######## toggle_event_rx_flat ########
Fig. 1: toggle_event_rx_flat, signal metal coverage by tile
Scale bar: 20 µm. The die is cut into 12 by 12 equal tiles; dark blue is low, red is high, scaled to the fullest tile. Values are wire area over tile area, all layers added.
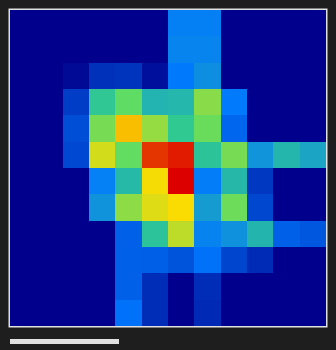
Fig. 2: toggle_event_rx_flat, placed cells, one colour a class
Fill, decap, tap and diode cells in grey.
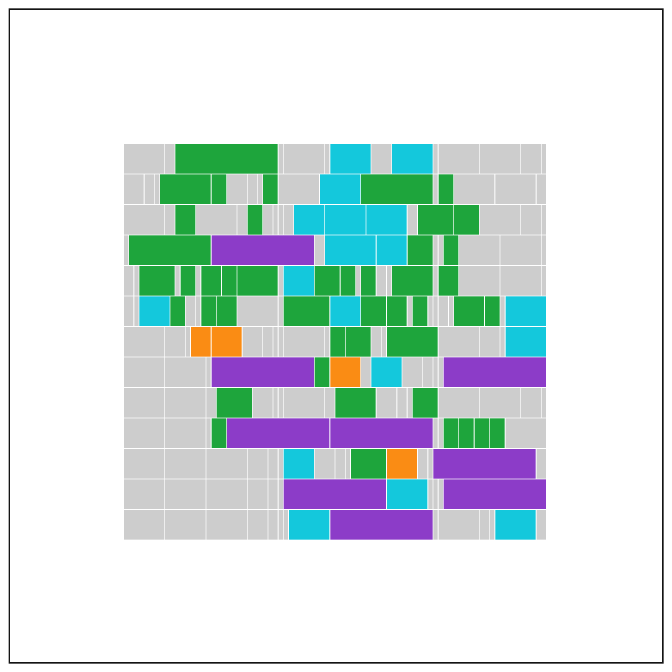
Fig. 3: toggle_event_rx_flat, the metal 3 layer
Scale bar: 20 µm.
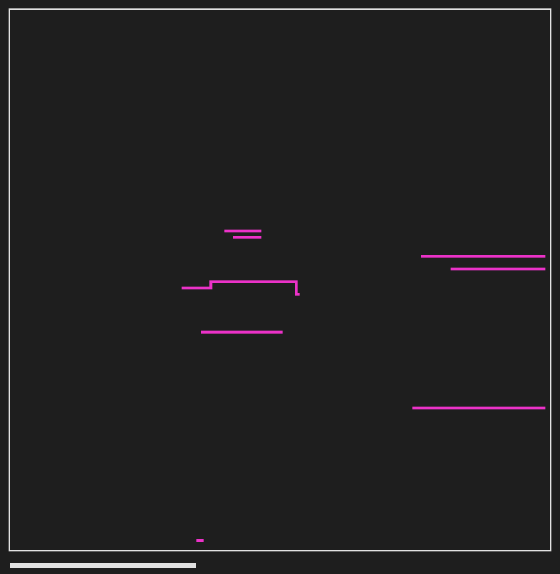
==> src/rtl/toggle_pkg.sv <==
// Shared definitions for the two-phase toggle event channel (sender and receiver).
package toggle_pkg;

    localparam int SYNC_STAGES_DEF = 2;
    localparam int CNT_W_DEF       = 4;

    // Action taken on the pending-event counter in a given cycle.
    typedef enum logic [1:0] {
        CNT_HOLD,
        CNT_INC,
        CNT_DEC,
        CNT_SAT
    } cnt_op_e;

    // Largest count a cnt_w-bit pending counter can hold.
    function automatic int cnt_max(input int cnt_w);
        return (1 << cnt_w) - 1;
    endfunction

endpackage

==> src/rtl/toggle_event_rx_if.sv <==
// Event channel bundle between the toggle receiver (slave) and its surroundings:
// the incoming toggle line, the consumer handshake and the status/ack lines.
interface toggle_event_rx_if
    import toggle_pkg::*;
#(
    parameter int CNT_W = CNT_W_DEF
);

    logic             req_tgl;
    logic             evt_valid;
    logic             evt_ready;
    logic             ack_tgl;
    logic [CNT_W-1:0] pending;
    logic             overflow;
    logic             clr_ovf;

    modport slave (
        input  req_tgl,
        input  evt_ready,
        input  clr_ovf,
        output evt_valid,
        output ack_tgl,
        output pending,
        output overflow
    );

    modport master (
        output req_tgl,
        output evt_ready,
        output clr_ovf,
        input  evt_valid,
        input  ack_tgl,
        input  pending,
        input  overflow
    );

endinterface

==> src/rtl/toggle_sync.sv <==
// Reset-to-zero flop chain that brings an asynchronous level into the clk domain.
// Also used on the sender side to bring ack_tgl back.
module toggle_sync #(
    parameter int STAGES = 2
) (
    input  logic clk,
    input  logic rst_n,
    input  logic d,
    output logic q
);

    logic [STAGES-1:0] chain;

    // Shift the raw input through the chain; the oldest stage is the safe output.
    always_ff @(posedge clk or negedge rst_n) begin
        if (!rst_n) begin
            chain <= '0;
        end else begin
            chain <= {chain[STAGES-2:0], d};
        end
    end

    assign q = chain[STAGES-1];

endmodule

==> src/rtl/toggle_event_rx.sv <==
// Receiving end of the two-phase toggle event channel. Every transition of
// req_tgl becomes one queued event in a saturating pending counter; events are
// handed out over valid/ready and each accepted event flips ack_tgl.
module toggle_event_rx
    import toggle_pkg::*;
#(
    parameter int SYNC_STAGES = SYNC_STAGES_DEF,
    parameter int CNT_W       = CNT_W_DEF
) (
    input logic              clk,
    input logic              rst_n,
    toggle_event_rx_if.slave bus
);

    localparam logic [CNT_W-1:0] PEND_MAX = CNT_W'(cnt_max(CNT_W));

    logic             s_out;
    logic             prev;
    logic             tgl_edge;
    logic             pop;
    logic [CNT_W-1:0] pend_q;
    logic             ack_q;
    logic             ovf_q;
    cnt_op_e          cnt_op;

    toggle_sync #(
        .STAGES (SYNC_STAGES)
    ) u_sync (
        .clk   (clk),
        .rst_n (rst_n),
        .d     (bus.req_tgl),
        .q     (s_out)
    );

    assign tgl_edge = s_out ^ prev;
    assign pop      = (pend_q != '0) && bus.evt_ready;

    // Remember the last synchronised level so either transition direction is an edge.
    always_ff @(posedge clk or negedge rst_n) begin
        if (!rst_n) begin
            prev <= 1'b0;
        end else begin
            prev <= s_out;
        end
    end

    // Pick the counter action; an edge and a pop together cancel, and an edge at full count is dropped.
    always_comb begin
        cnt_op = CNT_HOLD;
        if (tgl_edge && !pop) begin
            cnt_op = (pend_q == PEND_MAX) ? CNT_SAT : CNT_INC;
        end else if (pop && !tgl_edge) begin
            cnt_op = CNT_DEC;
        end
    end

    // Pending-event counter.
    always_ff @(posedge clk or negedge rst_n) begin
        if (!rst_n) begin
            pend_q <= '0;
        end else begin
            case (cnt_op)
                CNT_INC: pend_q <= pend_q + 1'b1;
                CNT_DEC: pend_q <= pend_q - 1'b1;
                default: pend_q <= pend_q;
            endcase
        end
    end

    // Flip the acknowledge line once per consumed event.
    always_ff @(posedge clk or negedge rst_n) begin
        if (!rst_n) begin
            ack_q <= 1'b0;
        end else if (pop) begin
            ack_q <= ~ack_q;
        end
    end

    // Sticky drop flag; a drop in the same cycle as a clear keeps it set.
    always_ff @(posedge clk or negedge rst_n) begin
        if (!rst_n) begin
            ovf_q <= 1'b0;
        end else if (cnt_op == CNT_SAT) begin
            ovf_q <= 1'b1;
        end else if (bus.clr_ovf) begin
            ovf_q <= 1'b0;
        end
    end

    assign bus.evt_valid = (pend_q != '0);
    assign bus.pending   = pend_q;
    assign bus.ack_tgl   = ack_q;
    assign bus.overflow  = ovf_q;

endmodule

==> src/flat_wrapper.sv <==
// flat-port wrapper written by rule: the top's interface ports become plain ports
module toggle_event_rx_flat import toggle_pkg::*;
#(
    parameter int SYNC_STAGES = SYNC_STAGES_DEF,
    parameter int CNT_W       = CNT_W_DEF
)
  (clk, rst_n, bus_req_tgl, bus_evt_ready, bus_clr_ovf, bus_evt_valid, bus_ack_tgl, bus_pending, bus_overflow);
  toggle_event_rx_if #(.CNT_W(CNT_W)) bus_i ();
  input logic clk;
  input logic rst_n;
  input wire logic [$bits(bus_i.req_tgl)-1:0] bus_req_tgl;
  input wire logic [$bits(bus_i.evt_ready)-1:0] bus_evt_ready;
  input wire logic [$bits(bus_i.clr_ovf)-1:0] bus_clr_ovf;
  output wire logic [$bits(bus_i.evt_valid)-1:0] bus_evt_valid;
  output wire logic [$bits(bus_i.ack_tgl)-1:0] bus_ack_tgl;
  output wire logic [$bits(bus_i.pending)-1:0] bus_pending;
  output wire logic [$bits(bus_i.overflow)-1:0] bus_overflow;
  assign bus_i.req_tgl = bus_req_tgl;
  assign bus_i.evt_ready = bus_evt_ready;
  assign bus_i.clr_ovf = bus_clr_ovf;
  assign bus_evt_valid = bus_i.evt_valid;
  assign bus_ack_tgl = bus_i.ack_tgl;
  assign bus_pending = bus_i.pending;
  assign bus_overflow = bus_i.overflow;
  toggle_event_rx #(.SYNC_STAGES(SYNC_STAGES), .CNT_W(CNT_W)) u_core (.clk(clk), .rst_n(rst_n), .bus(bus_i));
endmodule
==> config.mk <==
export PLATFORM = sky130hd
export DESIGN_NAME = toggle_event_rx_flat
export DESIGN_NICKNAME = d
export VERILOG_FILES = /design/src/rtl/toggle_pkg.sv /design/src/rtl/toggle_event_rx_if.sv /design/src/rtl/toggle_sync.sv /design/src/rtl/toggle_event_rx.sv /design/src/flat_wrapper.sv
export SDC_FILE = /design/constraint.sdc
export NUM_CORES = 1
export LEC_CHECK = 0
export ABC_AREA = 1
export CAP_MARGIN = 20
export CORE_MARGIN = 10
export CORE_UTILIZATION = 35
export DETAILED_ROUTE_END_ITERATION = 10
export PLACE_DENSITY = 0.64
export SKIP_LAST_GASP = 1
export SYNTH_ARGS = -nofsm -noshare
export SYNTH_HDL_FRONTEND = slang
export SYNTH_HIERARCHICAL = 1
export SYNTH_SLANG_ARGS = --single-unit
==> constraint.sdc <==
create_clock -name clk -period 1.9 [get_ports clk]
set_clock_uncertainty 0.05 [all_clocks]
set_input_delay 0.38 -clock clk [delete_from_list [all_inputs] [get_ports clk]]
set_output_delay 0.38 -clock clk [all_outputs]
set_load 0.005 [all_outputs]
==> changes_impl.md <==
## Flow update

* Result of the run: complete, no violations
* Post-synth cell types at 16
* Total count of max-transition violations in the final report at 0
* Register cell area after layout at 225 µm²
* Clock input transition at the sequential cells of the worst setup and hold paths at 60 ps
* Finished layout cell area at 746 µm²
* Count of unresolved DRC violations after routing at 0
* Max Root-Sink Buffers at 2
* Required time of the worst setup path at 1470 ps
* # IOs at 12
* AO/OA Area Share at 6.14%
* Simple-Gate Area Share at 23.6%
* Clk latency of the worst-skew pair at 260 ps
* Non-Clock Buffer Area Fraction at 22.1%
* Max-cap viol count at 0
* Inverter count at 13
* Crit path max-delay cell type: sky130_fd_sc_hd__clkdlybuf4s50_1
* Transition at the pin with the smallest max-transition slack at 383 ps
* Largest area class, layout: logic gates
* Reg-to-Reg End: u_core/bus.pending[3]$_DFFE_PN0P_
* Count of library flops with an enable pin at 0
* Gate count of the mapped netlist at 54
* Global-route wire length before repair at 1.86 mm
* Post-route worst setup slack at 96.3 ps
* Final Hold Violating Endpoints at 0
* Worst hold-check path type: register to register
* Buffering stage count on the worst path with inverters included at 1
* Worst-path fanout max at 2
* Setup total negative slack at 0 ps
* Non-clk bufs at 18
* Share of the clock period used by the worst path at 94.9%
* Placer congestion estimate at 0.706
Notes on Fig. 1 above:
tiles over half the peak: 13%
mean over tiles: 0.053
densest ninth of the die: middle
nearly empty tiles: 53%
emptiest ninth of the die: bottom left
vias after detailed routing: 428
drt total wl: 1.11 mm
routed length per placed instance: 12.2 µm
gr usage total: 7.26%

Notes on Fig. 2 above:
legend:
  purple:
    class: sequential cells
    cells: 9
    share_of_their_area: 31%
  cyan:
    class: remaining buffers and delay cells
    cells: 18
    share_of_their_area: 23%
  orange:
    class: clock drivers and dummy loads
    cells: 4
    share_of_their_area: 3.8%
  green:
    class: combinational and other logic
    cells: 45
    share_of_their_area: 43%
Std-Cell Core Area: 1330 µm²
Layout Utilization: 55.9%

Notes on Fig. 3 above:
wire length on this layer: 66.7 µm
longest straight run: 14.0 µm
share of all routed wire: 6.0%
nets with wire on the layer: 7

-- routing by layer --
layer	vias to the layer above	track usage (%)	routed length, µm
li1	215	-	-
met1	200	6.26	407
met2	11	13.0	610
met3	2	3.27	66
met4	0	5.03	22
met5	-	0	0
-- per-stage QoR --
| stage | utilization, % | hold slack (ps) | total power (W) |
|---|---|---|---|
| after floorplan | - | 34.4 | 0.000588 |
| after global placement | 51.8 | 284 | 0.000883 |
| after detailed placement | 51.8 | 296 | 0.000900 |
| after CTS | 53.8 | 310 | 0.00105 |
| after global routing | 55.9 | 311 | 0.00116 |
| final | 55.9 | 306 | 0.00107 |
-- sequential cells by signal (all words and copies together) (netlist names) --
register and count:
u_core/bus.ack_tgl 1, u_core/prev 1, u_core/bus.overflow 1, u_core/bus.pending 4, u_core/u_sync/chain 2
-- power groups by stage --
stage | clock (W) | sequential [W] | combinational (W)
4_1_cts | 0.000149 | 0.000296 | 0.000605
2_1_floorplan | 0 | 0.000332 | 0.000256
6_report | 0.000144 | 0.000303 | 0.000620
5_1_grt | 0.000159 | 0.000309 | 0.000694
3_5_place_dp | 0 | 0.000299 | 0.000601
3_3_place_gp | 0 | 0.000296 | 0.000588

######## axi_burst_master_flat ########
Fig. 4: axi_burst_master_flat, the clock network
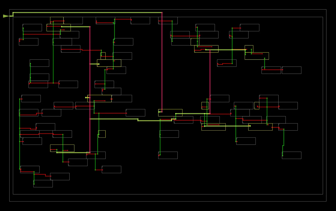
Fig. 5: axi_burst_master_flat, met1 routing
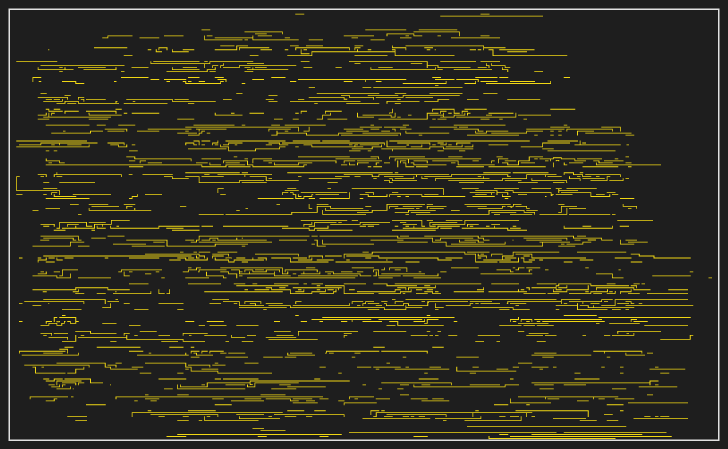
Fig. 6: axi_burst_master_flat, the metal 3 layer
Scale bar: 20 µm.
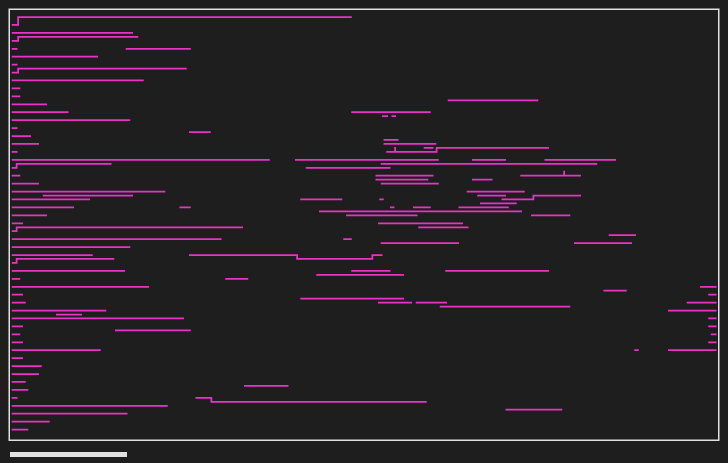
$ cat config.mk
export PLATFORM = sky130hd
export DESIGN_NAME = axi_burst_master_flat
export DESIGN_NICKNAME = d
export VERILOG_FILES = /design/src/rtl/axi_burst_master_if.sv /design/src/rtl/axi_burst_master.sv /design/src/flat_wrapper.sv
export SDC_FILE = /design/constraint.sdc
export NUM_CORES = 1
export LEC_CHECK = 0
export CAP_MARGIN = 25
export CORE_ASPECT_RATIO = 0.6
export CORE_UTILIZATION = 39
export DETAILED_ROUTE_END_ITERATION = 6
export PLACE_DENSITY_LB_ADDON = 0.25
export SYNTH_ARGS = -nofsm -noshare
export SYNTH_HDL_FRONTEND = slang
export SYNTH_SLANG_ARGS = --single-unit
$ cat constraint.sdc
create_clock -name ACLK -period 2.7 [get_ports ACLK]
set_input_delay 0.405 -clock ACLK [delete_from_list [all_inputs] [get_ports ACLK]]
set_output_delay 0.405 -clock ACLK [all_outputs]
set_load 0.005 [all_outputs]
$ cat src/rtl/axi_burst_master_if.sv
// axi_burst_master_if: command, write/read stream and AXI channel signals of the burst master.
interface axi_burst_master_if #(parameter int ADDR_WIDTH = 5, parameter int DATA_WIDTH = 32);
    logic                  cmd_valid, cmd_ready, cmd_write;
    logic [ADDR_WIDTH-1:0] cmd_addr;
    logic [7:0]            cmd_len;
    logic                  wr_valid, wr_ready;
    logic [DATA_WIDTH-1:0] wr_data;
    logic                  rd_valid, rd_ready;
    logic [DATA_WIDTH-1:0] rd_data;
    logic                  busy, done, error;
    logic                  AWVALID, AWREADY, AWBURST;
    logic [ADDR_WIDTH-1:0] AWADDR;
    logic [7:0]            AWLEN;
    logic                  WVALID, WREADY, WLAST;
    logic [DATA_WIDTH-1:0] WDATA;
    logic                  BVALID, BREADY;
    logic [1:0]            BRESP;
    logic                  ARVALID, ARREADY;
    logic [ADDR_WIDTH-1:0] ARADDR;
    logic                  RVALID, RREADY;
    logic [DATA_WIDTH-1:0] RDATA;
    logic [1:0]            RRESP;
    logic                  W_EN, R_EN;

    modport master (
        input  cmd_valid, cmd_write, cmd_addr, cmd_len, wr_valid, wr_data, rd_ready,
               AWREADY, WREADY, BVALID, BRESP, ARREADY, RVALID, RDATA, RRESP,
        output cmd_ready, wr_ready, rd_valid, rd_data, busy, done, error,
               AWVALID, AWADDR, AWBURST, AWLEN, WVALID, WDATA, WLAST, BREADY,
               ARVALID, ARADDR, RREADY, W_EN, R_EN
    );

    modport slave (
        output cmd_valid, cmd_write, cmd_addr, cmd_len, wr_valid, wr_data, rd_ready,
               AWREADY, WREADY, BVALID, BRESP, ARREADY, RVALID, RDATA, RRESP,
        input  cmd_ready, wr_ready, rd_valid, rd_data, busy, done, error,
               AWVALID, AWADDR, AWBURST, AWLEN, WVALID, WDATA, WLAST, BREADY,
               ARVALID, ARADDR, RREADY, W_EN, R_EN
    );
endinterface

$ cat src/rtl/axi_burst_master.sv
// axi_burst_master: writes one INCR burst or reads N words as single-beat AR/R pairs,
// bridging a write stream and a read stream to the AXI channels.
module axi_burst_master #(
    parameter int ADDR_WIDTH = 5,
    parameter int DATA_WIDTH = 32
) (
    input logic ACLK,
    input logic ARESET,
    axi_burst_master_if.master bus
);
    typedef enum logic [2:0] {IDLE, AW_REQ, W_DATA, B_RESP, AR_REQ, R_DATA, RD_OUT, DONE} state_t;

    state_t                state_q, state_d;
    logic [ADDR_WIDTH-1:0] addr_q, addr_d;
    logic [7:0]            len_q, len_d;
    logic [8:0]            beat_q, beat_d;
    logic                  err_q, err_d;
    logic [DATA_WIDTH-1:0] rdata_q, rdata_d;
    logic                  last_beat;

    always_ff @(posedge ACLK) begin
        if (ARESET) begin
            state_q <= IDLE;
            addr_q  <= '0;
            len_q   <= '0;
            beat_q  <= '0;
            err_q   <= 1'b0;
            rdata_q <= '0;
        end else begin
            state_q <= state_d;
            addr_q  <= addr_d;
            len_q   <= len_d;
            beat_q  <= beat_d;
            err_q   <= err_d;
            rdata_q <= rdata_d;
        end
    end

    assign last_beat = beat_q == {1'b0, len_q} - 9'd1;

    always_comb begin
        state_d = state_q;
        addr_d  = addr_q;
        len_d   = len_q;
        beat_d  = beat_q;
        err_d   = err_q;
        rdata_d = rdata_q;
        case (state_q)
            IDLE: if (bus.cmd_valid) begin
                addr_d  = bus.cmd_addr;
                len_d   = bus.cmd_len;
                beat_d  = '0;
                err_d   = 1'b0;
                state_d = (bus.cmd_len == 8'd0) ? DONE : (bus.cmd_write ? AW_REQ : AR_REQ);
            end
            AW_REQ: state_d = bus.AWREADY ? W_DATA : AW_REQ;
            W_DATA: if (bus.wr_valid && bus.WREADY) begin
                beat_d  = beat_q + 9'd1;
                state_d = last_beat ? B_RESP : W_DATA;
            end
            B_RESP: if (bus.BVALID) begin
                err_d   = err_q | (bus.BRESP != 2'b00);
                state_d = DONE;
            end
            AR_REQ: state_d = bus.ARREADY ? R_DATA : AR_REQ;
            R_DATA: if (bus.RVALID) begin
                rdata_d = bus.RDATA;
                err_d   = err_q | (bus.RRESP != 2'b00);
                state_d = RD_OUT;
            end
            // Address advances only once the word has left on the read stream.
            RD_OUT: if (bus.rd_ready) begin
                addr_d  = addr_q + ADDR_WIDTH'(1);
                beat_d  = beat_q + 9'd1;
                state_d = (beat_q + 9'd1 == {1'b0, len_q}) ? DONE : AR_REQ;
            end
            DONE:    state_d = IDLE;
            default: state_d = IDLE;
        endcase
    end

    assign bus.cmd_ready = state_q == IDLE;
    assign bus.busy      = state_q != IDLE;
    assign bus.done      = state_q == DONE;
    assign bus.error     = (state_q == DONE) & err_q;
    assign bus.AWVALID   = state_q == AW_REQ;
    assign bus.AWADDR    = addr_q;
    assign bus.AWLEN     = len_q;
    assign bus.AWBURST   = 1'b1;
    assign bus.WVALID    = (state_q == W_DATA) & bus.wr_valid;
    assign bus.WDATA     = (state_q == W_DATA) ? bus.wr_data : '0;
    assign bus.WLAST     = (state_q == W_DATA) & last_beat;
    assign bus.wr_ready  = (state_q == W_DATA) & bus.WREADY;
    assign bus.BREADY    = state_q == B_RESP;
    assign bus.ARVALID   = state_q == AR_REQ;
    assign bus.ARADDR    = addr_q;
    assign bus.RREADY    = state_q == R_DATA;
    assign bus.rd_valid  = state_q == RD_OUT;
    assign bus.rd_data   = rdata_q;
    assign bus.W_EN      = (state_q == AW_REQ) | (state_q == W_DATA) | (state_q == B_RESP);
    assign bus.R_EN      = (state_q == AR_REQ) | (state_q == R_DATA) | (state_q == RD_OUT);
endmodule

$ cat src/flat_wrapper.sv
// flat-port wrapper written by rule: the top's interface ports become plain ports
module axi_burst_master_flat 
#(
    parameter int ADDR_WIDTH = 5,
    parameter int DATA_WIDTH = 32
)
  (ACLK, ARESET, bus_cmd_valid, bus_cmd_write, bus_cmd_addr, bus_cmd_len, bus_wr_valid, bus_wr_data, bus_rd_ready, bus_AWREADY, bus_WREADY, bus_BVALID, bus_BRESP, bus_ARREADY, bus_RVALID, bus_RDATA, bus_RRESP, bus_cmd_ready, bus_wr_ready, bus_rd_valid, bus_rd_data, bus_busy, bus_done, bus_error, bus_AWVALID, bus_AWADDR, bus_AWBURST, bus_AWLEN, bus_WVALID, bus_WDATA, bus_WLAST, bus_BREADY, bus_ARVALID, bus_ARADDR, bus_RREADY, bus_W_EN, bus_R_EN);
  axi_burst_master_if #(.ADDR_WIDTH(ADDR_WIDTH), .DATA_WIDTH(DATA_WIDTH)) bus_i ();
  input logic ACLK;
  input logic ARESET;
  input wire logic [$bits(bus_i.cmd_valid)-1:0] bus_cmd_valid;
  input wire logic [$bits(bus_i.cmd_write)-1:0] bus_cmd_write;
  input wire logic [$bits(bus_i.cmd_addr)-1:0] bus_cmd_addr;
  input wire logic [$bits(bus_i.cmd_len)-1:0] bus_cmd_len;
  input wire logic [$bits(bus_i.wr_valid)-1:0] bus_wr_valid;
  input wire logic [$bits(bus_i.wr_data)-1:0] bus_wr_data;
  input wire logic [$bits(bus_i.rd_ready)-1:0] bus_rd_ready;
  input wire logic [$bits(bus_i.AWREADY)-1:0] bus_AWREADY;
  input wire logic [$bits(bus_i.WREADY)-1:0] bus_WREADY;
  input wire logic [$bits(bus_i.BVALID)-1:0] bus_BVALID;
  input wire logic [$bits(bus_i.BRESP)-1:0] bus_BRESP;
  input wire logic [$bits(bus_i.ARREADY)-1:0] bus_ARREADY;
  input wire logic [$bits(bus_i.RVALID)-1:0] bus_RVALID;
  input wire logic [$bits(bus_i.RDATA)-1:0] bus_RDATA;
  input wire logic [$bits(bus_i.RRESP)-1:0] bus_RRESP;
  output wire logic [$bits(bus_i.cmd_ready)-1:0] bus_cmd_ready;
  output wire logic [$bits(bus_i.wr_ready)-1:0] bus_wr_ready;
  output wire logic [$bits(bus_i.rd_valid)-1:0] bus_rd_valid;
  output wire logic [$bits(bus_i.rd_data)-1:0] bus_rd_data;
  output wire logic [$bits(bus_i.busy)-1:0] bus_busy;
  output wire logic [$bits(bus_i.done)-1:0] bus_done;
  output wire logic [$bits(bus_i.error)-1:0] bus_error;
  output wire logic [$bits(bus_i.AWVALID)-1:0] bus_AWVALID;
  output wire logic [$bits(bus_i.AWADDR)-1:0] bus_AWADDR;
  output wire logic [$bits(bus_i.AWBURST)-1:0] bus_AWBURST;
  output wire logic [$bits(bus_i.AWLEN)-1:0] bus_AWLEN;
  output wire logic [$bits(bus_i.WVALID)-1:0] bus_WVALID;
  output wire logic [$bits(bus_i.WDATA)-1:0] bus_WDATA;
  output wire logic [$bits(bus_i.WLAST)-1:0] bus_WLAST;
  output wire logic [$bits(bus_i.BREADY)-1:0] bus_BREADY;
  output wire logic [$bits(bus_i.ARVALID)-1:0] bus_ARVALID;
  output wire logic [$bits(bus_i.ARADDR)-1:0] bus_ARADDR;
  output wire logic [$bits(bus_i.RREADY)-1:0] bus_RREADY;
  output wire logic [$bits(bus_i.W_EN)-1:0] bus_W_EN;
  output wire logic [$bits(bus_i.R_EN)-1:0] bus_R_EN;
  assign bus_i.cmd_valid = bus_cmd_valid;
  assign bus_i.cmd_write = bus_cmd_write;
  assign bus_i.cmd_addr = bus_cmd_addr;
  assign bus_i.cmd_len = bus_cmd_len;
  assign bus_i.wr_valid = bus_wr_valid;
  assign bus_i.wr_data = bus_wr_data;
  assign bus_i.rd_ready = bus_rd_ready;
  assign bus_i.AWREADY = bus_AWREADY;
  assign bus_i.WREADY = bus_WREADY;
  assign bus_i.BVALID = bus_BVALID;
  assign bus_i.BRESP = bus_BRESP;
  assign bus_i.ARREADY = bus_ARREADY;
  assign bus_i.RVALID = bus_RVALID;
  assign bus_i.RDATA = bus_RDATA;
  assign bus_i.RRESP = bus_RRESP;
  assign bus_cmd_ready = bus_i.cmd_ready;
  assign bus_wr_ready = bus_i.wr_ready;
  assign bus_rd_valid = bus_i.rd_valid;
  assign bus_rd_data = bus_i.rd_data;
  assign bus_busy = bus_i.busy;
  assign bus_done = bus_i.done;
  assign bus_error = bus_i.error;
  assign bus_AWVALID = bus_i.AWVALID;
  assign bus_AWADDR = bus_i.AWADDR;
  assign bus_AWBURST = bus_i.AWBURST;
  assign bus_AWLEN = bus_i.AWLEN;
  assign bus_WVALID = bus_i.WVALID;
  assign bus_WDATA = bus_i.WDATA;
  assign bus_WLAST = bus_i.WLAST;
  assign bus_BREADY = bus_i.BREADY;
  assign bus_ARVALID = bus_i.ARVALID;
  assign bus_ARADDR = bus_i.ARADDR;
  assign bus_RREADY = bus_i.RREADY;
  assign bus_W_EN = bus_i.W_EN;
  assign bus_R_EN = bus_i.R_EN;
  axi_burst_master #(.ADDR_WIDTH(ADDR_WIDTH), .DATA_WIDTH(DATA_WIDTH)) u_core (.ACLK(ACLK), .ARESET(ARESET), .bus(bus_i));
endmodule
==> changes_impl.md <==
## Flow update

* Worst reg-to-reg path cell count at 7
* Adder-cell share of the synthesized area at 1.13%
* Power, Total at 0.00398 W
* Critical path's top delay family: simple AND/OR/NAND/NOR gates
* Largest area class, layout: buffers
* Number of tap instances at 108
* Die span in y at 73.6 µm
* Share of the clock period used by the worst path at 98.0%
* Combinational Power Share at 46.2%
* Post-CTS Setup Repair Bufs at 0
* Number of warnings printed during yosys synthesis at 0
* Final Hold Violating Endpoints at 0
* Area share of the largest cell type after synthesis at 34.8%
* Simple-Gate Area Share at 33.1%
* RSZ-0062 raised after global routing: yes
* Post-cts repair resize count at 5
* Clock power share at 26.4%
* Leading cell types by total area after synthesis: sky130_fd_sc_hd__dfxtp_1 (35%), sky130_fd_sc_hd__nand2_1 (11%), sky130_fd_sc_hd__a21oi_1 (9.8%)
* Worst reg2reg setup slack at 470 ps
* Clock input transition at the sequential cells of the worst setup and hold paths at 60 ps
* Post-Route M1 WL at 5.09 mm
* Highest metal layer with signal wires: met5
* Result of the run: complete, no violations
* # IOs at 189
* Number of filler instances in the final layout at 659
* Number of global-route vias before repair at 3633
* Headroom to the max-slew limit at 54.0%
* Skew final at 4.11 ps
* Data arrival, critical path at 2240 ps
* CP cell instances: or4_4 > or4b_4 > a31oi_2 > a311oi_1 > nor3_1 > buf_2
* Multi-input combinational cell area at 1940 µm²
Notes on Fig. 4 above:
clk latency of the worst-skew pair: 330 ps
Clock group: 0.00105 W
TritonCTS Buffers: 9
clkbuf count: 10

Notes on Fig. 5 above:
nets with wire on the layer: 660
longest straight run: 35.4 µm

Notes on Fig. 6 above:
longest straight run: 57.0 µm
share of all routed wire: 11%
main direction: horizontal
nets with wire on the layer: 102
wire length on this layer: 1280 µm
met3 track demand over resource: 11.9%
drt total wl: 11.8 mm
vias after detailed routing: 3909

==> per-stage QoR <==
step / TNS [ps] / std cells
global route: -34.5 / 753
finish: 0 / 753
detailed placement: -57.9 / 736
floorplan: 0 / 466
global placement: 0 / 736
CTS: 0 / 752
==> per-layer routing <==
metal	up-vias	GRT usage, %
met4	2	7.96
met5	-	0
met2	165	40.7
met1	1809	34.9
li1	1916	-
met3	17	11.9
==> worst max-delay path by stage <==
| stage | slack [ps] | cells after the start | end | start |
|---|---|---|---|---|
| 2_1_floorplan | 420 | 6 | bus_WLAST | u_core.bus.AWLEN[0]$_SDFFE_PP0P_ |
| 3_5_place_dp | -60 | 6 | bus_WLAST | u_core.bus.AWLEN[0]$_SDFFE_PP0P_ |
| 5_1_grt | -30 | 6 | bus_WLAST | u_core.bus.AWLEN[3]$_SDFFE_PP0P_ |
| 4_1_cts | 2 | 6 | bus_WLAST | u_core.bus.AWLEN[3]$_SDFFE_PP0P_ |
| 3_3_place_gp | 40 | 6 | bus_WLAST | u_core.bus.AWLEN[0]$_SDFFE_PP0P_ |
| 6_report | 50 | 6 | bus_WLAST | u_core.bus.AWLEN[3]$_SDFFE_PP0P_ |

######## alu_decoder ########
### src/rtl/alu_decoder.sv
// ----------------------------------------------------------------------------
// alu_decoder
// ALU control decoder for a single-cycle RV32I core. It sits between the main
// control decoder and the ALU.
//
// The ALU operation code is decoded combinationally with zero latency. A
// clocked side path provides:
//   - a registered copy of the operation code;
//   - a sticky flag that records whether an unsupported encoding was decoded.
//
// Ports
//   clk           in   1  clock; all state updates on the rising edge
//   rst           in   1  synchronous active-high reset (registered path only)
//   op5           in   1  opcode bit 5 (1 = R-type, 0 = I-type ALU op)
//   ALUOP         in   2  class: 00 add, 01 branch, 10 R/I-type, 11 reserved
//   funct3        in   3  instruction funct3 field
//   funct7        in   7  instruction funct7 field (only bit 5 is used)
//   ALUControl    out  3  combinational ALU operation code
//   ALUControl_q  out  3  ALUControl registered on clk
//   illegal_op    out  1  sticky flag for unsupported encodings
//
// Operation codes
//   000 ADD   010 SUB   001 SLL   100 XOR   101 SRL   110 OR   111 AND
// ----------------------------------------------------------------------------
module alu_decoder (
    input  logic       clk,
    input  logic       rst,
    input  logic       op5,
    input  logic [1:0] ALUOP,
    input  logic [2:0] funct3,
    input  logic [6:0] funct7,
    output logic [2:0] ALUControl,
    output logic [2:0] ALUControl_q,
    output logic       illegal_op
);

    logic [2:0] alu_control_s;
    logic       illegal_s;
    logic [2:0] alu_control_d;
    logic [2:0] alu_control_q;
    logic       illegal_op_d;
    logic       illegal_op_q;

    // Only funct7[5] distinguishes SUB from ADD. The other funct7 bits are
    // collected here so that they are visibly consumed and never reach any
    // output.
    logic       unused_funct7_s;
    assign unused_funct7_s = ^{funct7[6], funct7[4:0]};

    // Combinational decode of the ALU operation code and the illegal-encoding
    // indicator.
    always_comb begin
        alu_control_s = 3'b000;
        illegal_s     = 1'b0;
        case (ALUOP)
            2'b00: alu_control_s = 3'b000;
            2'b01: alu_control_s = 3'b010;
            2'b10: begin
                case (funct3)
                    3'b000: begin
                        // SUB only for R-type with funct7[5] set. ADDI ignores
                        // funct7[5], because those bits belong to its immediate.
                        if ({op5, funct7[5]} == 2'b11) begin
                            alu_control_s = 3'b010;
                        end else begin
                            alu_control_s = 3'b000;
                        end
                    end
                    3'b001: alu_control_s = 3'b001;
                    3'b100: alu_control_s = 3'b100;
                    3'b101: alu_control_s = 3'b101; // SRA is not supported
                    3'b110: alu_control_s = 3'b110;
                    3'b111: alu_control_s = 3'b111;
                    3'b010, 3'b011: begin
                        // Set-less-than encodings decode to ADD and raise the flag.
                        alu_control_s = 3'b000;
                        illegal_s     = 1'b1;
                    end
                    default: alu_control_s = 3'b000;
                endcase
            end
            2'b11: begin
                alu_control_s = 3'b000;
                illegal_s     = 1'b1;
            end
            default: begin
                alu_control_s = 3'b000;
                illegal_s     = 1'b0;
            end
        endcase
    end

    // Next-state values for the registered code and the sticky illegal flag.
    always_comb begin
        alu_control_d = alu_control_s;
        illegal_op_d  = illegal_op_q | illegal_s;
    end

    // State registers. The synchronous reset has priority over a
    // same-cycle illegal encoding.
    always_ff @(posedge clk) begin
        if (rst) begin
            alu_control_q <= 3'b000;
            illegal_op_q  <= 1'b0;
        end else begin
            alu_control_q <= alu_control_d;
            illegal_op_q  <= illegal_op_d;
        end
    end

    assign ALUControl   = alu_control_s;
    assign ALUControl_q = alu_control_q;
    assign illegal_op   = illegal_op_q;

endmodule

### config.mk
export PLATFORM = sky130hd
export DESIGN_NAME = alu_decoder
export DESIGN_NICKNAME = d
export VERILOG_FILES = /design/src/rtl/alu_decoder.sv
export SDC_FILE = /design/constraint.sdc
export NUM_CORES = 1
export LEC_CHECK = 0
export CAP_MARGIN = 20
export CORE_AREA = 5 5 42 44
export CTS_CLUSTER_DIAMETER = 80
export DETAILED_ROUTE_END_ITERATION = 8
export DIE_AREA = 0 0 47 49
export SLEW_MARGIN = 10
export SYNTH_ARGS = -nofsm -noshare
export SYNTH_HDL_FRONTEND = slang
export SYNTH_SLANG_ARGS = --single-unit
### constraint.sdc
create_clock -name clk -period 1.4 [get_ports clk]
set_input_delay 0.21 -clock clk [delete_from_list [all_inputs] [get_ports clk]]
set_output_delay 0.21 -clock clk [all_outputs]
set_load 0.02 [all_outputs]
==> changes_impl.md <==
## Flow update

* Result of the run: complete, no violations
* Number of warnings printed during yosys synthesis at 0
* Headroom to the max-slew limit at 84.8%
* Antenna Cells at 0
* Critical path's top delay family: buffers and inverters
* Initial core utilization at 13.7%
* Largest area class, layout: buffers
* Most common logic cells in the final layout: sky130_fd_sc_hd__clkdlybuf4s50_1 (5), sky130_fd_sc_hd__dfxtp_1 (4), sky130_fd_sc_hd__dlymetal6s2s_1 (4), sky130_fd_sc_hd__buf_4 (4)
* Signed area change from the synthesized netlist to the final layout at 118%
* Number of standard cells in the final layout excluding fillers at 56
* Synthesized area per cell at 10.1 µm²
* Startpoint type of the worst setup path: register
* Hold Path Sink: illegal_op$_SDFF_PP0_
* Setup total negative slack at 0 ps
* DR iter-0 viols at 0
* Die span in y at 49 µm
* Count of TritonRoute iterations in the first routing pass at 1
* Post-CTS Setup Repair Bufs at 0
* Non-clk bufs at 18
* Number of nets produced by synthesis at 34
* Clock tree from TritonCTS: done
* Sequential-to-total area share from yosys stat at 41.8%
* Yosys synthesis chip area at 191 µm²
* Static leakage at 0.214 nW
* Post-cts repair resize count at 17
* Data arrival, critical path at 1120 ps
## cells in the mapped netlist (all sizes together)
library cell	count	area, µm²
nor3b	1	7.51
nand2	1	3.75
and3b	1	10.0
and2b	1	7.51
and2	1	6.26
nor2b	4	42.6
dfxtp	4	80.1
inv	1	3.75
a31oi	1	6.26
a21oi	2	10.0
nand4b	1	8.76
o21ai	1	5.00
## metrics by stage
stage | setup slack (ps) | hold slack, ps | area (µm²) | total power, W
finish | 73.5 | 443 | 418 | 0.000338
global route | 24.0 | 487 | 418 | 0.000365
CTS | -16.5 | 437 | 403 | 0.000348
detailed placement | -511 | 441 | 384 | 0.000206
global placement | -499 | 439 | 384 | 0.000205
floorplan | 499 | 274 | 191 | 0.000153
## per-layer routing
layer	wire [µm]	GRT usage, %	vias up
met2	247	7.24	12
met4	0	4.15	0
met1	176	4.61	84
met5	0	0	-
met3	86	3.69	0
li1	-	-	108
## report_power, final
part           total [W]  switching (W)  internal [W]
Clock           0.000139      0.0000430     0.0000956
Combinational  0.0000781      0.0000329     0.0000452
Sequential      0.000121     0.00000151      0.000120
## cell families after synthesis
logic type,Yosys count,synth area share [%]
compound gates,4,11.1
flops,4,41.8
buf+inv,1,1.96
simple gates,10,45.1
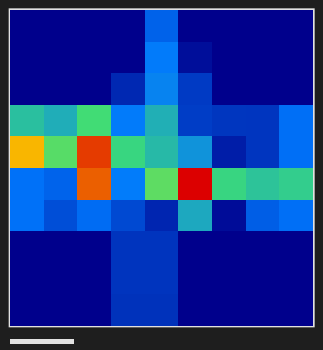
Fig. 7. Signal metal coverage by tile (alu_decoder).
Scale bar: 10 µm. The die is cut into 9 by 10 equal tiles; dark blue is low, red is high, scaled to the fullest tile. Values are wire area over tile area, all layers added.
fullest tile: 0.25
nearly empty tiles: 47%
densest ninth of the die: left middle
mean over tiles: 0.039
tiles over half the peak: 7.8%
vias after detailed routing: 204
drt total wl: 511 µm

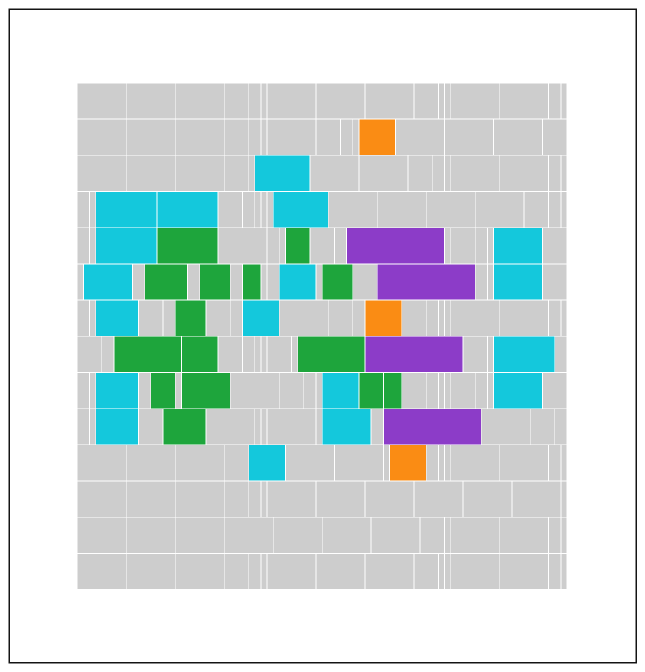
Fig. 8. Placed cells, one colour a class (alu_decoder).
Fill, decap, tap and diode cells in grey.
legend:
  purple:
    class: sequential cells
    cells: 4
    share_of_their_area: 20%
  green:
    class: combinational and other logic
    cells: 15
    share_of_their_area: 29%
  orange:
    class: clock drivers
    cells: 3
    share_of_their_area: 5.7%
  cyan:
    class: remaining buffers and delay cells
    cells: 18
    share_of_their_area: 45%
row cnt: 14
Layout Utilization: 29.8%


######## viterbi_rx_decoder ########
**config.mk**
```make
export PLATFORM = sky130hd
export DESIGN_NAME = viterbi_rx_decoder
export DESIGN_NICKNAME = d
export VERILOG_FILES = /design/src/rtl/viterbi_pkg.sv /design/src/rtl/viterbi_acs.sv /design/src/rtl/viterbi_rx_decoder.sv
export SDC_FILE = /design/constraint.sdc
export NUM_CORES = 1
export LEC_CHECK = 0
export ABC_AREA = 1
export ABC_CLOCK_PERIOD_IN_PS = 14700
export CORE_MARGIN = 3
export CORE_UTILIZATION = 50
export CTS_BUF_LIST = sky130_fd_sc_hd__clkbuf_4
export DETAILED_ROUTE_END_ITERATION = 16
export GPL_ROUTABILITY_DRIVEN = 0
export PLACE_DENSITY = 0.68
export SYNTH_ARGS = -nofsm -noshare
export SYNTH_HDL_FRONTEND = slang
export SYNTH_SLANG_ARGS = --single-unit
```
**constraint.sdc**
```tcl
create_clock -name i_clk -period 14.7 [get_ports i_clk]
set_input_delay 2.205 -clock i_clk [delete_from_list [all_inputs] [get_ports i_clk]]
set_output_delay 2.205 -clock i_clk [all_outputs]
set_load 0.1 [all_outputs]
```
**src/rtl/viterbi_pkg.sv**
```systemverilog
// Shared helpers for the hard-decision rate-1/2 Viterbi decoder: encoder model,
// branch-metric popcount and trellis sizing.
package viterbi_pkg;

  localparam int K_MAX  = 7;
  localparam int NS_MAX = 1 << (K_MAX - 1);

  function automatic int f_ns(input int k);
    return 1 << (k - 1);
  endfunction

  function automatic int f_metric_sat(input int w);
    return (1 << w) - 1;
  endfunction

  function automatic logic f_parity(input logic [K_MAX-1:0] v);
    return ^v;
  endfunction

  function automatic logic [1:0] f_popcount2(input logic [1:0] v);
    return {1'b0, v[0]} + {1'b0, v[1]};
  endfunction

  // State and generator are zero-extended to K_MAX, so the AND ignores unused high bits.
  function automatic logic f_enc_out(input logic [K_MAX-2:0] state, input logic b,
                                     input logic [K_MAX-1:0] poly);
    return f_parity({state, b} & poly);
  endfunction

endpackage

```
**src/rtl/viterbi_acs.sv**
```systemverilog
// Add-compare-select for one trellis state: two saturating candidates, the
// smaller wins and ties go to predecessor x = 0.
module viterbi_acs
  import viterbi_pkg::*;
#(
  parameter int P_METRIC_W = 6
) (
  input  logic [P_METRIC_W-1:0] pm0_i,
  input  logic [1:0]            bm0_i,
  input  logic [P_METRIC_W-1:0] pm1_i,
  input  logic [1:0]            bm1_i,
  output logic [P_METRIC_W-1:0] pm_o,
  output logic                  dec_o
);

  localparam logic [P_METRIC_W:0] SAT = (P_METRIC_W+1)'(f_metric_sat(P_METRIC_W));

  function automatic logic [P_METRIC_W-1:0] f_sat_add(input logic [P_METRIC_W-1:0] pm,
                                                      input logic [1:0] bm);
    logic [P_METRIC_W:0] sum;
    sum = {1'b0, pm} + {{(P_METRIC_W-1){1'b0}}, bm};
    return (sum > SAT) ? SAT[P_METRIC_W-1:0] : sum[P_METRIC_W-1:0];
  endfunction

  logic [P_METRIC_W-1:0] cand0, cand1;

  assign cand0 = f_sat_add(pm0_i, bm0_i);
  assign cand1 = f_sat_add(pm1_i, bm1_i);
  assign dec_o = (cand1 < cand0);
  assign pm_o  = dec_o ? cand1 : cand0;

endmodule

```
**src/rtl/viterbi_rx_decoder.sv**
```systemverilog
// Full-trellis hard-decision Viterbi decoder with erasure masks, per-symbol
// metric normalisation and register-exchange survivors.
module viterbi_rx_decoder
  import viterbi_pkg::*;
#(
  parameter int             P_K           = 3,
  parameter logic [P_K-1:0] P_POLY_0      = 3'b111,
  parameter logic [P_K-1:0] P_POLY_1      = 3'b101,
  parameter int             P_DEPTH       = 15,
  parameter int             P_METRIC_W    = 6,
  parameter int             P_START_STATE = 0
) (
  input  logic                  i_clk,
  input  logic                  i_reset,
  input  logic [1:0]            i_data,
  input  logic [1:0]            i_valid,
  output logic                  o_data,
  output logic                  o_valid,
  output logic                  o_error,
  output logic [P_METRIC_W-1:0] o_metric
);

  localparam int NS = f_ns(P_K);
  localparam int SW = P_K - 1;
  localparam int FW = $clog2(P_DEPTH + 1);
  localparam logic [K_MAX-1:0]      POLY0_X = K_MAX'(P_POLY_0);
  localparam logic [K_MAX-1:0]      POLY1_X = K_MAX'(P_POLY_1);
  localparam logic [P_METRIC_W-1:0] PM_INIT = P_METRIC_W'(1 << (P_METRIC_W - 2));
  localparam logic [FW-1:0]         FILL_MAX = FW'(P_DEPTH);

  logic [P_METRIC_W-1:0] pm_q [NS];
  logic [P_METRIC_W-1:0] pm_acs [NS];
  logic [P_METRIC_W-1:0] pm_d [NS];
  logic [P_DEPTH-1:0]    surv_q [NS];
  logic [P_DEPTH-1:0]    surv_d [NS];
  logic [SW-1:0]         pred [NS];
  logic [NS-1:0]         dec;
  logic [FW-1:0]         fill_q, fill_d;
  logic [P_METRIC_W-1:0] min_pm;
  logic [SW-1:0]         best;
  logic                  acc;
  logic                  o_data_q, o_valid_q, o_error_q;
  logic [P_METRIC_W-1:0] o_metric_q;

  assign acc = |i_valid;

  for (genvar n = 0; n < NS; n++) begin : g_state
    localparam int PA = n >> 1;
    localparam int PB = (n >> 1) | (1 << (P_K - 2));
    localparam logic B = 1'(n % 2);
    localparam logic [1:0] CA = {f_enc_out((K_MAX-1)'(PA), B, POLY1_X),
                                 f_enc_out((K_MAX-1)'(PA), B, POLY0_X)};
    localparam logic [1:0] CB = {f_enc_out((K_MAX-1)'(PB), B, POLY1_X),
                                 f_enc_out((K_MAX-1)'(PB), B, POLY0_X)};

    logic [1:0] bm_a, bm_b;
    // Erased code bits are masked out before the Hamming count.
    assign bm_a = f_popcount2((i_data ^ CA) & i_valid);
    assign bm_b = f_popcount2((i_data ^ CB) & i_valid);

    viterbi_acs #(.P_METRIC_W(P_METRIC_W)) u_acs (
      .pm0_i (pm_q[PA]),
      .bm0_i (bm_a),
      .pm1_i (pm_q[PB]),
      .bm1_i (bm_b),
      .pm_o  (pm_acs[n]),
      .dec_o (dec[n])
    );

    assign pred[n]   = dec[n] ? SW'(PB) : SW'(PA);
    assign surv_d[n] = (surv_q[pred[n]] << 1) | P_DEPTH'(B);
  end

  always_comb begin
    min_pm = pm_acs[0];
    best   = '0;
    for (int n = 1; n < NS; n++) begin
      if (pm_acs[n] < min_pm) begin
        min_pm = pm_acs[n];
        best   = SW'(n);
      end
    end
    for (int n = 0; n < NS; n++) pm_d[n] = pm_acs[n] - min_pm;
  end

  assign fill_d = (fill_q == FILL_MAX) ? fill_q : fill_q + FW'(1);

  // ---- single register stage: metrics, survivors and output qualifiers ----
  always_ff @(posedge i_clk) begin
    if (i_reset) begin
      for (int n = 0; n < NS; n++) begin
        pm_q[n]   <= (n == P_START_STATE) ? '0 : PM_INIT;
        surv_q[n] <= '0;
      end
      fill_q     <= '0;
      o_data_q   <= 1'b0;
      o_valid_q  <= 1'b0;
      o_error_q  <= 1'b0;
      o_metric_q <= '0;
    end else begin
      o_valid_q <= 1'b0;
      o_error_q <= 1'b0;
      if (acc) begin
        pm_q       <= pm_d;
        surv_q     <= surv_d;
        fill_q     <= fill_d;
        o_valid_q  <= (fill_d == FILL_MAX);
        o_data_q   <= surv_d[best][P_DEPTH-1];
        o_error_q  <= (min_pm != '0);
        o_metric_q <= min_pm;
      end
    end
  end

  assign o_data   = o_data_q;
  assign o_valid  = o_valid_q;
  assign o_error  = o_error_q;
  assign o_metric = o_metric_q;

endmodule

```
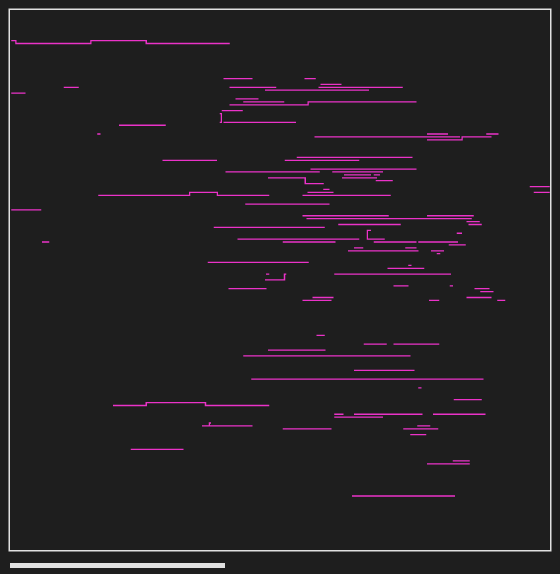
Fig. 9. The metal 3 layer (viterbi_rx_decoder).
Scale bar: 50 µm.
longest straight run: 53.8 µm
nets with wire on the layer: 71
drt total wl: 19.5 mm
met3 track demand over resource: 4.03%

==> changes_impl.md <==
## Flow update

* Headroom to the max-slew limit at 27.9%
* Pin count of the biggest net entering global routing at 63
* Required time of the worst setup path at 15120 ps
* # IOs at 15
* Top reg by flops: surv_q
* Gr usage total at 24.7%
* Worst slack, placed at 3760 ps
* RSZ-0062 raised after global routing: no
* Count of unresolved DRC violations after routing at 0
* Critical path's top delay family: simple AND/OR/NAND/NOR gates
* Post-synth cell types at 46
* Clock input transition at the sequential cells of the worst setup and hold paths at 160 ps
* Result of the run: complete, no violations
* Flip-flop count of the largest register, all copies and words added at 51
* Most instantiated library cell after synthesis: sky130_fd_sc_hd__nand2_1
* Ys cells at 1156
* Hold Path Sink: o_metric[5]$_SDFFE_PP0N_
* Number of standard cells in the final layout excluding fillers at 1343
* Detail Placement HPWL at 14.7 mm
* Max-cap viol count at 0
* DR iter-0 viols at 537
* Clk sink count at 88
* Remaining Overflow, GRT at 0
* Setup CP Type: input pin to register
* Setup total negative slack at 0 ps
* Data arrival, critical path at 11000 ps
* Detailed-route vias per instance at 5.43
* Initial core utilization at 51.5%
* ANT nets after route at 0
* Worst-path fanout max at 33
* Most used DFF post-synth: sky130_fd_sc_hd__dfxtp_1
* Tool warnings at 26
* Cell occurring most often along the worst timing path: sky130_fd_sc_hd__inv_1
-- cell families (layout without fill, tap and decap cells) --
| family | after synthesis | in the layout |
|---|---|---|
| AND/OR/NAND/NOR | 567 | 567 |
| AND-OR/OR-AND | 238 | 238 |
| buffers and inverters | 192 | 197 |
| flip-flops | 88 | 88 |
| adder cells (fa/ha/maj) | 56 | 56 |
| XOR/XNOR | 13 | 13 |
| multiplexers | 2 | 2 |
| other | 0 | 2 |
-- area by class of cell --
cell class / instances / area, µm²
Tap cell: 180 / 225
Fill cell: 1464 / 6360
Clock inverter: 7 / 53.8
Inverter: 163 / 612
Clock buffer: 9 / 67.6
Timing Repair Buffer: 18 / 170
Sequential cell: 88 / 1760
Multi-Input combinational cell: 876 / 4680
Antenna cell: 2 / 5.00
-- routing by layer --
metal  vias up  global-route usage (%)
met5         -                       0
met2       191                    40.2
li1       3814                       -
met3        30                    4.03
met1      3256                    33.9
met4         0                    6.94

######## mc_ctrl ########
Fig. 10: mc_ctrl, signal metal coverage by tile
Scale bar: 10 µm. The die is cut into 10 by 10 equal tiles; dark blue is low, red is high, scaled to the fullest tile. Values are wire area over tile area, all layers added.
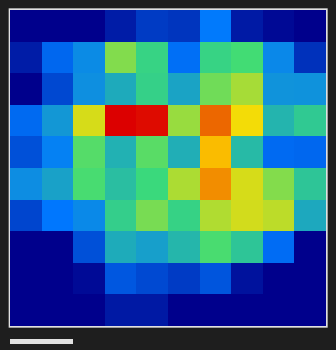
Fig. 11: mc_ctrl, the metal 3 layer
Scale bar: 10 µm.
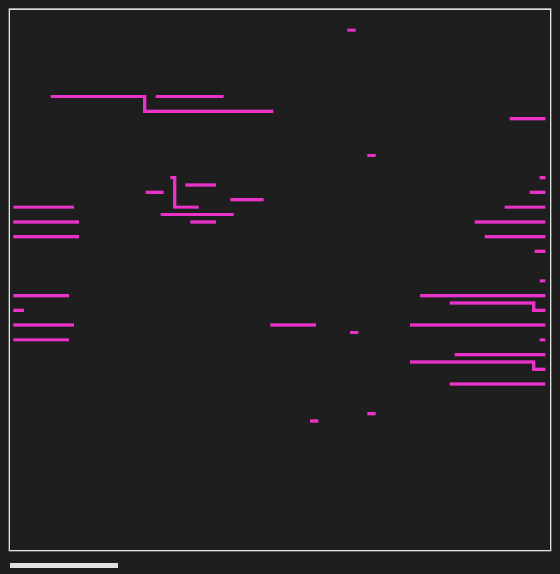
Fig. 12: mc_ctrl, the clock network
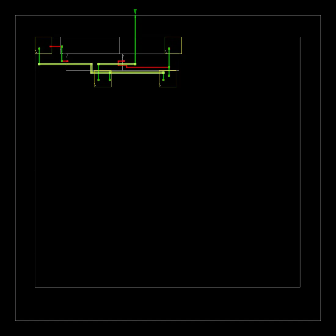
==> src/rtl/mc_pkg.sv <==
// Shared definitions for the multi-cycle MIPS controller: opcodes, functs,
// ALU operation codes (also used by the ALU), datapath select encodings,
// FSM state enum and the one-hot instruction class produced by mc_decode.
package mc_pkg;

    localparam logic [5:0] OP_RTYPE = 6'h00;
    localparam logic [5:0] OP_JAL   = 6'h03;
    localparam logic [5:0] OP_BEQ   = 6'h04;
    localparam logic [5:0] OP_ORI   = 6'h0D;
    localparam logic [5:0] OP_LUI   = 6'h0F;
    localparam logic [5:0] OP_LW    = 6'h23;
    localparam logic [5:0] OP_SW    = 6'h2B;

    localparam logic [5:0] FN_JR    = 6'h08;
    localparam logic [5:0] FN_ADDU  = 6'h21;
    localparam logic [5:0] FN_SUBU  = 6'h23;

    localparam logic [3:0] ALU_ADD  = 4'b0000;
    localparam logic [3:0] ALU_SUB  = 4'b0001;
    localparam logic [3:0] ALU_AND  = 4'b0010;
    localparam logic [3:0] ALU_OR   = 4'b0011;
    localparam logic [3:0] ALU_LUI  = 4'b0100;

    localparam logic [1:0] RD_RT    = 2'b00;
    localparam logic [1:0] RD_RD    = 2'b01;
    localparam logic [1:0] RD_RA    = 2'b10;

    localparam logic [1:0] M2R_ALU  = 2'b00;
    localparam logic [1:0] M2R_DM   = 2'b01;
    localparam logic [1:0] M2R_PC   = 2'b10;

    localparam logic [1:0] NPC_PC4  = 2'b00;
    localparam logic [1:0] NPC_BR   = 2'b01;
    localparam logic [1:0] NPC_J    = 2'b10;
    localparam logic [1:0] NPC_JR   = 2'b11;

    typedef enum logic [2:0] {
        S_FETCH  = 3'd0,
        S_DECODE = 3'd1,
        S_EXEC   = 3'd2,
        S_MEM    = 3'd3,
        S_WB     = 3'd4
    } state_t;

    // Exactly one bit is set for any instruction word; nop is the all-zero
    // word, unk is every encoding outside the supported set.
    typedef struct packed {
        logic addu;
        logic subu;
        logic ori;
        logic lw;
        logic sw;
        logic beq;
        logic lui;
        logic jal;
        logic jr;
        logic nop;
        logic unk;
    } iclass_t;

endpackage

==> src/rtl/mc_decode.sv <==
// Instruction classifier: maps the IR word to a one-hot instruction class.
// Latency: purely combinational, zero cycles.
// Backpressure: none; output follows the input word continuously.
module mc_decode
    import mc_pkg::*;
(
    input  logic [31:0] instr,
    output iclass_t     cls
);

    logic [5:0] opcode;
    logic [5:0] funct;
    logic       is_zero;

    assign opcode  = instr[31:26];
    assign funct   = instr[5:0];
    assign is_zero = ~|instr;

    // Classify by opcode, and by funct for R-type words.
    always_comb begin
        cls = '0;
        case (opcode)
            OP_RTYPE: begin
                case (funct)
                    FN_ADDU: cls.addu = 1'b1;
                    FN_SUBU: cls.subu = 1'b1;
                    FN_JR:   cls.jr   = 1'b1;
                    default: begin
                        cls.nop = is_zero;
                        cls.unk = ~is_zero;
                    end
                endcase
            end
            OP_JAL:  cls.jal = 1'b1;
            OP_BEQ:  cls.beq = 1'b1;
            OP_ORI:  cls.ori = 1'b1;
            OP_LUI:  cls.lui = 1'b1;
            OP_LW:   cls.lw  = 1'b1;
            OP_SW:   cls.sw  = 1'b1;
            default: cls.unk = 1'b1;
        endcase
    end

endmodule

==> src/rtl/mc_ctrl.sv <==
// Multi-cycle MIPS control FSM (FETCH/DECODE/EXEC/MEM/WB) driving datapath pins.
// Latency: 2 cycles jal/jr/nop, 3 beq, 4 addu/subu/ori/lui/sw, 5 lw.
// Backpressure: with MC_CTRL_MEMWAIT_EN defined, MEM stalls while MemReady=0; otherwise none.
module mc_ctrl
    import mc_pkg::*;
(
    input  logic        clk,
    input  logic        reset,
    input  logic [31:0] Instr,
    input  logic        IsEq,
    input  logic        MemReady,
    output logic        PCWrite,
    output logic        IRWrite,
    output logic        RegWrite,
    output logic        MemWrite,
    output logic [3:0]  ALUOp,
    output logic        ALUSrc,
    output logic        ExtOp,
    output logic [1:0]  RegDst,
    output logic [1:0]  MemToReg,
    output logic [1:0]  NPCSel,
    output logic        InstrDone
);

    state_t  state;
    state_t  state_nxt;
    iclass_t cls;
    logic    mem_go;

    mc_decode u_decode (
        .instr (Instr),
        .cls   (cls)
    );

`ifdef MC_CTRL_MEMWAIT_EN
    assign mem_go = MemReady;
`else
    // MemReady has no effect: MEM always completes in one cycle.
    assign mem_go = 1'b1 | MemReady;
`endif

    // State register; reset returns to FETCH immediately.
    always_ff @(posedge clk or posedge reset) begin
        if (reset) state <= S_FETCH;
        else       state <= state_nxt;
    end

    // Next state and datapath controls from state plus decoded class.
    always_comb begin
        state_nxt = state;
        PCWrite   = 1'b0;
        IRWrite   = 1'b0;
        RegWrite  = 1'b0;
        MemWrite  = 1'b0;
        ALUOp     = ALU_ADD;
        ALUSrc    = 1'b0;
        ExtOp     = 1'b0;
        RegDst    = RD_RT;
        MemToReg  = M2R_ALU;
        NPCSel    = NPC_PC4;
        InstrDone = 1'b0;

        // ALU setup persists from EXEC through MEM and WB so the result stays valid.
        if (state == S_EXEC || state == S_MEM || state == S_WB) begin
            if (cls.subu || cls.beq)      ALUOp = ALU_SUB;
            else if (cls.ori)             ALUOp = ALU_OR;
            else if (cls.lui)             ALUOp = ALU_LUI;
            else                          ALUOp = ALU_ADD;
            ALUSrc = cls.ori | cls.lui | cls.lw | cls.sw;
            ExtOp  = cls.lw | cls.sw | cls.beq;
        end

        case (state)
            S_FETCH: begin
                IRWrite   = 1'b1;
                PCWrite   = 1'b1;
                NPCSel    = NPC_PC4;
                state_nxt = S_DECODE;
            end
            S_DECODE: begin
                if (cls.jal) begin
                    // PC already holds PC+4, which is the link value.
                    PCWrite   = 1'b1;
                    NPCSel    = NPC_J;
                    RegWrite  = 1'b1;
                    RegDst    = RD_RA;
                    MemToReg  = M2R_PC;
                    InstrDone = 1'b1;
                    state_nxt = S_FETCH;
                end else if (cls.jr) begin
                    PCWrite   = 1'b1;
                    NPCSel    = NPC_JR;
                    InstrDone = 1'b1;
                    state_nxt = S_FETCH;
                end else if (cls.nop || cls.unk) begin
                    InstrDone = 1'b1;
                    state_nxt = S_FETCH;
                end else begin
                    state_nxt = S_EXEC;
                end
            end
            S_EXEC: begin
                if (cls.beq) begin
                    PCWrite   = IsEq;
                    NPCSel    = NPC_BR;
                    InstrDone = 1'b1;
                    state_nxt = S_FETCH;
                end else if (cls.lw || cls.sw) begin
                    state_nxt = S_MEM;
                end else begin
                    state_nxt = S_WB;
                end
            end
            S_MEM: begin
                if (mem_go) begin
                    if (cls.sw) begin
                        MemWrite  = 1'b1;
                        InstrDone = 1'b1;
                        state_nxt = S_FETCH;
                    end else begin
                        state_nxt = S_WB;
                    end
                end
            end
            S_WB: begin
                RegWrite  = 1'b1;
                RegDst    = (cls.addu || cls.subu) ? RD_RD : RD_RT;
                MemToReg  = cls.lw ? M2R_DM : M2R_ALU;
                InstrDone = 1'b1;
                state_nxt = S_FETCH;
            end
            default: state_nxt = S_FETCH;
        endcase

        // No write may escape while reset is held, wherever the FSM was.
        if (reset) begin
            PCWrite   = 1'b0;
            IRWrite   = 1'b0;
            RegWrite  = 1'b0;
            MemWrite  = 1'b0;
            InstrDone = 1'b0;
        end
    end

endmodule

==> config.mk <==
export PLATFORM = sky130hd
export DESIGN_NAME = mc_ctrl
export DESIGN_NICKNAME = d
export VERILOG_FILES = /design/src/rtl/mc_pkg.sv /design/src/rtl/mc_decode.sv /design/src/rtl/mc_ctrl.sv
export SDC_FILE = /design/constraint.sdc
export NUM_CORES = 1
export LEC_CHECK = 0
export CAP_MARGIN = 20
export CORE_MARGIN = 3
export CORE_UTILIZATION = 27
export CTS_BUF_LIST = sky130_fd_sc_hd__clkbuf_4
export DETAILED_ROUTE_END_ITERATION = 12
export MAX_ROUTING_LAYER = met4
export PLACE_DENSITY = 0.87
export SLEW_MARGIN = 40
export SYNTH_ARGS = -nofsm -noshare
export SYNTH_HDL_FRONTEND = slang
export SYNTH_SLANG_ARGS = --single-unit
==> constraint.sdc <==
create_clock -name clk -period 1.5 [get_ports clk]
set_input_delay 0.3 -clock clk [delete_from_list [all_inputs] [get_ports clk]]
set_output_delay 0.3 -clock clk [all_outputs]
set_load 0.005 [all_outputs]
==> changes_impl.md <==
## Flow update

* Result of the run: complete, but fails checks
* Violations in the final reports: setup timing
* RSZ-0062 raised after global routing: yes
* # IOs at 53
* Number of setup violations in the final report at 16
* Area share of the largest cell type after synthesis at 14.5%
* Initial core utilization at 29.4%
* Most common logic cells in the final layout: sky130_fd_sc_hd__buf_4 (27), sky130_fd_sc_hd__buf_6 (19), sky130_fd_sc_hd__buf_2 (15), sky130_fd_sc_hd__clkbuf_4 (4)
* Std-Cell Core Area at 1760 µm²
* Required time of the worst setup path at 1200 ps
* Worst reg2reg setup slack at 280 ps
* Top reg by flops: state
* Static leakage at 0.581 nW
* Sw Ratio at 35.7%
* CP Depth at 8
* Number of nets produced by synthesis at 104
* Remaining Overflow, GRT at 0
* Number of filler instances in the final layout at 135
* Post-Route M1 WL at 920 µm
* Largest area class, layout: buffers
* Grt met1 use at 21.5%
* Register share of the cell area at 6.06%
* Post-route worst setup slack at -355 ps
* ANT nets after route at 0
* Final-layout worst hold slack at 485 ps
* Number of standard cells in the final layout excluding fillers at 162
* Fraction of registers with async set/reset at 100%
* Post-Syn Area at 518 µm²
* Share of the clock period used by the worst path at 124%
* Placer congestion estimate at 0.850
* Timing endpoint of the critical path: PCWrite
* Die span in y at 49.8 µm
* DIE WIDTH at 49.8 µm
* Leading area contributor after synthesis: sky130_fd_sc_hd__dfrtp_1
* Post-cts repair resize count at 135
About Fig. 10:
fullest tile: 0.51
densest ninth of the die: middle
tiles over half the peak: 23%
emptiest ninth of the die: bottom left

About Fig. 11:
main direction: horizontal
nets with wire on the layer: 31
met3 track demand over resource: 5.74%
drt total wl: 2.40 mm
vias after detailed routing: 826

About Fig. 12:
clk sink count: 3
clk latency of the worst-skew pair: 230 ps
clkbuf count: 4
skew final: 5.92 ps

-- cell usage after synthesis, drive strengths merged, types with 2 or more instances --
| cell | instances |
|---|---|
| nor2 | 6 |
| a21oi | 5 |
| nand2b | 5 |
| nor3 | 5 |
| buf | 4 |
| dfrtp | 3 |
| nand3b | 3 |
| nand4 | 3 |
| nor2b | 3 |
| a211oi | 2 |
| a21o | 2 |
| and2 | 2 |
| inv | 2 |
| nand3 | 2 |
| nor4 | 2 |
| nor4b | 2 |
| o21a | 2 |
| or2 | 2 |
| or3b | 2 |
-- power by group through the flow --
stage	combinational (W)	clock [W]	sequential (W)
after CTS	0.000479	0.000164	0.000114
after detailed placement	0.000380	0	0.000119
after global routing	0.000605	0.000173	0.000116
after global placement	0.000369	0	0.000117
after floorplan	0.000180	0	0.000106
final	0.000575	0.000158	0.000115
-- kinds of logic (layout without fill, tap and decap cells) --
| family | count (synthesis) | after routing | share of synthesized area, % |
|---|---|---|---|
| simple gates | 43 | 43 | 57.5 |
| xor+xnor | 1 | 1 | 1.69 |
| buf+inv | 6 | 75 | 7.25 |
| flops | 3 | 3 | 14.5 |
| compound gates | 14 | 14 | 18.4 |
| other cells | 1 | 1 | 0.724 |

######## bm_pack ########
Fig. 13: bm_pack, met1 routing
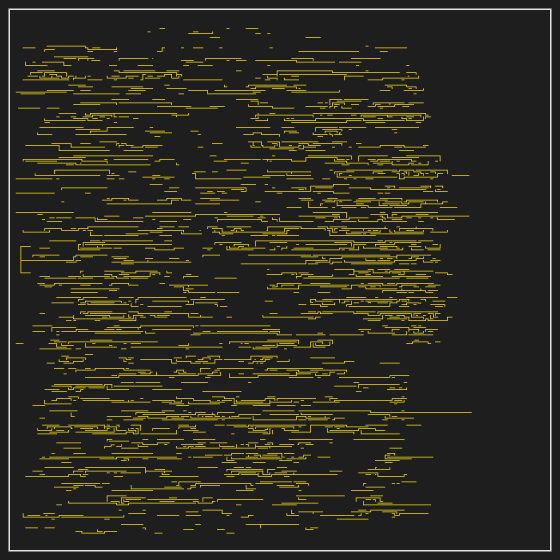
Fig. 14: bm_pack, placed cells, one colour a class
Fill, decap, tap and diode cells in grey.
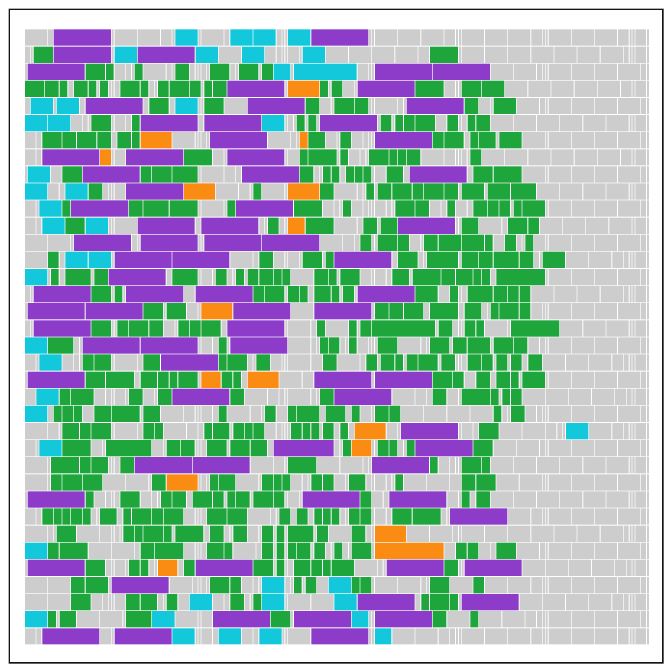
Fig. 15: bm_pack, the metal 3 layer
Scale bar: 20 µm.
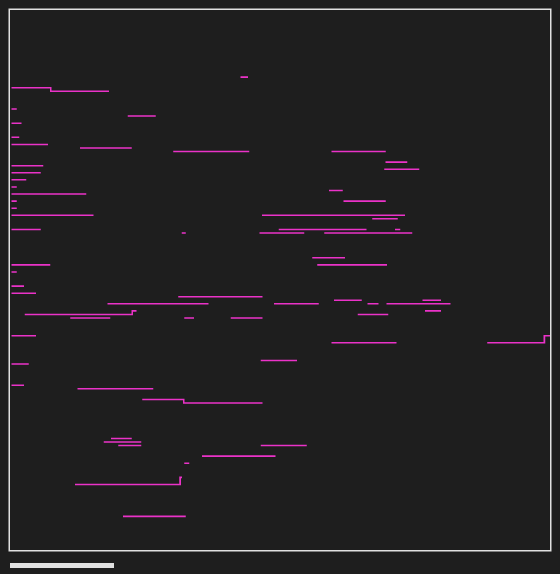
$ cat src/rtl/bm_pack.sv
// Byte-buffer consumer: pops payload bytes and frames them as
// sync(EB 90) / seq / len / payload / checksum over a valid/ready byte stream.
module bm_pack #(
    parameter int PAY_LEN = 64,
    parameter int RD_LAT  = 1,
    parameter int CRD_DLY = 6
) (
    input  logic        clk_sys,
    input  logic        rst,
    input  logic        bm_vld,
    input  logic [7:0]  bm_q,
    output logic        bm_req,
    output logic [7:0]  pk_data,
    output logic        pk_vld,
    output logic        pk_sop,
    output logic        pk_eop,
    input  logic        pk_rdy,
    output logic [15:0] pkt_cnt,
    output logic        ovf
);
    typedef enum logic [2:0] {IDLE, SYN0, SYN1, SEQ, LEN, FETCH, PAY, CKS} state_t;

    localparam logic [7:0]    LEN8    = 8'(PAY_LEN);
    localparam int            GW      = $clog2(RD_LAT + 2);
    localparam logic [GW-1:0] GAP_MAX = GW'(RD_LAT + 1);

    state_t               state, state_n;
    logic [7:0]           data_n, cks, cks_n, seq, seq_n, pay_cnt, pay_n;
    logic                 vld_n, sop_n, eop_n;
    logic [15:0]          cnt_n, avail;
    logic [16:0]          avail_add;
    logic                 crd_ovf, accept;
    logic [CRD_DLY-1:0]   crd_sr;
    logic [GW-1:0]        gap;

    // Written bytes become poppable CRD_DLY cycles after their word strobe.
    assign avail_add = {1'b0, avail} + (crd_sr[CRD_DLY-1] ? 17'd4 : 17'd0);
    assign crd_ovf   = avail_add > 17'd32768;
    assign accept    = pk_vld && pk_rdy;

    always_ff @(posedge clk_sys or posedge rst) begin
        if (rst) begin
            state   <= IDLE;
            pk_data <= 8'h00;
            pk_vld  <= 1'b0;
            pk_sop  <= 1'b0;
            pk_eop  <= 1'b0;
            pkt_cnt <= 16'h0000;
            ovf     <= 1'b0;
            seq     <= 8'h00;
            cks     <= 8'h00;
            pay_cnt <= 8'h00;
            avail   <= 16'h0000;
            crd_sr  <= '0;
            gap     <= GAP_MAX;
        end else begin
            state   <= state_n;
            pk_data <= data_n;
            pk_vld  <= vld_n;
            pk_sop  <= sop_n;
            pk_eop  <= eop_n;
            pkt_cnt <= cnt_n;
            seq     <= seq_n;
            cks     <= cks_n;
            pay_cnt <= pay_n;
            crd_sr  <= {crd_sr[CRD_DLY-2:0], bm_vld};
            if (crd_ovf)
                ovf <= 1'b1;
            avail <= (crd_ovf ? 16'h8000 : avail_add[15:0]) - {15'd0, bm_req};
            if (bm_req)
                gap <= GW'(1);
            else if (gap != GAP_MAX)
                gap <= gap + GW'(1);
        end
    end

    // Next-state and next-output; outputs only change on accept, so they hold while stalled.
    always_comb begin
        state_n = state;
        data_n  = pk_data;
        vld_n   = pk_vld;
        sop_n   = pk_sop;
        eop_n   = pk_eop;
        cks_n   = cks;
        seq_n   = seq;
        pay_n   = pay_cnt;
        cnt_n   = pkt_cnt;
        bm_req  = 1'b0;
        case (state)
            IDLE: if (avail >= 16'(PAY_LEN)) begin
                state_n = SYN0;
                data_n  = 8'hEB;
                vld_n   = 1'b1;
                sop_n   = 1'b1;
                eop_n   = 1'b0;
            end
            SYN0: if (accept) begin
                state_n = SYN1;
                data_n  = 8'h90;
                sop_n   = 1'b0;
            end
            SYN1: if (accept) begin
                state_n = SEQ;
                data_n  = seq;
                cks_n   = seq;
            end
            SEQ: if (accept) begin
                state_n = LEN;
                data_n  = LEN8;
                cks_n   = cks + LEN8;
            end
            LEN: if (accept) begin
                state_n = FETCH;
                vld_n   = 1'b0;
                pay_n   = 8'h00;
            end
            FETCH: if (gap >= GAP_MAX) begin
                bm_req  = 1'b1;
                state_n = PAY;
                data_n  = bm_q;
                vld_n   = 1'b1;
                cks_n   = cks + bm_q;
                pay_n   = pay_cnt + 8'd1;
            end
            PAY: if (accept) begin
                if (pay_cnt < LEN8) begin
                    state_n = FETCH;
                    vld_n   = 1'b0;
                end else begin
                    state_n = CKS;
                    data_n  = cks;
                    eop_n   = 1'b1;
                end
            end
            CKS: if (accept) begin
                state_n = IDLE;
                vld_n   = 1'b0;
                eop_n   = 1'b0;
                cnt_n   = pkt_cnt + 16'd1;
                seq_n   = seq + 8'd1;
            end
            default: state_n = IDLE;
        endcase
    end
endmodule

$ cat config.mk
export PLATFORM = sky130hd
export DESIGN_NAME = bm_pack
export DESIGN_NICKNAME = d
export VERILOG_FILES = /design/src/rtl/bm_pack.sv
export SDC_FILE = /design/constraint.sdc
export NUM_CORES = 1
export LEC_CHECK = 0
export CAP_MARGIN = 20
export CELL_PAD_IN_SITES_DETAIL_PLACEMENT = 0
export CELL_PAD_IN_SITES_GLOBAL_PLACEMENT = 1
export CORE_MARGIN = 2
export CORE_UTILIZATION = 49
export CTS_CLUSTER_DIAMETER = 120
export DETAILED_ROUTE_END_ITERATION = 12
export GPL_ROUTABILITY_DRIVEN = 0
export PLACE_DENSITY = 0.95
export SETUP_SLACK_MARGIN = 0.3
export SYNTH_ARGS = -nofsm -noshare
export SYNTH_HDL_FRONTEND = slang
export SYNTH_SLANG_ARGS = --single-unit
$ cat constraint.sdc
create_clock -name clk_sys -period 6.1 [get_ports clk_sys]
set_input_delay 1.22 -clock clk_sys [delete_from_list [all_inputs] [get_ports clk_sys]]
set_output_delay 1.22 -clock clk_sys [all_outputs]
set_load 0.01 [all_outputs]
==> changes_impl.md <==
## Flow update

* Number of nets produced by synthesis at 549
* Detailed-route vias per instance at 5.77
* Post-synthesis xor/xnor area fraction at 9.18%
* Main kind of combinational logic by area: simple AND/OR/NAND/NOR gates
* Most used DFF post-synth: sky130_fd_sc_hd__dfrtp_1
* Power spent charging and discharging nets at 0.00113 W
* ANT nets after route at 0
* Hold path depth at 0
* Clock power share at 15.2%
* Source of the worst hold timing path: crd_sr[1]$_DFF_PP0_
* Synthesized area per cell at 9.36 µm²
* Sequential-to-total area share from yosys stat at 40.6%
* Initial core utilization at 50.0%
* Leading cell types by total area after synthesis: sky130_fd_sc_hd__dfrtp_1 (40%), sky130_fd_sc_hd__xnor2_1 (5.9%), sky130_fd_sc_hd__ha_1 (4.1%)
* Largest area class, layout: logic gates
* Count of library flops with an enable pin at 0
* Worst setup startpoint: avail[2]$_DFF_PP0_
* Adder-cell share of the synthesized area at 4.52%
* Finished layout cell area at 5540 µm²
* Std-Cell Core Area at 9730 µm²
* Gr usage total at 20.7%
* Routed length per placed instance at 15.8 µm
* Result of the run: complete, no violations
* Leading area contributor after synthesis: sky130_fd_sc_hd__dfrtp_1
* Critical path's top delay family: simple AND/OR/NAND/NOR gates
* RSZ-0062 raised after global routing: no
## Picture notes: Fig. 13
share of all routed wire: 45%
longest straight run: 21.6 µm
wire length on this layer: 4890 µm
vias after detailed routing: 3967
grt met1 use: 27.7%
drt total wl: 10.8 mm

## Picture notes: Fig. 14
legend:
  green:
    class: combinational and other logic
    cells: 415
    share_of_their_area: 51%
  cyan:
    class: remaining buffers and delay cells
    cells: 44
    share_of_their_area: 8.4%
  orange:
    class: clock drivers and dummy loads
    cells: 16
    share_of_their_area: 3.7%
  purple:
    class: sequential cells
    cells: 79
    share_of_their_area: 37%

## Picture notes: Fig. 15
share of all routed wire: 4.7%
main direction: horizontal
longest straight run: 27.1 µm
nets with wire on the layer: 50

[metal layers]
layer,routed length [µm],track usage (%),share of wire [%],vias up
li1,-,-,-,1931
met1,4890,27.7,45,1917
met2,5250,33.3,48,102
met3,508,4.59,4.7,17
met4,179,6.85,1.7,0
met5,0,0,0,-
[flip-flops by register name, indices dropped and copies added, names as in the netlist]
register and count:
cks 8, gap 2, pay_cnt 8, pk_vld 1
pk_data 8, pkt_cnt 16, ovf 1, avail 16
pk_eop 1, seq 8, crd_sr 6, pk_sop 1
state 3
[through the flow]
stage / power [W] / hold WS (ps) / util (%) / std cells / setup WS (ps)
final: 0.00259 / 356 / 56.9 / 687 / 1720
after global routing: 0.00281 / 364 / 56.9 / 687 / 1260
after CTS: 0.00260 / 359 / 56.6 / 686 / 1740
after detailed placement: 0.00220 / 340 / 54.6 / 670 / 1780
after global placement: 0.00216 / 338 / 54.6 / 670 / 2020
after floorplan: 0.00185 / 331 / - / 520 / 2560
[cell families after synthesis]
logic type,Yosys count
xor gates and xnor gates,51
AOI/OAI and AO/OA,116
and+or+nand+nor,201
DFF,79
buffers and inverters,43
adders and majority gates,17
muxes,13

######## id_ex_stage ########
==> src/rtl/id_ex_stage.sv <==
`default_nettype none
// ============================================================================
//  Module   : id_ex_stage
//  Brief    : ID/EX pipeline register for a 5-stage RV32I core with
//             load-use hazard detection, flush/hold handling and a
//             saturating bubble counter.
//  Revision : 1.0  initial release
// ============================================================================
module id_ex_stage #(
    parameter int XLEN  = 32,
    parameter int CNT_W = 16
) (
    input  logic             clk,
    input  logic             rst,
    // decode-stage inputs
    input  logic             id_valid,
    input  logic [XLEN-1:0]  id_pc,
    input  logic [XLEN-1:0]  id_rs1_data,
    input  logic [XLEN-1:0]  id_rs2_data,
    input  logic [XLEN-1:0]  id_imm,
    input  logic [4:0]       id_rs1,
    input  logic [4:0]       id_rs2,
    input  logic [4:0]       id_rd,
    input  logic             id_uses_rs1,
    input  logic             id_uses_rs2,
    input  logic [2:0]       id_funct3,
    input  logic             id_RegWrite,
    input  logic             id_MemWrite,
    input  logic             id_MemRead,
    input  logic             id_ALUSrc,
    input  logic             id_MemToReg,
    input  logic [2:0]       id_ALUOp,
    // pipeline control
    input  logic             flush,
    input  logic             hold,
    // execute-stage outputs
    output logic             ex_valid,
    output logic [XLEN-1:0]  ex_pc,
    output logic [XLEN-1:0]  ex_rs1_data,
    output logic [XLEN-1:0]  ex_rs2_data,
    output logic [XLEN-1:0]  ex_imm,
    output logic [4:0]       ex_rs1,
    output logic [4:0]       ex_rs2,
    output logic [4:0]       ex_rd,
    output logic [2:0]       ex_funct3,
    output logic             ex_RegWrite,
    output logic             ex_MemWrite,
    output logic             ex_MemRead,
    output logic             ex_ALUSrc,
    output logic             ex_MemToReg,
    output logic [2:0]       ex_ALUOp,
    output logic             stall,
    output logic [CNT_W-1:0] bubble_count
);

    localparam logic [CNT_W-1:0] c_CNT_MAX = {CNT_W{1'b1}};

    logic w_rs1_hit;
    logic w_rs2_hit;
    logic w_load_use;
    logic w_advance;

    // Load in EX whose non-x0 destination is a source actually read by ID.
    always_comb begin
        w_rs1_hit  = id_uses_rs1 & (ex_rd == id_rs1);
        w_rs2_hit  = id_uses_rs2 & (ex_rd == id_rs2);
        w_load_use = ex_valid & ex_MemRead & (ex_rd != 5'd0) & id_valid
                   & (w_rs1_hit | w_rs2_hit);
        // Flush wins so the PC redirect is never blocked; hold freezes
        // everything and defers the hazard decision until it drops.
        stall      = w_load_use & ~flush & ~hold & ~rst;
        w_advance  = ~flush & ~hold & ~w_load_use;
    end

    // Valid and control: cleared on flush or load-use bubble, frozen on hold.
    always_ff @(posedge clk or posedge rst) begin
        if (rst) begin
            ex_valid    <= 1'b0;
            ex_RegWrite <= 1'b0;
            ex_MemWrite <= 1'b0;
            ex_MemRead  <= 1'b0;
            ex_ALUSrc   <= 1'b0;
            ex_MemToReg <= 1'b0;
            ex_ALUOp    <= 3'b000;
        end else if (flush || (!hold && w_load_use)) begin
            ex_valid    <= 1'b0;
            ex_RegWrite <= 1'b0;
            ex_MemWrite <= 1'b0;
            ex_MemRead  <= 1'b0;
            ex_ALUSrc   <= 1'b0;
            ex_MemToReg <= 1'b0;
            ex_ALUOp    <= 3'b000;
        end else if (!hold) begin
            // Control from an empty ID slot is forced to zero.
            ex_valid    <= id_valid;
            ex_RegWrite <= id_valid & id_RegWrite;
            ex_MemWrite <= id_valid & id_MemWrite;
            ex_MemRead  <= id_valid & id_MemRead;
            ex_ALUSrc   <= id_valid & id_ALUSrc;
            ex_MemToReg <= id_valid & id_MemToReg;
            ex_ALUOp    <= id_valid ? id_ALUOp : 3'b000;
        end
    end

    // Data and index fields load only on a normal advance; bubbles keep them.
    always_ff @(posedge clk or posedge rst) begin
        if (rst) begin
            ex_pc       <= '0;
            ex_rs1_data <= '0;
            ex_rs2_data <= '0;
            ex_imm      <= '0;
            ex_rs1      <= 5'd0;
            ex_rs2      <= 5'd0;
            ex_rd       <= 5'd0;
            ex_funct3   <= 3'b000;
        end else if (w_advance) begin
            ex_pc       <= id_pc;
            ex_rs1_data <= id_rs1_data;
            ex_rs2_data <= id_rs2_data;
            ex_imm      <= id_imm;
            ex_rs1      <= id_rs1;
            ex_rs2      <= id_rs2;
            ex_rd       <= id_rd;
            ex_funct3   <= id_funct3;
        end
    end

    // Count load-use bubbles only; saturate at all-ones instead of wrapping.
    always_ff @(posedge clk or posedge rst) begin
        if (rst) begin
            bubble_count <= '0;
        end else if (!flush && !hold && w_load_use && (bubble_count != c_CNT_MAX)) begin
            bubble_count <= bubble_count + 1'b1;
        end
    end

endmodule
`default_nettype wire

==> config.mk <==
export PLATFORM = sky130hd
export DESIGN_NAME = id_ex_stage
export DESIGN_NICKNAME = d
export VERILOG_FILES = /design/src/rtl/id_ex_stage.sv
export SDC_FILE = /design/constraint.sdc
export NUM_CORES = 1
export LEC_CHECK = 0
export CORE_AREA = 3 3 147 135
export DETAILED_ROUTE_END_ITERATION = 7
export DIE_AREA = 0 0 150 138
export PLACE_DENSITY = 0.76
export SLEW_MARGIN = 20
export SYNTH_ARGS = -nofsm -noshare
export SYNTH_HDL_FRONTEND = slang
export SYNTH_SLANG_ARGS = --single-unit
==> constraint.sdc <==
create_clock -name clk -period 6.1 [get_ports clk]
set_input_delay 0.915 -clock clk [delete_from_list [all_inputs] [get_ports clk]]
set_output_delay 0.915 -clock clk [all_outputs]
set_load 0.01 [all_outputs]
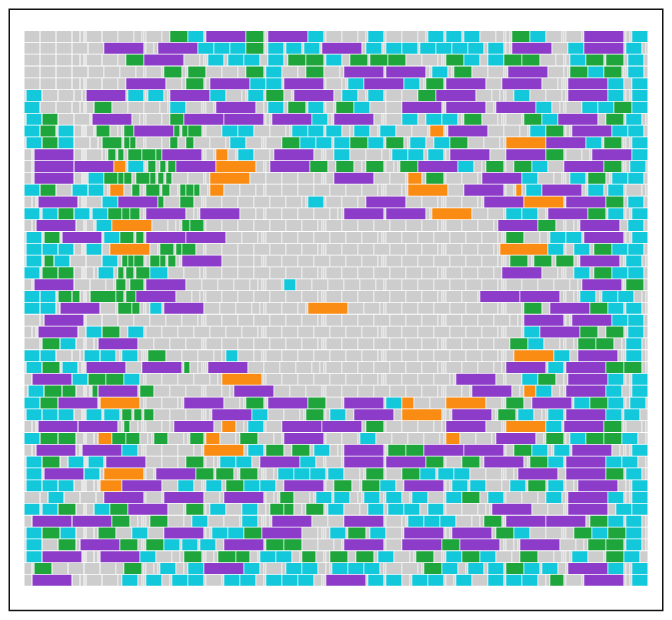
Fig. 16. Placed cells, one colour a class (id_ex_stage).
Fill, decap, tap and diode cells in grey.
legend:
  cyan:
    class: remaining buffers and delay cells
    cells: 336
    share_of_their_area: 32%
  purple:
    class: sequential cells
    cells: 171
    share_of_their_area: 41%
  green:
    class: combinational and other logic
    cells: 236
    share_of_their_area: 22%
  orange:
    class: clock drivers and dummy loads
    cells: 32
    share_of_their_area: 5.5%
row cnt: 47
register share of the cell area: 39.7%
Std-Cell Core Area: 18300 µm²
Layout Utilization: 58.7%
finished layout cell area: 10800 µm²

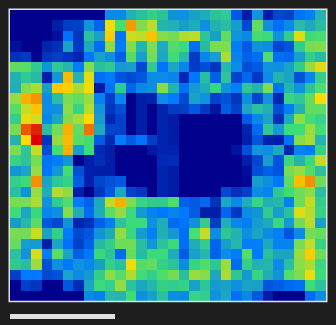
Fig. 17. Signal metal coverage by tile (id_ex_stage).
Scale bar: 50 µm. The die is cut into 30 by 28 equal tiles; dark blue is low, red is high, scaled to the fullest tile. Values are wire area over tile area, all layers added.
nearly empty tiles: 12%
emptiest ninth of the die: middle
fullest tile: 0.45
tiles over half the peak: 21%
mean over tiles: 0.15

==> changes_impl.md <==
## Flow update

* Result of the run: complete, no violations
* Largest vdd supply drop at 0.186 mV
* Setup total negative slack at 0 ps
* Ys cells at 428
* Gr usage total at 17.6%
* Skew final at 7.39 ps
* Share of the clock period used by the worst path at 66.0%
* Drt total wl at 18.5 mm
* Yosys synthesis chip area at 6740 µm²
* Headroom to the max-slew limit at 37.2%
* ANT nets after route at 0
* Static leakage at 4.41 nW
* Highest metal layer with signal wires: met4
* Routed length per placed instance at 18.1 µm
* Gate count of the mapped netlist at 428
* Adder-cell share of the synthesized area at 0.186%
* Most instantiated logic cell after routing: sky130_fd_sc_hd__clkdlybuf4s50_1
* Detailed-route vias per instance at 4.66
* Tool warnings at 26
* Max-cap viol count at 0
* Worst reg2reg setup slack at 3470 ps
* Total of hold buffers inserted after clock tree synthesis at 0
* Leading area contributor after synthesis: sky130_fd_sc_hd__dfrtp_1
## worst max-delay path, cell delays in order
cell	delay (ps)
sky130_fd_sc_hd__clkdlybuf4s50_1	500
sky130_fd_sc_hd__xnor2_1	140
sky130_fd_sc_hd__nand4_1	170
sky130_fd_sc_hd__o22ai_1	270
sky130_fd_sc_hd__and2_1	360
sky130_fd_sc_hd__and3_1	210
sky130_fd_sc_hd__clkdlybuf4s50_1	550
## power by group through the flow
stage | registers [W] | logic (W) | clock network [W]
final | 0.00136 | 0.000698 | 0.00105
after global routing | 0.00138 | 0.000744 | 0.00112
after CTS | 0.00136 | 0.000712 | 0.00107
after detailed placement | 0.00138 | 0.000709 | 0
after global placement | 0.00137 | 0.000698 | 0
after floorplan | 0.00144 | 0.000188 | 0
## cells by family after synthesis
logic type	Yosys count
compound gates	14
xor+xnor	24
fa+ha+maj	1
buf+inv	25
flops	171
mux	147
simple gates	46
## per-stage QoR
step	setup WS (ps)	std cells
final	2070	1020
after global routing	1850	1020
after CTS	2010	1020
after detailed placement	2030	988
after global placement	2070	988
after floorplan	120	428

######## load_store_unit ########
--- src/rtl/lsu_pkg.sv ---
// lsu_pkg: shared types and helpers for the load/store unit.
//   lsu_width_e  RV32I load/store width codes (funct3)
//   lsu_state_e  sequencer states of load_store_unit
//   LSU_DATA_W   datapath width supported by the unit
//   lsu_funct3_legal()  funct3 legality for a load or a store
package lsu_pkg;

    localparam int LSU_DATA_W = 32;

    typedef enum logic [2:0] {
        LSU_B  = 3'b000,
        LSU_H  = 3'b001,
        LSU_W  = 3'b010,
        LSU_BU = 3'b100,
        LSU_HU = 3'b101
    } lsu_width_e;

    typedef enum logic [1:0] {
        IDLE   = 2'd0,
        ACCESS = 2'd1,
        WRITE  = 2'd2,
        RESP   = 2'd3
    } lsu_state_e;

    // Unsigned widths only exist for loads; a store with 1xx is illegal.
    function automatic logic lsu_funct3_legal(input logic [2:0] f3, input logic is_store);
        logic ok;
        case (f3)
            LSU_B, LSU_H, LSU_W: ok = 1'b1;
            LSU_BU, LSU_HU:      ok = !is_store;
            default:             ok = 1'b0;
        endcase
        return ok;
    endfunction

endpackage

--- src/rtl/lsu_align.sv ---
// lsu_align: combinational lane logic for the load/store unit.
//   funct3     in   width code of the access
//   byte_off   in   low two bits of the byte address
//   mem_rdata  in   word currently read from memory
//   wdata      in   low half of the store data (SB uses [7:0], SH uses [15:0])
//   load_data  out  selected byte/half/word, sign- or zero-extended
//   merge_data out  mem_rdata with the addressed byte/half replaced by wdata
module lsu_align
    import lsu_pkg::*;
(
    input  logic [2:0]            funct3,
    input  logic [1:0]            byte_off,
    input  logic [LSU_DATA_W-1:0] mem_rdata,
    input  logic [15:0]           wdata,
    output logic [LSU_DATA_W-1:0] load_data,
    output logic [LSU_DATA_W-1:0] merge_data
);

    logic [7:0]  byte_sel;
    logic [15:0] half_sel;

    always_comb begin
        byte_sel  = mem_rdata[{byte_off, 3'b000} +: 8];
        // Half lane follows addr[1] only; addr[0] is ignored here.
        half_sel  = byte_off[1] ? mem_rdata[31:16] : mem_rdata[15:0];

        case (funct3)
            LSU_B:   load_data = {{24{byte_sel[7]}}, byte_sel};
            LSU_H:   load_data = {{16{half_sel[15]}}, half_sel};
            LSU_BU:  load_data = {24'd0, byte_sel};
            LSU_HU:  load_data = {16'd0, half_sel};
            default: load_data = mem_rdata;
        endcase

        merge_data = mem_rdata;
        if (funct3 == LSU_H) begin
            if (byte_off[1]) merge_data[31:16] = wdata;
            else             merge_data[15:0]  = wdata;
        end else begin
            merge_data[{byte_off, 3'b000} +: 8] = wdata[7:0];
        end
    end

endmodule

--- src/rtl/load_store_unit.sv ---
// load_store_unit: initiator side of a word-addressed data memory (combinational
// read, synchronous write, no byte enables). Loads are extracted and extended;
// SB/SH are done as read-modify-write.
// Ports:
//   i_clk, i_rst            clock, synchronous active-high reset
//   i_req / o_ready         request handshake (accepted only while idle)
//   i_we, i_funct3          store flag and RV32I width code
//   i_addr, i_wdata         byte address and store data
//   o_valid, o_rdata, o_err one-cycle completion pulse, load result (held), error flag
//   o_mem_we, o_mem_addr,
//   o_mem_wdata, i_mem_rdata  memory port
// Optional build macro: LSU_MISALIGN_TRAP_EN -- misaligned H/HU/W accesses report
// o_err instead of silently ignoring the low address bits.
module load_store_unit
    import lsu_pkg::*;
#(
    parameter int P_ADDR_WIDTH = 11,
    parameter int P_DATA_WIDTH = 32
) (
    input  logic                    i_clk,
    input  logic                    i_rst,
    input  logic                    i_req,
    output logic                    o_ready,
    input  logic                    i_we,
    input  logic [2:0]              i_funct3,
    input  logic [31:0]             i_addr,
    input  logic [P_DATA_WIDTH-1:0] i_wdata,
    output logic                    o_valid,
    output logic [P_DATA_WIDTH-1:0] o_rdata,
    output logic                    o_err,
    output logic                    o_mem_we,
    output logic [P_ADDR_WIDTH-1:0] o_mem_addr,
    output logic [P_DATA_WIDTH-1:0] o_mem_wdata,
    input  logic [P_DATA_WIDTH-1:0] i_mem_rdata
);

    localparam int AQ_W = P_ADDR_WIDTH + 2;

    lsu_state_e              state;
    logic                    we_q;
    logic [2:0]              funct3_q;
    logic [AQ_W-1:0]         addr_q;
    logic [P_DATA_WIDTH-1:0] wdata_q;
    logic [P_DATA_WIDTH-1:0] merge_q;

    logic [P_DATA_WIDTH-1:0] load_data;
    logic [P_DATA_WIDTH-1:0] merge_data;
    logic                    misalign;
    logic                    access_err;
    logic                    sw_write;

    // Byte-address bits above the memory range wrap; they are intentionally dropped.
    logic unused_addr_hi;
    assign unused_addr_hi = &{1'b0, i_addr[31:AQ_W]};

    lsu_align u_align (
        .funct3     (funct3_q),
        .byte_off   (addr_q[1:0]),
        .mem_rdata  (i_mem_rdata),
        .wdata      (wdata_q[15:0]),
        .load_data  (load_data),
        .merge_data (merge_data)
    );

`ifdef LSU_MISALIGN_TRAP_EN
    // funct3[1:0]==01 covers both H and HU.
    assign misalign = ((funct3_q[1:0] == 2'b01) && addr_q[0]) ||
                      ((funct3_q == LSU_W) && (addr_q[1:0] != 2'b00));
`else
    assign misalign = 1'b0;
`endif

    assign access_err = !lsu_funct3_legal(funct3_q, we_q) || misalign;
    assign sw_write   = we_q && (funct3_q == LSU_W) && !access_err;

    assign o_ready     = (state == IDLE);
    assign o_mem_addr  = addr_q[AQ_W-1:2];
    assign o_mem_wdata = (state == WRITE) ? merge_q : wdata_q;
    // Gated by reset so a write in flight when reset hits never lands.
    assign o_mem_we    = !i_rst && (((state == ACCESS) && sw_write) || (state == WRITE));

    always_ff @(posedge i_clk) begin
        if (i_rst) begin
            state    <= IDLE;
            o_valid  <= 1'b0;
            o_err    <= 1'b0;
            o_rdata  <= '0;
            addr_q   <= '0;
            wdata_q  <= '0;
            merge_q  <= '0;
            we_q     <= 1'b0;
            funct3_q <= 3'b000;
        end else begin
            o_valid <= 1'b0;
            o_err   <= 1'b0;
            case (state)
                IDLE: begin
                    if (i_req) begin
                        we_q     <= i_we;
                        funct3_q <= i_funct3;
                        addr_q   <= i_addr[AQ_W-1:0];
                        wdata_q  <= i_wdata;
                        state    <= ACCESS;
                    end
                end
                ACCESS: begin
                    if (access_err) begin
                        o_valid <= 1'b1;
                        o_err   <= 1'b1;
                        state   <= RESP;
                    end else if (!we_q) begin
                        o_rdata <= load_data;
                        o_valid <= 1'b1;
                        state   <= RESP;
                    end else if (funct3_q == LSU_W) begin
                        o_valid <= 1'b1;
                        state   <= RESP;
                    end else begin
                        merge_q <= merge_data;
                        state   <= WRITE;
                    end
                end
                WRITE: begin
                    o_valid <= 1'b1;
                    state   <= RESP;
                end
                RESP:    state <= IDLE;
                default: state <= IDLE;
            endcase
        end
    end

endmodule

--- config.mk ---
export PLATFORM = sky130hd
export DESIGN_NAME = load_store_unit
export DESIGN_NICKNAME = d
export VERILOG_FILES = /design/src/rtl/lsu_pkg.sv /design/src/rtl/lsu_align.sv /design/src/rtl/load_store_unit.sv
export SDC_FILE = /design/constraint.sdc
export NUM_CORES = 1
export LEC_CHECK = 0
export CAP_MARGIN = 20
export CORE_MARGIN = 3
export CORE_UTILIZATION = 45
export CTS_BUF_LIST = sky130_fd_sc_hd__clkbuf_4 sky130_fd_sc_hd__clkbuf_8 sky130_fd_sc_hd__clkbuf_16
export CTS_CLUSTER_SIZE = 30
export DETAILED_ROUTE_END_ITERATION = 10
export DONT_BUFFER_PORTS = 1
export PLACE_DENSITY = 0.64
export SYNTH_ARGS = -nofsm -noshare
export SYNTH_HDL_FRONTEND = slang
export SYNTH_SLANG_ARGS = --single-unit
--- constraint.sdc ---
create_clock -name i_clk -period 3.1 [get_ports i_clk]
set_input_delay 0.62 -clock i_clk [delete_from_list [all_inputs] [get_ports i_clk]]
set_output_delay 0.62 -clock i_clk [all_outputs]
set_load 0.05 [all_outputs]
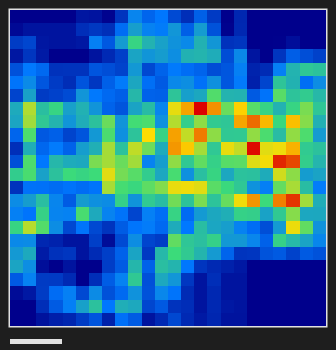
Fig. 18. Signal metal coverage by tile (load_store_unit).
Scale bar: 20 µm. The die is cut into 24 by 24 equal tiles; dark blue is low, red is high, scaled to the fullest tile. Values are wire area over tile area, all layers added.
tiles over half the peak: 16%
nearly empty tiles: 12%
mean over tiles: 0.19
emptiest ninth of the die: bottom right

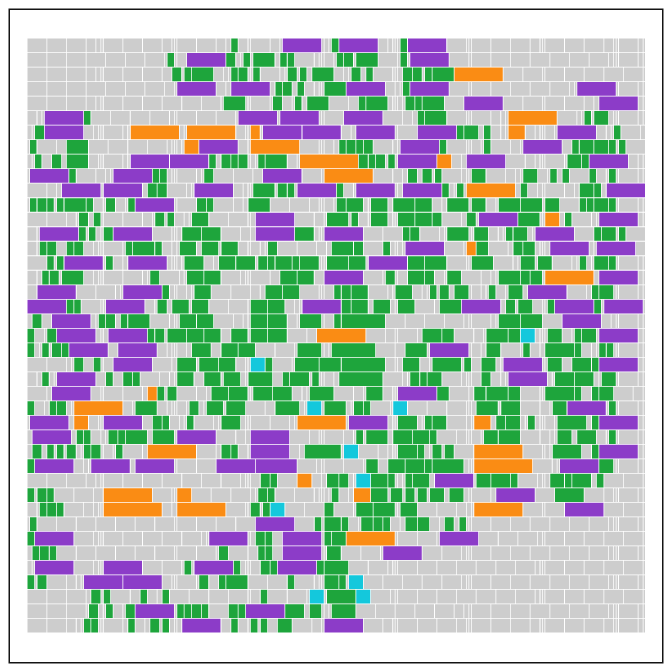
Fig. 19. Placed cells, one colour a class (load_store_unit).
Fill, decap, tap and diode cells in grey.
legend:
  orange:
    class: clock drivers and dummy loads
    cells: 32
    share_of_their_area: 9.5%
  green:
    class: combinational and other logic
    cells: 507
    share_of_their_area: 52%
  cyan:
    class: remaining buffers and delay cells
    cells: 10
    share_of_their_area: 1.2%
  purple:
    class: sequential cells
    cells: 117
    share_of_their_area: 37%

==> changes_impl.md <==
## Flow update

* Internal Pwr Total at 0.00389 W
* Routed length per placed instance at 20.4 µm
* Result of the run: complete, no violations
* Stage delay of the slowest cell on the critical path at 540 ps
* Number of nets produced by synthesis at 809
* Synthesized area per cell at 8.71 µm²
* Clock input transition at the sequential cells of the worst setup and hold paths at 50 ps
* Leading cell types by total area after synthesis: sky130_fd_sc_hd__dfxtp_1 (39%), sky130_fd_sc_hd__nand2_1 (8.3%), sky130_fd_sc_hd__mux2_2 (8.1%)
* Drt total wl at 17.1 mm
* Post-cts repair resize count at 0
* Clock group at 0.00198 W
* Area share of the largest cell type after synthesis at 38.5%
* Timing endpoint of the critical path: o_mem_wdata[3]
* DIE WIDTH at 122 µm
* TritonCTS Buffers at 17
* Number of setup violations in the final report at 0
* Die span in y at 122 µm
* Final Hold Violating Endpoints at 0
* Source of the worst hold timing path: i_rst
* Detailed-route vias per instance at 6.00
* Hold path depth at 1
* Initial core utilization at 47.0%
* Launch instance of the worst register-to-register path: addr_q[1]$_SDFFE_PP0P_
* Clock tree from TritonCTS: done
* Total die size at 14900 µm²
* Layout Utilization at 50.6%
* Power, Total at 0.00711 W
* Number of warnings printed during yosys synthesis at 0
* Fraction of final layout cells sized beyond drive strength 1 at 16.2%
* Tool warnings at 53
* Count of unresolved DRC violations after routing at 0
* Static leakage at 2.25 nW
* Setup CP Type: register to output port
* Total placed cells including tap cells at 806
* Clock H-tree levels at 4
* Final Net Count at 764
* Transition at the pin with the smallest max-transition slack at 836 ps
* Clk latency of the worst-skew pair at 410 ps
-- cell families after synthesis --
group                    Yosys count  synth area share [%]
flip-flops                       117                  38.5
AND/OR/NAND/NOR                  240                  17.7
buffers and inverters             83                  7.64
multiplexers                      78                  14.6
AND-OR/OR-AND                    172                  19.9
adder cells (fa/ha/maj)            8                  1.65
-- critical path: cells and delay by family, from the launching register on --
family,cells,cell delay [ps]
muxes,1,540
adders and majority gates,1,160
DFF,1,320
buffers and inverters,2,500
-- state kept, by name, indices dropped and copies added (netlist names), 2 cells and up --
name	count
o_rdata	32
addr_q	13
wdata_q	32
state	2
merge_q	32
funct3_q	3
-- final cells by class --
class	count	area, µm²
clock buffer	20	448
clock inverter	12	154
fill	1266	6380
inverter	9	33.8
multi-input combinational	498	3280
sequential	117	2340
tap	172	215
timing repair buffer	10	75.1
-- layer usage --
layer / part of all wire [%] / wire length [µm] / track usage (%) / vias to the layer above
li1: - / - / - / 2386
met1: 41 / 7070 / 30.0 / 2408
met2: 45 / 7750 / 34.7 / 215
met3: 12 / 2030 / 9.22 / 19
met4: 1.4 / 238 / 6.93 / 0
met5: 0 / 0 / 0 / -

######## vga_scan_driver ########
<file path="src/rtl/vga_timing_pkg.sv">
// vga_timing_pkg
//   Shared 640x480@60 scan timing constants, the per-pixel scan flag type
//   that travels down the renderer-latency delay line, and a window helper.
//   No ports; imported by vga_scan_driver and by layers needing the timing.
package vga_timing_pkg;

   localparam int CLK_DIV_DEF    = 4;   // 100 MHz system clock -> 25 MHz pixel rate
   localparam int PIPE_DELAY_DEF = 2;   // renderer latency in pixel ticks

   localparam int H_ACTIVE = 640;
   localparam int H_FP     = 16;
   localparam int H_SYNC   = 96;
   localparam int H_BP     = 48;
   localparam int H_TOTAL  = H_ACTIVE + H_FP + H_SYNC + H_BP;   // 800

   localparam int V_ACTIVE = 480;
   localparam int V_FP     = 10;
   localparam int V_SYNC   = 2;
   localparam int V_BP     = 33;
   localparam int V_TOTAL  = V_ACTIVE + V_FP + V_SYNC + V_BP;   // 525

   localparam int H_SYNC_START = H_ACTIVE + H_FP;               // 656
   localparam int H_SYNC_END   = H_SYNC_START + H_SYNC;         // 752
   localparam int V_SYNC_START = V_ACTIVE + V_FP;               // 490
   localparam int V_SYNC_END   = V_SYNC_START + V_SYNC;         // 492

   // Flags decoded from the raw scan position; syncs are active low.
   typedef struct packed {
      logic active;
      logic hs_n;
      logic vs_n;
   } scan_flags_t;

   // Blanked, syncs inactive: what the delay line holds out of reset.
   localparam scan_flags_t FLAGS_IDLE = '{active: 1'b0, hs_n: 1'b1, vs_n: 1'b1};

   // Half-open window test lo <= v < hi.
   function automatic logic in_window(input logic [9:0] v,
                                      input logic [9:0] lo,
                                      input logic [9:0] hi);
      return (v >= lo) && (v < hi);
   endfunction

endpackage

</file>
<file path="src/rtl/scan_delay_line.sv">
// scan_delay_line
//   Tick-enabled shift register used to align per-pixel side information
//   with a pipelined renderer.
//   clk    in   rising-edge clock
//   rst_n  in   asynchronous active-low reset; every stage loads RESET_VALUE
//   en     in   shift enable (pixel tick)
//   data   in   WIDTH-bit value entering stage 0
//   staged out  value that will move into the last stage on the next shift
//   last   out  last stage (DEPTH shifts behind data)
module scan_delay_line #(
   parameter int               WIDTH       = 3,
   parameter int               DEPTH       = 2,
   parameter logic [WIDTH-1:0] RESET_VALUE = '0
) (
   input  logic             clk,
   input  logic             rst_n,
   input  logic             en,
   input  logic [WIDTH-1:0] data,
   output logic [WIDTH-1:0] staged,
   output logic [WIDTH-1:0] last
);

   generate
      if (DEPTH < 1) begin : g_bad_depth
         $error("scan_delay_line: DEPTH must be at least 1");
      end
   endgenerate

   logic [DEPTH-1:0][WIDTH-1:0] stage;

   always_ff @(posedge clk or negedge rst_n) begin
      if (!rst_n) begin
         for (int i = 0; i < DEPTH; i++) stage[i] <= RESET_VALUE;
      end else if (en) begin
         stage[0] <= data;
         for (int i = 1; i < DEPTH; i++) stage[i] <= stage[i-1];
      end
   end

   assign last = stage[DEPTH-1];

   // For a single stage the next occupant of the last stage is the input itself.
   generate
      if (DEPTH == 1) begin : g_staged_in
         assign staged = data;
      end else begin : g_staged_tap
         assign staged = stage[DEPTH-2];
      end
   endgenerate

endmodule

</file>
<file path="src/rtl/vga_scan_driver.sv">
// vga_scan_driver
//   VGA scan generator: pixel divider, X/Y counters feeding the render
//   layers, sync/blank decode delayed by the renderer latency, and the
//   registered 12-bit colour output sampled from the renderer.
//   OriginalClk in   system clock
//   ResetN      in   asynchronous active-low reset
//   LayerInput  in   renderer pixel, R=[15:12] G=[11:8] B=[7:4]
//   XPosition   out  horizontal count 0..H_TOTAL-1
//   YPosition   out  vertical count 0..V_TOTAL-1
//   PixelTick   out  one-cycle strobe per CLK_DIV cycles; counters advance on it
//   FrameStart  out  strobe on the PixelTick that wraps the scan to (0,0)
//   Hsync/Vsync out  active-low syncs, PIPE_DELAY ticks behind the counters
//   Red/Green/Blue out colour, zero while the delayed pixel is blanked
module vga_scan_driver
   import vga_timing_pkg::*;
#(
   parameter int CLK_DIV    = CLK_DIV_DEF,
   parameter int PIPE_DELAY = PIPE_DELAY_DEF,
   parameter int H_VIS      = H_ACTIVE,
   parameter int H_FRONT    = H_FP,
   parameter int H_PULSE    = H_SYNC,
   parameter int H_BACK     = H_BP,
   parameter int V_VIS      = V_ACTIVE,
   parameter int V_FRONT    = V_FP,
   parameter int V_PULSE    = V_SYNC,
   parameter int V_BACK     = V_BP
) (
   input  logic        OriginalClk,
   input  logic        ResetN,
   input  logic [15:0] LayerInput,
   output logic [9:0]  XPosition,
   output logic [9:0]  YPosition,
   output logic        PixelTick,
   output logic        FrameStart,
   output logic        Hsync,
   output logic        Vsync,
   output logic [3:0]  Red,
   output logic [3:0]  Green,
   output logic [3:0]  Blue
);

   generate
      if (PIPE_DELAY < 1 || PIPE_DELAY > 8) begin : g_bad_delay
         $error("vga_scan_driver: PIPE_DELAY must be in 1..8");
      end
      if (CLK_DIV < 1) begin : g_bad_div
         $error("vga_scan_driver: CLK_DIV must be at least 1");
      end
   endgenerate

   localparam int H_TOT = H_VIS + H_FRONT + H_PULSE + H_BACK;
   localparam int V_TOT = V_VIS + V_FRONT + V_PULSE + V_BACK;

   localparam logic [9:0] X_LAST   = 10'(H_TOT - 1);
   localparam logic [9:0] Y_LAST   = 10'(V_TOT - 1);
   localparam logic [9:0] X_VIS    = 10'(H_VIS);
   localparam logic [9:0] Y_VIS    = 10'(V_VIS);
   localparam logic [9:0] HS_START = 10'(H_VIS + H_FRONT);
   localparam logic [9:0] HS_END   = 10'(H_VIS + H_FRONT + H_PULSE);
   localparam logic [9:0] VS_START = 10'(V_VIS + V_FRONT);
   localparam logic [9:0] VS_END   = 10'(V_VIS + V_FRONT + V_PULSE);

   localparam int             DIV_W    = (CLK_DIV > 1) ? $clog2(CLK_DIV) : 1;
   localparam logic [DIV_W-1:0] DIV_LAST = DIV_W'(CLK_DIV - 1);

   logic [DIV_W-1:0] div_cnt;
   logic [DIV_W-1:0] div_nxt;
   logic             tick_nxt;

   always_comb begin
      div_nxt  = (div_cnt == DIV_LAST) ? '0 : div_cnt + 1'b1;
      tick_nxt = (div_nxt == DIV_LAST);
   end

   // PixelTick is registered from the next divider value so it is high in
   // exactly the cycle where the divider sits at CLK_DIV-1. FrameStart uses the
   // same look-ahead: X/Y only change on ticks, so they already hold the
   // position that the coming tick will wrap.
   always_ff @(posedge OriginalClk or negedge ResetN) begin
      if (!ResetN) begin
         div_cnt    <= '0;
         PixelTick  <= 1'b0;
         FrameStart <= 1'b0;
         XPosition  <= '0;
         YPosition  <= '0;
      end else begin
         div_cnt    <= div_nxt;
         PixelTick  <= tick_nxt;
         FrameStart <= tick_nxt && (XPosition == X_LAST) && (YPosition == Y_LAST);
         if (PixelTick) begin
            if (XPosition == X_LAST) begin
               XPosition <= '0;
               YPosition <= (YPosition == Y_LAST) ? '0 : YPosition + 10'd1;
            end else begin
               XPosition <= XPosition + 10'd1;
            end
         end
      end
   end

   scan_flags_t raw;
   scan_flags_t staged;
   scan_flags_t delayed;

   always_comb begin
      raw        = FLAGS_IDLE;
      raw.active = (XPosition < X_VIS) && (YPosition < Y_VIS);
      raw.hs_n   = !in_window(XPosition, HS_START, HS_END);
      raw.vs_n   = !in_window(YPosition, VS_START, VS_END);
   end

   scan_delay_line #(
      .WIDTH      ($bits(scan_flags_t)),
      .DEPTH      (PIPE_DELAY),
      .RESET_VALUE(FLAGS_IDLE)
   ) u_delay (
      .clk   (OriginalClk),
      .rst_n (ResetN),
      .en    (PixelTick),
      .data  (raw),
      .staged(staged),
      .last  (delayed)
   );

   assign Hsync = delayed.hs_n;
   assign Vsync = delayed.vs_n;

   // The colour register loads on the same tick that moves `staged` into the
   // last delay stage, so gating with `staged.active` keeps colour aligned
   // with the syncs that appear on that tick.
   logic [11:0] rgb;

   always_ff @(posedge OriginalClk or negedge ResetN) begin
      if (!ResetN) begin
         rgb <= 12'h000;
      end else if (PixelTick) begin
         rgb <= staged.active ? LayerInput[15:4] : 12'h000;
      end
   end

   assign {Red, Green, Blue} = rgb;

   // Low nibble of the renderer word and the sync bits of the staged tap
   // carry no information here.
   logic unused_bits;
   assign unused_bits = ^{LayerInput[3:0], staged.hs_n, staged.vs_n};

endmodule

</file>
<file path="config.mk">
export PLATFORM = sky130hd
export DESIGN_NAME = vga_scan_driver
export DESIGN_NICKNAME = d
export VERILOG_FILES = /design/src/rtl/vga_timing_pkg.sv /design/src/rtl/scan_delay_line.sv /design/src/rtl/vga_scan_driver.sv
export SDC_FILE = /design/constraint.sdc
export NUM_CORES = 1
export LEC_CHECK = 0
export ABC_CLOCK_PERIOD_IN_PS = 1900
export CORE_MARGIN = 1.5
export CORE_UTILIZATION = 47
export DETAILED_ROUTE_END_ITERATION = 7
export GPL_TIMING_DRIVEN = 0
export PLACE_DENSITY = 0.79
export SETUP_SLACK_MARGIN = 0.02
export SYNTH_ARGS = -nofsm -noshare
export SYNTH_HDL_FRONTEND = slang
export SYNTH_SLANG_ARGS = --single-unit
</file>
<file path="constraint.sdc">
create_clock -name OriginalClk -period 1.9 [get_ports OriginalClk]
set_input_delay 0.285 -clock OriginalClk [delete_from_list [all_inputs] [get_ports OriginalClk]]
set_output_delay 0.285 -clock OriginalClk [all_outputs]
set_load 0.05 [all_outputs]
</file>
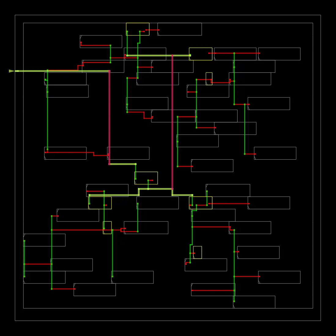
Fig. 20. The clock network (vga_scan_driver).
Clock group: 0.000543 W
TritonCTS Buffers: 5
clk sink count: 41
skew final: 7.63 ps
clk latency of the worst-skew pair: 290 ps

==> changes_impl.md <==
## Flow update

* Result of the run: complete, no violations
* Max Root-Sink Buffers at 2
* Source of the worst hold timing path: div_cnt[0]$_DFF_PN0_
* Transition at the pin with the smallest max-transition slack at 532 ps
* Internal Pwr Total at 0.00119 W
* RSZ-0062 raised after global routing: no
* Buffers added on ports at 49
* Total of hold buffers inserted after clock tree synthesis at 1
* Fraction of final layout cells sized beyond drive strength 1 at 11.8%
* Timing endpoint of the critical path: XPosition[5]
* Data arrival, critical path at 1530 ps
* Detail Placement HPWL at 3.04 mm
* Tool warnings at 34
* Clock input transition at the sequential cells of the worst setup and hold paths at 70 ps
* Fraction of registers with async set/reset at 100%
* Worst hold-check path type: register to register
* Largest area class, layout: registers
* Number of tap instances at 50
* Final critical delay including setup and external delays at 1810 ps
* Register cell area after layout at 1030 µm²
* Post-Syn Area at 1930 µm²
* Root Buffer: sky130_fd_sc_hd__clkbuf_8
* Reg-to-Reg End: YPosition[4]$_DFFE_PN0P_
* Final Net Count at 269
* Power spent charging and discharging nets at 0.000375 W
* Post-CTS Setup Repair Bufs at 0
* Multi-input combinational cell area at 791 µm²
* Critical path's top delay family: buffers and inverters
* Worst reg2reg setup slack at 130 ps
* Mux frac, synth at 1.75%
* Initial core utilization at 48.5%
* CP Depth at 1
* Pin count of the biggest net entering global routing at 22
* Number of filler instances in the final layout at 350
* Placer congestion estimate at 0.882
* Post-cts repair resize count at 12
* Worst setup startpoint: XPosition[5]$_DFFE_PN0P_
* CP cell instances: clkdlybuf4s50_1
* Gr usage total at 19.9%
* Worst reg-to-reg path cell count at 4
* Seq pwr share at 56.8%
* Simple-Gate Area Share at 21.2%
* Clkbuf count at 6
* Clock tree from TritonCTS: done
* Final Hold Violating Endpoints at 0
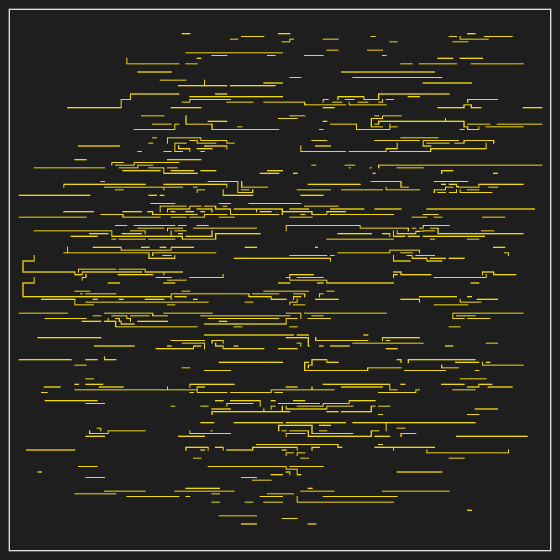
Fig. 21. Met1 routing (vga_scan_driver).
main direction: horizontal
longest straight run: 20.2 µm
nets with wire on the layer: 217
grt met1 use: 25.6%
drt total wl: 4.14 mm
vias after detailed routing: 1585

-- sequential cells by signal (all words and copies together), names as in the netlist --
signal and count:
PixelTick 1, rgb 12, YPosition 10, XPosition 10
FrameStart 1, u_delay.last 2, u_delay.staged 3, div_cnt 2
-- per-stage QoR --
stage / cells / setup WS (ps) / util [%] / power [W]
finish: 296 / 86.0 / 65.5 / 0.00157
detailed placement: 287 / 133 / 63.1 / 0.00104
floorplan: 187 / 25.9 / - / 0.000964
global route: 296 / 37.6 / 65.5 / 0.00163
global placement: 286 / -644 / 62.5 / 0.00104
CTS: 296 / 25.7 / 65.0 / 0.00159
-- metal layers --
layer	up-vias	GRT usage [%]	routed length, µm
li1	772	-	-
met1	749	25.6	1830
met2	56	32.2	1920
met3	8	4.73	290
met4	0	7.91	99
met5	-	0	0
-- cell usage after synthesis, drive strengths merged (5+ instances only) --
master / count
nand2: 11
ha: 6
inv: 20
nor3: 5
nand3: 17
o21ai: 19
xnor2: 9
and3: 5
nor2: 8
nand4: 10
clkbuf: 7
dfrtp: 37

######## one_to_two_demux ########
File: config.mk
export PLATFORM = sky130hd
export DESIGN_NAME = one_to_two_demux
export DESIGN_NICKNAME = d
export VERILOG_FILES = /design/src/rtl/one_to_two_demux.sv
export SDC_FILE = /design/constraint.sdc
export NUM_CORES = 1
export LEC_CHECK = 0
export CORE_UTILIZATION = 50
export DETAILED_ROUTE_END_ITERATION = 16
export PLACE_DENSITY = 0.81
export SKIP_CTS_REPAIR_TIMING = 1
export SYNTH_ARGS = -nofsm -noshare
export SYNTH_HDL_FRONTEND = slang
export SYNTH_SLANG_ARGS = --single-unit
File: constraint.sdc
create_clock -name clk -period 2.1 [get_ports clk]
set_input_delay 0.315 -clock clk [delete_from_list [all_inputs] [get_ports clk]]
set_output_delay 0.315 -clock clk [all_outputs]
set_load 0.05 [all_outputs]
File: src/rtl/one_to_two_demux.sv
// ---------------------------------------------------------------------------
// one_to_two_demux
//   Registered 1-to-2 stream demultiplexer. Each input beat is steered to
//   lane 0 or lane 1 by in_select and lands in that lane's 2-entry buffer.
//   Every port uses a valid/ready handshake. There is no combinational path
//   from the input side to the output side.
//
//   Optional feature macro: DEMUX_BEAT_COUNT_EN
//     When it is defined, the CNT_W parameter and the out0_count/out1_count
//     ports exist. Each counter counts the beats delivered on its lane and
//     wraps at 2^CNT_W.
//
// Ports
//   clk, rst            rising-edge clock; asynchronous active-high reset
//   in_data/in_select   input beat payload and lane select (0 -> out0, 1 -> out1)
//   in_valid/in_ready   input handshake; in_ready depends on the selected lane only
//   outN_data/_valid    head of the lane-N buffer
//   outN_ready          lane-N consumer accepts the head beat
//   outN_count          beats delivered on lane N (DEMUX_BEAT_COUNT_EN only)
// ---------------------------------------------------------------------------

// One lane: a 2-entry FIFO with a head register and a tail register.
// The head register drives the output directly. It is only overwritten by
// new data, so it keeps the last popped beat after the lane empties.
module one_to_two_demux_lane #(
    parameter int WIDTH = 8
`ifdef DEMUX_BEAT_COUNT_EN
    ,parameter int CNT_W = 16
`endif
) (
    input  logic             clk,
    input  logic             rst,
    input  logic             push,
    input  logic [WIDTH-1:0] push_data,
    input  logic             out_ready,
    output logic [WIDTH-1:0] out_data,
    output logic             out_valid,
`ifdef DEMUX_BEAT_COUNT_EN
    output logic [CNT_W-1:0] out_count,
`endif
    output logic             full
);
    typedef enum logic [1:0] {EMPTY = 2'd0, ONE = 2'd1, FULL = 2'd2} occ_e;

    occ_e             occ_q, occ_d;
    logic [WIDTH-1:0] head_q, head_d;
    logic [WIDTH-1:0] tail_q, tail_d;
    logic             pop;

    assign out_valid = (occ_q != EMPTY);
    assign out_data  = head_q;
    assign full      = (occ_q == FULL);
    assign pop       = out_valid & out_ready;

    // The top never pushes into a FULL lane (in_ready is low), so the FULL
    // case handles pops only.
    always_comb begin
        occ_d  = occ_q;
        head_d = head_q;
        tail_d = tail_q;
        unique case (occ_q)
            EMPTY: begin
                if (push) begin
                    head_d = push_data;
                    occ_d  = ONE;
                end
            end
            ONE: begin
                case ({push, pop})
                    2'b10: begin
                        tail_d = push_data;
                        occ_d  = FULL;
                    end
                    2'b01: occ_d = EMPTY;
                    // The head leaves and the new beat replaces it in place.
                    2'b11: head_d = push_data;
                    default: ;
                endcase
            end
            FULL: begin
                if (pop) begin
                    head_d = tail_q;
                    occ_d  = ONE;
                end
            end
            default: occ_d = EMPTY;
        endcase
    end

    always_ff @(posedge clk or posedge rst) begin
        if (rst) begin
            occ_q  <= EMPTY;
            head_q <= '0;
            tail_q <= '0;
        end else begin
            occ_q  <= occ_d;
            head_q <= head_d;
            tail_q <= tail_d;
        end
    end

`ifdef DEMUX_BEAT_COUNT_EN
    logic [CNT_W-1:0] count_q, count_d;

    always_comb begin
        count_d = count_q;
        if (pop) count_d = count_q + 1'b1;
    end

    always_ff @(posedge clk or posedge rst) begin
        if (rst) count_q <= '0;
        else     count_q <= count_d;
    end

    assign out_count = count_q;
`endif
endmodule

module one_to_two_demux #(
    parameter int WIDTH = 8
`ifdef DEMUX_BEAT_COUNT_EN
    ,parameter int CNT_W = 16
`endif
) (
    input  logic             clk,
    input  logic             rst,
    input  logic [WIDTH-1:0] in_data,
    input  logic             in_select,
    input  logic             in_valid,
    output logic             in_ready,
    output logic [WIDTH-1:0] out0_data,
    output logic             out0_valid,
    input  logic             out0_ready,
    output logic [WIDTH-1:0] out1_data,
    output logic             out1_valid,
`ifdef DEMUX_BEAT_COUNT_EN
    output logic [CNT_W-1:0] out0_count,
    output logic [CNT_W-1:0] out1_count,
`endif
    input  logic             out1_ready
);
    localparam int NUM_LANES = 2;

    logic [NUM_LANES-1:0][WIDTH-1:0] lane_data;
    logic [NUM_LANES-1:0]            lane_valid;
    logic [NUM_LANES-1:0]            lane_ready;
    logic [NUM_LANES-1:0]            lane_full;
    logic [NUM_LANES-1:0]            lane_push;
`ifdef DEMUX_BEAT_COUNT_EN
    logic [NUM_LANES-1:0][CNT_W-1:0] lane_count;
`endif

    // in_ready uses registered occupancy only. A same-cycle pop on a FULL
    // lane does not open it up; the beat goes in on the following cycle.
    assign in_ready = in_select ? ~lane_full[1] : ~lane_full[0];

    assign lane_ready = {out1_ready, out0_ready};

    for (genvar i = 0; i < NUM_LANES; i++) begin : g_lane
        assign lane_push[i] = in_valid & in_ready & (in_select == 1'(i));

        one_to_two_demux_lane #(
            .WIDTH (WIDTH)
`ifdef DEMUX_BEAT_COUNT_EN
            ,.CNT_W(CNT_W)
`endif
        ) u_lane (
            .clk       (clk),
            .rst       (rst),
            .push      (lane_push[i]),
            .push_data (in_data),
            .out_ready (lane_ready[i]),
            .out_data  (lane_data[i]),
            .out_valid (lane_valid[i]),
`ifdef DEMUX_BEAT_COUNT_EN
            .out_count (lane_count[i]),
`endif
            .full      (lane_full[i])
        );
    end

    assign out0_data  = lane_data[0];
    assign out0_valid = lane_valid[0];
    assign out1_data  = lane_data[1];
    assign out1_valid = lane_valid[1];
`ifdef DEMUX_BEAT_COUNT_EN
    assign out0_count = lane_count[0];
    assign out1_count = lane_count[1];
`endif
endmodule

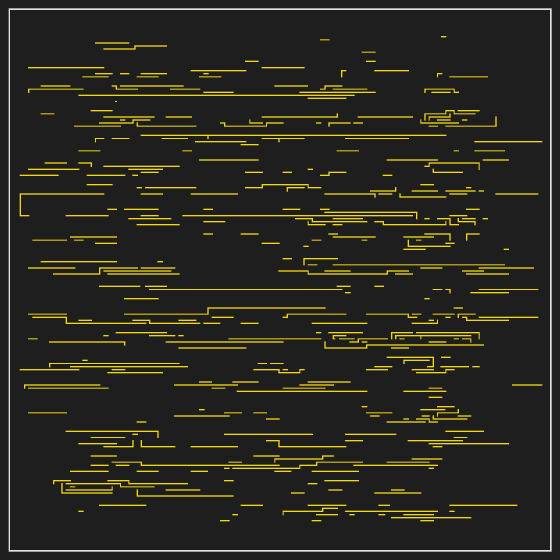
Fig. 22. Met1 routing (one_to_two_demux).
nets with wire on the layer: 147
main direction: horizontal
share of all routed wire: 43%
longest straight run: 33.6 µm
wire length on this layer: 1400 µm
vias after detailed routing: 1084
drt total wl: 3.28 mm

==> changes_impl.md <==
## Flow update

* Result of the run: complete, no violations
* ANT nets after route at 0
* Met3 track demand over resource at 7.64%
* Largest area class, layout: registers
* Post-route worst setup slack at 251 ps
* Power, Total at 0.00241 W
* Clock Network Area Fraction at 2.71%
* Adder-cell share of the synthesized area at 0%
* Routed length per placed instance at 16.1 µm
* Crit path max-delay cell type: sky130_fd_sc_hd__clkdlybuf4s50_1
* Max-cap viol count at 0
* Die span in y at 59.6 µm
* RSZ-0062 raised after global routing: no
* Non-clk bufs at 40
* Synth Register Bits at 36
* Number of antenna violations at the first check in global routing at 0
* Number of setup violations in the final report at 0
* Count of TritonRoute iterations in the first routing pass at 4
* Worst reg2reg setup slack at 370 ps
* Detail Placement HPWL at 2.35 mm
* Main kind of combinational logic by area: multiplexers
* TritonCTS Buffers at 5
* Row cnt at 20
* Yosys synthesis chip area at 1660 µm²
* Most instantiated logic cell after routing: sky130_fd_sc_hd__mux2_2
* Most used routing layer: met2
* Initial core utilization at 53.4%
* Multi-input combinational cell area at 731 µm²
* Element type at the critical path end: output port
* Layout multi-input combinational cell count at 73
* Post-Syn Area at 1660 µm²
* Total die size at 3550 µm²
* Std-Cell Core Area at 3100 µm²
* Clk sink count at 36
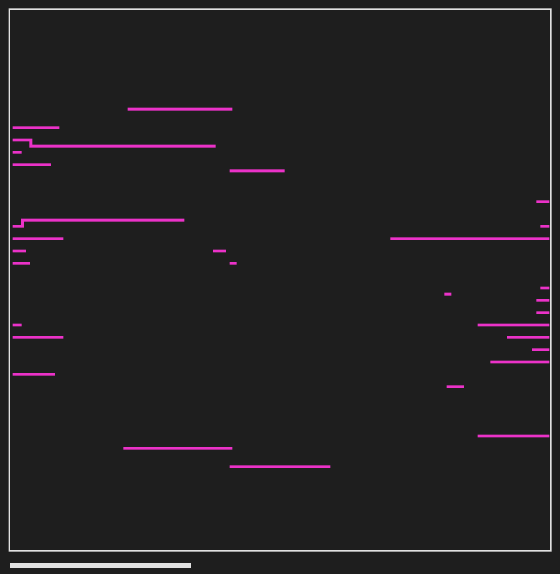
Fig. 23. The metal 3 layer (one_to_two_demux).
Scale bar: 20 µm.
longest straight run: 20.2 µm
nets with wire on the layer: 24
main direction: horizontal
wire length on this layer: 162 µm

how the worst max path moves through the flow:
stage                                                     to  slack, ps  cells past startpoint
global placement    g_lane[1].u_lane.out_data[5]$_DFFE_PP0P_        190                      5
global route                                        in_ready        100                      3
finish                                          out0_data[4]        250                      1
floorplan                                           in_ready        290                      3
detailed placement  g_lane[0].u_lane.out_data[2]$_DFFE_PP0P_        150                      5
CTS                                               out0_valid         60                      3
stage by stage:
step / util [%] / area (µm²)
finish: 70.0 / 2170
global route: 70.0 / 2170
CTS: 69.9 / 2170
detailed placement: 68.0 / 2110
global placement: 68.0 / 2110
floorplan: - / 1660
cells by family (layout without fill, tap and decap cells):
family | after synthesis | count (layout)
AOI/OAI and AO/OA | 9 | 9
muxes | 50 | 50
buffers and inverters | 6 | 51
DFF | 36 | 36
and+or+nand+nor | 14 | 14
cells in the mapped netlist, drive strengths merged:
cell	n
nand3b	2
dfrtp	36
a221o	1
nand2b	1
or2	1
o21a	1
mux2i	2
buf	2
nand3	1
nor4bb	1
a21boi	1
inv	3
nor2	1
nor3b	1
a22oi	1
o221ai	1
clkbuf	1
o21bai	1
nor2b	5
nand2	1
o21ai	3
mux2	48

######## self_test_multi ########
File: config.mk
export PLATFORM = sky130hd
export DESIGN_NAME = self_test_multi
export DESIGN_NICKNAME = d
export VERILOG_FILES = /design/src/rtl/self_test_pkg.sv /design/src/rtl/st_uart_tx.sv /design/src/rtl/self_test_multi.sv
export SDC_FILE = /design/constraint.sdc
export NUM_CORES = 1
export LEC_CHECK = 0
export ABC_AREA = 0
export CORE_MARGIN = 2
export CORE_UTILIZATION = 40
export DETAILED_ROUTE_END_ITERATION = 12
export PLACE_DENSITY = 0.61
export SLEW_MARGIN = 30
export SYNTH_ARGS = -nofsm -noshare
export SYNTH_HDL_FRONTEND = slang
export SYNTH_SLANG_ARGS = --single-unit
File: constraint.sdc
create_clock -name clk -period 4.6 [get_ports clk]
set_input_delay 0.92 -clock clk [delete_from_list [all_inputs] [get_ports clk]]
set_output_delay 0.92 -clock clk [all_outputs]
set_load 0.01 [all_outputs]
File: src/rtl/self_test_pkg.sv
// Shared definitions for the multi-layer self-test block.
//   HDR_DEFAULT : header value a test word must carry to be accepted
//   *_OFS       : distance of each 4-bit field from the word MSB
//   FIELD_W     : width of the header / flags / key / id fields
//   state_t     : controller states (COLLECT, WAIT_TX, TX, DONE)
package self_test_pkg;

    localparam logic [3:0] HDR_DEFAULT = 4'b1010;

    localparam int FIELD_W   = 4;
    localparam int HDR_OFS   = 0;
    localparam int FLAGS_OFS = 4;   // flags are carried but never interpreted
    localparam int KEY_OFS   = 8;
    localparam int ID_OFS    = 12;  // layer id travels with the word untouched

    typedef enum logic [1:0] {
        COLLECT = 2'd0,
        WAIT_TX = 2'd1,
        TX      = 2'd2,
        DONE    = 2'd3
    } state_t;

endpackage

File: src/rtl/st_uart_tx.sv
// UART-style frame serialiser.
// A frame is: start bit 0, DATA_W data bits LSB first, stop bit 1; every bit
// lasts CLK_DIV clock cycles. A load pulse in the cycle frame_done is high
// starts the next frame with no idle gap between the stop and start bits.
// Ports:
//   clk, rst_n  : clock, asynchronous active-low reset
//   load        : start a frame with word (also accepted while busy)
//   word        : data to serialise, captured on load
//   tx_out      : serial line, idles high
//   frame_done  : high during the final cycle of the stop bit
module st_uart_tx #(
    parameter int DATA_W  = 32,
    parameter int CLK_DIV = 8
) (
    input  logic              clk,
    input  logic              rst_n,
    input  logic              load,
    input  logic [DATA_W-1:0] word,
    output logic              tx_out,
    output logic              frame_done
);

    localparam int DIV_W = $clog2(CLK_DIV);
    localparam int BIT_W = $clog2(DATA_W + 2);
    localparam logic [DIV_W-1:0] DIV_LAST = DIV_W'(CLK_DIV - 1);
    // bit_cnt 0 = start bit, 1..DATA_W = data bits, DATA_W+1 = stop bit
    localparam logic [BIT_W-1:0] BIT_LAST = BIT_W'(DATA_W + 1);

    logic              busy;
    logic [DIV_W-1:0]  div_cnt;
    logic [BIT_W-1:0]  bit_cnt;
    // Remaining data bits with the stop bit parked above them; shifting in
    // ones keeps the line high once the data has drained.
    logic [DATA_W:0]   shreg;
    logic              bit_end;

    assign bit_end    = busy && (div_cnt == DIV_LAST);
    assign frame_done = bit_end && (bit_cnt == BIT_LAST);

    always_ff @(posedge clk or negedge rst_n) begin
        if (!rst_n) begin
            busy    <= 1'b0;
            div_cnt <= '0;
            bit_cnt <= '0;
            shreg   <= '1;
            tx_out  <= 1'b1;
        end else if (load) begin
            busy    <= 1'b1;
            div_cnt <= '0;
            bit_cnt <= '0;
            shreg   <= {1'b1, word};
            tx_out  <= 1'b0;
        end else if (frame_done) begin
            busy    <= 1'b0;
            div_cnt <= '0;
            bit_cnt <= '0;
            tx_out  <= 1'b1;
        end else if (bit_end) begin
            div_cnt <= '0;
            bit_cnt <= bit_cnt + 1'b1;
            tx_out  <= shreg[0];
            shreg   <= {1'b1, shreg[DATA_W:1]};
        end else if (busy) begin
            div_cnt <= div_cnt + 1'b1;
        end
    end

endmodule

File: src/rtl/self_test_multi.sv
// Multi-layer self-test collector and serialiser.
// Collects LAYERS test words with a valid header, keeping them sorted by key
// (stable insertion, done at the accepting edge). On the bottom layer
// (f_layer=1) the sorted set is sent back-to-back through st_uart_tx.
// Handshake: a word transfers on a rising edge where data_valid and
// data_ready are both high; data_ready is high only in COLLECT and never
// depends on data_valid; the producer holds data_in stable while valid.
// Ports:
//   clk, rst_n   : clock, asynchronous active-low reset
//   f_layer      : bottom-layer flag, sampled only while waiting to transmit
//   data_in      : test word {header, flags, key, id, payload}
//   data_valid   : data_in valid this cycle
//   data_ready   : block accepts a word this cycle
//   tx_out       : serial output, idles high
//   sort_finish  : all words captured and sorted
//   tx_busy      : serial frame sequence in progress
//   data_out     : word of the current (or last) frame
//   err_cnt      : rejected-header count, saturating at 255
//   fsm_state    : current controller state (state_t encoding)
module self_test_multi
    import self_test_pkg::*;
#(
    parameter int         DATA_W  = 32,
    parameter int         LAYERS  = 4,
    parameter int         CLK_DIV = 8,
    parameter logic [3:0] HDR     = HDR_DEFAULT
) (
    input  logic              clk,
    input  logic              rst_n,
    input  logic              f_layer,
    input  logic [DATA_W-1:0] data_in,
    input  logic              data_valid,
    output logic              data_ready,
    output logic              tx_out,
    output logic              sort_finish,
    output logic              tx_busy,
    output logic [DATA_W-1:0] data_out,
    output logic [7:0]        err_cnt,
    output logic [1:0]        fsm_state
);

    localparam int CNT_W  = $clog2(LAYERS + 1);
    localparam int HDR_HI = DATA_W - 1 - HDR_OFS;
    localparam int KEY_HI = DATA_W - 1 - KEY_OFS;
    localparam logic [CNT_W-1:0] LAST_CNT = CNT_W'(LAYERS - 1);
    localparam logic [CNT_W-1:0] ALL_CNT  = CNT_W'(LAYERS);

    state_t            state;
    state_t            state_next;

    logic [DATA_W-1:0] sort_buf [LAYERS];
    logic [DATA_W-1:0] buf_ins  [LAYERS];
    logic [CNT_W-1:0]  count;
    logic [CNT_W-1:0]  ins_pos;
    logic [CNT_W-1:0]  tx_idx;     // index of the next word to frame

    logic              accept;
    logic              hdr_ok;
    logic              word_ok;
    logic              word_bad;
    logic [FIELD_W-1:0] new_key;

    logic              uart_load;
    logic [DATA_W-1:0] load_word;
    logic              frame_done;

    assign accept   = data_valid & data_ready;
    assign hdr_ok   = (data_in[HDR_HI -: FIELD_W] == HDR);
    assign word_ok  = accept & hdr_ok;
    assign word_bad = accept & ~hdr_ok;
    assign new_key  = data_in[KEY_HI -: FIELD_W];
    assign fsm_state = state;

    // The buffer is kept sorted, so stored keys <= new_key form a prefix;
    // counting them gives the slot right after the last equal key (stable).
    always_comb begin
        ins_pos = '0;
        for (int i = 0; i < LAYERS; i++) begin
            if ((CNT_W'(i) < count) && (sort_buf[i][KEY_HI -: FIELD_W] <= new_key))
                ins_pos = ins_pos + 1'b1;
        end
    end

    always_comb begin
        for (int i = 0; i < LAYERS; i++) begin
            buf_ins[i] = sort_buf[i];
            if (CNT_W'(i) == ins_pos)
                buf_ins[i] = data_in;
            else if (CNT_W'(i) > ins_pos)
                buf_ins[i] = sort_buf[(i == 0) ? 0 : i - 1];
        end
    end

    // Frame launch: first word when leaving WAIT_TX, then each following
    // word in the cycle the previous stop bit ends.
    always_comb begin
        uart_load = 1'b0;
        load_word = sort_buf[0];
        if (state == WAIT_TX && f_layer) begin
            uart_load = 1'b1;
            load_word = sort_buf[0];
        end else if (state == TX && frame_done && tx_idx != ALL_CNT) begin
            uart_load = 1'b1;
            load_word = sort_buf[tx_idx];
        end
    end

    always_comb begin
        state_next = state;
        case (state)
            COLLECT: if (word_ok && count == LAST_CNT) state_next = WAIT_TX;
            WAIT_TX: if (f_layer)                      state_next = TX;
            TX:      if (frame_done && tx_idx == ALL_CNT) state_next = DONE;
            DONE:    state_next = DONE;
            default: state_next = COLLECT;
        endcase
    end

    always_ff @(posedge clk or negedge rst_n) begin
        if (!rst_n) state <= COLLECT;
        else        state <= state_next;
    end

    // Status outputs are registered from the next state so they change on
    // the same edge as the state, and data_ready stays low while in reset.
    always_ff @(posedge clk or negedge rst_n) begin
        if (!rst_n) begin
            data_ready  <= 1'b0;
            sort_finish <= 1'b0;
            tx_busy     <= 1'b0;
        end else begin
            data_ready  <= (state_next == COLLECT);
            sort_finish <= (state_next != COLLECT);
            tx_busy     <= (state_next == TX);
        end
    end

    always_ff @(posedge clk or negedge rst_n) begin
        if (!rst_n) begin
            for (int i = 0; i < LAYERS; i++) sort_buf[i] <= '0;
            count    <= '0;
            err_cnt  <= '0;
            tx_idx   <= '0;
            data_out <= '0;
        end else begin
            if (word_ok) begin
                sort_buf <= buf_ins;
                count    <= count + 1'b1;
            end
            if (word_bad && err_cnt != 8'hFF)
                err_cnt <= err_cnt + 8'd1;
            if (uart_load) begin
                data_out <= load_word;
                tx_idx   <= (state == WAIT_TX) ? CNT_W'(1) : tx_idx + 1'b1;
            end
        end
    end

    st_uart_tx #(
        .DATA_W  (DATA_W),
        .CLK_DIV (CLK_DIV)
    ) u_tx (
        .clk        (clk),
        .rst_n      (rst_n),
        .load       (uart_load),
        .word       (load_word),
        .tx_out     (tx_out),
        .frame_done (frame_done)
    );

endmodule

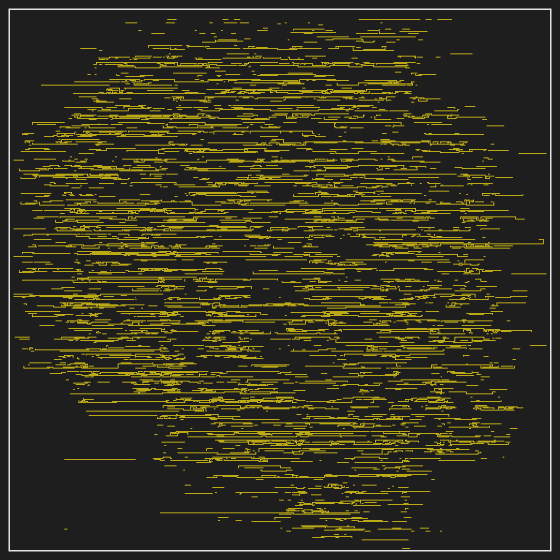
Fig. 24. Met1 routing (self_test_multi).
wire length on this layer: 13300 µm
main direction: horizontal
longest straight run: 61.2 µm
share of all routed wire: 47%
vias after detailed routing: 8059
drt total wl: 28.2 mm

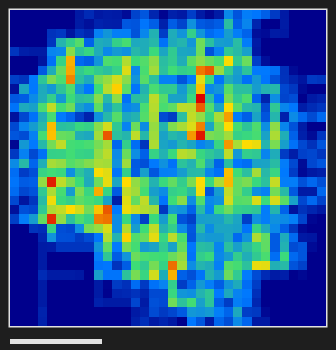
Fig. 25. Signal metal coverage by tile (self_test_multi).
Scale bar: 50 µm. The die is cut into 34 by 34 equal tiles; dark blue is low, red is high, scaled to the fullest tile. Values are wire area over tile area, all layers added.
fullest tile: 0.50
emptiest ninth of the die: bottom left
nearly empty tiles: 18%
tiles over half the peak: 21%
mean over tiles: 0.15

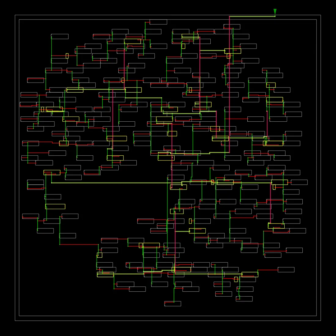
Fig. 26. The clock network (self_test_multi).
count of flip-flops and latches: 222
clk latency of the worst-skew pair: 530 ps
TritonCTS Buffers: 25
Clock group: 0.00200 W

==> changes_impl.md <==
## Flow update

* Met2 routing resource usage after global routing at 32.4%
* Final-layout worst hold slack at 360 ps
* Buffering stage count on the worst path with inverters included at 5
* Fraction of final layout cells sized beyond drive strength 1 at 25.2%
* Result of the run: complete, no violations
* Fraction of registers with async set/reset at 100%
* Count of TritonRoute iterations in the first routing pass at 5
* Largest vdd supply drop at 0.277 mV
* Sequential-to-total area share from yosys stat at 50.1%
* Non-Clock Buffer Area Fraction at 10.9%
* Antenna Cells at 0
* Finished layout cell area at 13800 µm²
* Sw Ratio at 30.1%
* Post-synth cell types at 61
* AO/OA Area Share at 11.9%
* Most instantiated library cell after synthesis: sky130_fd_sc_hd__dfrtp_1
* Setup CP Type: input pin to register
* Final critical delay including setup and external delays at 4420 ps
* Clock tree from TritonCTS: done
* Layout Utilization at 49.8%
* Clock power share at 30.9%
flip-flops by register name, indices dropped and copies added (netlist names), 2 cells and up:
name          count
count             3
err_cnt           8
data_out         32
sort_buf        128
u_tx.bit_cnt      6
tx_idx            3
fsm_state         2
u_tx.shreg       32
u_tx.div_cnt      3
layer usage:
| layer | up-vias | wire [µm] | share of wire (%) |
|---|---|---|---|
| li1 | 3799 | - | - |
| met1 | 4074 | 13300 | 47 |
| met2 | 153 | 13400 | 47 |
| met3 | 33 | 1070 | 3.8 |
| met4 | 0 | 456 | 1.6 |
| met5 | - | 0 | 0 |
cells in the final DEF, fill, tap and decap left out, drive strengths merged, types with 3 or more instances in the layout:
master	n
nand2	149
dfstp	33
a31oi	31
buf	63
a21oi	42
xor2	5
nor2b	6
nor3	5
inv	21
a21o	3
o21ai	43
and4	3
o22ai	28
clkbuf	38
nand2b	8
nor2	88
clkinv	4
ha	27
nand3	10
xnor2	7
mux2i	33
nand3b	3
dfrtp	189
and2	6
mux4	32
a22oi	32
clkdlybuf4s50	78
mux2	89
nand4	5
repair_timing:
action | in CTS | in global routing
pin swaps | 4 | 6
endpoints found under the setup margin | 1 | 86
setup buffers | 4 | 4
resized | 8 | 7
gates cloned | 2 | 0


==> notes/layouts.md <==
Pictures saved along the way, in no particular order.

The clock network.
shot_01.png
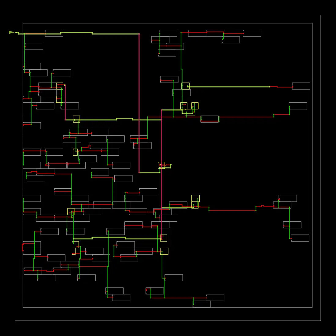
shot_02.png
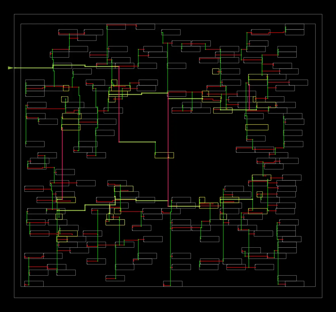
shot_03.png
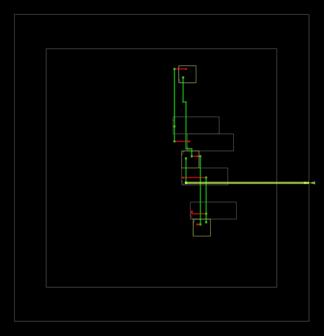
shot_04.png
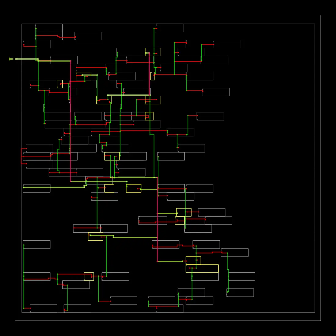
shot_05.png
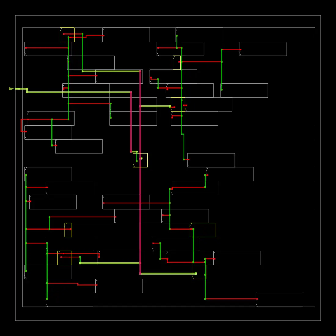
shot_06.png
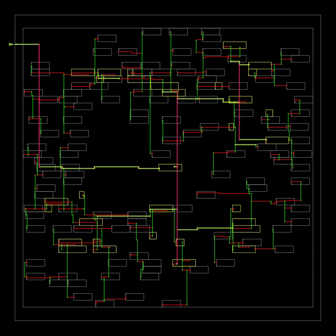
- most sequential cells: shot_02.png
- fewest clock buffers: shot_03.png
id_ex_stage -> shot_02.png
one_to_two_demux -> shot_05.png
alu_decoder -> shot_03.png
bm_pack -> shot_04.png
viterbi_rx_decoder -> shot_01.png
load_store_unit -> shot_06.png


==> notes/layouts.md <==
Pictures saved along the way, in no particular order.

Met1 routing.
picture 1
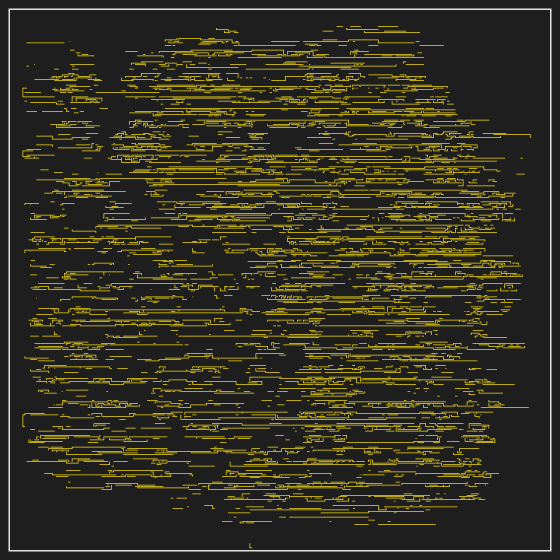
picture 2
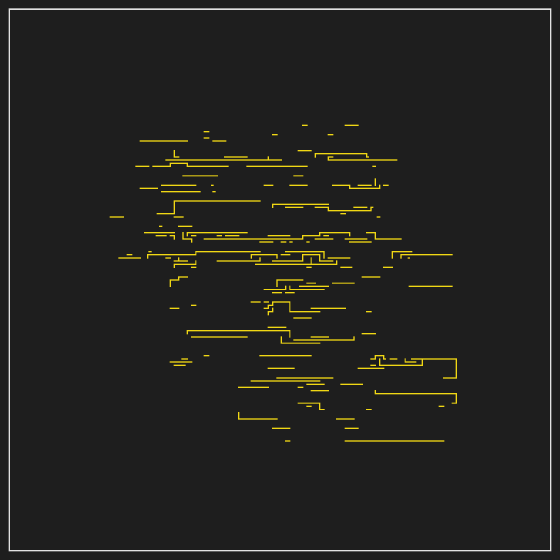
picture 3
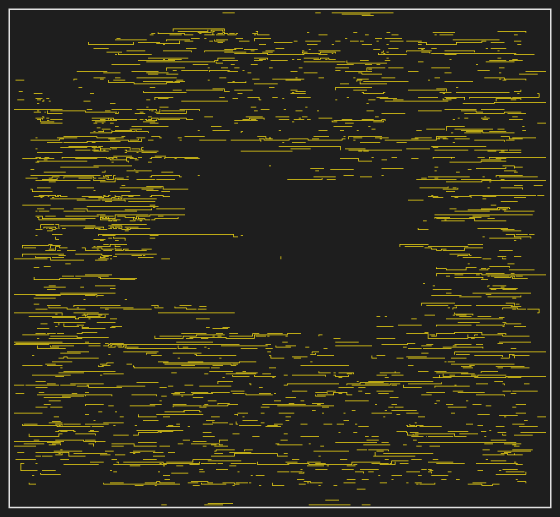
picture 4
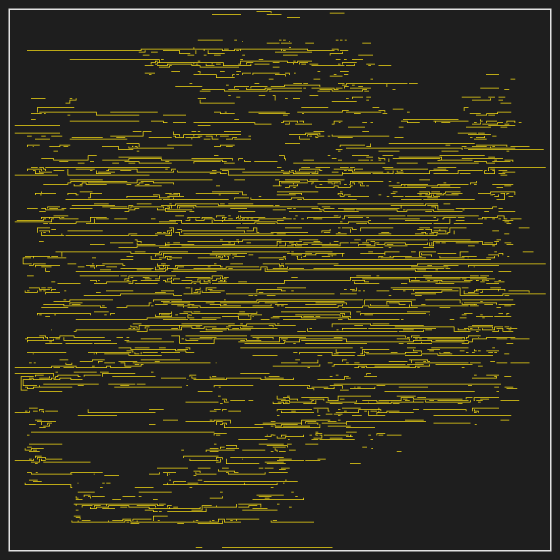
picture 5
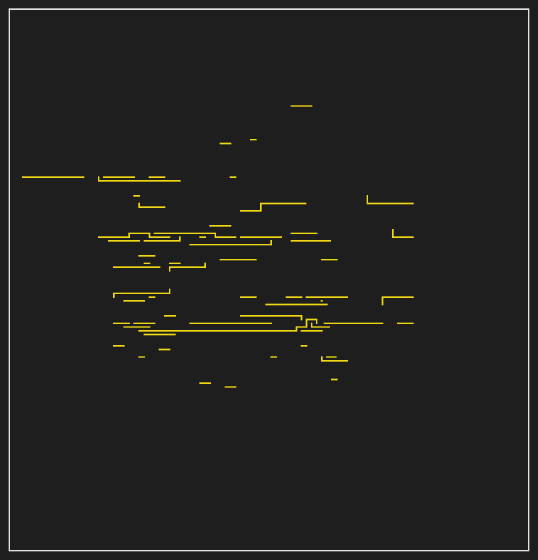
picture 6
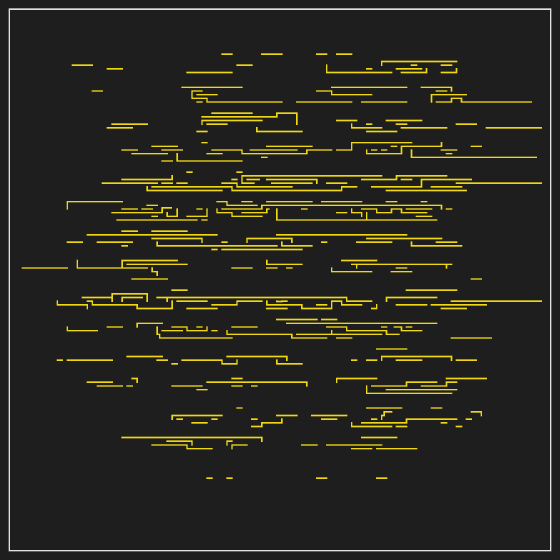
| picture | from |
|---|---|
| picture 5 | alu_decoder |
| picture 2 | toggle_event_rx_flat |
| picture 6 | mc_ctrl |
| picture 3 | id_ex_stage |
| picture 4 | load_store_unit |
| picture 1 | viterbi_rx_decoder |

Key to picture 6:
nets with wire on the layer: 128
wire length on this layer: 920 µm
main direction: horizontal

No activity file was given, so power comes from the tool's default toggle rates.
